# beep_decoder

Fig. 1: beep_decoder, sequential cells grouped by signal name
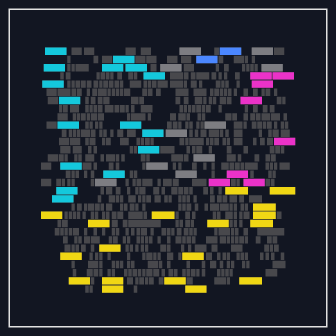

## src/rtl/beep_pkg.sv

```systemverilog
// beep_pkg: shared types, period windows and the period classifier for
// beep_decoder. Window constants assume a 100 MHz system clock.
package beep_pkg;

    typedef enum logic [1:0] {
        IDLE     = 2'd0,
        MEASURE  = 2'd1,
        LOCK_512 = 2'd2,
        LOCK_1K  = 2'd3
    } beep_state_t;

    typedef enum logic [1:0] {
        C512    = 2'd0,
        C1K     = 2'd1,
        INVALID = 2'd2
    } beep_class_t;

    // Inclusive period windows in clk cycles.
    localparam int unsigned P512_MIN = 185_000;
    localparam int unsigned P512_MAX = 205_000;
    localparam int unsigned P1K_MIN  = 95_000;
    localparam int unsigned P1K_MAX  = 105_000;

    // Measured periods are per + 1, so one bit wider than the 18-bit counter.
    localparam int PERIOD_W = 19;

    function automatic beep_class_t classify(
        input logic [PERIOD_W-1:0] p,
        input logic [PERIOD_W-1:0] lo512,
        input logic [PERIOD_W-1:0] hi512,
        input logic [PERIOD_W-1:0] lo1k,
        input logic [PERIOD_W-1:0] hi1k
    );
        if (p >= lo512 && p <= hi512) begin
            return C512;
        end else if (p >= lo1k && p <= hi1k) begin
            return C1K;
        end else begin
            return INVALID;
        end
    endfunction

endpackage

```

## src/rtl/beep_edge_sync.sv

```systemverilog
// beep_edge_sync: 2-FF synchronizer, optional stability filter and
// rising-edge detector for the asynchronous beeper line.
// Macro BEEP_DECODER_GLITCH_FILTER_EN: when defined, the level only changes
// after 4 identical consecutive synchronized samples (pin-to-pulse latency 7
// cycles instead of 3).
module beep_edge_sync (
    input  logic clk,
    input  logic rst,
    input  logic beep_in,
    output logic rise_pulse
);

    logic sync1;
    logic sync2;
    logic level;
    logic level_d;

    // Two flops to resolve metastability on the asynchronous input.
    always_ff @(posedge clk) begin
        if (rst) begin
            sync1 <= 1'b0;
            sync2 <= 1'b0;
        end else begin
            sync1 <= beep_in;
            sync2 <= sync1;
        end
    end

`ifdef BEEP_DECODER_GLITCH_FILTER_EN
    logic [1:0] stab_cnt;
    logic       filt;

    // Adopt a new level only once it has been seen on 4 consecutive samples.
    always_ff @(posedge clk) begin
        if (rst) begin
            filt     <= 1'b0;
            stab_cnt <= 2'd0;
        end else if (sync2 == filt) begin
            stab_cnt <= 2'd0;
        end else if (stab_cnt == 2'd3) begin
            filt     <= sync2;
            stab_cnt <= 2'd0;
        end else begin
            stab_cnt <= stab_cnt + 2'd1;
        end
    end

    assign level = filt;
`else
    assign level = sync2;
`endif

    // Registered one-cycle pulse on each low-to-high transition of the level.
    always_ff @(posedge clk) begin
        if (rst) begin
            level_d    <= 1'b0;
            rise_pulse <= 1'b0;
        end else begin
            level_d    <= level;
            rise_pulse <= level & ~level_d;
        end
    end

endmodule

```

## src/rtl/beep_decoder.sv

```systemverilog
// beep_decoder: measures the period between rising edges of a beeper line,
// classifies it as 512 Hz / 1 kHz / invalid and locks onto a tone after
// LOCK_CNT consecutive same-class periods.
// Macro BEEP_DECODER_GLITCH_FILTER_EN enables the input stability filter
// inside beep_edge_sync.
// The P*_LO/P*_HI parameters default to the package windows; they exist so a
// scaled-down instance can be built for short simulations.
module beep_decoder
    import beep_pkg::*;
#(
    parameter int unsigned CLK_HZ   = 100_000_000,
    parameter int unsigned LOCK_CNT = 4,
    parameter int unsigned TIMEOUT  = 250_000,
    parameter int unsigned P512_LO  = P512_MIN,
    parameter int unsigned P512_HI  = P512_MAX,
    parameter int unsigned P1K_LO   = P1K_MIN,
    parameter int unsigned P1K_HI   = P1K_MAX
) (
    input  logic        clk,
    input  logic        rst,
    input  logic        beep_in,
    output logic        tone_512,
    output logic        tone_1k,
    output logic        tone_start,
    output logic        tone_end,
    output logic [15:0] burst_len,
    output beep_state_t state_dbg
);

    if (CLK_HZ == 0 || LOCK_CNT == 0 || LOCK_CNT > 255 ||
        TIMEOUT < 2 || TIMEOUT > 262_143) begin : g_bad_param
        $error("beep_decoder: parameter out of range");
    end

    localparam logic [17:0]         TO_MAX     = 18'(TIMEOUT);
    localparam logic [17:0]         TO_LAST    = 18'(TIMEOUT - 1);
    localparam logic [7:0]          LOCK_N     = 8'(LOCK_CNT);
    localparam logic [15:0]         LOCK_BURST = 16'(LOCK_CNT);
    localparam logic [PERIOD_W-1:0] W512_LO    = PERIOD_W'(P512_LO);
    localparam logic [PERIOD_W-1:0] W512_HI    = PERIOD_W'(P512_HI);
    localparam logic [PERIOD_W-1:0] W1K_LO     = PERIOD_W'(P1K_LO);
    localparam logic [PERIOD_W-1:0] W1K_HI     = PERIOD_W'(P1K_HI);

    logic                rise;
    logic [17:0]         per;
    logic [PERIOD_W-1:0] period;
    beep_class_t         cls;
    beep_class_t         prev_cls;
    logic [7:0]          match_cnt;
    logic [7:0]          match_next;
    logic                timeout_hit;
    beep_state_t         state;

    beep_edge_sync u_edge_sync (
        .clk        (clk),
        .rst        (rst),
        .beep_in    (beep_in),
        .rise_pulse (rise)
    );

    // Period classification and the match count the current edge would produce.
    always_comb begin
        period      = {1'b0, per} + PERIOD_W'(1);
        cls         = classify(period, W512_LO, W512_HI, W1K_LO, W1K_HI);
        match_next  = 8'd0;
        if (cls == INVALID) begin
            match_next = 8'd0;
        end else if (cls == prev_cls) begin
            match_next = (match_cnt == 8'hFF) ? match_cnt : match_cnt + 8'd1;
        end else begin
            match_next = 8'd1;
        end
        // Fires once, on the cycle per steps onto TIMEOUT; an edge wins.
        timeout_hit = !rise && (per == TO_LAST);
    end

    // Cycles since the last edge, saturating at TIMEOUT.
    always_ff @(posedge clk) begin
        if (rst) begin
            per <= 18'd0;
        end else if (rise) begin
            per <= 18'd0;
        end else if (per != TO_MAX) begin
            per <= per + 18'd1;
        end
    end

    // Tone FSM with registered tone levels, pulses and burst length.
    always_ff @(posedge clk) begin
        if (rst) begin
            state      <= IDLE;
            match_cnt  <= 8'd0;
            prev_cls   <= INVALID;
            burst_len  <= 16'd0;
            tone_512   <= 1'b0;
            tone_1k    <= 1'b0;
            tone_start <= 1'b0;
            tone_end   <= 1'b0;
        end else begin
            tone_start <= 1'b0;
            tone_end   <= 1'b0;
            if (rise) begin
                case (state)
                    IDLE: begin
                        // First edge only opens the measurement window.
                        state     <= MEASURE;
                        match_cnt <= 8'd0;
                        prev_cls  <= INVALID;
                        burst_len <= 16'd0;
                    end
                    MEASURE: begin
                        match_cnt <= match_next;
                        prev_cls  <= cls;
                        if (match_next >= LOCK_N && cls == C512) begin
                            state      <= LOCK_512;
                            tone_512   <= 1'b1;
                            tone_start <= 1'b1;
                            burst_len  <= LOCK_BURST;
                        end else if (match_next >= LOCK_N && cls == C1K) begin
                            state      <= LOCK_1K;
                            tone_1k    <= 1'b1;
                            tone_start <= 1'b1;
                            burst_len  <= LOCK_BURST;
                        end
                    end
                    LOCK_512: begin
                        match_cnt <= match_next;
                        prev_cls  <= cls;
                        if (cls == C512) begin
                            if (burst_len != 16'hFFFF) burst_len <= burst_len + 16'd1;
                        end else begin
                            state    <= MEASURE;
                            tone_512 <= 1'b0;
                            tone_end <= 1'b1;
                        end
                    end
                    default: begin
                        match_cnt <= match_next;
                        prev_cls  <= cls;
                        if (cls == C1K) begin
                            if (burst_len != 16'hFFFF) burst_len <= burst_len + 16'd1;
                        end else begin
                            state    <= MEASURE;
                            tone_1k  <= 1'b0;
                            tone_end <= 1'b1;
                        end
                    end
                endcase
            end else if (timeout_hit) begin
                state     <= IDLE;
                match_cnt <= 8'd0;
                prev_cls  <= INVALID;
                tone_512  <= 1'b0;
                tone_1k   <= 1'b0;
                if (state == LOCK_512 || state == LOCK_1K) tone_end <= 1'b1;
            end
        end
    end

    assign state_dbg = state;

endmodule

```

## config.mk

```make
export PLATFORM = sky130hd
export DESIGN_NAME = beep_decoder
export DESIGN_NICKNAME = d
export VERILOG_FILES = /design/src/rtl/beep_pkg.sv /design/src/rtl/beep_edge_sync.sv /design/src/rtl/beep_decoder.sv
export SDC_FILE = /design/constraint.sdc
export NUM_CORES = 1
export LEC_CHECK = 0
export ABC_AREA = 1
export CAP_MARGIN = 20
export CORE_MARGIN = 10
export CORE_UTILIZATION = 50
export CTS_CLUSTER_DIAMETER = 60
export DETAILED_ROUTE_END_ITERATION = 10
export GPL_ROUTABILITY_DRIVEN = 0
export GPL_TIMING_DRIVEN = 0
export PLACE_DENSITY = 0.69
export SETUP_SLACK_MARGIN = 0.3
export SYNTH_ARGS = -nofsm -noshare
export SYNTH_HDL_FRONTEND = slang
export SYNTH_SLANG_ARGS = --single-unit
```

## constraint.sdc

```tcl
create_clock -name clk -period 3.5 [get_ports clk]
set_input_delay 0.35 -clock clk [delete_from_list [all_inputs] [get_ports clk]]
set_output_delay 0.35 -clock clk [all_outputs]
set_load 0.005 [all_outputs]
```

# operand_forward_stage

### src/rtl/operand_forward_stage.sv
// Operand forwarding stage: ID/EX pipeline register plus the operand
// bypass network. EX-stage state is registered from the ID fields; ALU
// operands are resolved combinationally from the registered register-file
// data or from the EX/MEM and MEM/WB producers.
module operand_forward_stage #(
  parameter logic [31:0] NOP_INST = 32'h00000013
) (
  input  logic        clk,
  input  logic        reset,
  input  logic        id_valid,
  input  logic [31:0] id_inst,
  input  logic [31:0] id_pc,
  input  logic [31:0] id_imm,
  input  logic [31:0] id_rs1_data,
  input  logic [31:0] id_rs2_data,
  input  logic [4:0]  id_rs1,
  input  logic [4:0]  id_rs2,
  input  logic [4:0]  id_rd,
  input  logic        id_alu_src,
  input  logic        id_op1_pc,
  input  logic        exmem_reg_write,
  input  logic [4:0]  exmem_rd,
  input  logic [31:0] exmem_result,
  input  logic        memwb_reg_write,
  input  logic [4:0]  memwb_rd,
  input  logic [31:0] memwb_result,
  input  logic        stall,
  input  logic        flush,
  output logic        ex_valid,
  output logic [31:0] ex_inst,
  output logic [31:0] ex_pc,
  output logic [4:0]  ex_rd,
  output logic [31:0] alu_in_1,
  output logic [31:0] alu_in_2,
  output logic [31:0] ex_store_data,
  output logic [1:0]  fwd_sel_1,
  output logic [1:0]  fwd_sel_2
);

  // Registered EX-stage state
  logic        valid_q, valid_d;
  logic [31:0] inst_q, inst_d;
  logic [31:0] pc_q, pc_d;
  logic [31:0] imm_q, imm_d;
  logic [4:0]  rs1_idx_q, rs1_idx_d;
  logic [4:0]  rs2_idx_q, rs2_idx_d;
  logic [4:0]  rd_q, rd_d;
  logic [31:0] rs1_val_q, rs1_val_d;
  logic [31:0] rs2_val_q, rs2_val_d;
  logic        alu_src_q, alu_src_d;
  logic        op1_pc_q, op1_pc_d;

  // Resolved (forwarded) register operands
  logic [1:0]  sel_1, sel_2;
  logic [31:0] fwd_rs1, fwd_rs2;

  // Youngest producer wins; x0 is hard-wired to zero and never bypassed.
  function automatic logic [1:0] pick_src(input logic [4:0] rs);
    logic [1:0] src;
    src = 2'd0;
    if (rs != 5'd0) begin
      if (exmem_reg_write && (exmem_rd == rs)) begin
        src = 2'd2;
      end else if (memwb_reg_write && (memwb_rd == rs)) begin
        src = 2'd1;
      end
    end
    return src;
  endfunction

  // Bypass selection for both operands, active regardless of ex_valid
  always_comb begin
    sel_1 = pick_src(rs1_idx_q);
    sel_2 = pick_src(rs2_idx_q);
    case (sel_1)
      2'd2:    fwd_rs1 = exmem_result;
      2'd1:    fwd_rs1 = memwb_result;
      default: fwd_rs1 = rs1_val_q;
    endcase
    case (sel_2)
      2'd2:    fwd_rs2 = exmem_result;
      2'd1:    fwd_rs2 = memwb_result;
      default: fwd_rs2 = rs2_val_q;
    endcase
  end

  // Next-state: flush beats stall beats load; reset is applied in the flop block
  always_comb begin
    valid_d   = valid_q;
    inst_d    = inst_q;
    pc_d      = pc_q;
    imm_d     = imm_q;
    rs1_idx_d = rs1_idx_q;
    rs2_idx_d = rs2_idx_q;
    rd_d      = rd_q;
    rs1_val_d = rs1_val_q;
    rs2_val_d = rs2_val_q;
    alu_src_d = alu_src_q;
    op1_pc_d  = op1_pc_q;
    if (flush) begin
      // Bubble: data fields are don't-care, zeroed to keep them clean
      valid_d   = 1'b0;
      inst_d    = NOP_INST;
      rd_d      = 5'd0;
      rs1_idx_d = 5'd0;
      rs2_idx_d = 5'd0;
      rs1_val_d = 32'd0;
      rs2_val_d = 32'd0;
    end else if (stall) begin
      // Latch the bypassed values so operands survive producer retirement
      rs1_val_d = fwd_rs1;
      rs2_val_d = fwd_rs2;
    end else begin
      valid_d   = id_valid;
      inst_d    = id_valid ? id_inst : NOP_INST;
      rd_d      = id_valid ? id_rd : 5'd0;
      pc_d      = id_pc;
      imm_d     = id_imm;
      rs1_idx_d = id_rs1;
      rs2_idx_d = id_rs2;
      rs1_val_d = id_rs1_data;
      rs2_val_d = id_rs2_data;
      alu_src_d = id_alu_src;
      op1_pc_d  = id_op1_pc;
    end
  end

  // Pipeline register with synchronous reset
  always_ff @(posedge clk) begin
    if (reset) begin
      valid_q   <= 1'b0;
      inst_q    <= NOP_INST;
      pc_q      <= 32'd0;
      imm_q     <= 32'd0;
      rs1_idx_q <= 5'd0;
      rs2_idx_q <= 5'd0;
      rd_q      <= 5'd0;
      rs1_val_q <= 32'd0;
      rs2_val_q <= 32'd0;
      alu_src_q <= 1'b0;
      op1_pc_q  <= 1'b0;
    end else begin
      valid_q   <= valid_d;
      inst_q    <= inst_d;
      pc_q      <= pc_d;
      imm_q     <= imm_d;
      rs1_idx_q <= rs1_idx_d;
      rs2_idx_q <= rs2_idx_d;
      rd_q      <= rd_d;
      rs1_val_q <= rs1_val_d;
      rs2_val_q <= rs2_val_d;
      alu_src_q <= alu_src_d;
      op1_pc_q  <= op1_pc_d;
    end
  end

  assign ex_valid      = valid_q;
  assign ex_inst       = inst_q;
  assign ex_pc         = pc_q;
  assign ex_rd         = rd_q;
  assign fwd_sel_1     = sel_1;
  assign fwd_sel_2     = sel_2;
  assign ex_store_data = fwd_rs2;
  assign alu_in_1      = op1_pc_q ? pc_q : fwd_rs1;
  assign alu_in_2      = alu_src_q ? imm_q : fwd_rs2;

endmodule

### config.mk
export PLATFORM = sky130hd
export DESIGN_NAME = operand_forward_stage
export DESIGN_NICKNAME = d
export VERILOG_FILES = /design/src/rtl/operand_forward_stage.sv
export SDC_FILE = /design/constraint.sdc
export NUM_CORES = 1
export LEC_CHECK = 0
export CORE_AREA = 5 5 163 165
export CTS_CLUSTER_SIZE = 40
export DETAILED_ROUTE_END_ITERATION = 6
export DIE_AREA = 0 0 168 170
export GPL_ROUTABILITY_DRIVEN = 1
export GPL_TIMING_DRIVEN = 0
export PLACE_DENSITY = 0.74
export SKIP_CTS_REPAIR_TIMING = 1
export SYNTH_ARGS = -nofsm -noshare
export SYNTH_HDL_FRONTEND = slang
export SYNTH_SLANG_ARGS = --single-unit
### constraint.sdc
create_clock -name clk -period 2.95 [get_ports clk]
set_input_delay 0.4425 -clock clk [delete_from_list [all_inputs] [get_ports clk]]
set_output_delay 0.4425 -clock clk [all_outputs]
set_load 0.02 [all_outputs]
# inv_ark_stage_flat

## src/rtl/aes_pkg.sv

```systemverilog
// Shared AES definitions: datapath width, round counts, the big-endian state
// type [0:127] (byte 0 = bits 0..7, column-major S(row,col)), the round-tag
// type and the AddRoundKey stage FSM encoding.
package aes_pkg;

  localparam int unsigned AES_DW    = 128;
  localparam int unsigned AES_NR128 = 10;
  localparam int unsigned AES_NR192 = 12;
  localparam int unsigned AES_NR256 = 14;
  localparam int unsigned AES_RW    = 4;

  typedef logic [0:AES_DW-1] aes_state_t;
  typedef logic [AES_RW-1:0] aes_round_t;

  typedef enum logic {
    ST_IDLE   = 1'b0,
    ST_ACTIVE = 1'b1
  } ark_fsm_e;

endpackage

```

## src/rtl/inv_ark_stage_if.sv

```systemverilog
// Beat bus of the inverse AddRoundKey stage.
//   in_*  : upstream beat (valid/ready/first/state) into the stage
//   out_* : tagged result beat (valid/ready/state/round/mix/last) out of it
// slave  = the stage's view, master = the surrounding pipeline's view.
interface inv_ark_stage_if;
  import aes_pkg::*;

  logic       in_valid;
  logic       in_ready;
  logic       in_first;
  aes_state_t in_state;
  logic       out_valid;
  logic       out_ready;
  aes_state_t out_state;
  aes_round_t out_round;
  logic       out_mix;
  logic       out_last;

  modport slave (
    input  in_valid, in_first, in_state, out_ready,
    output in_ready, out_valid, out_state, out_round, out_mix, out_last
  );

  modport master (
    output in_valid, in_first, in_state, out_ready,
    input  in_ready, out_valid, out_state, out_round, out_mix, out_last
  );

endinterface

```

## src/rtl/aes_skid_buf.sv

```systemverilog
// Two-entry valid/ready buffer.
//   clk, rst_n   : clock, synchronous active-low reset (empties buffer)
//   push         : write push_data this cycle (only honoured while in_ready)
//   in_ready     : registered "not full"; independent of out_ready
//   out_valid    : head entry valid
//   out_ready    : consumer takes head entry
//   pop_data     : head entry, held stable while stalled
module aes_skid_buf #(
  parameter int unsigned W = 8
) (
  input  logic         clk,
  input  logic         rst_n,
  input  logic         push,
  input  logic [W-1:0] push_data,
  output logic         in_ready,
  output logic         out_valid,
  input  logic         out_ready,
  output logic [W-1:0] pop_data
);

  logic [W-1:0] ent0_q;  // head
  logic [W-1:0] ent1_q;
  logic [1:0]   cnt_q;
  logic [1:0]   cnt_d;
  logic         rdy_q;
  logic         do_push;
  logic         do_pop;

  assign do_push   = push & rdy_q;
  assign do_pop    = (cnt_q != 2'd0) & out_ready;
  assign cnt_d     = cnt_q + {1'b0, do_push} - {1'b0, do_pop};
  assign in_ready  = rdy_q;
  assign out_valid = (cnt_q != 2'd0);
  assign pop_data  = ent0_q;

  always_ff @(posedge clk) begin
    if (!rst_n) begin
      ent0_q <= '0;
      ent1_q <= '0;
      cnt_q  <= '0;
      rdy_q  <= 1'b0;
    end else begin
      cnt_q <= cnt_d;
      // A pop on a full buffer only frees the slot for the next cycle.
      rdy_q <= (cnt_d != 2'd2);
      if (do_pop) begin
        if (do_push && cnt_q == 2'd1) begin
          ent0_q <= push_data;
        end else begin
          ent0_q <= ent1_q;
          if (do_push) ent1_q <= push_data;
        end
      end else if (do_push) begin
        if (cnt_q == 2'd0) ent0_q <= push_data;
        else               ent1_q <= push_data;
      end
    end
  end

endmodule

```

## src/rtl/inv_ark_stage.sv

```systemverilog
// Inverse-cipher AddRoundKey stage with round-key store and per-block round
// sequencing. Each accepted beat is XORed with key[r] and emitted tagged r:
// first beat of a block uses r=NR, following beats NR-1 down to 0.
//   clk, rst_n          : clock, synchronous active-low reset
//   key_we/waddr/wdata  : round-key write (index > NR ignored)
//   bus (slave)         : in_* beat in, out_* tagged beat out
//   err                 : one-cycle pulse on protocol or unloaded-key error
module inv_ark_stage
  import aes_pkg::*;
#(
  parameter int unsigned NR = AES_NR128
) (
  input  logic           clk,
  input  logic           rst_n,
  input  logic           key_we,
  input  logic [3:0]     key_waddr,
  input  aes_state_t     key_wdata,
  inv_ark_stage_if.slave bus,
  output logic           err
);

  localparam int unsigned PW     = AES_DW + AES_RW + 2;
  localparam aes_round_t  NR_TAG = aes_round_t'(NR);

  aes_state_t    key_mem [NR+1];
  logic [NR:0]   key_loaded;
  ark_fsm_e      state_q, state_d;
  aes_round_t    cnt_q, cnt_d;
  aes_round_t    rnd;
  logic          accept;
  logic          emit;
  logic          err_d;
  logic          mix;
  logic          last;
  logic          in_ready;
  aes_state_t    xor_state;
  logic [PW-1:0] push_data;
  logic [PW-1:0] pop_data;

  // Key data carries no reset; only the loaded mask is cleared.
  always_ff @(posedge clk) begin
    if (key_we && key_waddr <= NR_TAG) key_mem[key_waddr] <= key_wdata;
  end

  always_ff @(posedge clk) begin
    if (!rst_n) begin
      key_loaded <= '0;
    end else if (key_we && key_waddr <= NR_TAG) begin
      key_loaded[key_waddr] <= 1'b1;
    end
  end

  assign accept = bus.in_valid & in_ready;

  always_comb begin
    state_d = state_q;
    cnt_d   = cnt_q;
    rnd     = NR_TAG;
    emit    = 1'b0;
    err_d   = 1'b0;
    if (accept) begin
      if (bus.in_first) begin
        // A first beat always restarts; inside a block it aborts the old one.
        emit    = 1'b1;
        cnt_d   = NR_TAG - 4'd1;
        state_d = ST_ACTIVE;
        err_d   = (state_q == ST_ACTIVE);
      end else if (state_q == ST_IDLE) begin
        err_d = 1'b1;
      end else begin
        rnd  = cnt_q;
        emit = 1'b1;
        if (cnt_q == '0) state_d = ST_IDLE;
        else             cnt_d   = cnt_q - 4'd1;
      end
      if (emit && !key_loaded[rnd]) err_d = 1'b1;
    end
  end

  always_ff @(posedge clk) begin
    if (!rst_n) begin
      state_q <= ST_IDLE;
      cnt_q   <= '0;
      err     <= 1'b0;
    end else begin
      state_q <= state_d;
      cnt_q   <= cnt_d;
      err     <= err_d;
    end
  end

  // Read happens before this edge's key write lands: same-index write uses old key.
  assign xor_state = bus.in_state ^ key_mem[rnd];
  assign mix       = (rnd != '0) && (rnd < NR_TAG);
  assign last      = (rnd == '0);
  assign push_data = {xor_state, rnd, mix, last};

  aes_skid_buf #(.W(PW)) u_skid (
    .clk       (clk),
    .rst_n     (rst_n),
    .push      (emit),
    .push_data (push_data),
    .in_ready  (in_ready),
    .out_valid (bus.out_valid),
    .out_ready (bus.out_ready),
    .pop_data  (pop_data)
  );

  assign bus.in_ready  = in_ready;
  assign bus.out_state = pop_data[PW-1 -: AES_DW];
  assign bus.out_round = pop_data[AES_RW+1 -: AES_RW];
  assign bus.out_mix   = pop_data[1];
  assign bus.out_last  = pop_data[0];

endmodule

```

## src/flat_wrapper.sv

```systemverilog
// flat-port wrapper written by rule: the top's interface ports become plain ports
module inv_ark_stage_flat import aes_pkg::*;
#(
  parameter int unsigned NR = AES_NR128
)
  (clk, rst_n, key_we, key_waddr, key_wdata, err, bus_in_valid, bus_in_first, bus_in_state, bus_out_ready, bus_in_ready, bus_out_valid, bus_out_state, bus_out_round, bus_out_mix, bus_out_last);
  inv_ark_stage_if bus_i ();
  input  logic clk;
  input  logic rst_n;
  input  logic key_we;
  input  logic [3:0] key_waddr;
  input  aes_state_t key_wdata;
  output logic err;
  input wire logic [$bits(bus_i.in_valid)-1:0] bus_in_valid;
  input wire logic [$bits(bus_i.in_first)-1:0] bus_in_first;
  input wire logic [$bits(bus_i.in_state)-1:0] bus_in_state;
  input wire logic [$bits(bus_i.out_ready)-1:0] bus_out_ready;
  output wire logic [$bits(bus_i.in_ready)-1:0] bus_in_ready;
  output wire logic [$bits(bus_i.out_valid)-1:0] bus_out_valid;
  output wire logic [$bits(bus_i.out_state)-1:0] bus_out_state;
  output wire logic [$bits(bus_i.out_round)-1:0] bus_out_round;
  output wire logic [$bits(bus_i.out_mix)-1:0] bus_out_mix;
  output wire logic [$bits(bus_i.out_last)-1:0] bus_out_last;
  assign bus_i.in_valid = bus_in_valid;
  assign bus_i.in_first = bus_in_first;
  assign bus_i.in_state = bus_in_state;
  assign bus_i.out_ready = bus_out_ready;
  assign bus_in_ready = bus_i.in_ready;
  assign bus_out_valid = bus_i.out_valid;
  assign bus_out_state = bus_i.out_state;
  assign bus_out_round = bus_i.out_round;
  assign bus_out_mix = bus_i.out_mix;
  assign bus_out_last = bus_i.out_last;
  inv_ark_stage #(.NR(NR)) u_core (.clk(clk), .rst_n(rst_n), .key_we(key_we), .key_waddr(key_waddr), .key_wdata(key_wdata), .bus(bus_i), .err(err));
endmodule
```

## config.mk

```make
export PLATFORM = sky130hd
export DESIGN_NAME = inv_ark_stage_flat
export DESIGN_NICKNAME = d
export VERILOG_FILES = /design/src/rtl/aes_pkg.sv /design/src/rtl/inv_ark_stage_if.sv /design/src/rtl/aes_skid_buf.sv /design/src/rtl/inv_ark_stage.sv /design/src/flat_wrapper.sv
export SDC_FILE = /design/constraint.sdc
export NUM_CORES = 2
export LEC_CHECK = 0
export CELL_PAD_IN_SITES_DETAIL_PLACEMENT = 2
export CELL_PAD_IN_SITES_GLOBAL_PLACEMENT = 2
export CORE_MARGIN = 2
export CORE_UTILIZATION = 30
export CTS_BUF_LIST = sky130_fd_sc_hd__clkbuf_8 sky130_fd_sc_hd__clkbuf_16
export DETAILED_ROUTE_END_ITERATION = 8
export PLACE_DENSITY = 0.69
export SLEW_MARGIN = 0
export SYNTH_ARGS = -nofsm -noshare
export SYNTH_HDL_FRONTEND = slang
export SYNTH_HIERARCHICAL = 1
export SYNTH_SLANG_ARGS = --single-unit
```

## constraint.sdc

```tcl
create_clock -name clk -period 37 [get_ports clk]
set_input_delay 7.4 -clock clk [delete_from_list [all_inputs] [get_ports clk]]
set_output_delay 7.4 -clock clk [all_outputs]
set_load 0.02 [all_outputs]
```

Fig. 2: inv_ark_stage_flat, sequential cells grouped by signal name
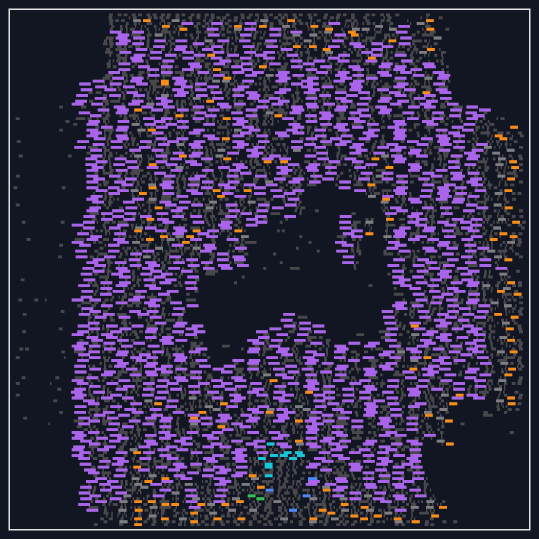
`u_core/key_mem` -> purple  # flops 1408, where all over the die
`u_core/u_skid/cnt_q` -> green  # flops 2
`u_core/u_skid/pop_data` -> orange  # flops 134, where all over the die
`u_core/key_loaded` -> cyan  # flops 11, where south
`u_core/cnt_q` -> blue  # flops 4, where south
not coloured = 137
reported sequential group power: 2.26 mW
flip-flop and latch share of the layout cell area: 57.1%
final core occ: 35.8%

Fig. 3: inv_ark_stage_flat, layout detail
Region (98, 343) to (148, 393) um. Cells in grey, sequential cells in the stronger grey; small squares are vias.
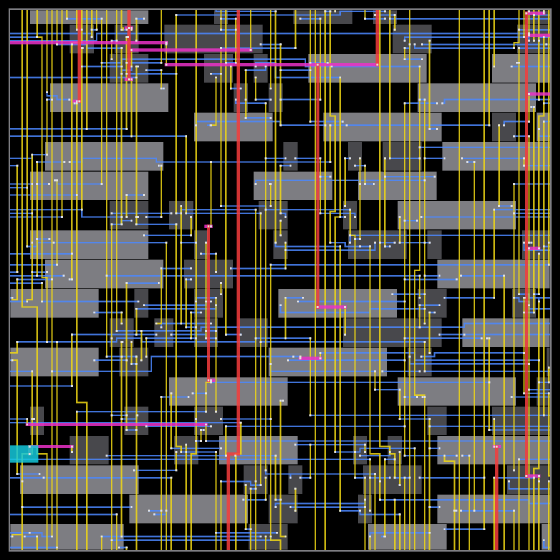
M2 -> yellow
M5 -> cyan
M1 -> blue
M3 -> magenta
M4 -> red
cells with their middle in the window = 79
most frequent = edfxtp_1 (23), nand2_1 (6), nor2_1 (6)
sequential cells in the window = 28
netlist names of flops here include = `u_core/key_mem` (23), `u_core/u_skid/ent1_q` (3), `u_core/u_skid/pop_data` (2)

==> tab_implementation.tex, inv_ark_stage_flat <==
% Synthesis and place-and-route results
\begin{tabular}{lr}
\hline
Metric & Value \\
\hline
\multicolumn{2}{l}{\textbf{Min path}} \\
\quad Min-delay src & u\_core/u\_skid/ent1\_q[99] \\
\quad Number of stages on the worst hold path & 2 \\
\quad Hold path endpoint & u\_core/u\_skid/ent1\_q[99] \\
\multicolumn{2}{l}{\textbf{Detailed routing}} \\
\quad DR vias & 48600 \\
\multicolumn{2}{l}{\textbf{Clocking}} \\
\quad H-tree level count & 4 \\
\quad Count of clock tree sinks & 1696 \\
\quad Reg clk slew, reported paths & 60 ps \\
\quad Insertion delay to the later sink of the worst-skew pair & about 850 ps \\
\quad Number of buffers added by the clock tree synthesis step & 184 \\
\multicolumn{2}{l}{\textbf{Power and ir drop}} \\
\quad Static Leakage & 28.3 nW \\
\quad Post-layout power & 4.71 mW \\
\multicolumn{2}{l}{\textbf{STA}} \\
\quad Final worst slack & approximately 24000 ps \\
\quad Setup repair after global routing missed its margin & false \\
\quad Worst clock skew & 40.8 ps \\
\multicolumn{2}{l}{\textbf{Cells and area}} \\
\quad Layout fillers & $\sim$24000 \\
\quad Net count reported at finish & 5612 \\
\quad FF+latch count & 1696 \\
\quad Sequential cell area & 0.0480 mm2 \\
\multicolumn{2}{l}{\textbf{Place}} \\
\quad Placement-stage worst setup slack & 23220 ps \\
\multicolumn{2}{l}{\textbf{Logic synthesis}} \\
\quad Count of synthesis-stage warnings from yosys & 6 \\
\quad Post-synthesis cell type with the largest combined area & edfxtp\_1 \\
\quad \#FFs+latches synth & 1696 \\
\multicolumn{2}{l}{\textbf{Die}} \\
\quad Tap cell instance count & $\sim$3200 \\
\quad Std-Cell Rows & 178 \\
\multicolumn{2}{l}{\textbf{Critical path}} \\
\quad Setup CP Type & primary input to flip-flop \\
\quad Reg2reg end & u\_core/u\_skid/pop\_data[77] \\
\multicolumn{2}{l}{\textbf{Global route}} \\
\quad Global routing usage summed across all routing layers & 21.3\% \\
\quad Antenna violations before repair & around 52 \\
\multicolumn{2}{l}{\textbf{Outcome}} \\
\quad Status & finished clean \\
\hline
\end{tabular}
## inv_ark_stage_flat: routing by layer
layer	track usage, %	wire, um	vias to the layer above
met4	8.84	10500	48
met1	26.2	109000	25900
met3	3.51	12500	513
met5	0	299	-
met2	37.0	131000	1315
li1	-	-	20800
## inv_ark_stage_flat: power groups by stage
stage / Combinational, mW / Clock, mW / Sequential, mW
3_3_place_gp: 0.587 / 0 / 2.30
2_1_floorplan: 0.218 / 0 / 2.34
3_5_place_dp: 0.603 / 0 / 2.31
4_1_cts: 0.607 / 1.89 / 2.27
6_report: 0.603 / 1.85 / 2.26
5_1_grt: 0.637 / 1.96 / 2.27
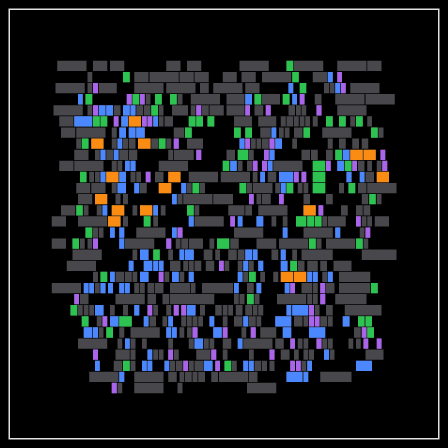
Fig. 4. Selected gate families (beep_decoder).
nor cells -> blue  # cells 117, most used nor2_1
xor and xnor cells -> orange  # cells 16, most used xor2_1
inv cells -> purple  # cells 67, most used inv_1
aoi and oai cells -> green  # cells 65, most used a21oi_1
count of placed standard cells in the final layout, fillers left out: 714
top logic cell by instance count in the layout: nand2_1

## Picture notes: Fig. 1
`match_cnt` -> magenta  # flops 8
`state_dbg` -> blue  # flops 2
`per` -> yellow  # flops 18
`burst_len` -> cyan  # flops 16
not coloured = 10
final core occ: 60.2%
reported sequential group power: 0.631 mW
sequential cell area: 0.00109 mm2

==> tab_implementation.tex, beep_decoder <==
% Synthesis and place-and-route results
\begin{tabular}{lr}
\hline
Metric & Value \\
\hline
\multicolumn{2}{l}{\textbf{Logic synthesis}} \\
\quad Top cells by count, synth & nand2\_1 (165), nor2\_1 (84), inv\_1 (64) \\
\quad Post-synth area hogs & dfxtp\_1 (30\%), nand2\_1 (17\%), nor2\_1 (8.8\%) \\
\quad Main combinational cell family by area after synthesis & simple AND/OR/NAND/NOR gates \\
\quad Syn Inst Count & 584 \\
\multicolumn{2}{l}{\textbf{Critical path}} \\
\quad Levels on crit path & 18 \\
\multicolumn{2}{l}{\textbf{Cells and area}} \\
\quad Final-layout non-clock buffer area share & roughly 7.3\% \\
\multicolumn{2}{l}{\textbf{STA}} \\
\quad Setup repair after global routing missed its margin & false \\
\quad Minimum clock period after layout & 2920 ps \\
\multicolumn{2}{l}{\textbf{Die}} \\
\quad Die width & about 100 um \\
\quad Die outline area & 0.0110 mm2 \\
\multicolumn{2}{l}{\textbf{Clocking}} \\
\quad Reg clk slew, reported paths & 100 ps \\
\quad Gates resized, CTS repair & 2 \\
\quad Buffers from clock root to sink, at most & 2 \\
\multicolumn{2}{l}{\textbf{Detailed routing}} \\
\quad Initial DRC count & 154 \\
\quad Drc violations & 0 \\
\multicolumn{2}{l}{\textbf{Power and ir drop}} \\
\quad Clk pwr share & 37.9\% \\
\quad Relative contribution of combinational cells to total power & 5.8\% \\
\multicolumn{2}{l}{\textbf{Outcome}} \\
\quad Status & finished clean \\
\hline
\end{tabular}
beep_decoder: registers in the layout (all words and copies together), names as in the netlist:
signal and flops:
burst_len 16, match_cnt 8, per 18, prev_cls 2, state_dbg 2, tone_1k 1
tone_512 1, tone_end 1, tone_start 1, u_edge_sync.level 1, u_edge_sync.level_d 1, u_edge_sync.rise_pulse 1
u_edge_sync.sync1 1
beep_decoder: layer usage:
| metal | part of all wire (%) | track usage (%) |
|---|---|---|
| met1 | 49 | 21.3 |
| met3 | 6.1 | 3.99 |
| met4 | 0.94 | 3.14 |
| met2 | 44 | 25.4 |
| met5 | 0 | 0 |
Fig. 5: operand_forward_stage, cells coloured by class
The bar under the picture is 50 um long. Fill, decap, tap and diode cells in grey.
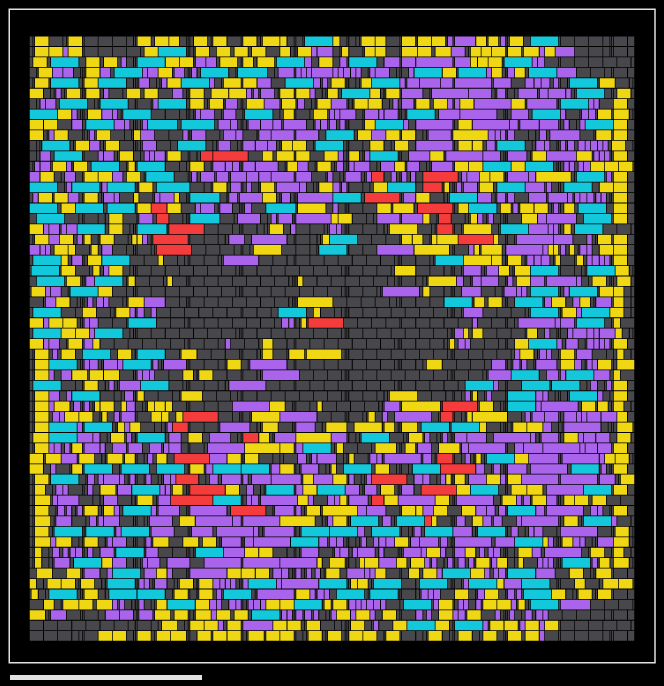
remaining buffers and delay cells -> yellow  # cells 564
registers -> cyan  # cells 178
remaining logic cells -> purple  # cells 763
clock drivers and dummy loads -> red  # cells 32
final instance area: 0.0162 mm2
flip-flop and latch share of the layout cell area: 22.1%

Fig. 6: operand_forward_stage, selected gate families
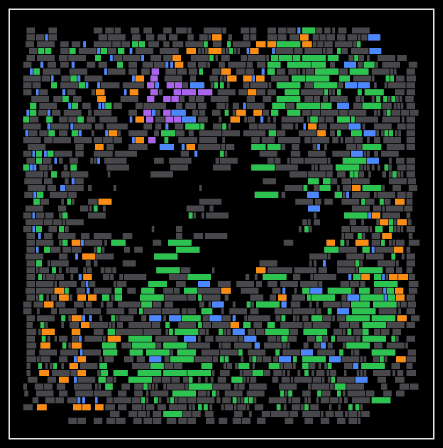
nor cells -> blue  # cells 119, most used nor2_1, where all over the die
aoi and oai cells -> green  # cells 268, most used a21oi_1, where all over the die
xor and xnor cells -> purple  # cells 18
mux cells -> orange  # cells 74, most used mux2i_1, where all over the die
top logic cell by instance count in the layout: clkdlybuf4s50_1
Comb area share: 37.6%
count of placed standard cells in the final layout, fillers left out: 1868

==> tab_implementation.tex, operand_forward_stage <==
% Synthesis and place-and-route results
\begin{tabular}{lr}
\hline
Metric & Value \\
\hline
\multicolumn{2}{l}{\textbf{Cells and area}} \\
\quad Count of non-CTS buffers in the layout & 564 \\
\quad Top library cells by usage in the layout, fill and taps aside & clkdlybuf4s50\_1 (322), nand2\_1 (201), dfxtp\_1 (170), a21oi\_1 (99), nor2\_1 (80) \\
\multicolumn{2}{l}{\textbf{Clocking}} \\
\quad TritonCTS clock tree & yes \\
\quad Buffers from clock root to sink, at most & 2 \\
\multicolumn{2}{l}{\textbf{Die}} \\
\quad Die width & 168 um \\
\quad Initial core utilization & 33.8\% \\
\quad Std-Cell Rows & $\sim$58 \\
\multicolumn{2}{l}{\textbf{Logic synthesis}} \\
\quad Synth Flop Type & dfxtp\_1 \\
\quad Yosys xor share & 1.87\% \\
\quad Main combinational cell family by area after synthesis & AND-OR/OR-AND gates \\
\quad Distinct lib cells & 30 \\
\quad Multiplexer share & 9.27\% \\
\multicolumn{2}{l}{\textbf{Critical path}} \\
\quad Slowest stage cell on the critical path & or4\_4 \\
\quad Reg2reg end & rs2\_val\_q[7] \\
\quad Maximum net fanout on the critical path & 10 \\
\quad Count of buffer and inverter cells on the critical path & 3 \\
\multicolumn{2}{l}{\textbf{Global route}} \\
\quad Most congested layer reported by global routing & met2 \\
\quad Met2 GRT Util & between 40 and 50\% \\
\multicolumn{2}{l}{\textbf{Detailed routing}} \\
\quad Per-cell routed wire length & 22.5 um \\
\multicolumn{2}{l}{\textbf{STA}} \\
\quad Final worst slack & -520 ps \\
\quad Fin Setup TNS & -31840 ps \\
\quad Setup Viol. Count Final & 96 \\
\multicolumn{2}{l}{\textbf{Outcome}} \\
\quad Violations in the final reports & setup timing \\
\quad Status & complete, but fails checks \\
\multicolumn{2}{l}{\textbf{Power and ir drop}} \\
\quad Post-layout power & 6.32 mW \\
\hline
\end{tabular}
==> operand_forward_stage: report_power, final <==
group | switching (mW) | internal [mW]
clock network | 1.18 | 1.24
logic | 0.665 | 0.699
registers | 0.0547 | 2.49
==> operand_forward_stage: how the worst max path moves through the flow <==
stage                    to  slack (ps)  cells after the start
3_3_place_gp   alu_in_2[15]       -1550                     11
2_1_floorplan  alu_in_2[30]        -100                      9
6_report       alu_in_2[22]        -520                     10
3_5_place_dp   alu_in_2[17]       -1600                     11
5_1_grt        alu_in_2[22]        -620                     10
4_1_cts        alu_in_2[17]       -1620                      9

==> gallery <==
Supply network.
Pins as bars on the die edge.
image #1
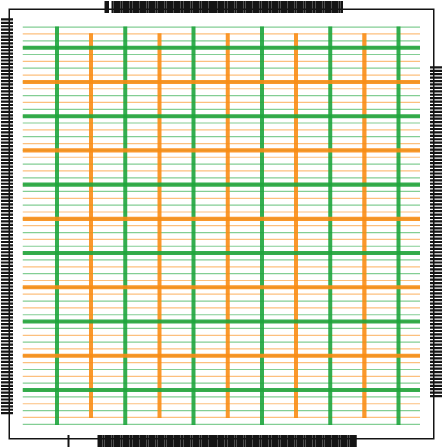
image #2
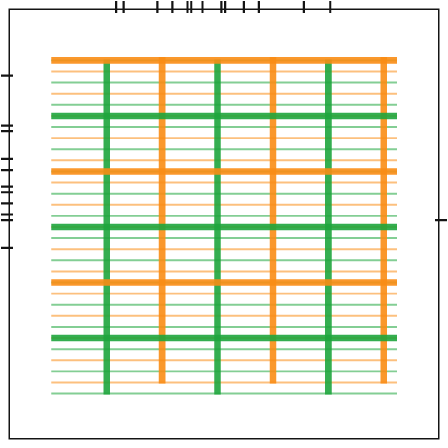
image #3
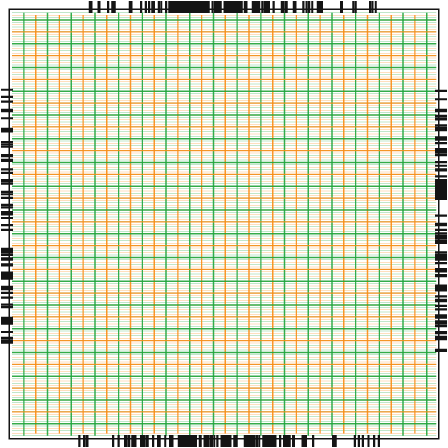
For operand_forward_stage, see image #1.
For inv_ark_stage_flat, see image #3.
For beep_decoder, see image #2.
- smallest die: image #2
- largest die: image #3


# keypad_scanner

Fig. 7: keypad_scanner, supply network
Pins as bars on the die edge.
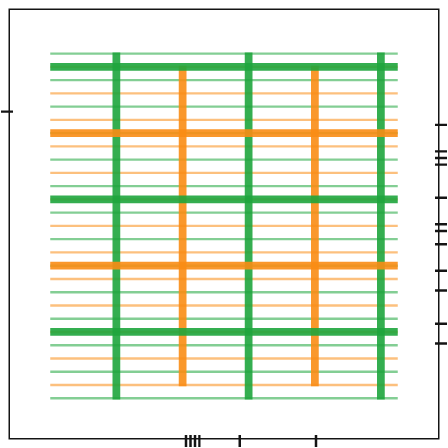

<file path="config.mk">
export PLATFORM = sky130hd
export DESIGN_NAME = keypad_scanner
export DESIGN_NICKNAME = d
export VERILOG_FILES = /design/src/rtl/keypad_scanner.sv
export SDC_FILE = /design/constraint.sdc
export NUM_CORES = 1
export LEC_CHECK = 0
export ABC_AREA = 1
export CAP_MARGIN = 20
export CORE_MARGIN = 8
export CORE_UTILIZATION = 44
export DETAILED_ROUTE_END_ITERATION = 10
export PLACE_DENSITY = 0.75
export RECOVER_POWER = 25
export SKIP_LAST_GASP = 1
export SLEW_MARGIN = 20
export SYNTH_ARGS = -nofsm -noshare
export SYNTH_HDL_FRONTEND = slang
export SYNTH_SLANG_ARGS = --single-unit
</file>
<file path="constraint.sdc">
create_clock -name clock -period 3.34 [get_ports clock]
set_input_delay 0.668 -clock clock [delete_from_list [all_inputs] [get_ports clock]]
set_output_delay 0.668 -clock clock [all_outputs]
set_load 0.01 [all_outputs]
</file>
<file path="src/rtl/keypad_scanner.sv">
// 4x4 keypad scanner: active-low one-hot column drive, two-flop row synchroniser,
// tick-paced press/release debounce, and {counter, keyboard} hand-off to the encoder.
module keypad_scanner #(
    parameter int SCAN_DIV     = 1000,
    parameter int DEBOUNCE_CNT = 8
) (
    input  logic       clock,
    input  logic       reset_n,
    input  logic [3:0] rows,
    output logic [3:0] columns,
    output logic [1:0] counter,
    output logic [3:0] keyboard,
    output logic       key_valid,
    output logic       key_held,
    output logic       multi_key
);
    localparam int            PW      = (SCAN_DIV > 1) ? $clog2(SCAN_DIV) : 1;
    localparam logic [PW-1:0] PRE_MAX = PW'(SCAN_DIV - 1);
    localparam logic [7:0]    CNT_MAX = 8'(DEBOUNCE_CNT);

    typedef enum logic [1:0] {SCAN, DEBOUNCE, HELD, RELEASE} state_t;

    state_t        state;
    logic [3:0]    rows_meta, rows_sync, cap_row;
    logic [PW-1:0] prescaler;
    logic [7:0]    count;
    logic [1:0]    scan_index, cap_col;
    logic [2:0]    zeros;
    logic          tick, idle, single;

    always_comb begin
        zeros  = 3'(!rows_sync[0]) + 3'(!rows_sync[1]) + 3'(!rows_sync[2]) + 3'(!rows_sync[3]);
        idle   = (rows_sync == 4'hF);
        single = (zeros == 3'd1);
        tick   = (prescaler == PRE_MAX);
    end

    assign columns = ~(4'b0001 << scan_index);

    always_ff @(posedge clock or negedge reset_n) begin
        if (!reset_n) begin
            rows_meta <= 4'hF;
            rows_sync <= 4'hF;
            prescaler <= '0;
        end else begin
            rows_meta <= rows;
            rows_sync <= rows_meta;
            prescaler <= tick ? '0 : prescaler + 1'b1;
        end
    end

    always_ff @(posedge clock or negedge reset_n) begin
        if (!reset_n) begin
            state      <= SCAN;
            scan_index <= 2'd0;
            count      <= 8'd0;
            cap_row    <= 4'hF;
            cap_col    <= 2'd0;
            counter    <= 2'd0;
            keyboard   <= 4'hF;
            key_valid  <= 1'b0;
            key_held   <= 1'b0;
            multi_key  <= 1'b0;
        end else begin
            key_valid <= 1'b0;
            multi_key <= 1'b0;
            if (tick) begin
                case (state)
                    SCAN: begin
                        if (idle) begin
                            scan_index <= scan_index + 2'd1;
                        end else if (single) begin
                            cap_row <= rows_sync;
                            cap_col <= scan_index;
                            count   <= 8'd1;
                            if (CNT_MAX == 8'd1) begin
                                keyboard  <= rows_sync;
                                counter   <= scan_index;
                                key_valid <= 1'b1;
                                key_held  <= 1'b1;
                                state     <= HELD;
                            end else begin
                                state <= DEBOUNCE;
                            end
                        end else begin
                            multi_key  <= 1'b1;
                            scan_index <= scan_index + 2'd1;
                        end
                    end
                    DEBOUNCE: begin
                        if (rows_sync == cap_row) begin
                            count <= count + 8'd1;
                            if (count + 8'd1 == CNT_MAX) begin
                                keyboard  <= cap_row;
                                counter   <= cap_col;
                                key_valid <= 1'b1;
                                key_held  <= 1'b1;
                                state     <= HELD;
                            end
                        end else begin
                            state      <= SCAN;
                            scan_index <= scan_index + 2'd1;
                        end
                    end
                    // Column stays frozen; only an all-idle sample starts the release count.
                    HELD: begin
                        if (idle) begin
                            count <= 8'd1;
                            if (CNT_MAX == 8'd1) begin
                                key_held   <= 1'b0;
                                state      <= SCAN;
                                scan_index <= scan_index + 2'd1;
                            end else begin
                                state <= RELEASE;
                            end
                        end
                    end
                    RELEASE: begin
                        if (idle) begin
                            count <= count + 8'd1;
                            if (count + 8'd1 == CNT_MAX) begin
                                key_held   <= 1'b0;
                                state      <= SCAN;
                                scan_index <= scan_index + 2'd1;
                            end
                        end else begin
                            state <= HELD;
                        end
                    end
                    default: state <= SCAN;
                endcase
            end
        end
    end
endmodule

</file>
# hazard_ctrl

$ cat src/rtl/hazard_ctrl.sv
// Pipeline hazard controller: merges multi-cycle EX unit freezes, load-use interlock
// and branch fetch penalty into per-stage register enables and bubble strobes.
module hazard_ctrl #(
   parameter int N_MC       = 2,
   parameter int BR_PENALTY = 2,
   parameter int MC_TIMEOUT = 64
) (
   input  logic            clk,
   input  logic            rst,
   input  logic [4:0]      ID_rs1_idx,
   input  logic [4:0]      ID_rs2_idx,
   input  logic            ID_rs1_used,
   input  logic            ID_rs2_used,
   input  logic            ID_is_branch,
   input  logic            ID_EX_valid,
   input  logic            ID_EX_is_load,
   input  logic [4:0]      ID_EX_rd_idx,
   input  logic [N_MC-1:0] ID_EX_mc_sel,
   input  logic [N_MC-1:0] EX_mc_busy,
   output logic            ST_pc_en,
   output logic            ST_if_id_en,
   output logic            ST_id_ex_en,
   output logic            ST_ex_mem_en,
   output logic            ST_mem_wb_en,
   output logic            ST_id_ex_bubble,
   output logic            ST_br_stall,
   output logic [N_MC-1:0] ST_mc_start,
   output logic            ST_mc_timeout,
   output logic [1:0]      dbg_mc_state
);

   localparam int BW = (BR_PENALTY > 1) ? $clog2(BR_PENALTY) : 1;
   localparam int WW = $clog2(MC_TIMEOUT + 1);

   // Encoding is visible on dbg_mc_state: 0 = IDLE, 1 = ISSUE, 2 = WAIT.
   typedef enum logic [1:0] {
      MC_IDLE  = 2'd0,
      MC_ISSUE = 2'd1,
      MC_WAIT  = 2'd2
   } mc_state_t;

   mc_state_t       state_q, state_d;
   logic [N_MC-1:0] sel_q, sel_d, sel_first, start_raw;
   logic [WW-1:0]   wd_q, wd_d;
   logic            timeout_q, timeout_d;
   logic [BW-1:0]   br_cnt_q;
   logic            start_cond, lat_busy, wd_expired, freeze, lu;

   // Only the lowest requested unit is honoured.
   assign sel_first  = ID_EX_mc_sel & (~ID_EX_mc_sel + N_MC'(1));
   assign start_cond = ID_EX_valid & (|ID_EX_mc_sel);
   assign lat_busy   = |(EX_mc_busy & sel_q);
   assign wd_expired = (wd_q == WW'(MC_TIMEOUT));

   always_ff @(posedge clk) begin
      if (rst) begin
         state_q   <= MC_IDLE;
         sel_q     <= '0;
         wd_q      <= '0;
         timeout_q <= 1'b0;
      end else begin
         state_q   <= state_d;
         sel_q     <= sel_d;
         wd_q      <= wd_d;
         timeout_q <= timeout_d;
      end
   end

   always_comb begin
      state_d   = state_q;
      sel_d     = sel_q;
      wd_d      = wd_q;
      timeout_d = timeout_q;
      freeze    = 1'b0;
      start_raw = '0;
      case (state_q)
         MC_IDLE: begin
            if (start_cond) begin
               freeze    = 1'b1;
               start_raw = sel_first;
               sel_d     = sel_first;
               state_d   = MC_ISSUE;
            end
         end
         MC_ISSUE: begin
            freeze  = 1'b1;
            wd_d    = '0;
            state_d = MC_WAIT;
         end
         MC_WAIT: begin
            if (lat_busy && !wd_expired) begin
               freeze = 1'b1;
               wd_d   = wd_q + WW'(1);
            end else begin
               // Busy low: result is captured this edge. Busy high: watchdog release.
               state_d = MC_IDLE;
               if (lat_busy) timeout_d = 1'b1;
            end
         end
         default: state_d = MC_IDLE;
      endcase
   end

   assign lu = ID_EX_valid & ID_EX_is_load & (ID_EX_rd_idx != 5'd0) &
               ((ID_rs1_used & (ID_rs1_idx == ID_EX_rd_idx)) |
                (ID_rs2_used & (ID_rs2_idx == ID_EX_rd_idx)));

   always_comb begin
      ST_pc_en        = 1'b1;
      ST_if_id_en     = 1'b1;
      ST_id_ex_en     = 1'b1;
      ST_ex_mem_en    = 1'b1;
      ST_mem_wb_en    = 1'b1;
      ST_id_ex_bubble = 1'b0;
      ST_br_stall     = 1'b0;
      ST_mc_start     = '0;
      if (!rst) begin
         ST_br_stall = ID_is_branch | (br_cnt_q != '0);
         ST_mc_start = start_raw;
         if (freeze) begin
            ST_pc_en     = 1'b0;
            ST_if_id_en  = 1'b0;
            ST_id_ex_en  = 1'b0;
            ST_ex_mem_en = 1'b0;
            ST_mem_wb_en = 1'b0;
         end else if (lu) begin
            ST_pc_en        = 1'b0;
            ST_if_id_en     = 1'b0;
            ST_id_ex_bubble = 1'b1;
         end
      end
   end

   // Counter loads only when the branch actually leaves ID.
   always_ff @(posedge clk) begin
      if (rst) begin
         br_cnt_q <= '0;
      end else if (ID_is_branch && ST_if_id_en) begin
         br_cnt_q <= BW'(BR_PENALTY - 1);
      end else if ((br_cnt_q != '0) && !freeze) begin
         br_cnt_q <= br_cnt_q - BW'(1);
      end
   end

   assign ST_mc_timeout = timeout_q;
   assign dbg_mc_state  = state_q;

endmodule
$ cat config.mk
export PLATFORM = sky130hd
export DESIGN_NAME = hazard_ctrl
export DESIGN_NICKNAME = d
export VERILOG_FILES = /design/src/rtl/hazard_ctrl.sv
export SDC_FILE = /design/constraint.sdc
export NUM_CORES = 1
export LEC_CHECK = 0
export CORE_MARGIN = 2
export CORE_UTILIZATION = 43
export CTS_BUF_LIST = sky130_fd_sc_hd__clkbuf_8
export CTS_CLUSTER_SIZE = 12
export DETAILED_ROUTE_END_ITERATION = 12
export PLACE_DENSITY = 0.82
export SETUP_SLACK_MARGIN = 0.1
export SLEW_MARGIN = 30
export SYNTH_ARGS = -nofsm -noshare
export SYNTH_HDL_FRONTEND = slang
export SYNTH_SLANG_ARGS = --single-unit
$ cat constraint.sdc
create_clock -name clk -period 2.2 [get_ports clk]
set_clock_uncertainty 0.15 [all_clocks]
set_input_delay 0.44 -clock clk [delete_from_list [all_inputs] [get_ports clk]]
set_output_delay 0.44 -clock clk [all_outputs]
set_load 0.02 [all_outputs]
# symbol_train_rx

**src/rtl/symbol_train_rx.sv**
```systemverilog
// Preamble receiver: drops the short-training and guard samples, buffers the first
// long training symbol and streams out the average of both long training symbols.
module symbol_train_rx #(
  parameter int STS_LEN = 160,
  parameter int GI_LEN  = 32,
  parameter int LTS_LEN = 64
) (
  input  logic        clk,
  input  logic        rst_n,
  input  logic [15:0] train_din,
  input  logic        train_din_vld,
  input  logic        train_din_last,
  input  logic [8:0]  train_din_Index,
  output logic        train_din_rdy,
  output logic [15:0] lts_dout,
  output logic        lts_dout_vld,
  output logic        lts_dout_last,
  output logic [5:0]  lts_dout_Index,
  input  logic        lts_dout_rdy,
  output logic        frame_done,
  output logic        err
);

  localparam int LTS1_START = STS_LEN + GI_LEN;
  localparam int LTS2_START = LTS1_START + LTS_LEN;
  localparam int LAST_CNT   = LTS2_START + LTS_LEN - 1;

  typedef enum logic [2:0] {IDLE, STS, GI, LTS1, LTS2} state_t;

  state_t      state;
  logic [8:0]  cnt;
  logic [15:0] buf_mem [LTS_LEN];

  logic        acc_p0;
  logic        idx_err_p0;
  logic        at_end_p0;
  logic        early_last_p0;
  logic        miss_last_p0;
  logic [5:0]  lts1_addr_p0;
  logic [5:0]  lts2_addr_p0;
  logic [15:0] lts1_smp_p0;

  // Floor average of two signed 8-bit components, computed at 9 bits.
  function automatic logic [7:0] avg8(input logic signed [7:0] a, input logic signed [7:0] b);
    logic signed [8:0] s;
    s = $signed({a[7], a}) + $signed({b[7], b});
    return 8'(s >>> 1);
  endfunction

  // Only the LTS2 phase can stall upstream, and only while an output is pending.
  assign train_din_rdy = (state != LTS2) | ~lts_dout_vld | lts_dout_rdy;

  assign acc_p0        = train_din_vld & train_din_rdy;
  assign idx_err_p0    = acc_p0 & (train_din_Index != cnt);
  assign at_end_p0     = (cnt == 9'(LAST_CNT));
  assign early_last_p0 = acc_p0 & train_din_last & ~at_end_p0;
  assign miss_last_p0  = acc_p0 & ~train_din_last & at_end_p0;
  assign lts1_addr_p0  = 6'(cnt - 9'(LTS1_START));
  assign lts2_addr_p0  = 6'(cnt - 9'(LTS2_START));
  assign lts1_smp_p0   = buf_mem[lts2_addr_p0];

  always_ff @(posedge clk) begin
    if (acc_p0 && state == LTS1)
      buf_mem[lts1_addr_p0] <= train_din;
  end

  // p0 -> p1: accepted sample updates control state and the registered output.
  always_ff @(posedge clk or negedge rst_n) begin
    if (!rst_n) begin
      state          <= IDLE;
      cnt            <= '0;
      lts_dout       <= '0;
      lts_dout_vld   <= 1'b0;
      lts_dout_last  <= 1'b0;
      lts_dout_Index <= '0;
      frame_done     <= 1'b0;
      err            <= 1'b0;
    end else begin
      frame_done <= 1'b0;
      if (lts_dout_rdy)
        lts_dout_vld <= 1'b0;
      if (acc_p0) begin
        err <= ((state == IDLE) ? 1'b0 : err) | idx_err_p0 | early_last_p0 | miss_last_p0;
        if (early_last_p0) begin
          state <= IDLE;
          cnt   <= '0;
        end else begin
          cnt <= at_end_p0 ? '0 : cnt + 9'd1;
          case (state)
            IDLE: state <= STS;
            STS:  if (cnt == 9'(LTS1_START - GI_LEN - 1)) state <= GI;
            GI:   if (cnt == 9'(LTS1_START - 1)) state <= LTS1;
            LTS1: if (cnt == 9'(LTS2_START - 1)) state <= LTS2;
            LTS2: if (at_end_p0) begin
              state      <= IDLE;
              frame_done <= 1'b1;
            end
            default: state <= IDLE;
          endcase
          if (state == LTS2) begin
            lts_dout       <= {avg8(lts1_smp_p0[15:8], train_din[15:8]),
                               avg8(lts1_smp_p0[7:0], train_din[7:0])};
            lts_dout_vld   <= 1'b1;
            lts_dout_Index <= lts2_addr_p0;
            lts_dout_last  <= (lts2_addr_p0 == 6'(LTS_LEN - 1));
          end
        end
      end
    end
  end

endmodule

```
**config.mk**
```make
export PLATFORM = sky130hd
export DESIGN_NAME = symbol_train_rx
export DESIGN_NICKNAME = d
export VERILOG_FILES = /design/src/rtl/symbol_train_rx.sv
export SDC_FILE = /design/constraint.sdc
export NUM_CORES = 1
export LEC_CHECK = 0
export CORE_MARGIN = 1.5
export CORE_UTILIZATION = 25
export CTS_BUF_LIST = sky130_fd_sc_hd__clkbuf_4
export DETAILED_ROUTE_END_ITERATION = 12
export HOLD_SLACK_MARGIN = 0.12
export PLACE_DENSITY_LB_ADDON = 0.2
export SLEW_MARGIN = 30
export SYNTH_ARGS = -nofsm -noshare
export SYNTH_HDL_FRONTEND = slang
export SYNTH_SLANG_ARGS = --single-unit
```
**constraint.sdc**
```tcl
create_clock -name clk -period 8.3 [get_ports clk]
set_clock_uncertainty 0.1 [all_clocks]
set_input_delay 2.49 -clock clk [delete_from_list [all_inputs] [get_ports clk]]
set_output_delay 2.49 -clock clk [all_outputs]
set_load 0.05 [all_outputs]
```
# count_issuer

$ cat src/rtl/counter_pkg.sv
// Shared definitions for the count issuer: FSM state encoding, default count
// width and the WAIT timeout margin.
package counter_pkg;

   localparam int unsigned DEFAULT_CNT_WIDTH = 7;
   localparam int unsigned TIMEOUT_MARGIN    = 3;

   typedef enum logic [1:0] {
      IDLE  = 2'b00,
      ISSUE = 2'b01,
      WAIT  = 2'b10
   } state_t;

endpackage

$ cat src/rtl/count_job_fifo.sv
// Job queue for the count issuer: FIFO of requested count lengths; push and
// pop in the same cycle both take effect.
module count_job_fifo
   import counter_pkg::*;
#(
   parameter int unsigned CNT_WIDTH  = DEFAULT_CNT_WIDTH,
   parameter int unsigned FIFO_DEPTH = 2
) (
   input  logic                 clk,
   input  logic                 rst,
   input  logic                 push,
   input  logic [CNT_WIDTH-1:0] push_data,
   input  logic                 pop,
   output logic                 full,
   output logic                 empty,
   output logic [CNT_WIDTH-1:0] head
);

   localparam int unsigned PTR_W = (FIFO_DEPTH > 1) ? $clog2(FIFO_DEPTH) : 1;
   localparam int unsigned CNT_W = $clog2(FIFO_DEPTH + 1);

   logic [CNT_WIDTH-1:0] mem [FIFO_DEPTH];
   logic [PTR_W-1:0]     wr_ptr;
   logic [PTR_W-1:0]     rd_ptr;
   logic [CNT_W-1:0]     count;
   logic                 do_push;
   logic                 do_pop;

   // Pointers wrap explicitly so non-power-of-two depths work.
   function automatic logic [PTR_W-1:0] next_ptr(input logic [PTR_W-1:0] p);
      if (p == PTR_W'(FIFO_DEPTH - 1))
         return '0;
      else
         return p + 1'b1;
   endfunction

   assign do_push = push && !full;
   assign do_pop  = pop && !empty;
   assign full    = (count == CNT_W'(FIFO_DEPTH));
   assign empty   = (count == '0);
   assign head    = mem[rd_ptr];

   always_ff @(posedge clk) begin
      if (do_push)
         mem[wr_ptr] <= push_data;
   end

   always_ff @(posedge clk) begin
      if (rst) begin
         wr_ptr <= '0;
         rd_ptr <= '0;
         count  <= '0;
      end else begin
         if (do_push)
            wr_ptr <= next_ptr(wr_ptr);
         if (do_pop)
            rd_ptr <= next_ptr(rd_ptr);
         unique case ({do_push, do_pop})
            2'b10:   count <= count + 1'b1;
            2'b01:   count <= count - 1'b1;
            default: count <= count;
         endcase
      end
   end

endmodule

$ cat src/rtl/count_issuer.sv
// Issues queued count jobs to an external counter FSM and tracks its progress.
// Optional WAIT timeout with sticky err_o is enabled by COUNT_ISSUER_TIMEOUT_EN.
module count_issuer
   import counter_pkg::*;
#(
   parameter int unsigned CNT_WIDTH  = DEFAULT_CNT_WIDTH,
   parameter int unsigned FIFO_DEPTH = 2
) (
   input  logic                 clk,
   input  logic                 rst,
   input  logic                 req_valid_i,
   output logic                 req_ready_o,
   input  logic [CNT_WIDTH-1:0] req_cnt_i,
   output logic                 start_o,
   output logic [CNT_WIDTH-1:0] cnt_val_o,
   output logic [CNT_WIDTH-1:0] cnt_o,
   input  logic                 idle_i,
   input  logic                 run_i,
   input  logic                 done_i,
   output logic                 busy_o,
   output logic                 job_done_o,
   output logic                 job_skip_o,
   output logic                 err_o
);

   state_t               state;
   state_t               next_state;
   logic                 fifo_pop;
   logic                 fifo_full;
   logic                 fifo_empty;
   logic [CNT_WIDTH-1:0] fifo_head;
   logic                 can_issue;
   logic                 can_skip;
   logic                 timeout_hit;

   count_job_fifo #(
      .CNT_WIDTH  (CNT_WIDTH),
      .FIFO_DEPTH (FIFO_DEPTH)
   ) u_fifo (
      .clk       (clk),
      .rst       (rst),
      .push      (req_valid_i),
      .push_data (req_cnt_i),
      .pop       (fifo_pop),
      .full      (fifo_full),
      .empty     (fifo_empty),
      .head      (fifo_head)
   );

   assign req_ready_o = !fifo_full;

   // Zero-length heads are skipped even while the counter is busy elsewhere.
   assign can_issue = !fifo_empty && (fifo_head != '0) && idle_i;
   assign can_skip  = !fifo_empty && (fifo_head == '0);

`ifdef COUNT_ISSUER_TIMEOUT_EN
   localparam int unsigned        WAIT_W     = CNT_WIDTH + 2;
   localparam logic [WAIT_W-1:0]  WAIT_LIMIT = WAIT_W'((2 ** CNT_WIDTH) + TIMEOUT_MARGIN);

   logic [WAIT_W-1:0] wait_cnt;
   logic              err_q;

   // wait_cnt indexes the current WAIT cycle from 0; the last allowed one is LIMIT-1.
   assign timeout_hit = (state == WAIT) && !done_i && (wait_cnt == WAIT_LIMIT - 1'b1);

   always_ff @(posedge clk) begin
      if (rst) begin
         wait_cnt <= '0;
         err_q    <= 1'b0;
      end else begin
         if (state == WAIT)
            wait_cnt <= wait_cnt + 1'b1;
         else
            wait_cnt <= '0;
         if (timeout_hit)
            err_q <= 1'b1;
      end
   end

   assign err_o = err_q;
`else
   assign timeout_hit = 1'b0;
   assign err_o       = 1'b0;
`endif

   always_ff @(posedge clk) begin
      if (rst)
         state <= IDLE;
      else
         state <= next_state;
   end

   always_comb begin
      next_state = state;
      unique case (state)
         IDLE:    if (can_issue) next_state = ISSUE;
         ISSUE:   next_state = WAIT;
         WAIT:    if (done_i || timeout_hit) next_state = IDLE;
         default: next_state = IDLE;
      endcase
   end

   // Outputs are forced low while rst is high so nothing escapes during reset.
   always_comb begin
      fifo_pop   = 1'b0;
      start_o    = 1'b0;
      job_done_o = 1'b0;
      job_skip_o = 1'b0;
      busy_o     = 1'b0;
      if (!rst) begin
         unique case (state)
            IDLE: begin
               fifo_pop   = can_issue || can_skip;
               job_done_o = can_skip;
               job_skip_o = can_skip;
            end
            ISSUE:   start_o    = 1'b1;
            WAIT:    job_done_o = done_i;
            default: ;
         endcase
         busy_o = (state != IDLE) || !fifo_empty;
      end
   end

   always_ff @(posedge clk) begin
      if (rst) begin
         cnt_o     <= '0;
         cnt_val_o <= '0;
      end else begin
         if (state == IDLE && can_issue)
            cnt_val_o <= fifo_head;
         if (state == ISSUE)
            cnt_o <= '0;
         else if (state == WAIT && run_i)
            cnt_o <= cnt_o + 1'b1;
      end
   end

endmodule
$ cat config.mk
export PLATFORM = sky130hd
export DESIGN_NAME = count_issuer
export DESIGN_NICKNAME = d
export VERILOG_FILES = /design/src/rtl/counter_pkg.sv /design/src/rtl/count_job_fifo.sv /design/src/rtl/count_issuer.sv
export SDC_FILE = /design/constraint.sdc
export NUM_CORES = 1
export LEC_CHECK = 0
export ABC_AREA = 1
export CORE_MARGIN = 2
export CORE_UTILIZATION = 35
export DETAILED_ROUTE_END_ITERATION = 10
export GPL_TIMING_DRIVEN = 0
export HOLD_SLACK_MARGIN = 0.12
export PLACE_DENSITY = 0.7
export SLEW_MARGIN = 10
export SYNTH_ARGS = -nofsm -noshare
export SYNTH_HDL_FRONTEND = slang
export SYNTH_HIERARCHICAL = 1
export SYNTH_SLANG_ARGS = --single-unit
$ cat constraint.sdc
create_clock -name clk -period 4.7 [get_ports clk]
set_input_delay 0.705 -clock clk [delete_from_list [all_inputs] [get_ports clk]]
set_output_delay 0.705 -clock clk [all_outputs]
set_load 0.01 [all_outputs]
# output_unit_controller_flat

**config.mk**
```make
export PLATFORM = sky130hd
export DESIGN_NAME = output_unit_controller_flat
export DESIGN_NICKNAME = d
export VERILOG_FILES = /design/src/rtl/output_unit_controller_if.sv /design/src/rtl/output_unit_controller.sv /design/src/flat_wrapper.sv
export SDC_FILE = /design/constraint.sdc
export NUM_CORES = 1
export LEC_CHECK = 0
export ABC_AREA = 0
export CORE_MARGIN = 5
export CORE_UTILIZATION = 37
export CTS_CLUSTER_DIAMETER = 120
export DETAILED_ROUTE_END_ITERATION = 8
export HOLD_SLACK_MARGIN = 0.06
export PLACE_DENSITY = 0.82
export SLEW_MARGIN = 25
export SYNTH_ARGS = -nofsm -noshare
export SYNTH_HDL_FRONTEND = slang
export SYNTH_SLANG_ARGS = --single-unit
```
**constraint.sdc**
```tcl
create_clock -name clk -period 1.65 [get_ports clk]
set_input_delay 0.2475 -clock clk [delete_from_list [all_inputs] [get_ports clk]]
set_output_delay 0.2475 -clock clk [all_outputs]
set_load 0.05 [all_outputs]
```
**src/rtl/output_unit_controller_if.sv**
```systemverilog
// Output-unit port bundle: crossbar/SA side in, downstream link and credit status out.
// Latency: none (wires only).
// Backpressure: none on the link; credit status is the only flow control carried here.
interface output_unit_controller_if #(
    parameter int FLIT_WIDTH = 36,
    parameter int CNT_WIDTH  = 3
);
    logic                  st_valid;
    logic [FLIT_WIDTH-1:0] st_data;
    logic                  credit_decre;
    logic                  credit_return;
    logic                  credit_avail;
    logic                  link_valid;
    logic [FLIT_WIDTH-1:0] link_data;
    logic [CNT_WIDTH-1:0]  credit_count;
    logic                  err_overflow;
    logic                  err_underflow;

    // Crossbar / switch allocator / downstream credit source side
    modport master (
        output st_valid, st_data, credit_decre, credit_return,
        input  credit_avail, link_valid, link_data, credit_count,
        input  err_overflow, err_underflow
    );

    // Output unit controller side
    modport slave (
        input  st_valid, st_data, credit_decre, credit_return,
        output credit_avail, link_valid, link_data, credit_count,
        output err_overflow, err_underflow
    );
endinterface

```
**src/rtl/output_unit_controller.sv**
```systemverilog
// Output unit: downstream credit counter, credit-available flag and link register.
// Latency: st_valid -> link_valid 1 cycle; credit update visible in credit_avail 1 cycle after the edge.
// Backpressure: none on the link; credits guarantee downstream FIFO space, credit_avail gates SA.
module output_unit_controller #(
    parameter int BUFFER_DEPTH = 4,
    parameter int FLIT_WIDTH   = 36,
    parameter int CNT_WIDTH    = 3
) (
    input  logic clk,
    input  logic rst,
    output_unit_controller_if.slave ou
);
    localparam logic [CNT_WIDTH-1:0] DEPTH_C = CNT_WIDTH'(BUFFER_DEPTH);
    localparam logic [CNT_WIDTH-1:0] ONE_C   = CNT_WIDTH'(1);

    logic [CNT_WIDTH-1:0]  cnt_q,  cnt_d;
    logic                  ovf_q,  ovf_d;
    logic                  unf_q,  unf_d;
    logic                  link_valid_q, link_valid_d;
    logic [FLIT_WIDTH-1:0] link_data_q,  link_data_d;

    // Credit counter next state: saturates at 0 and BUFFER_DEPTH, flags the attempt to pass either bound.
    // Simultaneous decrement and return cancel, so no error is possible in that case.
    always_comb begin
        cnt_d = cnt_q;
        ovf_d = ovf_q;
        unf_d = unf_q;
        case ({ou.credit_decre, ou.credit_return})
            2'b10: begin
                if (cnt_q == '0) unf_d = 1'b1;
                else             cnt_d = cnt_q - ONE_C;
            end
            2'b01: begin
                if (cnt_q == DEPTH_C) ovf_d = 1'b1;
                else                  cnt_d = cnt_q + ONE_C;
            end
            default: cnt_d = cnt_q;
        endcase
    end

    // Link next state: forward the crossbar flit, zero the data bus on idle cycles.
    always_comb begin
        link_valid_d = ou.st_valid;
        link_data_d  = ou.st_valid ? ou.st_data : '0;
    end

    // State registers; reset drops any flit held on the link and restores full credit.
    always_ff @(posedge clk or posedge rst) begin
        if (rst) begin
            cnt_q        <= DEPTH_C;
            ovf_q        <= 1'b0;
            unf_q        <= 1'b0;
            link_valid_q <= 1'b0;
            link_data_q  <= '0;
        end else begin
            cnt_q        <= cnt_d;
            ovf_q        <= ovf_d;
            unf_q        <= unf_d;
            link_valid_q <= link_valid_d;
            link_data_q  <= link_data_d;
        end
    end

    // Outputs come straight from registers; credit_avail only looks at the registered count.
    assign ou.credit_avail  = (cnt_q != '0);
    assign ou.credit_count  = cnt_q;
    assign ou.link_valid    = link_valid_q;
    assign ou.link_data     = link_data_q;
    assign ou.err_overflow  = ovf_q;
    assign ou.err_underflow = unf_q;
endmodule

```
**src/flat_wrapper.sv**
```systemverilog
// flat-port wrapper written by rule: the top's interface ports become plain ports
module output_unit_controller_flat 
#(
    parameter int BUFFER_DEPTH = 4,
    parameter int FLIT_WIDTH   = 36,
    parameter int CNT_WIDTH    = 3
)
  (clk, rst, ou_st_valid, ou_st_data, ou_credit_decre, ou_credit_return, ou_credit_avail, ou_link_valid, ou_link_data, ou_credit_count, ou_err_overflow, ou_err_underflow);
  output_unit_controller_if #(.FLIT_WIDTH(FLIT_WIDTH), .CNT_WIDTH(CNT_WIDTH)) ou_i ();
  input  logic clk;
  input  logic rst;
  input wire logic [$bits(ou_i.st_valid)-1:0] ou_st_valid;
  input wire logic [$bits(ou_i.st_data)-1:0] ou_st_data;
  input wire logic [$bits(ou_i.credit_decre)-1:0] ou_credit_decre;
  input wire logic [$bits(ou_i.credit_return)-1:0] ou_credit_return;
  output wire logic [$bits(ou_i.credit_avail)-1:0] ou_credit_avail;
  output wire logic [$bits(ou_i.link_valid)-1:0] ou_link_valid;
  output wire logic [$bits(ou_i.link_data)-1:0] ou_link_data;
  output wire logic [$bits(ou_i.credit_count)-1:0] ou_credit_count;
  output wire logic [$bits(ou_i.err_overflow)-1:0] ou_err_overflow;
  output wire logic [$bits(ou_i.err_underflow)-1:0] ou_err_underflow;
  assign ou_i.st_valid = ou_st_valid;
  assign ou_i.st_data = ou_st_data;
  assign ou_i.credit_decre = ou_credit_decre;
  assign ou_i.credit_return = ou_credit_return;
  assign ou_credit_avail = ou_i.credit_avail;
  assign ou_link_valid = ou_i.link_valid;
  assign ou_link_data = ou_i.link_data;
  assign ou_credit_count = ou_i.credit_count;
  assign ou_err_overflow = ou_i.err_overflow;
  assign ou_err_underflow = ou_i.err_underflow;
  output_unit_controller #(.BUFFER_DEPTH(BUFFER_DEPTH), .FLIT_WIDTH(FLIT_WIDTH), .CNT_WIDTH(CNT_WIDTH)) u_core (.clk(clk), .rst(rst), .ou(ou_i));
endmodule
```
Fig. 8: hazard_ctrl, cells coloured by class
The bar under the picture is 10 um long. Fill, decap, tap and diode cells in grey.
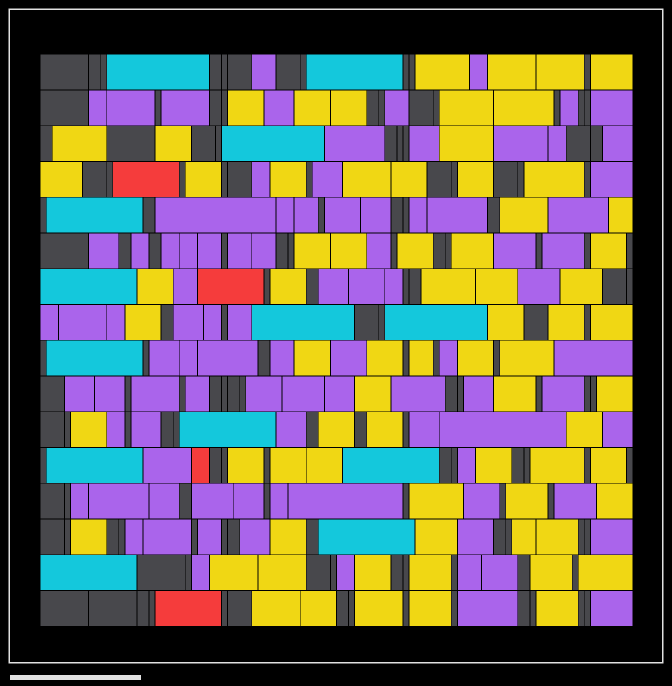
clock drivers and dummy loads -> red  # cells 4
registers -> cyan  # cells 13
remaining buffers and delay cells -> yellow  # cells 72
remaining logic cells -> purple  # cells 92
final instance area: 0.00163 mm2
core box area: 0.00196 mm2
Std-Cell Rows: 16

==> tab_implementation.tex, hazard_ctrl <==
% Synthesis and place-and-route results
\begin{tabular}{lr}
\hline
Metric & Value \\
\hline
\multicolumn{2}{l}{\textbf{Clocking}} \\
\quad Reg clk slew, reported paths & 50 ps \\
\quad Gates resized, CTS repair & 94 \\
\multicolumn{2}{l}{\textbf{STA}} \\
\quad Final worst slack & -98.4 ps \\
\quad Ratio of final minimum period to clock period & 104\% \\
\quad Setup Viol. Count Final & 6 \\
\multicolumn{2}{l}{\textbf{Place}} \\
\quad Last weighted congestion value of the routability-driven placer & 0.856 \\
\multicolumn{2}{l}{\textbf{Logic synthesis}} \\
\quad Post-synthesis cell type with the largest combined area & dfxtp\_1 \\
\quad Post-synth area hogs & dfxtp\_1 (29\%), xnor2\_1 (9.8\%), mux2i\_1 (6.7\%) \\
\quad Number of enable flip-flop cells & 0 \\
\quad Yosys adder share & between 2 and 3\% \\
\multicolumn{2}{l}{\textbf{Outcome}} \\
\quad Violations in the final reports & setup timing \\
\quad Status & complete, but fails checks \\
\multicolumn{2}{l}{\textbf{Cells and area}} \\
\quad Count of placed standard cells in the final layout, fillers left out & about 210 \\
\quad Final-layout non-clock buffer area share & 37.6\% \\
\quad Largest register FFs & 7 \\
\multicolumn{2}{l}{\textbf{Power and ir drop}} \\
\quad Peak supply drop & 0.436 mV \\
\quad Share of total power in sequential cells & 36.4\% \\
\quad Internal power & 0.487 mW \\
\quad Clk pwr share & between 30\% and 40\% \\
\multicolumn{2}{l}{\textbf{Critical path}} \\
\quad Slowest stage cell on the critical path & or4\_4 \\
\multicolumn{2}{l}{\textbf{Detailed routing}} \\
\quad Met2 WL post-DR & 1760 um \\
\hline
\end{tabular}
## hazard_ctrl: layout by cell type (no fill, tap or decap), types with 2 or more instances in the layout
master and instances:
nand3_1 3, inv_1 2, nand2_2 2, dlygate4sd2_1 14, nand2b_1 2, and2_1 2
xnor2_1 9, o211ai_1 2, dfxtp_1 9, a21oi_1 7, dlymetal6s2s_1 2, clkbuf_8 3
or3_1 5, dfxtp_2 4, buf_6 8, buf_4 36, clkdlybuf4s50_1 8, buf_2 3
nand4_1 4, a22oi_2 2, o21ai_0 2, nor2b_1 2, a211oi_1 2, nand2_1 11
nor2_1 8, mux2i_1 6, inv_2 3
Fig. 9: symbol_train_rx, layout detail
Region (76, 277) to (126, 327) um. Cells in grey, sequential cells in the stronger grey; small squares are vias.
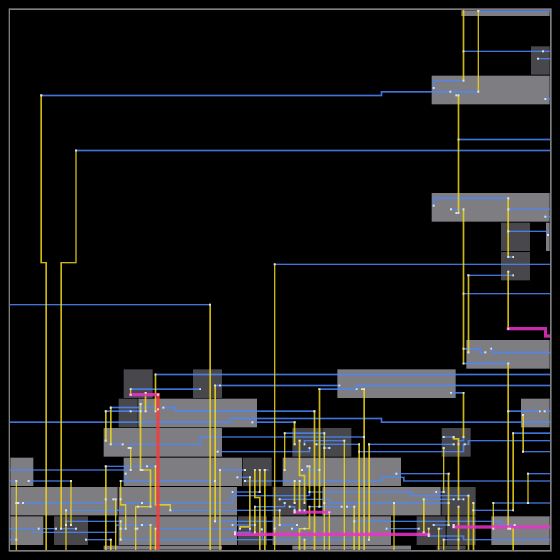
M1 -> blue
M2 -> yellow
M4 -> red
M3 -> magenta
netlist names of flops here include = `buf_mem` (13)
sequential cells in the window = 13
most frequent = edfxtp_1 (13), clkbuf_4 (7), a22oi_1 (5)
cells with their middle in the window = 29

Fig. 10: symbol_train_rx, supply network
Pins as bars on the die edge.
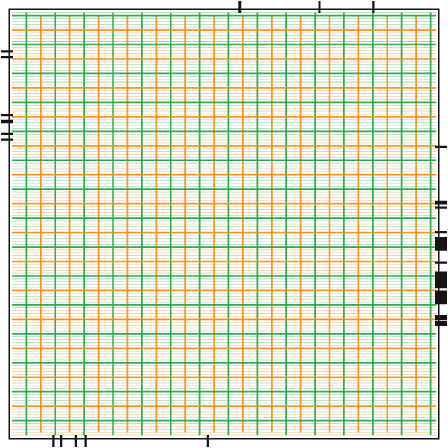
VSS -> green
VDD -> orange
signal pins = 57
met4 straps = 29
met1 rails = 147
met5 straps = 29
rows = 146
Die Ht: 402 um
die width: 402 um
Peak supply drop: 0.100 mV
core box area: 0.158 mm2

==> tab_implementation.tex, symbol_train_rx <==
% Synthesis and place-and-route results
\begin{tabular}{lr}
\hline
Metric & Value \\
\hline
\multicolumn{2}{l}{\textbf{Cells and area}} \\
\quad FF+latch count & 1062 \\
\quad Layout fillers & between 15000 and 20000 \\
\quad Final core occ & 29.9\% \\
\quad Layout cell share with drive strength beyond 1 & 23.7\% \\
\multicolumn{2}{l}{\textbf{Logic synthesis}} \\
\quad Synth Flop Type & edfxtp\_1 \\
\multicolumn{2}{l}{\textbf{Power and ir drop}} \\
\quad Reported sequential group power & 5.92 mW \\
\quad Internal power & between 8 and 9 mW \\
\quad Power in the clock group & 4.73 mW \\
\multicolumn{2}{l}{\textbf{Global route}} \\
\quad Antenna violations before repair & 6 \\
\quad Most congested layer reported by global routing & met2 \\
\multicolumn{2}{l}{\textbf{Detailed routing}} \\
\quad Number of nets with antenna violations after routing & 0 \\
\quad Vias per std cell & between 4 and 5 \\
\multicolumn{2}{l}{\textbf{Critical path}} \\
\quad Count of buffer and inverter cells on the critical path & 2 \\
\multicolumn{2}{l}{\textbf{STA}} \\
\quad Setup repair after global routing missed its margin & false \\
\multicolumn{2}{l}{\textbf{Outcome}} \\
\quad Status & finished clean \\
\hline
\end{tabular}
-- symbol_train_rx: logic make-up after synthesis --
family                   count (synthesis)
adder cells (fa/ha/maj)                 18
flip-flops                            1062
multiplexers                            43
AND/OR/NAND/NOR                        299
XOR/XNOR                                16
buffers and inverters                  155
AND-OR/OR-AND                          674
-- symbol_train_rx: state kept, by name, indices dropped and copies added (netlist names), 3 cells and up --
name            count
lts_dout           16
lts_dout_Index      6
cnt                 9
buf_mem          1024
state               3
Fig. 11: keypad_scanner, sequential cells grouped by signal name
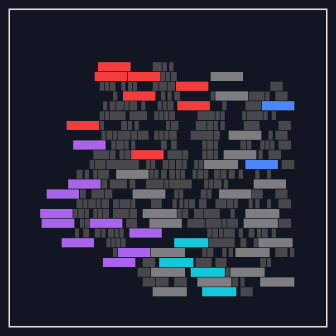
`prescaler` -> purple  # flops 10
`counter` -> blue  # flops 2
`rows_sync` -> cyan  # flops 4, where south
`count` -> red  # flops 8, where north
not coloured = 21
reported sequential group power: 0.558 mW
flip-flop and latch share of the layout cell area: 43.8%

About Fig. 7:
VSS -> green
VDD -> orange
rows = 26
met1 rails = 27
met4 straps = 5
signal pins = 19
core box area: 0.00504 mm2
Die Ht: 87.8 um
Peak supply drop: 0.269 mV
die width: 87.8 um

==> tab_implementation.tex, keypad_scanner <==
% Synthesis and place-and-route results
\begin{tabular}{lr}
\hline
Metric & Value \\
\hline
\multicolumn{2}{l}{\textbf{Job}} \\
\quad Reported max-cap violation count & 1 \\
\quad Number of warning messages in the logs & 31 \\
\multicolumn{2}{l}{\textbf{STA}} \\
\quad Final Max Tran Viols & between 40 and 50 \\
\quad Setup repair after global routing missed its margin & false \\
\quad Ratio of final minimum period to clock period & between 70\% and 80\% \\
\quad Final worst slack & 686 ps \\
\multicolumn{2}{l}{\textbf{Outcome}} \\
\quad Violations in the final reports & capacitance limit, slew limit \\
\quad Status & complete, but fails checks \\
\multicolumn{2}{l}{\textbf{Clocking}} \\
\quad Insertion delay to the later sink of the worst-skew pair & approximately 300 ps \\
\multicolumn{2}{l}{\textbf{Logic synthesis}} \\
\quad Post-synthesis cell type with the largest combined area & dfrtp\_1 \\
\quad Sequential share of the synthesized area & between 50\% and 60\% \\
\quad Mapped Area & 0.00227 mm2 \\
\quad Main combinational cell family by area after synthesis & simple AND/OR/NAND/NOR gates \\
\quad Number of cell instances after yosys synthesis & roughly 260 \\
\quad Syn Area/Cell & 8.77 um2 \\
\quad Synth Flop Type & dfrtp\_1 \\
\multicolumn{2}{l}{\textbf{Power and ir drop}} \\
\quad Share of total power in sequential cells & a little under three fifths \\
\quad Internal power & 0.763 mW \\
\quad Biggest consumer & sequential cells \\
\quad Static Leakage & 1.26 nW \\
\multicolumn{2}{l}{\textbf{Cells and area}} \\
\quad Sequential cell area & between 0.001 and 0.0015 mm2 \\
\quad Cell type taking the most area & flip-flops and latches \\
\quad Top library cells by usage in the layout, fill and taps aside & nand2\_1 (68), inv\_1 (34), dfrtp\_1 (29), nand3\_1 (21) \\
\quad FF+latch count & 45 \\
\multicolumn{2}{l}{\textbf{Min path}} \\
\quad Number of stages on the worst hold path & 0 \\
\multicolumn{2}{l}{\textbf{Die}} \\
\quad Tap cell instance count & 70 \\
\quad I/O pins & 19 \\
\multicolumn{2}{l}{\textbf{Global route}} \\
\quad Pin count of the biggest net entering global routing & approximately 46 \\
\hline
\end{tabular}
-- keypad_scanner: metal layers --
layer / share of wire (%) / global-route usage, %
met1: 45 / 12.6
met2: 49 / 20.2
met3: 5.2 / 3.38
met4: 1.4 / 4.06
met5: 0 / 0
-- keypad_scanner: through the flow --
stage	util, %	hold slack, ps	power (mW)	area [um2]
after floorplan	-	345	0.582	2270
after global placement	49.7	346	0.600	2510
after detailed placement	49.7	348	0.602	2510
after CTS	51.9	358	1.00	2620
after global routing	51.9	358	1.03	2620
final	51.9	358	0.988	2620
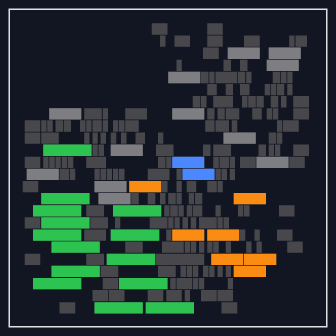
Fig. 12. Sequential cells grouped by signal name (count_issuer).
`state` -> blue  # flops 2
`cnt_val_o` -> orange  # flops 7
`u_fifo/mem` -> green  # flops 14
flip-flop and latch share of the layout cell area: 40.9%
reported sequential group power: 0.346 mW
final core occ: 47.6%
sequential cell area: 841 um2

Fig. 13: count_issuer, cells coloured by class
The bar under the picture is 20 um long. Fill, decap, tap and diode cells in grey.
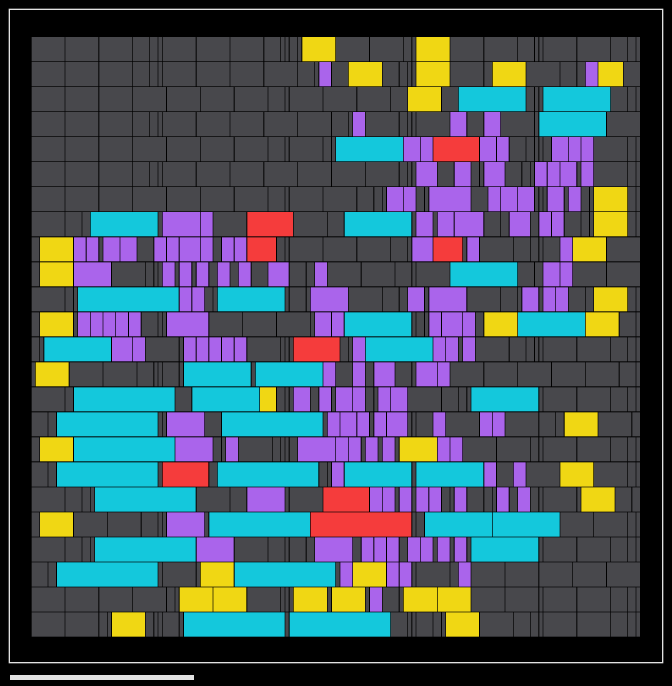
remaining buffers and delay cells -> yellow  # cells 34
remaining logic cells -> purple  # cells 144
registers -> cyan  # cells 35
clock drivers and dummy loads -> red  # cells 8
final instance area: 0.00206 mm2
core box area: 0.00432 mm2

==> tab_implementation.tex, count_issuer <==
% Synthesis and place-and-route results
\begin{tabular}{lr}
\hline
Metric & Value \\
\hline
\multicolumn{2}{l}{\textbf{STA}} \\
\quad Worst slew margin & 58.2\% \\
\quad Tightest Pin Transition & 624 ps \\
\multicolumn{2}{l}{\textbf{Critical path}} \\
\quad Arrival time worst endpoint & 2470 ps \\
\quad Capturing element type of the critical path & output port \\
\quad Worst-path cell chain & clkdlybuf4s50\_1 -> clkinv\_1 -> nand4\_1 -> nand2\_1 -> clkdlybuf4s50\_1 \\
\quad Termination of the worst setup path & job\_done\_o \\
\multicolumn{2}{l}{\textbf{Min path}} \\
\quad Worst hold path type & flip-flop to flip-flop \\
\quad Number of stages on the worst hold path & 2 \\
\multicolumn{2}{l}{\textbf{Power and ir drop}} \\
\quad Clk pwr share & 38.4\% \\
\quad Switch share & 25.0\% \\
\multicolumn{2}{l}{\textbf{Clocking}} \\
\quad TritonCTS clock tree & yes \\
\quad Count of clock tree sinks & 35 \\
\quad Post-CTS Setup Bufs & 0 \\
\multicolumn{2}{l}{\textbf{Cells and area}} \\
\quad Non-clk invs & 27 \\
\quad Comb area share & 29.2\% \\
\multicolumn{2}{l}{\textbf{Outcome}} \\
\quad Status & finished clean \\
\multicolumn{2}{l}{\textbf{Logic synthesis}} \\
\quad Basic-gate share of the synthesized area counting and, or, nand and nor cells & between 20\% and 30\% \\
\multicolumn{2}{l}{\textbf{Die}} \\
\quad Die Ht & 70.9 um \\
\quad Initial core utilization & 36.2\% \\
\hline
\end{tabular}
count_issuer: cells in the mapped netlist, drive strengths merged:
library cell	instances
edfxtp	14
xor2	1
buf	3
inv	26
dfxtp	21
a21oi	10
nand4	2
nand3	8
nand2	41
o22ai	1
nor2	38
o21ai	5
conb	1
or2	1
ha	2
mux2	7
clkinv	1
count_issuer: flip-flops by register name (all words and copies together), names as in the netlist, named ones only:
name / cells
u_fifo/rd_ptr: 1
cnt_val_o: 7
u_fifo/mem: 14
u_fifo/count: 2
u_fifo/wr_ptr: 1
cnt_o: 7
state: 2
Fig. 14: output_unit_controller_flat, selected gate families
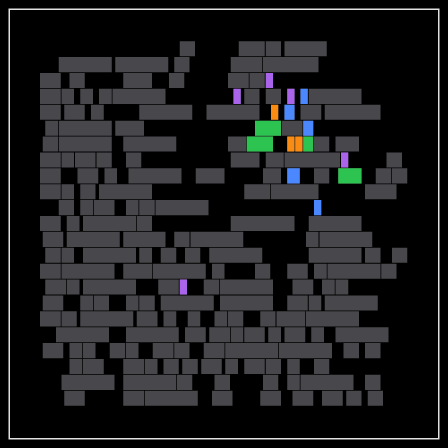
inv cells -> purple  # cells 5, most used inv_1
aoi and oai cells -> green  # cells 4
nor cells -> blue  # cells 5
nand cells -> orange  # cells 3, most used nand2_1
Comb area share: 16.5%
top logic cell by instance count in the layout: buf_4
count of placed standard cells in the final layout, fillers left out: 252

==> tab_implementation.tex, output_unit_controller_flat <==
% Synthesis and place-and-route results
\begin{tabular}{lr}
\hline
Metric & Value \\
\hline
\multicolumn{2}{l}{\textbf{Logic synthesis}} \\
\quad Syn Area/Cell & 13.8 um2 \\
\quad Synth Flop Type & dfrtp\_1 \\
\multicolumn{2}{l}{\textbf{Clocking}} \\
\quad Hold-fix buffers, CTS & 0 \\
\quad TritonCTS clock tree & yes \\
\multicolumn{2}{l}{\textbf{Critical path}} \\
\quad Maximum net fanout on the critical path & 2 \\
\multicolumn{2}{l}{\textbf{Cells and area}} \\
\quad Area added between synthesis and finish & 67.1\% \\
\quad Count of non-CTS buffers in the layout & 91 \\
\quad Final core occ & 62.8\% \\
\quad CLK BUF & 6 \\
\multicolumn{2}{l}{\textbf{STA}} \\
\quad Setup repair after global routing missed its margin & false \\
\multicolumn{2}{l}{\textbf{Detailed routing}} \\
\quad Pre-antenna DRT Iters & 4 \\
\quad Final routed wirelength across all metal layers & 3670 um \\
\multicolumn{2}{l}{\textbf{Power and ir drop}} \\
\quad Static Leakage & 1.21 nW \\
\multicolumn{2}{l}{\textbf{Die}} \\
\quad Std-Cell Rows & 23 \\
\multicolumn{2}{l}{\textbf{Outcome}} \\
\quad Status & finished clean \\
\hline
\end{tabular}
[output_unit_controller_flat: metal layers]
metal / global-route usage, % / up-vias / share of wire (%)
met1: 13.5 / 529 / 33
li1: - / 519 / -
met4: 6.35 / 0 / 1.3
met2: 27.8 / 42 / 57
met3: 7.25 / 4 / 8.9
met5: 0 / - / 0
[output_unit_controller_flat: flip-flops by register name, indices dropped and copies added, names as in the netlist]
register                 cells
u_core.ou.link_data         36
u_core.ou.err_underflow      1
u_core.ou.err_overflow       1
u_core.ou.credit_count       3
u_core.ou.link_valid         1

==> screenshots <==
Clock wiring as the flow saved it.
picture 1
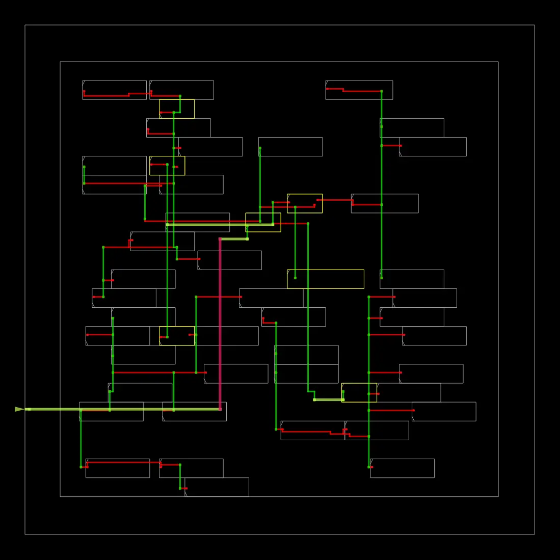
picture 2
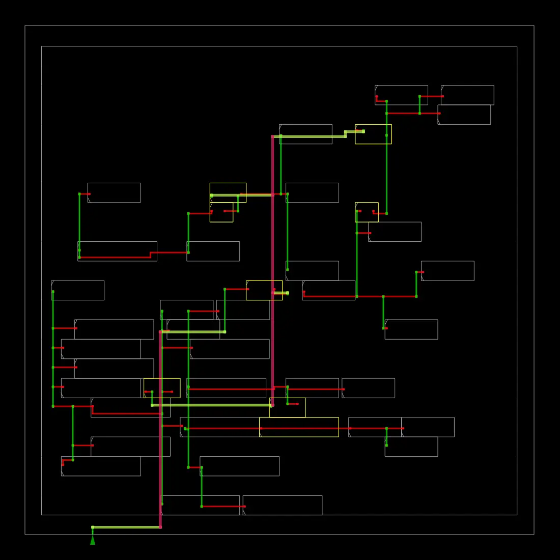
picture 3
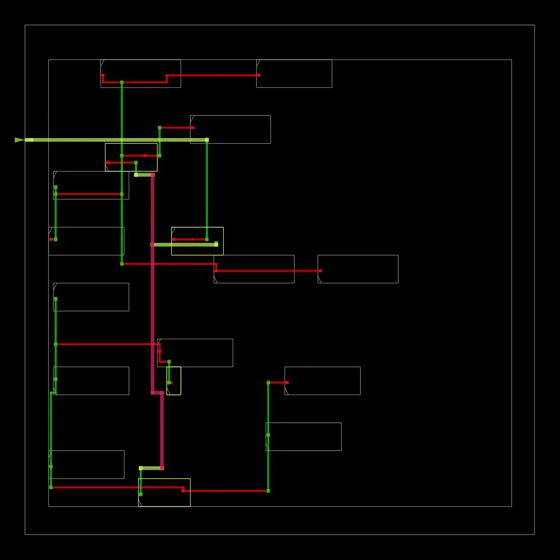
picture 4
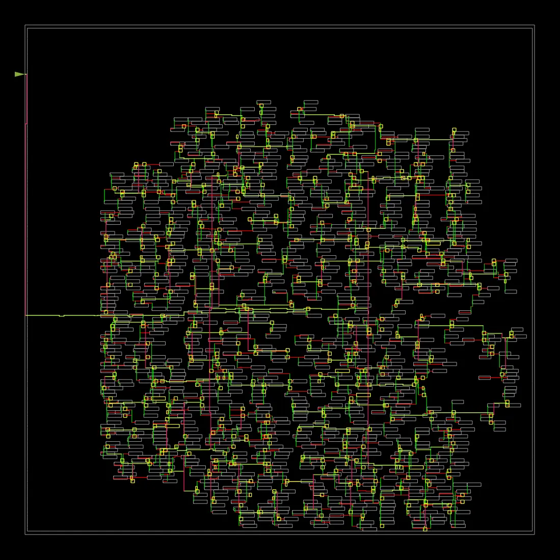
The one with the fewest sequential cells is picture 3.
The one with the most clock buffers is picture 4.
picture 1: output_unit_controller_flat
picture 3: hazard_ctrl
picture 4: symbol_train_rx
picture 2: count_issuer


# arc4_sched

Fig. 15: arc4_sched, sequential cells grouped by signal name
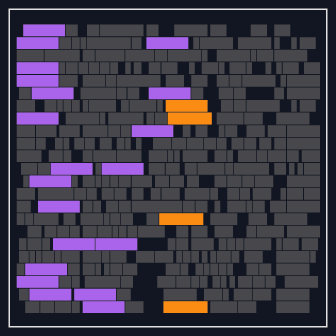

### src/rtl/arc4_sched.sv
// arc4_sched: sequences the three RC4 engines (init, ksa, prga) and owns the
// single shared S-memory port on their behalf.
//
// Ports
//   clk, rst_n                 clock, asynchronous active-low reset
//   en      / rdy              start request / scheduler idle and ready
//   err                        sticky abort flag (a stage overran TIMEOUT)
//   stage                      current owner: 0 none, 1 init, 2 ksa, 3 prga
//   en_i/en_k/en_p             one-cycle start pulses to the engines
//   rdy_i/rdy_k/rdy_p          engine ready inputs
//   addr_*/wrdata_*/wren_*     per-engine S-memory requests
//   s_addr/s_wrdata/s_wren     shared S-memory port, driven by the owner only
module arc4_sched #(
  parameter logic [19:0] TIMEOUT = 20'd600000
) (
  input  logic       clk,
  input  logic       rst_n,
  input  logic       en,
  output logic       rdy,
  output logic       err,
  output logic [1:0] stage,
  output logic       en_i,
  output logic       en_k,
  output logic       en_p,
  input  logic       rdy_i,
  input  logic       rdy_k,
  input  logic       rdy_p,
  input  logic [7:0] addr_i,
  input  logic [7:0] addr_k,
  input  logic [7:0] addr_p,
  input  logic [7:0] wrdata_i,
  input  logic [7:0] wrdata_k,
  input  logic [7:0] wrdata_p,
  input  logic       wren_i,
  input  logic       wren_k,
  input  logic       wren_p,
  output logic [7:0] s_addr,
  output logic [7:0] s_wrdata,
  output logic       s_wren
);

  typedef enum logic [3:0] {
    IDLE, ST_I, WT_I, ST_K, WT_K, ST_P, WT_P, DONE, ERR
  } state_e;

  localparam logic [19:0] LAST = TIMEOUT - 20'd1;

  state_e      state_q, state_d;
  logic [19:0] cnt_q, cnt_d;
  logic        expired;
  logic [19:0] cnt_inc;

  always_ff @(posedge clk or negedge rst_n) begin
    if (!rst_n) begin
      state_q <= IDLE;
      cnt_q   <= '0;
    end else begin
      state_q <= state_d;
      cnt_q   <= cnt_d;
    end
  end

  // ">=" rather than "==": a start pulse issued at the last count still
  // increments, so the following wait state must see the budget as spent.
  assign expired = (cnt_q >= LAST);
  assign cnt_inc = cnt_q + 20'd1;

  // The abort flag is exactly "sitting in ERR": an accepted en leaves ERR,
  // and reset forces IDLE, so no separate flag register is needed.
  assign err = (state_q == ERR);

  always_comb begin
    state_d = state_q;
    cnt_d   = cnt_q;
    rdy     = 1'b0;
    stage   = 2'd0;
    en_i    = 1'b0;
    en_k    = 1'b0;
    en_p    = 1'b0;
    case (state_q)
      IDLE, DONE, ERR: begin
        rdy = 1'b1;
        if (en) begin
          state_d = ST_I;
          cnt_d   = '0;
        end
      end
      // Start states: pulse the engine only once it reports ready. A launch
      // counts as progress, so it is not overridden by the timeout.
      ST_I: begin
        stage = 2'd1;
        if (rdy_i) begin
          en_i    = 1'b1;
          state_d = WT_I;
          cnt_d   = cnt_inc;
        end else if (expired) begin
          state_d = ERR;
          cnt_d   = '0;
        end else begin
          cnt_d = cnt_inc;
        end
      end
      ST_K: begin
        stage = 2'd2;
        if (rdy_k) begin
          en_k    = 1'b1;
          state_d = WT_K;
          cnt_d   = cnt_inc;
        end else if (expired) begin
          state_d = ERR;
          cnt_d   = '0;
        end else begin
          cnt_d = cnt_inc;
        end
      end
      ST_P: begin
        stage = 2'd3;
        if (rdy_p) begin
          en_p    = 1'b1;
          state_d = WT_P;
          cnt_d   = cnt_inc;
        end else if (expired) begin
          state_d = ERR;
          cnt_d   = '0;
        end else begin
          cnt_d = cnt_inc;
        end
      end
      // Wait states: completion is tested before expiry so that a finish on
      // the very last allowed cycle still counts as success.
      WT_I: begin
        stage = 2'd1;
        if (rdy_i) begin
          state_d = ST_K;
          cnt_d   = '0;
        end else if (expired) begin
          state_d = ERR;
          cnt_d   = '0;
        end else begin
          cnt_d = cnt_inc;
        end
      end
      WT_K: begin
        stage = 2'd2;
        if (rdy_k) begin
          state_d = ST_P;
          cnt_d   = '0;
        end else if (expired) begin
          state_d = ERR;
          cnt_d   = '0;
        end else begin
          cnt_d = cnt_inc;
        end
      end
      WT_P: begin
        stage = 2'd3;
        if (rdy_p) begin
          state_d = DONE;
          cnt_d   = '0;
        end else if (expired) begin
          state_d = ERR;
          cnt_d   = '0;
        end else begin
          cnt_d = cnt_inc;
        end
      end
      default: begin
        state_d = IDLE;
        cnt_d   = '0;
      end
    endcase
  end

  // Only the owning engine reaches the memory; with no owner the port is
  // parked at zero so a stray wren can never corrupt S.
  always_comb begin
    s_addr   = 8'd0;
    s_wrdata = 8'd0;
    s_wren   = 1'b0;
    case (stage)
      2'd1: begin
        s_addr   = addr_i;
        s_wrdata = wrdata_i;
        s_wren   = wren_i;
      end
      2'd2: begin
        s_addr   = addr_k;
        s_wrdata = wrdata_k;
        s_wren   = wren_k;
      end
      2'd3: begin
        s_addr   = addr_p;
        s_wrdata = wrdata_p;
        s_wren   = wren_p;
      end
      default: begin
        s_addr   = 8'd0;
        s_wrdata = 8'd0;
        s_wren   = 1'b0;
      end
    endcase
  end

endmodule

### config.mk
export PLATFORM = sky130hd
export DESIGN_NAME = arc4_sched
export DESIGN_NICKNAME = d
export VERILOG_FILES = /design/src/rtl/arc4_sched.sv
export SDC_FILE = /design/constraint.sdc
export NUM_CORES = 1
export LEC_CHECK = 0
export CAP_MARGIN = 20
export CORE_UTILIZATION = 45
export DETAILED_ROUTE_END_ITERATION = 10
export DONT_BUFFER_PORTS = 1
export HOLD_SLACK_MARGIN = 0.02
export MAX_ROUTING_LAYER = met4
export SLEW_MARGIN = 30
export SYNTH_ARGS = -nofsm -noshare
export SYNTH_HDL_FRONTEND = slang
export SYNTH_SLANG_ARGS = --single-unit
### constraint.sdc
create_clock -name clk -period 1.75 [get_ports clk]
set_input_delay 0.175 -clock clk [delete_from_list [all_inputs] [get_ports clk]]
set_output_delay 0.175 -clock clk [all_outputs]
set_load 0.1 [all_outputs]
# id_stage

File: src/rtl/id_stage_pkg.sv
// id_stage_pkg: shared opcodes, ALU/writeback encodings and decode types for the ID stage
package id_stage_pkg;
  localparam logic [6:0] OP_LUI    = 7'b0110111;
  localparam logic [6:0] OP_AUIPC  = 7'b0010111;
  localparam logic [6:0] OP_JAL    = 7'b1101111;
  localparam logic [6:0] OP_JALR   = 7'b1100111;
  localparam logic [6:0] OP_BRANCH = 7'b1100011;
  localparam logic [6:0] OP_LOAD   = 7'b0000011;
  localparam logic [6:0] OP_STORE  = 7'b0100011;
  localparam logic [6:0] OP_IMM    = 7'b0010011;
  localparam logic [6:0] OP_REG    = 7'b0110011;
  localparam logic [6:0] OP_FENCE  = 7'b0001111;
  localparam logic [6:0] OP_SYSTEM = 7'b1110011;
  localparam logic [31:0] INSTR_ECALL  = 32'h0000_0073;
  localparam logic [31:0] INSTR_EBREAK = 32'h0010_0073;

  typedef enum logic [3:0] {
    ALU_ADD    = 4'd0,
    ALU_SUB    = 4'd1,
    ALU_SLL    = 4'd2,
    ALU_SLT    = 4'd3,
    ALU_SLTU   = 4'd4,
    ALU_XOR    = 4'd5,
    ALU_SRL    = 4'd6,
    ALU_SRA    = 4'd7,
    ALU_OR     = 4'd8,
    ALU_AND    = 4'd9,
    ALU_PASS_B = 4'd10
  } alu_e;

  typedef enum logic [1:0] {
    WB_ALU = 2'd0,
    WB_MEM = 2'd1,
    WB_PC4 = 2'd2
  } wb_sel_e;

  typedef enum logic [2:0] {
    FMT_NONE,
    FMT_R,
    FMT_I,
    FMT_S,
    FMT_B,
    FMT_U,
    FMT_J
  } fmt_e;

  typedef struct packed {
    alu_e    alu_ctrl;
    logic    alu_src_a;
    logic    alu_src_b;
    logic    reg_write;
    logic    mem_read;
    logic    mem_write;
    wb_sel_e wb_sel;
    logic    branch;
    logic    jump;
    logic    jalr;
    logic    illegal;
  } ctrl_t;

  // alt selects SUB/SRA (instr bit 30) where the funct3 has an alternate form
  function automatic alu_e alu_op(input logic [2:0] f3, input logic alt);
    case (f3)
      3'd0:    alu_op = alt ? ALU_SUB : ALU_ADD;
      3'd1:    alu_op = ALU_SLL;
      3'd2:    alu_op = ALU_SLT;
      3'd3:    alu_op = ALU_SLTU;
      3'd4:    alu_op = ALU_XOR;
      3'd5:    alu_op = alt ? ALU_SRA : ALU_SRL;
      3'd6:    alu_op = ALU_OR;
      default: alu_op = ALU_AND;
    endcase
  endfunction
endpackage

File: src/rtl/id_stage_reg_file.sv
// reg_file: 32 x WIDTH register file, x0 hardwired to zero, combinational reads with writeback bypass
module reg_file #(
  parameter int WIDTH = 32
) (
  input  logic             i_clk,
  input  logic             i_rst,
  input  logic             i_we,
  input  logic [4:0]       i_wa,
  input  logic [WIDTH-1:0] i_wd,
  input  logic [4:0]       i_ra1,
  input  logic [4:0]       i_ra2,
  output logic [WIDTH-1:0] o_rd1,
  output logic [WIDTH-1:0] o_rd2
);
  logic [WIDTH-1:0] r_regs [32];
  logic             w_we;

  assign w_we = i_we && i_wa != '0;

  always_ff @(posedge i_clk)
    if (i_rst)
      for (int k = 0; k < 32; k++) r_regs[k] <= '0;
    else if (w_we)
      r_regs[i_wa] <= i_wd;

  assign o_rd1 = (i_ra1 == '0) ? '0 : (w_we && i_wa == i_ra1) ? i_wd : r_regs[i_ra1];
  assign o_rd2 = (i_ra2 == '0) ? '0 : (w_we && i_wa == i_ra2) ? i_wd : r_regs[i_ra2];
endmodule

File: src/rtl/id_stage.sv
// id_stage: RV32I decode, immediate generation, register read and ID/EX pipeline register
module id_stage
  import id_stage_pkg::*;
#(
  parameter int WIDTH = 32
) (
  input  logic             i_clk,
  input  logic             i_rst,
  input  logic [WIDTH-1:0] i_id_pc,
  input  logic [WIDTH-1:0] i_id_pc_plus_4,
  input  logic [WIDTH-1:0] i_id_instr,
  input  logic             i_wb_reg_write,
  input  logic [4:0]       i_wb_rd,
  input  logic [WIDTH-1:0] i_wb_data,
  input  logic             i_ex_stall,
  input  logic             i_ex_flush,
  output logic [WIDTH-1:0] o_ex_pc,
  output logic [WIDTH-1:0] o_ex_pc_plus_4,
  output logic [WIDTH-1:0] o_ex_rs1_data,
  output logic [WIDTH-1:0] o_ex_rs2_data,
  output logic [WIDTH-1:0] o_ex_imm,
  output logic [4:0]       o_ex_rs1,
  output logic [4:0]       o_ex_rs2,
  output logic [4:0]       o_ex_rd,
  output logic [2:0]       o_ex_funct3,
  output logic [3:0]       o_ex_alu_ctrl,
  output logic             o_ex_alu_src_a,
  output logic             o_ex_alu_src_b,
  output logic             o_ex_reg_write,
  output logic             o_ex_mem_read,
  output logic             o_ex_mem_write,
  output logic [1:0]       o_ex_wb_sel,
  output logic             o_ex_branch,
  output logic             o_ex_jump,
  output logic             o_ex_jalr,
  output logic             o_ex_illegal,
  output logic             o_load_use
);
  logic [31:0]      w_ins;
  logic [6:0]       w_op;
  logic [2:0]       w_f3;
  logic [6:0]       w_f7;
  ctrl_t            w_ctrl;
  fmt_e             w_fmt;
  logic             w_legal;
  logic [31:0]      w_imm32;
  logic [WIDTH-1:0] w_imm;
  logic [4:0]       w_rs1;
  logic [4:0]       w_rs2;
  logic [4:0]       w_rd;
  logic [WIDTH-1:0] w_rs1_data;
  logic [WIDTH-1:0] w_rs2_data;

  logic [WIDTH-1:0] r_pc;
  logic [WIDTH-1:0] r_pc4;
  logic [WIDTH-1:0] r_rs1_data;
  logic [WIDTH-1:0] r_rs2_data;
  logic [WIDTH-1:0] r_imm;
  logic [4:0]       r_rs1;
  logic [4:0]       r_rs2;
  logic [4:0]       r_rd;
  logic [2:0]       r_f3;
  ctrl_t            r_ctrl;

  assign w_ins = i_id_instr[31:0];
  assign w_op  = w_ins[6:0];
  assign w_f3  = w_ins[14:12];
  assign w_f7  = w_ins[31:25];

  // Each opcode sets its controls and a legality flag; anything illegal is squashed to illegal-only
  always_comb begin
    w_ctrl  = '0;
    w_fmt   = FMT_NONE;
    w_legal = 1'b1;
    case (w_op)
      OP_LUI: begin
        w_fmt = FMT_U;
        w_ctrl.alu_ctrl = ALU_PASS_B;
        w_ctrl.alu_src_b = 1'b1;
        w_ctrl.reg_write = 1'b1;
      end
      OP_AUIPC: begin
        w_fmt = FMT_U;
        w_ctrl.alu_src_a = 1'b1;
        w_ctrl.alu_src_b = 1'b1;
        w_ctrl.reg_write = 1'b1;
      end
      OP_JAL: begin
        w_fmt = FMT_J;
        w_ctrl.alu_src_a = 1'b1;
        w_ctrl.alu_src_b = 1'b1;
        w_ctrl.reg_write = 1'b1;
        w_ctrl.wb_sel = WB_PC4;
        w_ctrl.jump = 1'b1;
      end
      OP_JALR: begin
        w_legal = w_f3 == 3'b000;
        w_fmt = FMT_I;
        w_ctrl.alu_src_b = 1'b1;
        w_ctrl.reg_write = 1'b1;
        w_ctrl.wb_sel = WB_PC4;
        w_ctrl.jalr = 1'b1;
      end
      OP_BRANCH: begin
        w_legal = w_f3[2:1] != 2'b01;
        w_fmt = FMT_B;
        w_ctrl.alu_src_a = 1'b1;
        w_ctrl.alu_src_b = 1'b1;
        w_ctrl.branch = 1'b1;
      end
      OP_LOAD: begin
        w_legal = w_f3 != 3'b011 && w_f3[2:1] != 2'b11;
        w_fmt = FMT_I;
        w_ctrl.alu_src_b = 1'b1;
        w_ctrl.reg_write = 1'b1;
        w_ctrl.mem_read = 1'b1;
        w_ctrl.wb_sel = WB_MEM;
      end
      OP_STORE: begin
        w_legal = !w_f3[2] && w_f3[1:0] != 2'b11;
        w_fmt = FMT_S;
        w_ctrl.alu_src_b = 1'b1;
        w_ctrl.mem_write = 1'b1;
      end
      OP_IMM: begin
        w_legal = (w_f3 == 3'b001) ? w_f7 == 7'h00 :
                  (w_f3 == 3'b101) ? (w_f7 == 7'h00 || w_f7 == 7'h20) : 1'b1;
        w_fmt = FMT_I;
        w_ctrl.alu_ctrl = alu_op(w_f3, w_f3 == 3'b101 && w_f7[5]);
        w_ctrl.alu_src_b = 1'b1;
        w_ctrl.reg_write = 1'b1;
      end
      OP_REG: begin
        w_legal = w_f7 == 7'h00 || (w_f7 == 7'h20 && (w_f3 == 3'b000 || w_f3 == 3'b101));
        w_fmt = FMT_R;
        w_ctrl.alu_ctrl = alu_op(w_f3, w_f7[5]);
        w_ctrl.reg_write = 1'b1;
      end
      OP_FENCE:  w_legal = w_f3 == 3'b000;
      OP_SYSTEM: w_legal = w_ins == INSTR_ECALL || w_ins == INSTR_EBREAK;
      default:   w_legal = w_ins == '0;
    endcase
    if (!w_legal) begin
      w_ctrl = '0;
      w_ctrl.illegal = 1'b1;
      w_fmt = FMT_NONE;
    end
  end

  always_comb
    w_imm32 = (w_fmt == FMT_I) ? {{20{w_ins[31]}}, w_ins[31:20]} :
              (w_fmt == FMT_S) ? {{20{w_ins[31]}}, w_ins[31:25], w_ins[11:7]} :
              (w_fmt == FMT_B) ? {{19{w_ins[31]}}, w_ins[31], w_ins[7], w_ins[30:25], w_ins[11:8], 1'b0} :
              (w_fmt == FMT_U) ? {w_ins[31:12], 12'h000} :
              (w_fmt == FMT_J) ? {{11{w_ins[31]}}, w_ins[31], w_ins[19:12], w_ins[20], w_ins[30:21], 1'b0} :
              '0;

  assign w_imm = WIDTH'($signed(w_imm32));
  assign w_rs1 = (w_fmt inside {FMT_R, FMT_I, FMT_S, FMT_B}) ? w_ins[19:15] : '0;
  assign w_rs2 = (w_fmt inside {FMT_R, FMT_S, FMT_B}) ? w_ins[24:20] : '0;
  assign w_rd  = w_ctrl.reg_write ? w_ins[11:7] : '0;

  reg_file #(.WIDTH(WIDTH)) u_reg_file (
    .i_clk (i_clk),
    .i_rst (i_rst),
    .i_we  (i_wb_reg_write),
    .i_wa  (i_wb_rd),
    .i_wd  (i_wb_data),
    .i_ra1 (w_rs1),
    .i_ra2 (w_rs2),
    .o_rd1 (w_rs1_data),
    .o_rd2 (w_rs2_data)
  );

  always_ff @(posedge i_clk)
    if (i_rst || i_ex_flush) begin
      r_pc       <= '0;
      r_pc4      <= '0;
      r_rs1_data <= '0;
      r_rs2_data <= '0;
      r_imm      <= '0;
      r_rs1      <= '0;
      r_rs2      <= '0;
      r_rd       <= '0;
      r_f3       <= '0;
      r_ctrl     <= '0;
    end else if (!i_ex_stall) begin
      r_pc       <= i_id_pc;
      r_pc4      <= i_id_pc_plus_4;
      r_rs1_data <= w_rs1_data;
      r_rs2_data <= w_rs2_data;
      r_imm      <= w_imm;
      r_rs1      <= w_rs1;
      r_rs2      <= w_rs2;
      r_rd       <= w_rd;
      r_f3       <= w_f3;
      r_ctrl     <= w_ctrl;
    end

  assign o_ex_pc        = r_pc;
  assign o_ex_pc_plus_4 = r_pc4;
  assign o_ex_rs1_data  = r_rs1_data;
  assign o_ex_rs2_data  = r_rs2_data;
  assign o_ex_imm       = r_imm;
  assign o_ex_rs1       = r_rs1;
  assign o_ex_rs2       = r_rs2;
  assign o_ex_rd        = r_rd;
  assign o_ex_funct3    = r_f3;
  assign o_ex_alu_ctrl  = r_ctrl.alu_ctrl;
  assign o_ex_alu_src_a = r_ctrl.alu_src_a;
  assign o_ex_alu_src_b = r_ctrl.alu_src_b;
  assign o_ex_reg_write = r_ctrl.reg_write;
  assign o_ex_mem_read  = r_ctrl.mem_read;
  assign o_ex_mem_write = r_ctrl.mem_write;
  assign o_ex_wb_sel    = r_ctrl.wb_sel;
  assign o_ex_branch    = r_ctrl.branch;
  assign o_ex_jump      = r_ctrl.jump;
  assign o_ex_jalr      = r_ctrl.jalr;
  assign o_ex_illegal   = r_ctrl.illegal;

  // Forced-zero source fields never match a nonzero rd, so unused sources cannot raise a hazard
  assign o_load_use = r_ctrl.mem_read && r_rd != '0 && (r_rd == w_rs1 || r_rd == w_rs2);
endmodule

File: config.mk
export PLATFORM = sky130hd
export DESIGN_NAME = id_stage
export DESIGN_NICKNAME = d
export VERILOG_FILES = /design/src/rtl/id_stage_pkg.sv /design/src/rtl/id_stage_reg_file.sv /design/src/rtl/id_stage.sv
export SDC_FILE = /design/constraint.sdc
export NUM_CORES = 2
export LEC_CHECK = 0
export ABC_AREA = 1
export CAP_MARGIN = 5
export CORE_ASPECT_RATIO = 1.1
export CORE_UTILIZATION = 48
export CTS_CLUSTER_SIZE = 24
export DETAILED_ROUTE_END_ITERATION = 7
export PLACE_DENSITY = 0.69
export SYNTH_ARGS = -nofsm -noshare
export SYNTH_HDL_FRONTEND = slang
export SYNTH_SLANG_ARGS = --single-unit
File: constraint.sdc
create_clock -name i_clk -period 4.64 [get_ports i_clk]
set_input_delay 1.16 -clock i_clk [delete_from_list [all_inputs] [get_ports i_clk]]
set_output_delay 1.16 -clock i_clk [all_outputs]
set_load 0.02 [all_outputs]
# uart_command_controller

File: config.mk
export PLATFORM = sky130hd
export DESIGN_NAME = uart_command_controller
export DESIGN_NICKNAME = d
export VERILOG_FILES = /design/src/rtl/uart_command_controller_pkg.sv /design/src/rtl/uart_command_controller_response_serializer.sv /design/src/rtl/uart_command_controller.sv
export SDC_FILE = /design/constraint.sdc
export NUM_CORES = 1
export LEC_CHECK = 0
export CAP_MARGIN = 25
export CORE_UTILIZATION = 31
export DETAILED_ROUTE_END_ITERATION = 6
export PLACE_DENSITY = 0.59
export SLEW_MARGIN = 15
export SYNTH_ARGS = -nofsm -noshare
export SYNTH_HDL_FRONTEND = slang
export SYNTH_SLANG_ARGS = --single-unit
File: constraint.sdc
create_clock -name clk -period 2.3 [get_ports clk]
set_input_delay 0.575 -clock clk [delete_from_list [all_inputs] [get_ports clk]]
set_output_delay 0.575 -clock clk [all_outputs]
set_load 0.005 [all_outputs]
File: src/rtl/uart_command_controller_pkg.sv
// Shared constants for the UART command controller: command codes, FSM state
// encoding and the register-file addresses that hold ALU operands.
package uart_command_controller_pkg;

    localparam logic [7:0] CMD_WRITE     = 8'hAA;
    localparam logic [7:0] CMD_READ      = 8'hBB;
    localparam logic [7:0] CMD_ALU_OPS   = 8'hCC;
    localparam logic [7:0] CMD_ALU_NOOPS = 8'hDD;

    localparam logic [3:0] ST_IDLE     = 4'd0;
    localparam logic [3:0] ST_WR_ADDR  = 4'd1;
    localparam logic [3:0] ST_WR_DATA  = 4'd2;
    localparam logic [3:0] ST_RD_ADDR  = 4'd3;
    localparam logic [3:0] ST_RD_WAIT  = 4'd4;
    localparam logic [3:0] ST_OP_A     = 4'd5;
    localparam logic [3:0] ST_OP_B     = 4'd6;
    localparam logic [3:0] ST_ALU_FUNC = 4'd7;
    localparam logic [3:0] ST_ALU_WAIT = 4'd8;
    localparam logic [3:0] ST_TX_LO    = 4'd9;
    localparam logic [3:0] ST_TX_HI    = 4'd10;

    localparam int OPERAND_A_ADDR = 0;
    localparam int OPERAND_B_ADDR = 1;

    // States that are waiting on a UART byte; a line error there aborts the command.
    function automatic logic is_collecting(input logic [3:0] st);
        return (st == ST_IDLE)    || (st == ST_WR_ADDR) || (st == ST_WR_DATA) ||
               (st == ST_RD_ADDR) || (st == ST_OP_A)    || (st == ST_OP_B)    ||
               (st == ST_ALU_FUNC);
    endfunction

endpackage

File: src/rtl/uart_command_controller_response_serializer.sv
// Holds a read or ALU result and hands it to the UART transmitter one byte at a
// time (low byte first), with a one-cycle tx_valid gap between the two bytes.
module uart_command_controller_response_serializer
    import uart_command_controller_pkg::*;
#(
    parameter int DATA_WIDTH = 8
) (
    input  logic                    clk,
    input  logic                    reset,
    input  logic                    load,
    input  logic [2*DATA_WIDTH-1:0] load_data,
    input  logic                    two_bytes,
    input  logic                    tx_busy,
    output logic [DATA_WIDTH-1:0]   tx_data,
    output logic                    tx_valid,
    output logic                    xfer,
    output logic                    last_xfer
);

    logic [2*DATA_WIDTH-1:0] result_q;
    logic                    two_q;
    logic                    hi_q;
    logic                    active_q;
    logic                    valid_q;

    always_ff @(posedge clk) begin
        if (reset) begin
            result_q <= '0;
            two_q    <= 1'b0;
            hi_q     <= 1'b0;
            active_q <= 1'b0;
            valid_q  <= 1'b0;
        end else if (load) begin
            result_q <= load_data;
            two_q    <= two_bytes;
            hi_q     <= 1'b0;
            active_q <= 1'b1;
            valid_q  <= 1'b1;
        end else if (active_q) begin
            if (valid_q && !tx_busy) begin
                valid_q <= 1'b0;
                if (two_q && !hi_q) begin
                    hi_q <= 1'b1;
                end else begin
                    active_q <= 1'b0;
                end
            end else if (!valid_q) begin
                valid_q <= 1'b1;
            end
        end
    end

    assign xfer      = valid_q && !tx_busy;
    assign last_xfer = xfer && (hi_q || !two_q);
    assign tx_valid  = valid_q;
    assign tx_data   = !valid_q ? '0 :
                       hi_q     ? result_q[2*DATA_WIDTH-1:DATA_WIDTH] :
                                  result_q[DATA_WIDTH-1:0];

endmodule

File: src/rtl/uart_command_controller.sv
// Command FSM between the UART receiver and the register file / ALU, plus the
// saturating counter of discarded bytes and line errors.
//
//   state     | meaning
//   IDLE      | waiting for a command byte
//   WR_ADDR   | write: waiting for address byte
//   WR_DATA   | write: waiting for data byte, strobes the write
//   RD_ADDR   | read: waiting for address byte, strobes the read
//   RD_WAIT   | read: waiting for rf_read_data_valid
//   OP_A      | ALU: operand A byte -> RF address 0
//   OP_B      | ALU: operand B byte -> RF address 1
//   ALU_FUNC  | ALU: function byte, strobes alu_enable
//   ALU_WAIT  | ALU: waiting for alu_result_valid
//   TX_LO     | sending low response byte
//   TX_HI     | sending high response byte (ALU only)
module uart_command_controller
    import uart_command_controller_pkg::*;
#(
    parameter int DATA_WIDTH     = 8,
    parameter int ADDR_WIDTH     = 4,
    parameter int ALU_FUNC_WIDTH = 4
) (
    input  logic                      clk,
    input  logic                      reset,
    input  logic                      rx_data_valid,
    input  logic [DATA_WIDTH-1:0]     rx_parallel_data,
    input  logic                      rx_parity_error,
    input  logic                      rx_frame_error,
    output logic [ADDR_WIDTH-1:0]     rf_address,
    output logic                      rf_write_enable,
    output logic [DATA_WIDTH-1:0]     rf_write_data,
    output logic                      rf_read_enable,
    input  logic [DATA_WIDTH-1:0]     rf_read_data,
    input  logic                      rf_read_data_valid,
    output logic                      alu_enable,
    output logic [ALU_FUNC_WIDTH-1:0] alu_function,
    input  logic [2*DATA_WIDTH-1:0]   alu_result,
    input  logic                      alu_result_valid,
    output logic [DATA_WIDTH-1:0]     tx_data,
    output logic                      tx_valid,
    input  logic                      tx_busy,
    output logic                      busy,
    output logic [7:0]                dropped_count
);

    logic [3:0]              state_q;
    logic [ADDR_WIDTH-1:0]   addr_q;
    logic                    line_error;
    logic                    collecting;
    logic [3:0]              cmd_next;
    logic                    drop_event;
    logic                    ser_load;
    logic [2*DATA_WIDTH-1:0] ser_data;
    logic                    ser_two;
    logic                    ser_xfer;
    logic                    ser_last;

    always_comb begin
        cmd_next = ST_IDLE;
        if      (rx_parallel_data == DATA_WIDTH'(CMD_WRITE))     cmd_next = ST_WR_ADDR;
        else if (rx_parallel_data == DATA_WIDTH'(CMD_READ))      cmd_next = ST_RD_ADDR;
        else if (rx_parallel_data == DATA_WIDTH'(CMD_ALU_OPS))   cmd_next = ST_OP_A;
        else if (rx_parallel_data == DATA_WIDTH'(CMD_ALU_NOOPS)) cmd_next = ST_ALU_FUNC;
    end

    assign line_error = rx_parity_error || rx_frame_error;
    assign collecting = is_collecting(state_q);

    // At most one count per cycle, even if a byte and an error coincide.
    always_comb begin
        drop_event = 1'b0;
        if (collecting) begin
            drop_event = line_error ||
                         ((state_q == ST_IDLE) && rx_data_valid && (cmd_next == ST_IDLE));
        end else begin
            drop_event = line_error || rx_data_valid;
        end
    end

    assign ser_load = ((state_q == ST_RD_WAIT) && rf_read_data_valid) ||
                      ((state_q == ST_ALU_WAIT) && alu_result_valid);
    assign ser_two  = (state_q == ST_ALU_WAIT);
    assign ser_data = ser_two ? alu_result : {{DATA_WIDTH{1'b0}}, rf_read_data};

    always_ff @(posedge clk) begin
        if (reset) begin
            state_q         <= ST_IDLE;
            addr_q          <= '0;
            rf_address      <= '0;
            rf_write_enable <= 1'b0;
            rf_write_data   <= '0;
            rf_read_enable  <= 1'b0;
            alu_enable      <= 1'b0;
            alu_function    <= '0;
            dropped_count   <= '0;
        end else begin
            rf_write_enable <= 1'b0;
            rf_read_enable  <= 1'b0;
            alu_enable      <= 1'b0;
            if (drop_event && (dropped_count != 8'hFF)) begin
                dropped_count <= dropped_count + 8'd1;
            end
            if (collecting && line_error) begin
                state_q <= ST_IDLE;
            end else begin
                case (state_q)
                    ST_IDLE: if (rx_data_valid) state_q <= cmd_next;
                    ST_WR_ADDR: if (rx_data_valid) begin
                        addr_q  <= rx_parallel_data[ADDR_WIDTH-1:0];
                        state_q <= ST_WR_DATA;
                    end
                    ST_WR_DATA: if (rx_data_valid) begin
                        rf_write_enable <= 1'b1;
                        rf_address      <= addr_q;
                        rf_write_data   <= rx_parallel_data;
                        state_q         <= ST_IDLE;
                    end
                    ST_RD_ADDR: if (rx_data_valid) begin
                        rf_read_enable <= 1'b1;
                        rf_address     <= rx_parallel_data[ADDR_WIDTH-1:0];
                        state_q        <= ST_RD_WAIT;
                    end
                    ST_RD_WAIT: if (rf_read_data_valid) state_q <= ST_TX_LO;
                    ST_OP_A: if (rx_data_valid) begin
                        rf_write_enable <= 1'b1;
                        rf_address      <= ADDR_WIDTH'(OPERAND_A_ADDR);
                        rf_write_data   <= rx_parallel_data;
                        state_q         <= ST_OP_B;
                    end
                    ST_OP_B: if (rx_data_valid) begin
                        rf_write_enable <= 1'b1;
                        rf_address      <= ADDR_WIDTH'(OPERAND_B_ADDR);
                        rf_write_data   <= rx_parallel_data;
                        state_q         <= ST_ALU_FUNC;
                    end
                    ST_ALU_FUNC: if (rx_data_valid) begin
                        alu_enable   <= 1'b1;
                        alu_function <= rx_parallel_data[ALU_FUNC_WIDTH-1:0];
                        state_q      <= ST_ALU_WAIT;
                    end
                    ST_ALU_WAIT: if (alu_result_valid) state_q <= ST_TX_LO;
                    ST_TX_LO: begin
                        if (ser_last)      state_q <= ST_IDLE;
                        else if (ser_xfer) state_q <= ST_TX_HI;
                    end
                    ST_TX_HI: if (ser_xfer) state_q <= ST_IDLE;
                    default: state_q <= ST_IDLE;
                endcase
            end
        end
    end

    assign busy = (state_q != ST_IDLE);

    uart_command_controller_response_serializer #(
        .DATA_WIDTH(DATA_WIDTH)
    ) u_response_serializer (
        .clk       (clk),
        .reset     (reset),
        .load      (ser_load),
        .load_data (ser_data),
        .two_bytes (ser_two),
        .tx_busy   (tx_busy),
        .tx_data   (tx_data),
        .tx_valid  (tx_valid),
        .xfer      (ser_xfer),
        .last_xfer (ser_last)
    );

endmodule

Fig. 16: id_stage, supply network
Pins as bars on the die edge.
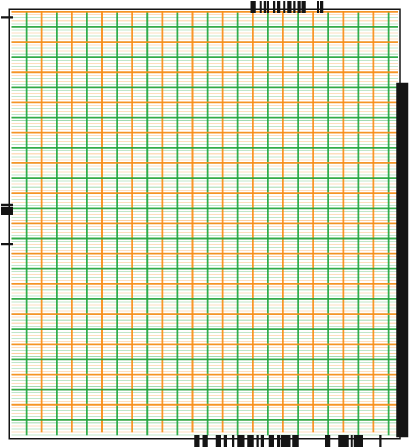
VSS -> green
VDD -> orange
signal pins = 332
met5 straps = 28
met1 rails = 141
met4 straps = 25
rows = 140
die width: 350 um
Die Ht: 385 um
core box area: 0.132 mm2

==> tab_implementation.tex, id_stage <==
% Synthesis and place-and-route results
\begin{tabular}{lr}
\hline
Metric & Value \\
\hline
\multicolumn{2}{l}{\textbf{Logic synthesis}} \\
\quad Top-area cell type share of the netlist area & 48.0\% \\
\quad Distinct lib cells & 47 \\
\quad Yosys adder share & 0\% \\
\quad Main combinational cell family by area after synthesis & simple AND/OR/NAND/NOR gates \\
\multicolumn{2}{l}{\textbf{Clocking}} \\
\quad Insertion delay to the later sink of the worst-skew pair & roughly 800 ps \\
\quad Hold-fix buffers, CTS & 0 \\
\quad Count of clock tree sinks & approximately 1200 \\
\multicolumn{2}{l}{\textbf{Outcome}} \\
\quad Violations in the final reports & DRC \\
\quad Status & complete, but fails checks \\
\multicolumn{2}{l}{\textbf{Global route}} \\
\quad Antenna violations before repair & 18 \\
\quad Most congested layer reported by global routing & met2 \\
\multicolumn{2}{l}{\textbf{Critical path}} \\
\quad R2R setup slack & 2490 ps \\
\quad Setup CP Type & primary input to flip-flop \\
\multicolumn{2}{l}{\textbf{Cells and area}} \\
\quad Number of logic gates & 5777 \\
\quad Non-clk invs & 160 \\
\multicolumn{2}{l}{\textbf{Detailed routing}} \\
\quad Drc violations & 7 \\
\quad Highest metal layer with signal wires & met5 \\
\multicolumn{2}{l}{\textbf{Die}} \\
\quad Initial core utilization & about half \\
\hline
\end{tabular}
[id_stage: per-stage QoR]
stage / utilization, % / instance area, um2 / std cells
5_1_grt: 56.8 / 75200 / 9892
2_1_floorplan: - / 64200 / 7888
6_report: 56.8 / 75200 / 9898
4_1_cts: 56.7 / 75100 / 9880
3_3_place_gp: 53.1 / 70300 / 9610
3_5_place_dp: 53.1 / 70300 / 9610
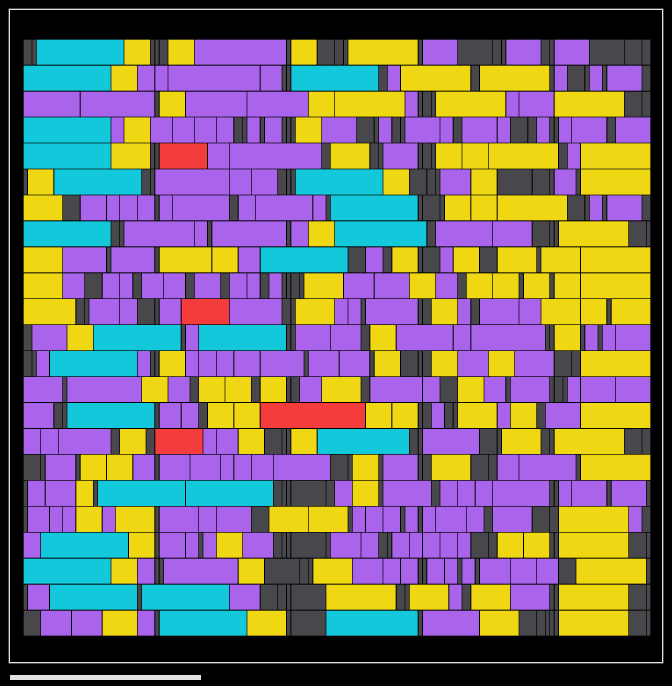
Fig. 17. Cells coloured by class (arc4_sched).
The bar under the picture is 20 um long. Fill, decap, tap and diode cells in grey.
registers -> cyan  # cells 24
remaining buffers and delay cells -> yellow  # cells 107
remaining logic cells -> purple  # cells 202
clock drivers and dummy loads -> red  # cells 4
core box area: 0.00412 mm2
final instance area: 0.00355 mm2
final core occ: 86.2%

Fig. 18: arc4_sched, selected gate families
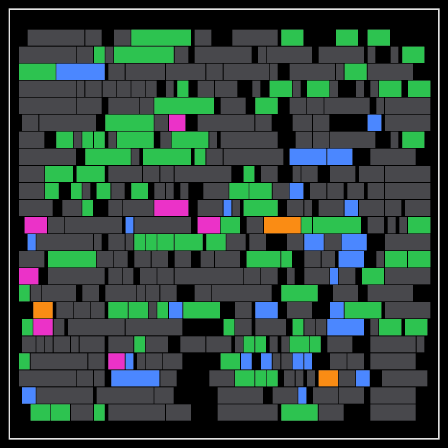
aoi and oai cells -> green  # cells 78, most used a222oi_1, where all over the die
nor cells -> blue  # cells 26, most used nor2_1
xor and xnor cells -> orange  # cells 3
non-inverting ao/oa cells -> magenta  # cells 7
top logic cell by instance count in the layout: buf_4
Comb area share: 42.6%
count of placed standard cells in the final layout, fillers left out: 387

About Fig. 15:
`state_q` -> orange  # flops 4
`cnt_q` -> purple  # flops 20
sequential cell area: 604 um2

==> tab_implementation.tex, arc4_sched <==
% Synthesis and place-and-route results
\begin{tabular}{lr}
\hline
Metric & Value \\
\hline
\multicolumn{2}{l}{\textbf{Place}} \\
\quad DP Wirelength & roughly 4700 um \\
\multicolumn{2}{l}{\textbf{Outcome}} \\
\quad Status & complete, but fails checks \\
\quad Violations in the final reports & setup timing \\
\multicolumn{2}{l}{\textbf{STA}} \\
\quad Final worst slack & -377 ps \\
\quad Final Max Tran Viols & 0 \\
\quad Setup Viol. Count Final & roughly 43 \\
\multicolumn{2}{l}{\textbf{Critical path}} \\
\quad Worst-path cell chain & buf\_6 -> nand2\_4 -> nor2\_4 -> a21oi\_4 -> nor2\_4 -> buf\_6 -> a222oi\_1 -> inv\_2 -> buf\_12 \\
\quad Capturing element type of the critical path & output port \\
\quad R2R setup slack & -350 ps \\
\quad Levels on crit path & 9 \\
\multicolumn{2}{l}{\textbf{Logic synthesis}} \\
\quad Synth Flop Type & dfrtp\_1 \\
\quad Compound-Gate Fraction of Synth Area & 33.5\% \\
\quad Count of synthesis-stage warnings from yosys & 0 \\
\quad Area of the synthesized netlist per yosys stat & $\sim$0.002 mm2 \\
\multicolumn{2}{l}{\textbf{Clocking}} \\
\quad Buffers from clock root to sink, at most & 2 \\
\quad Reg clk slew, reported paths & 100 ps \\
\quad TritonCTS clock tree & yes \\
\quad CTS Root Cell & clkbuf\_8 \\
\multicolumn{2}{l}{\textbf{Detailed routing}} \\
\quad Met2 WL post-DR & roughly 4200 um \\
\quad DR vias & 2524 \\
\quad Drc violations & 0 \\
\multicolumn{2}{l}{\textbf{Job}} \\
\quad Number of warning messages in the logs & 29 \\
\multicolumn{2}{l}{\textbf{Global route}} \\
\quad Antenna violations before repair & 0 \\
\multicolumn{2}{l}{\textbf{Min path}} \\
\quad Min-delay src & rdy\_k \\
\quad Number of stages on the worst hold path & 2 \\
\multicolumn{2}{l}{\textbf{Die}} \\
\quad Die Ht & around 68 um \\
\quad Initial core utilization & 48.1\% \\
\hline
\end{tabular}
[arc4_sched: final cells by class]
class	count	area share (%)
Clock buffer	3	1.16
Clock inverter	1	0.846
Inverter	28	2.96
Multi-Input combinational cell	174	42.6
Sequential cell	24	17.0
Tap cell	50	1.76
Timing Repair Buffer	107	33.6
[arc4_sched: timing repair]
item / CTS / global route
gates resized: 55 / 42
endpoints found under the hold margin: 24 / 24
pin swaps: 20 / 37
buffers inserted: 16 / 10
setup endpoints to repair: 44 / 47
cloned: 1 / 2
hold buffers: 1 / 1
[arc4_sched: registers in the layout, summed over array words and instances, names as in the netlist]
signal   flops
cnt_q       20
state_q      4
Fig. 19: uart_command_controller, sequential cells grouped by signal name
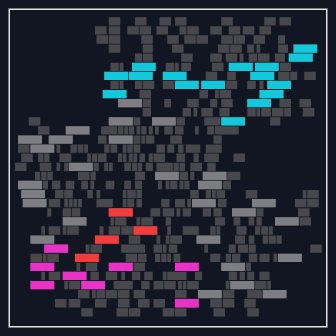
`u_response_serializer.result_q` -> cyan  # flops 16
`rf_write_data` -> magenta  # flops 8
`alu_function` -> red  # flops 4
final core occ: 45.7%
sequential cell area: 0.00110 mm2
flip-flop and latch share of the layout cell area: 29.1%

Fig. 20: uart_command_controller, layout detail
Region (0, 44) to (50, 94) um. Cells in grey, sequential cells in the stronger grey; small squares are vias.
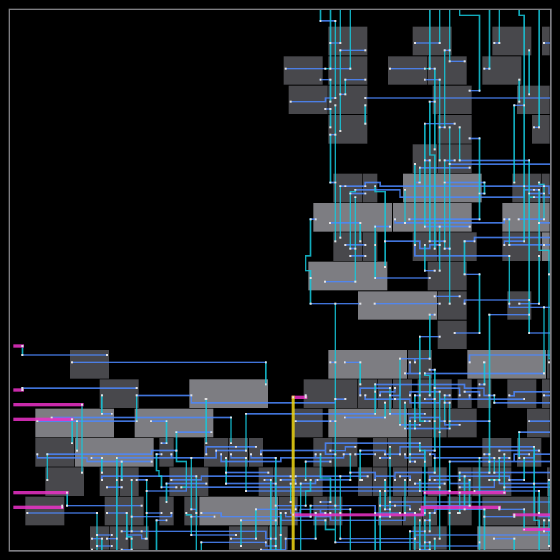
M3 -> magenta
M1 -> blue
M4 -> yellow
M2 -> cyan
netlist names of flops here include = `u_response_serializer.result_q` (5), `rf_address` (2)
sequential cells in the window = 15
cells with their middle in the window = 106
most frequent = clkdlybuf4s50_1 (18), dfxtp_1 (15), nor2_1 (12)

==> tab_implementation.tex, uart_command_controller <==
% Synthesis and place-and-route results
\begin{tabular}{lr}
\hline
Metric & Value \\
\hline
\multicolumn{2}{l}{\textbf{Outcome}} \\
\quad Status & finished clean \\
\multicolumn{2}{l}{\textbf{Logic synthesis}} \\
\quad FFs w/ async S/R, synth & 0\% \\
\quad Area of the synthesized netlist per yosys stat & 0.00265 mm2 \\
\quad Post-synth area hogs & dfxtp\_1 (42\%), mux2i\_1 (14\%), nor2\_1 (7.4\%) \\
\quad Mapped Area & 0.00265 mm2 \\
\multicolumn{2}{l}{\textbf{Die}} \\
\quad Die outline area & just under 0.009 mm2 \\
\multicolumn{2}{l}{\textbf{STA}} \\
\quad Final worst slack & about 57 ps \\
\quad Worst slew margin & 56.1\% \\
\multicolumn{2}{l}{\textbf{Critical path}} \\
\quad Source of the worst register-to-register timing path & state\_q[3] \\
\quad Count of buffer and inverter cells on the critical path & 1 \\
\multicolumn{2}{l}{\textbf{Detailed routing}} \\
\quad DR vias & 2442 \\
\multicolumn{2}{l}{\textbf{Job}} \\
\quad Number of warning messages in the logs & 26 \\
\multicolumn{2}{l}{\textbf{Clocking}} \\
\quad Insertion delay to the later sink of the worst-skew pair & 310 ps \\
\multicolumn{2}{l}{\textbf{Global route}} \\
\quad Met2 GRT Util & 24.8\% \\
\quad Routing usage on met3 & 2.50\% \\
\quad Number of global-route vias before repair & between 2000 and 2500 \\
\hline
\end{tabular}
uart_command_controller: how the worst max path moves through the flow:
stage                       end           startpoint  depth (start not counted)
2_1_floorplan  dropped_count[1]  rx_parallel_data[2]                          6
3_3_place_gp   dropped_count[1]  rx_parallel_data[5]                          8
3_5_place_dp   dropped_count[1]  rx_parallel_data[6]                          8
4_1_cts                    busy           state_q[3]                          2
5_1_grt        dropped_count[1]  rx_parallel_data[5]                          8
6_report                   busy           state_q[3]                          2
uart_command_controller: repair_timing:
action / CTS / global route
setup endpoints to repair: 0 / 3
setup buffers: 0 / 0
gates resized: 0 / 2

==> notes/layouts.md <==
Pictures saved along the way, in no particular order.

Clock wiring as the flow saved it.
Plate I
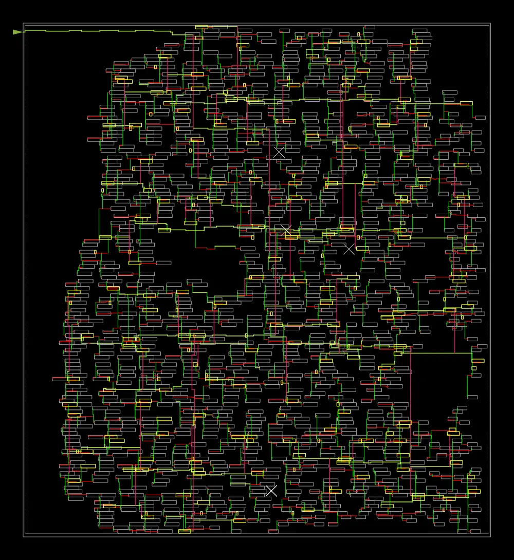
Plate II
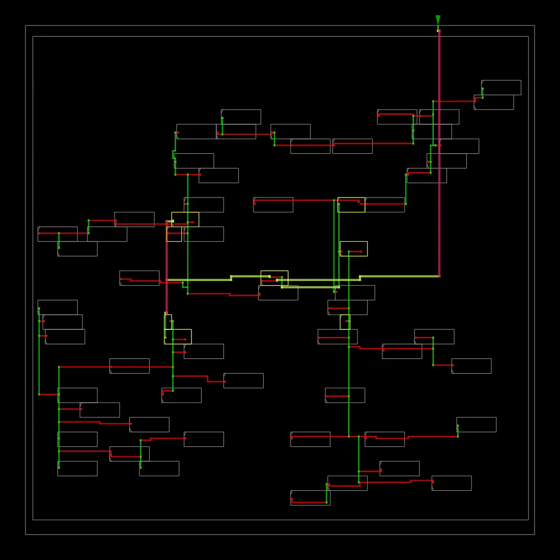
Plate III
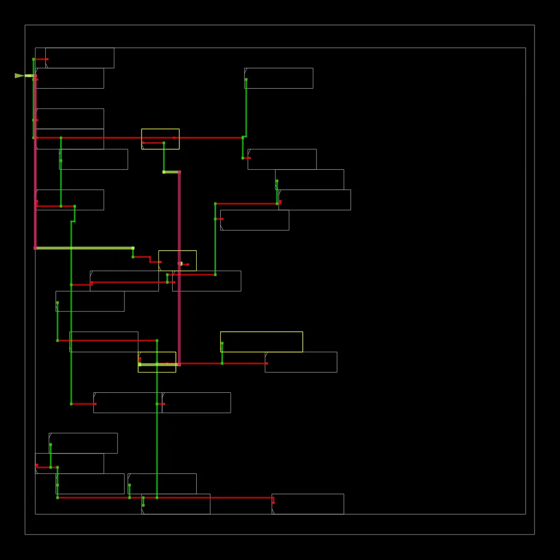
Plate II is uart_command_controller.
Plate III is arc4_sched.
Plate I is id_stage.



==> notes/layouts.md <==
Pictures saved along the way, in no particular order.

Selected gate families.
panel A
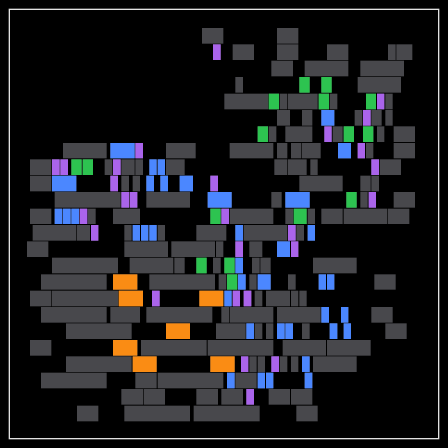
panel B
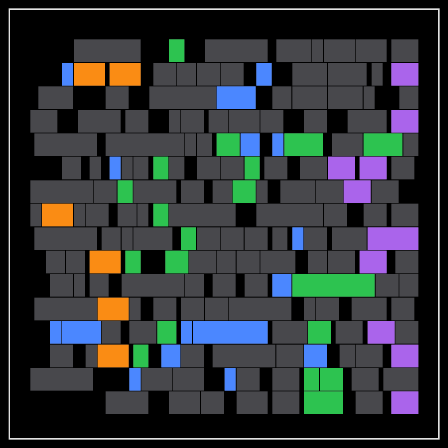
panel C
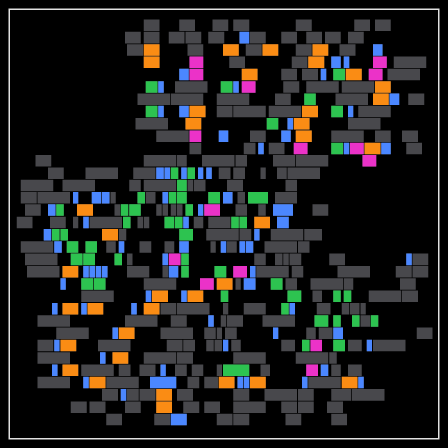
panel D
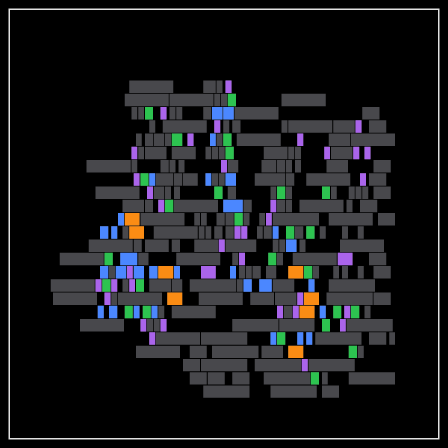
- most cells: panel C
- fewest cells: panel B
| picture | from |
|---|---|
| panel B | hazard_ctrl |
| panel A | count_issuer |
| panel D | keypad_scanner |
| panel C | uart_command_controller |


## Gallery

Supply network.
Pins as bars on the die edge.
(a)
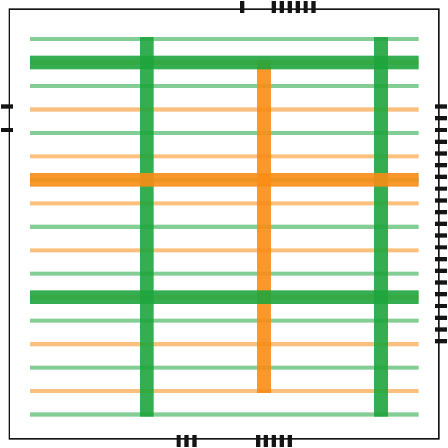
(b)
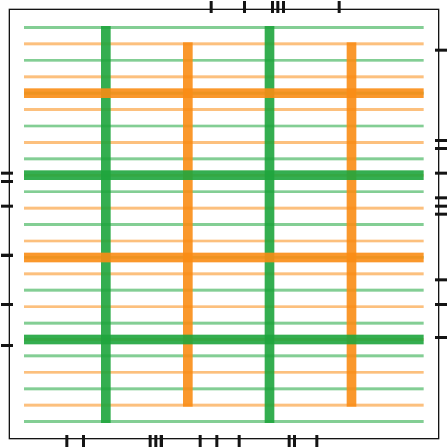
(c)
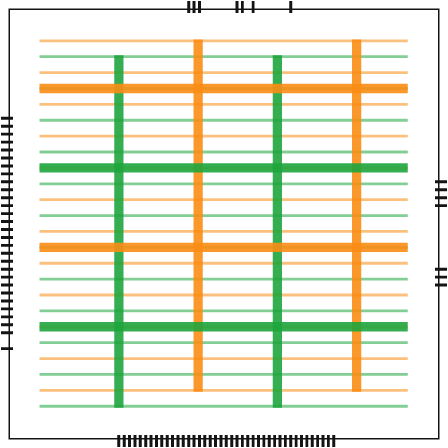
(d)
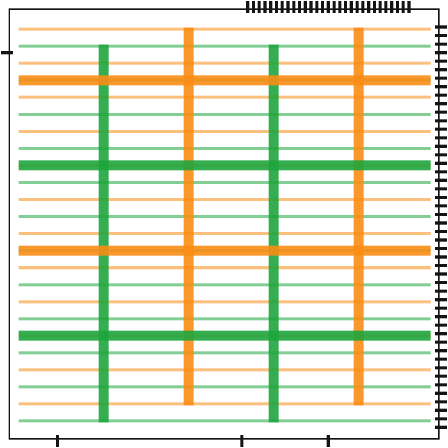
(e)
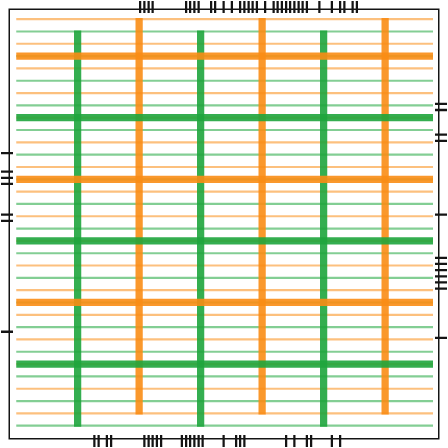
(b) -> count_issuer
(a) -> hazard_ctrl
(c) -> output_unit_controller_flat
(d) -> arc4_sched
(e) -> uart_command_controller
- largest die: (e)
- smallest die: (a)

Power and IR drop assume default switching activity.
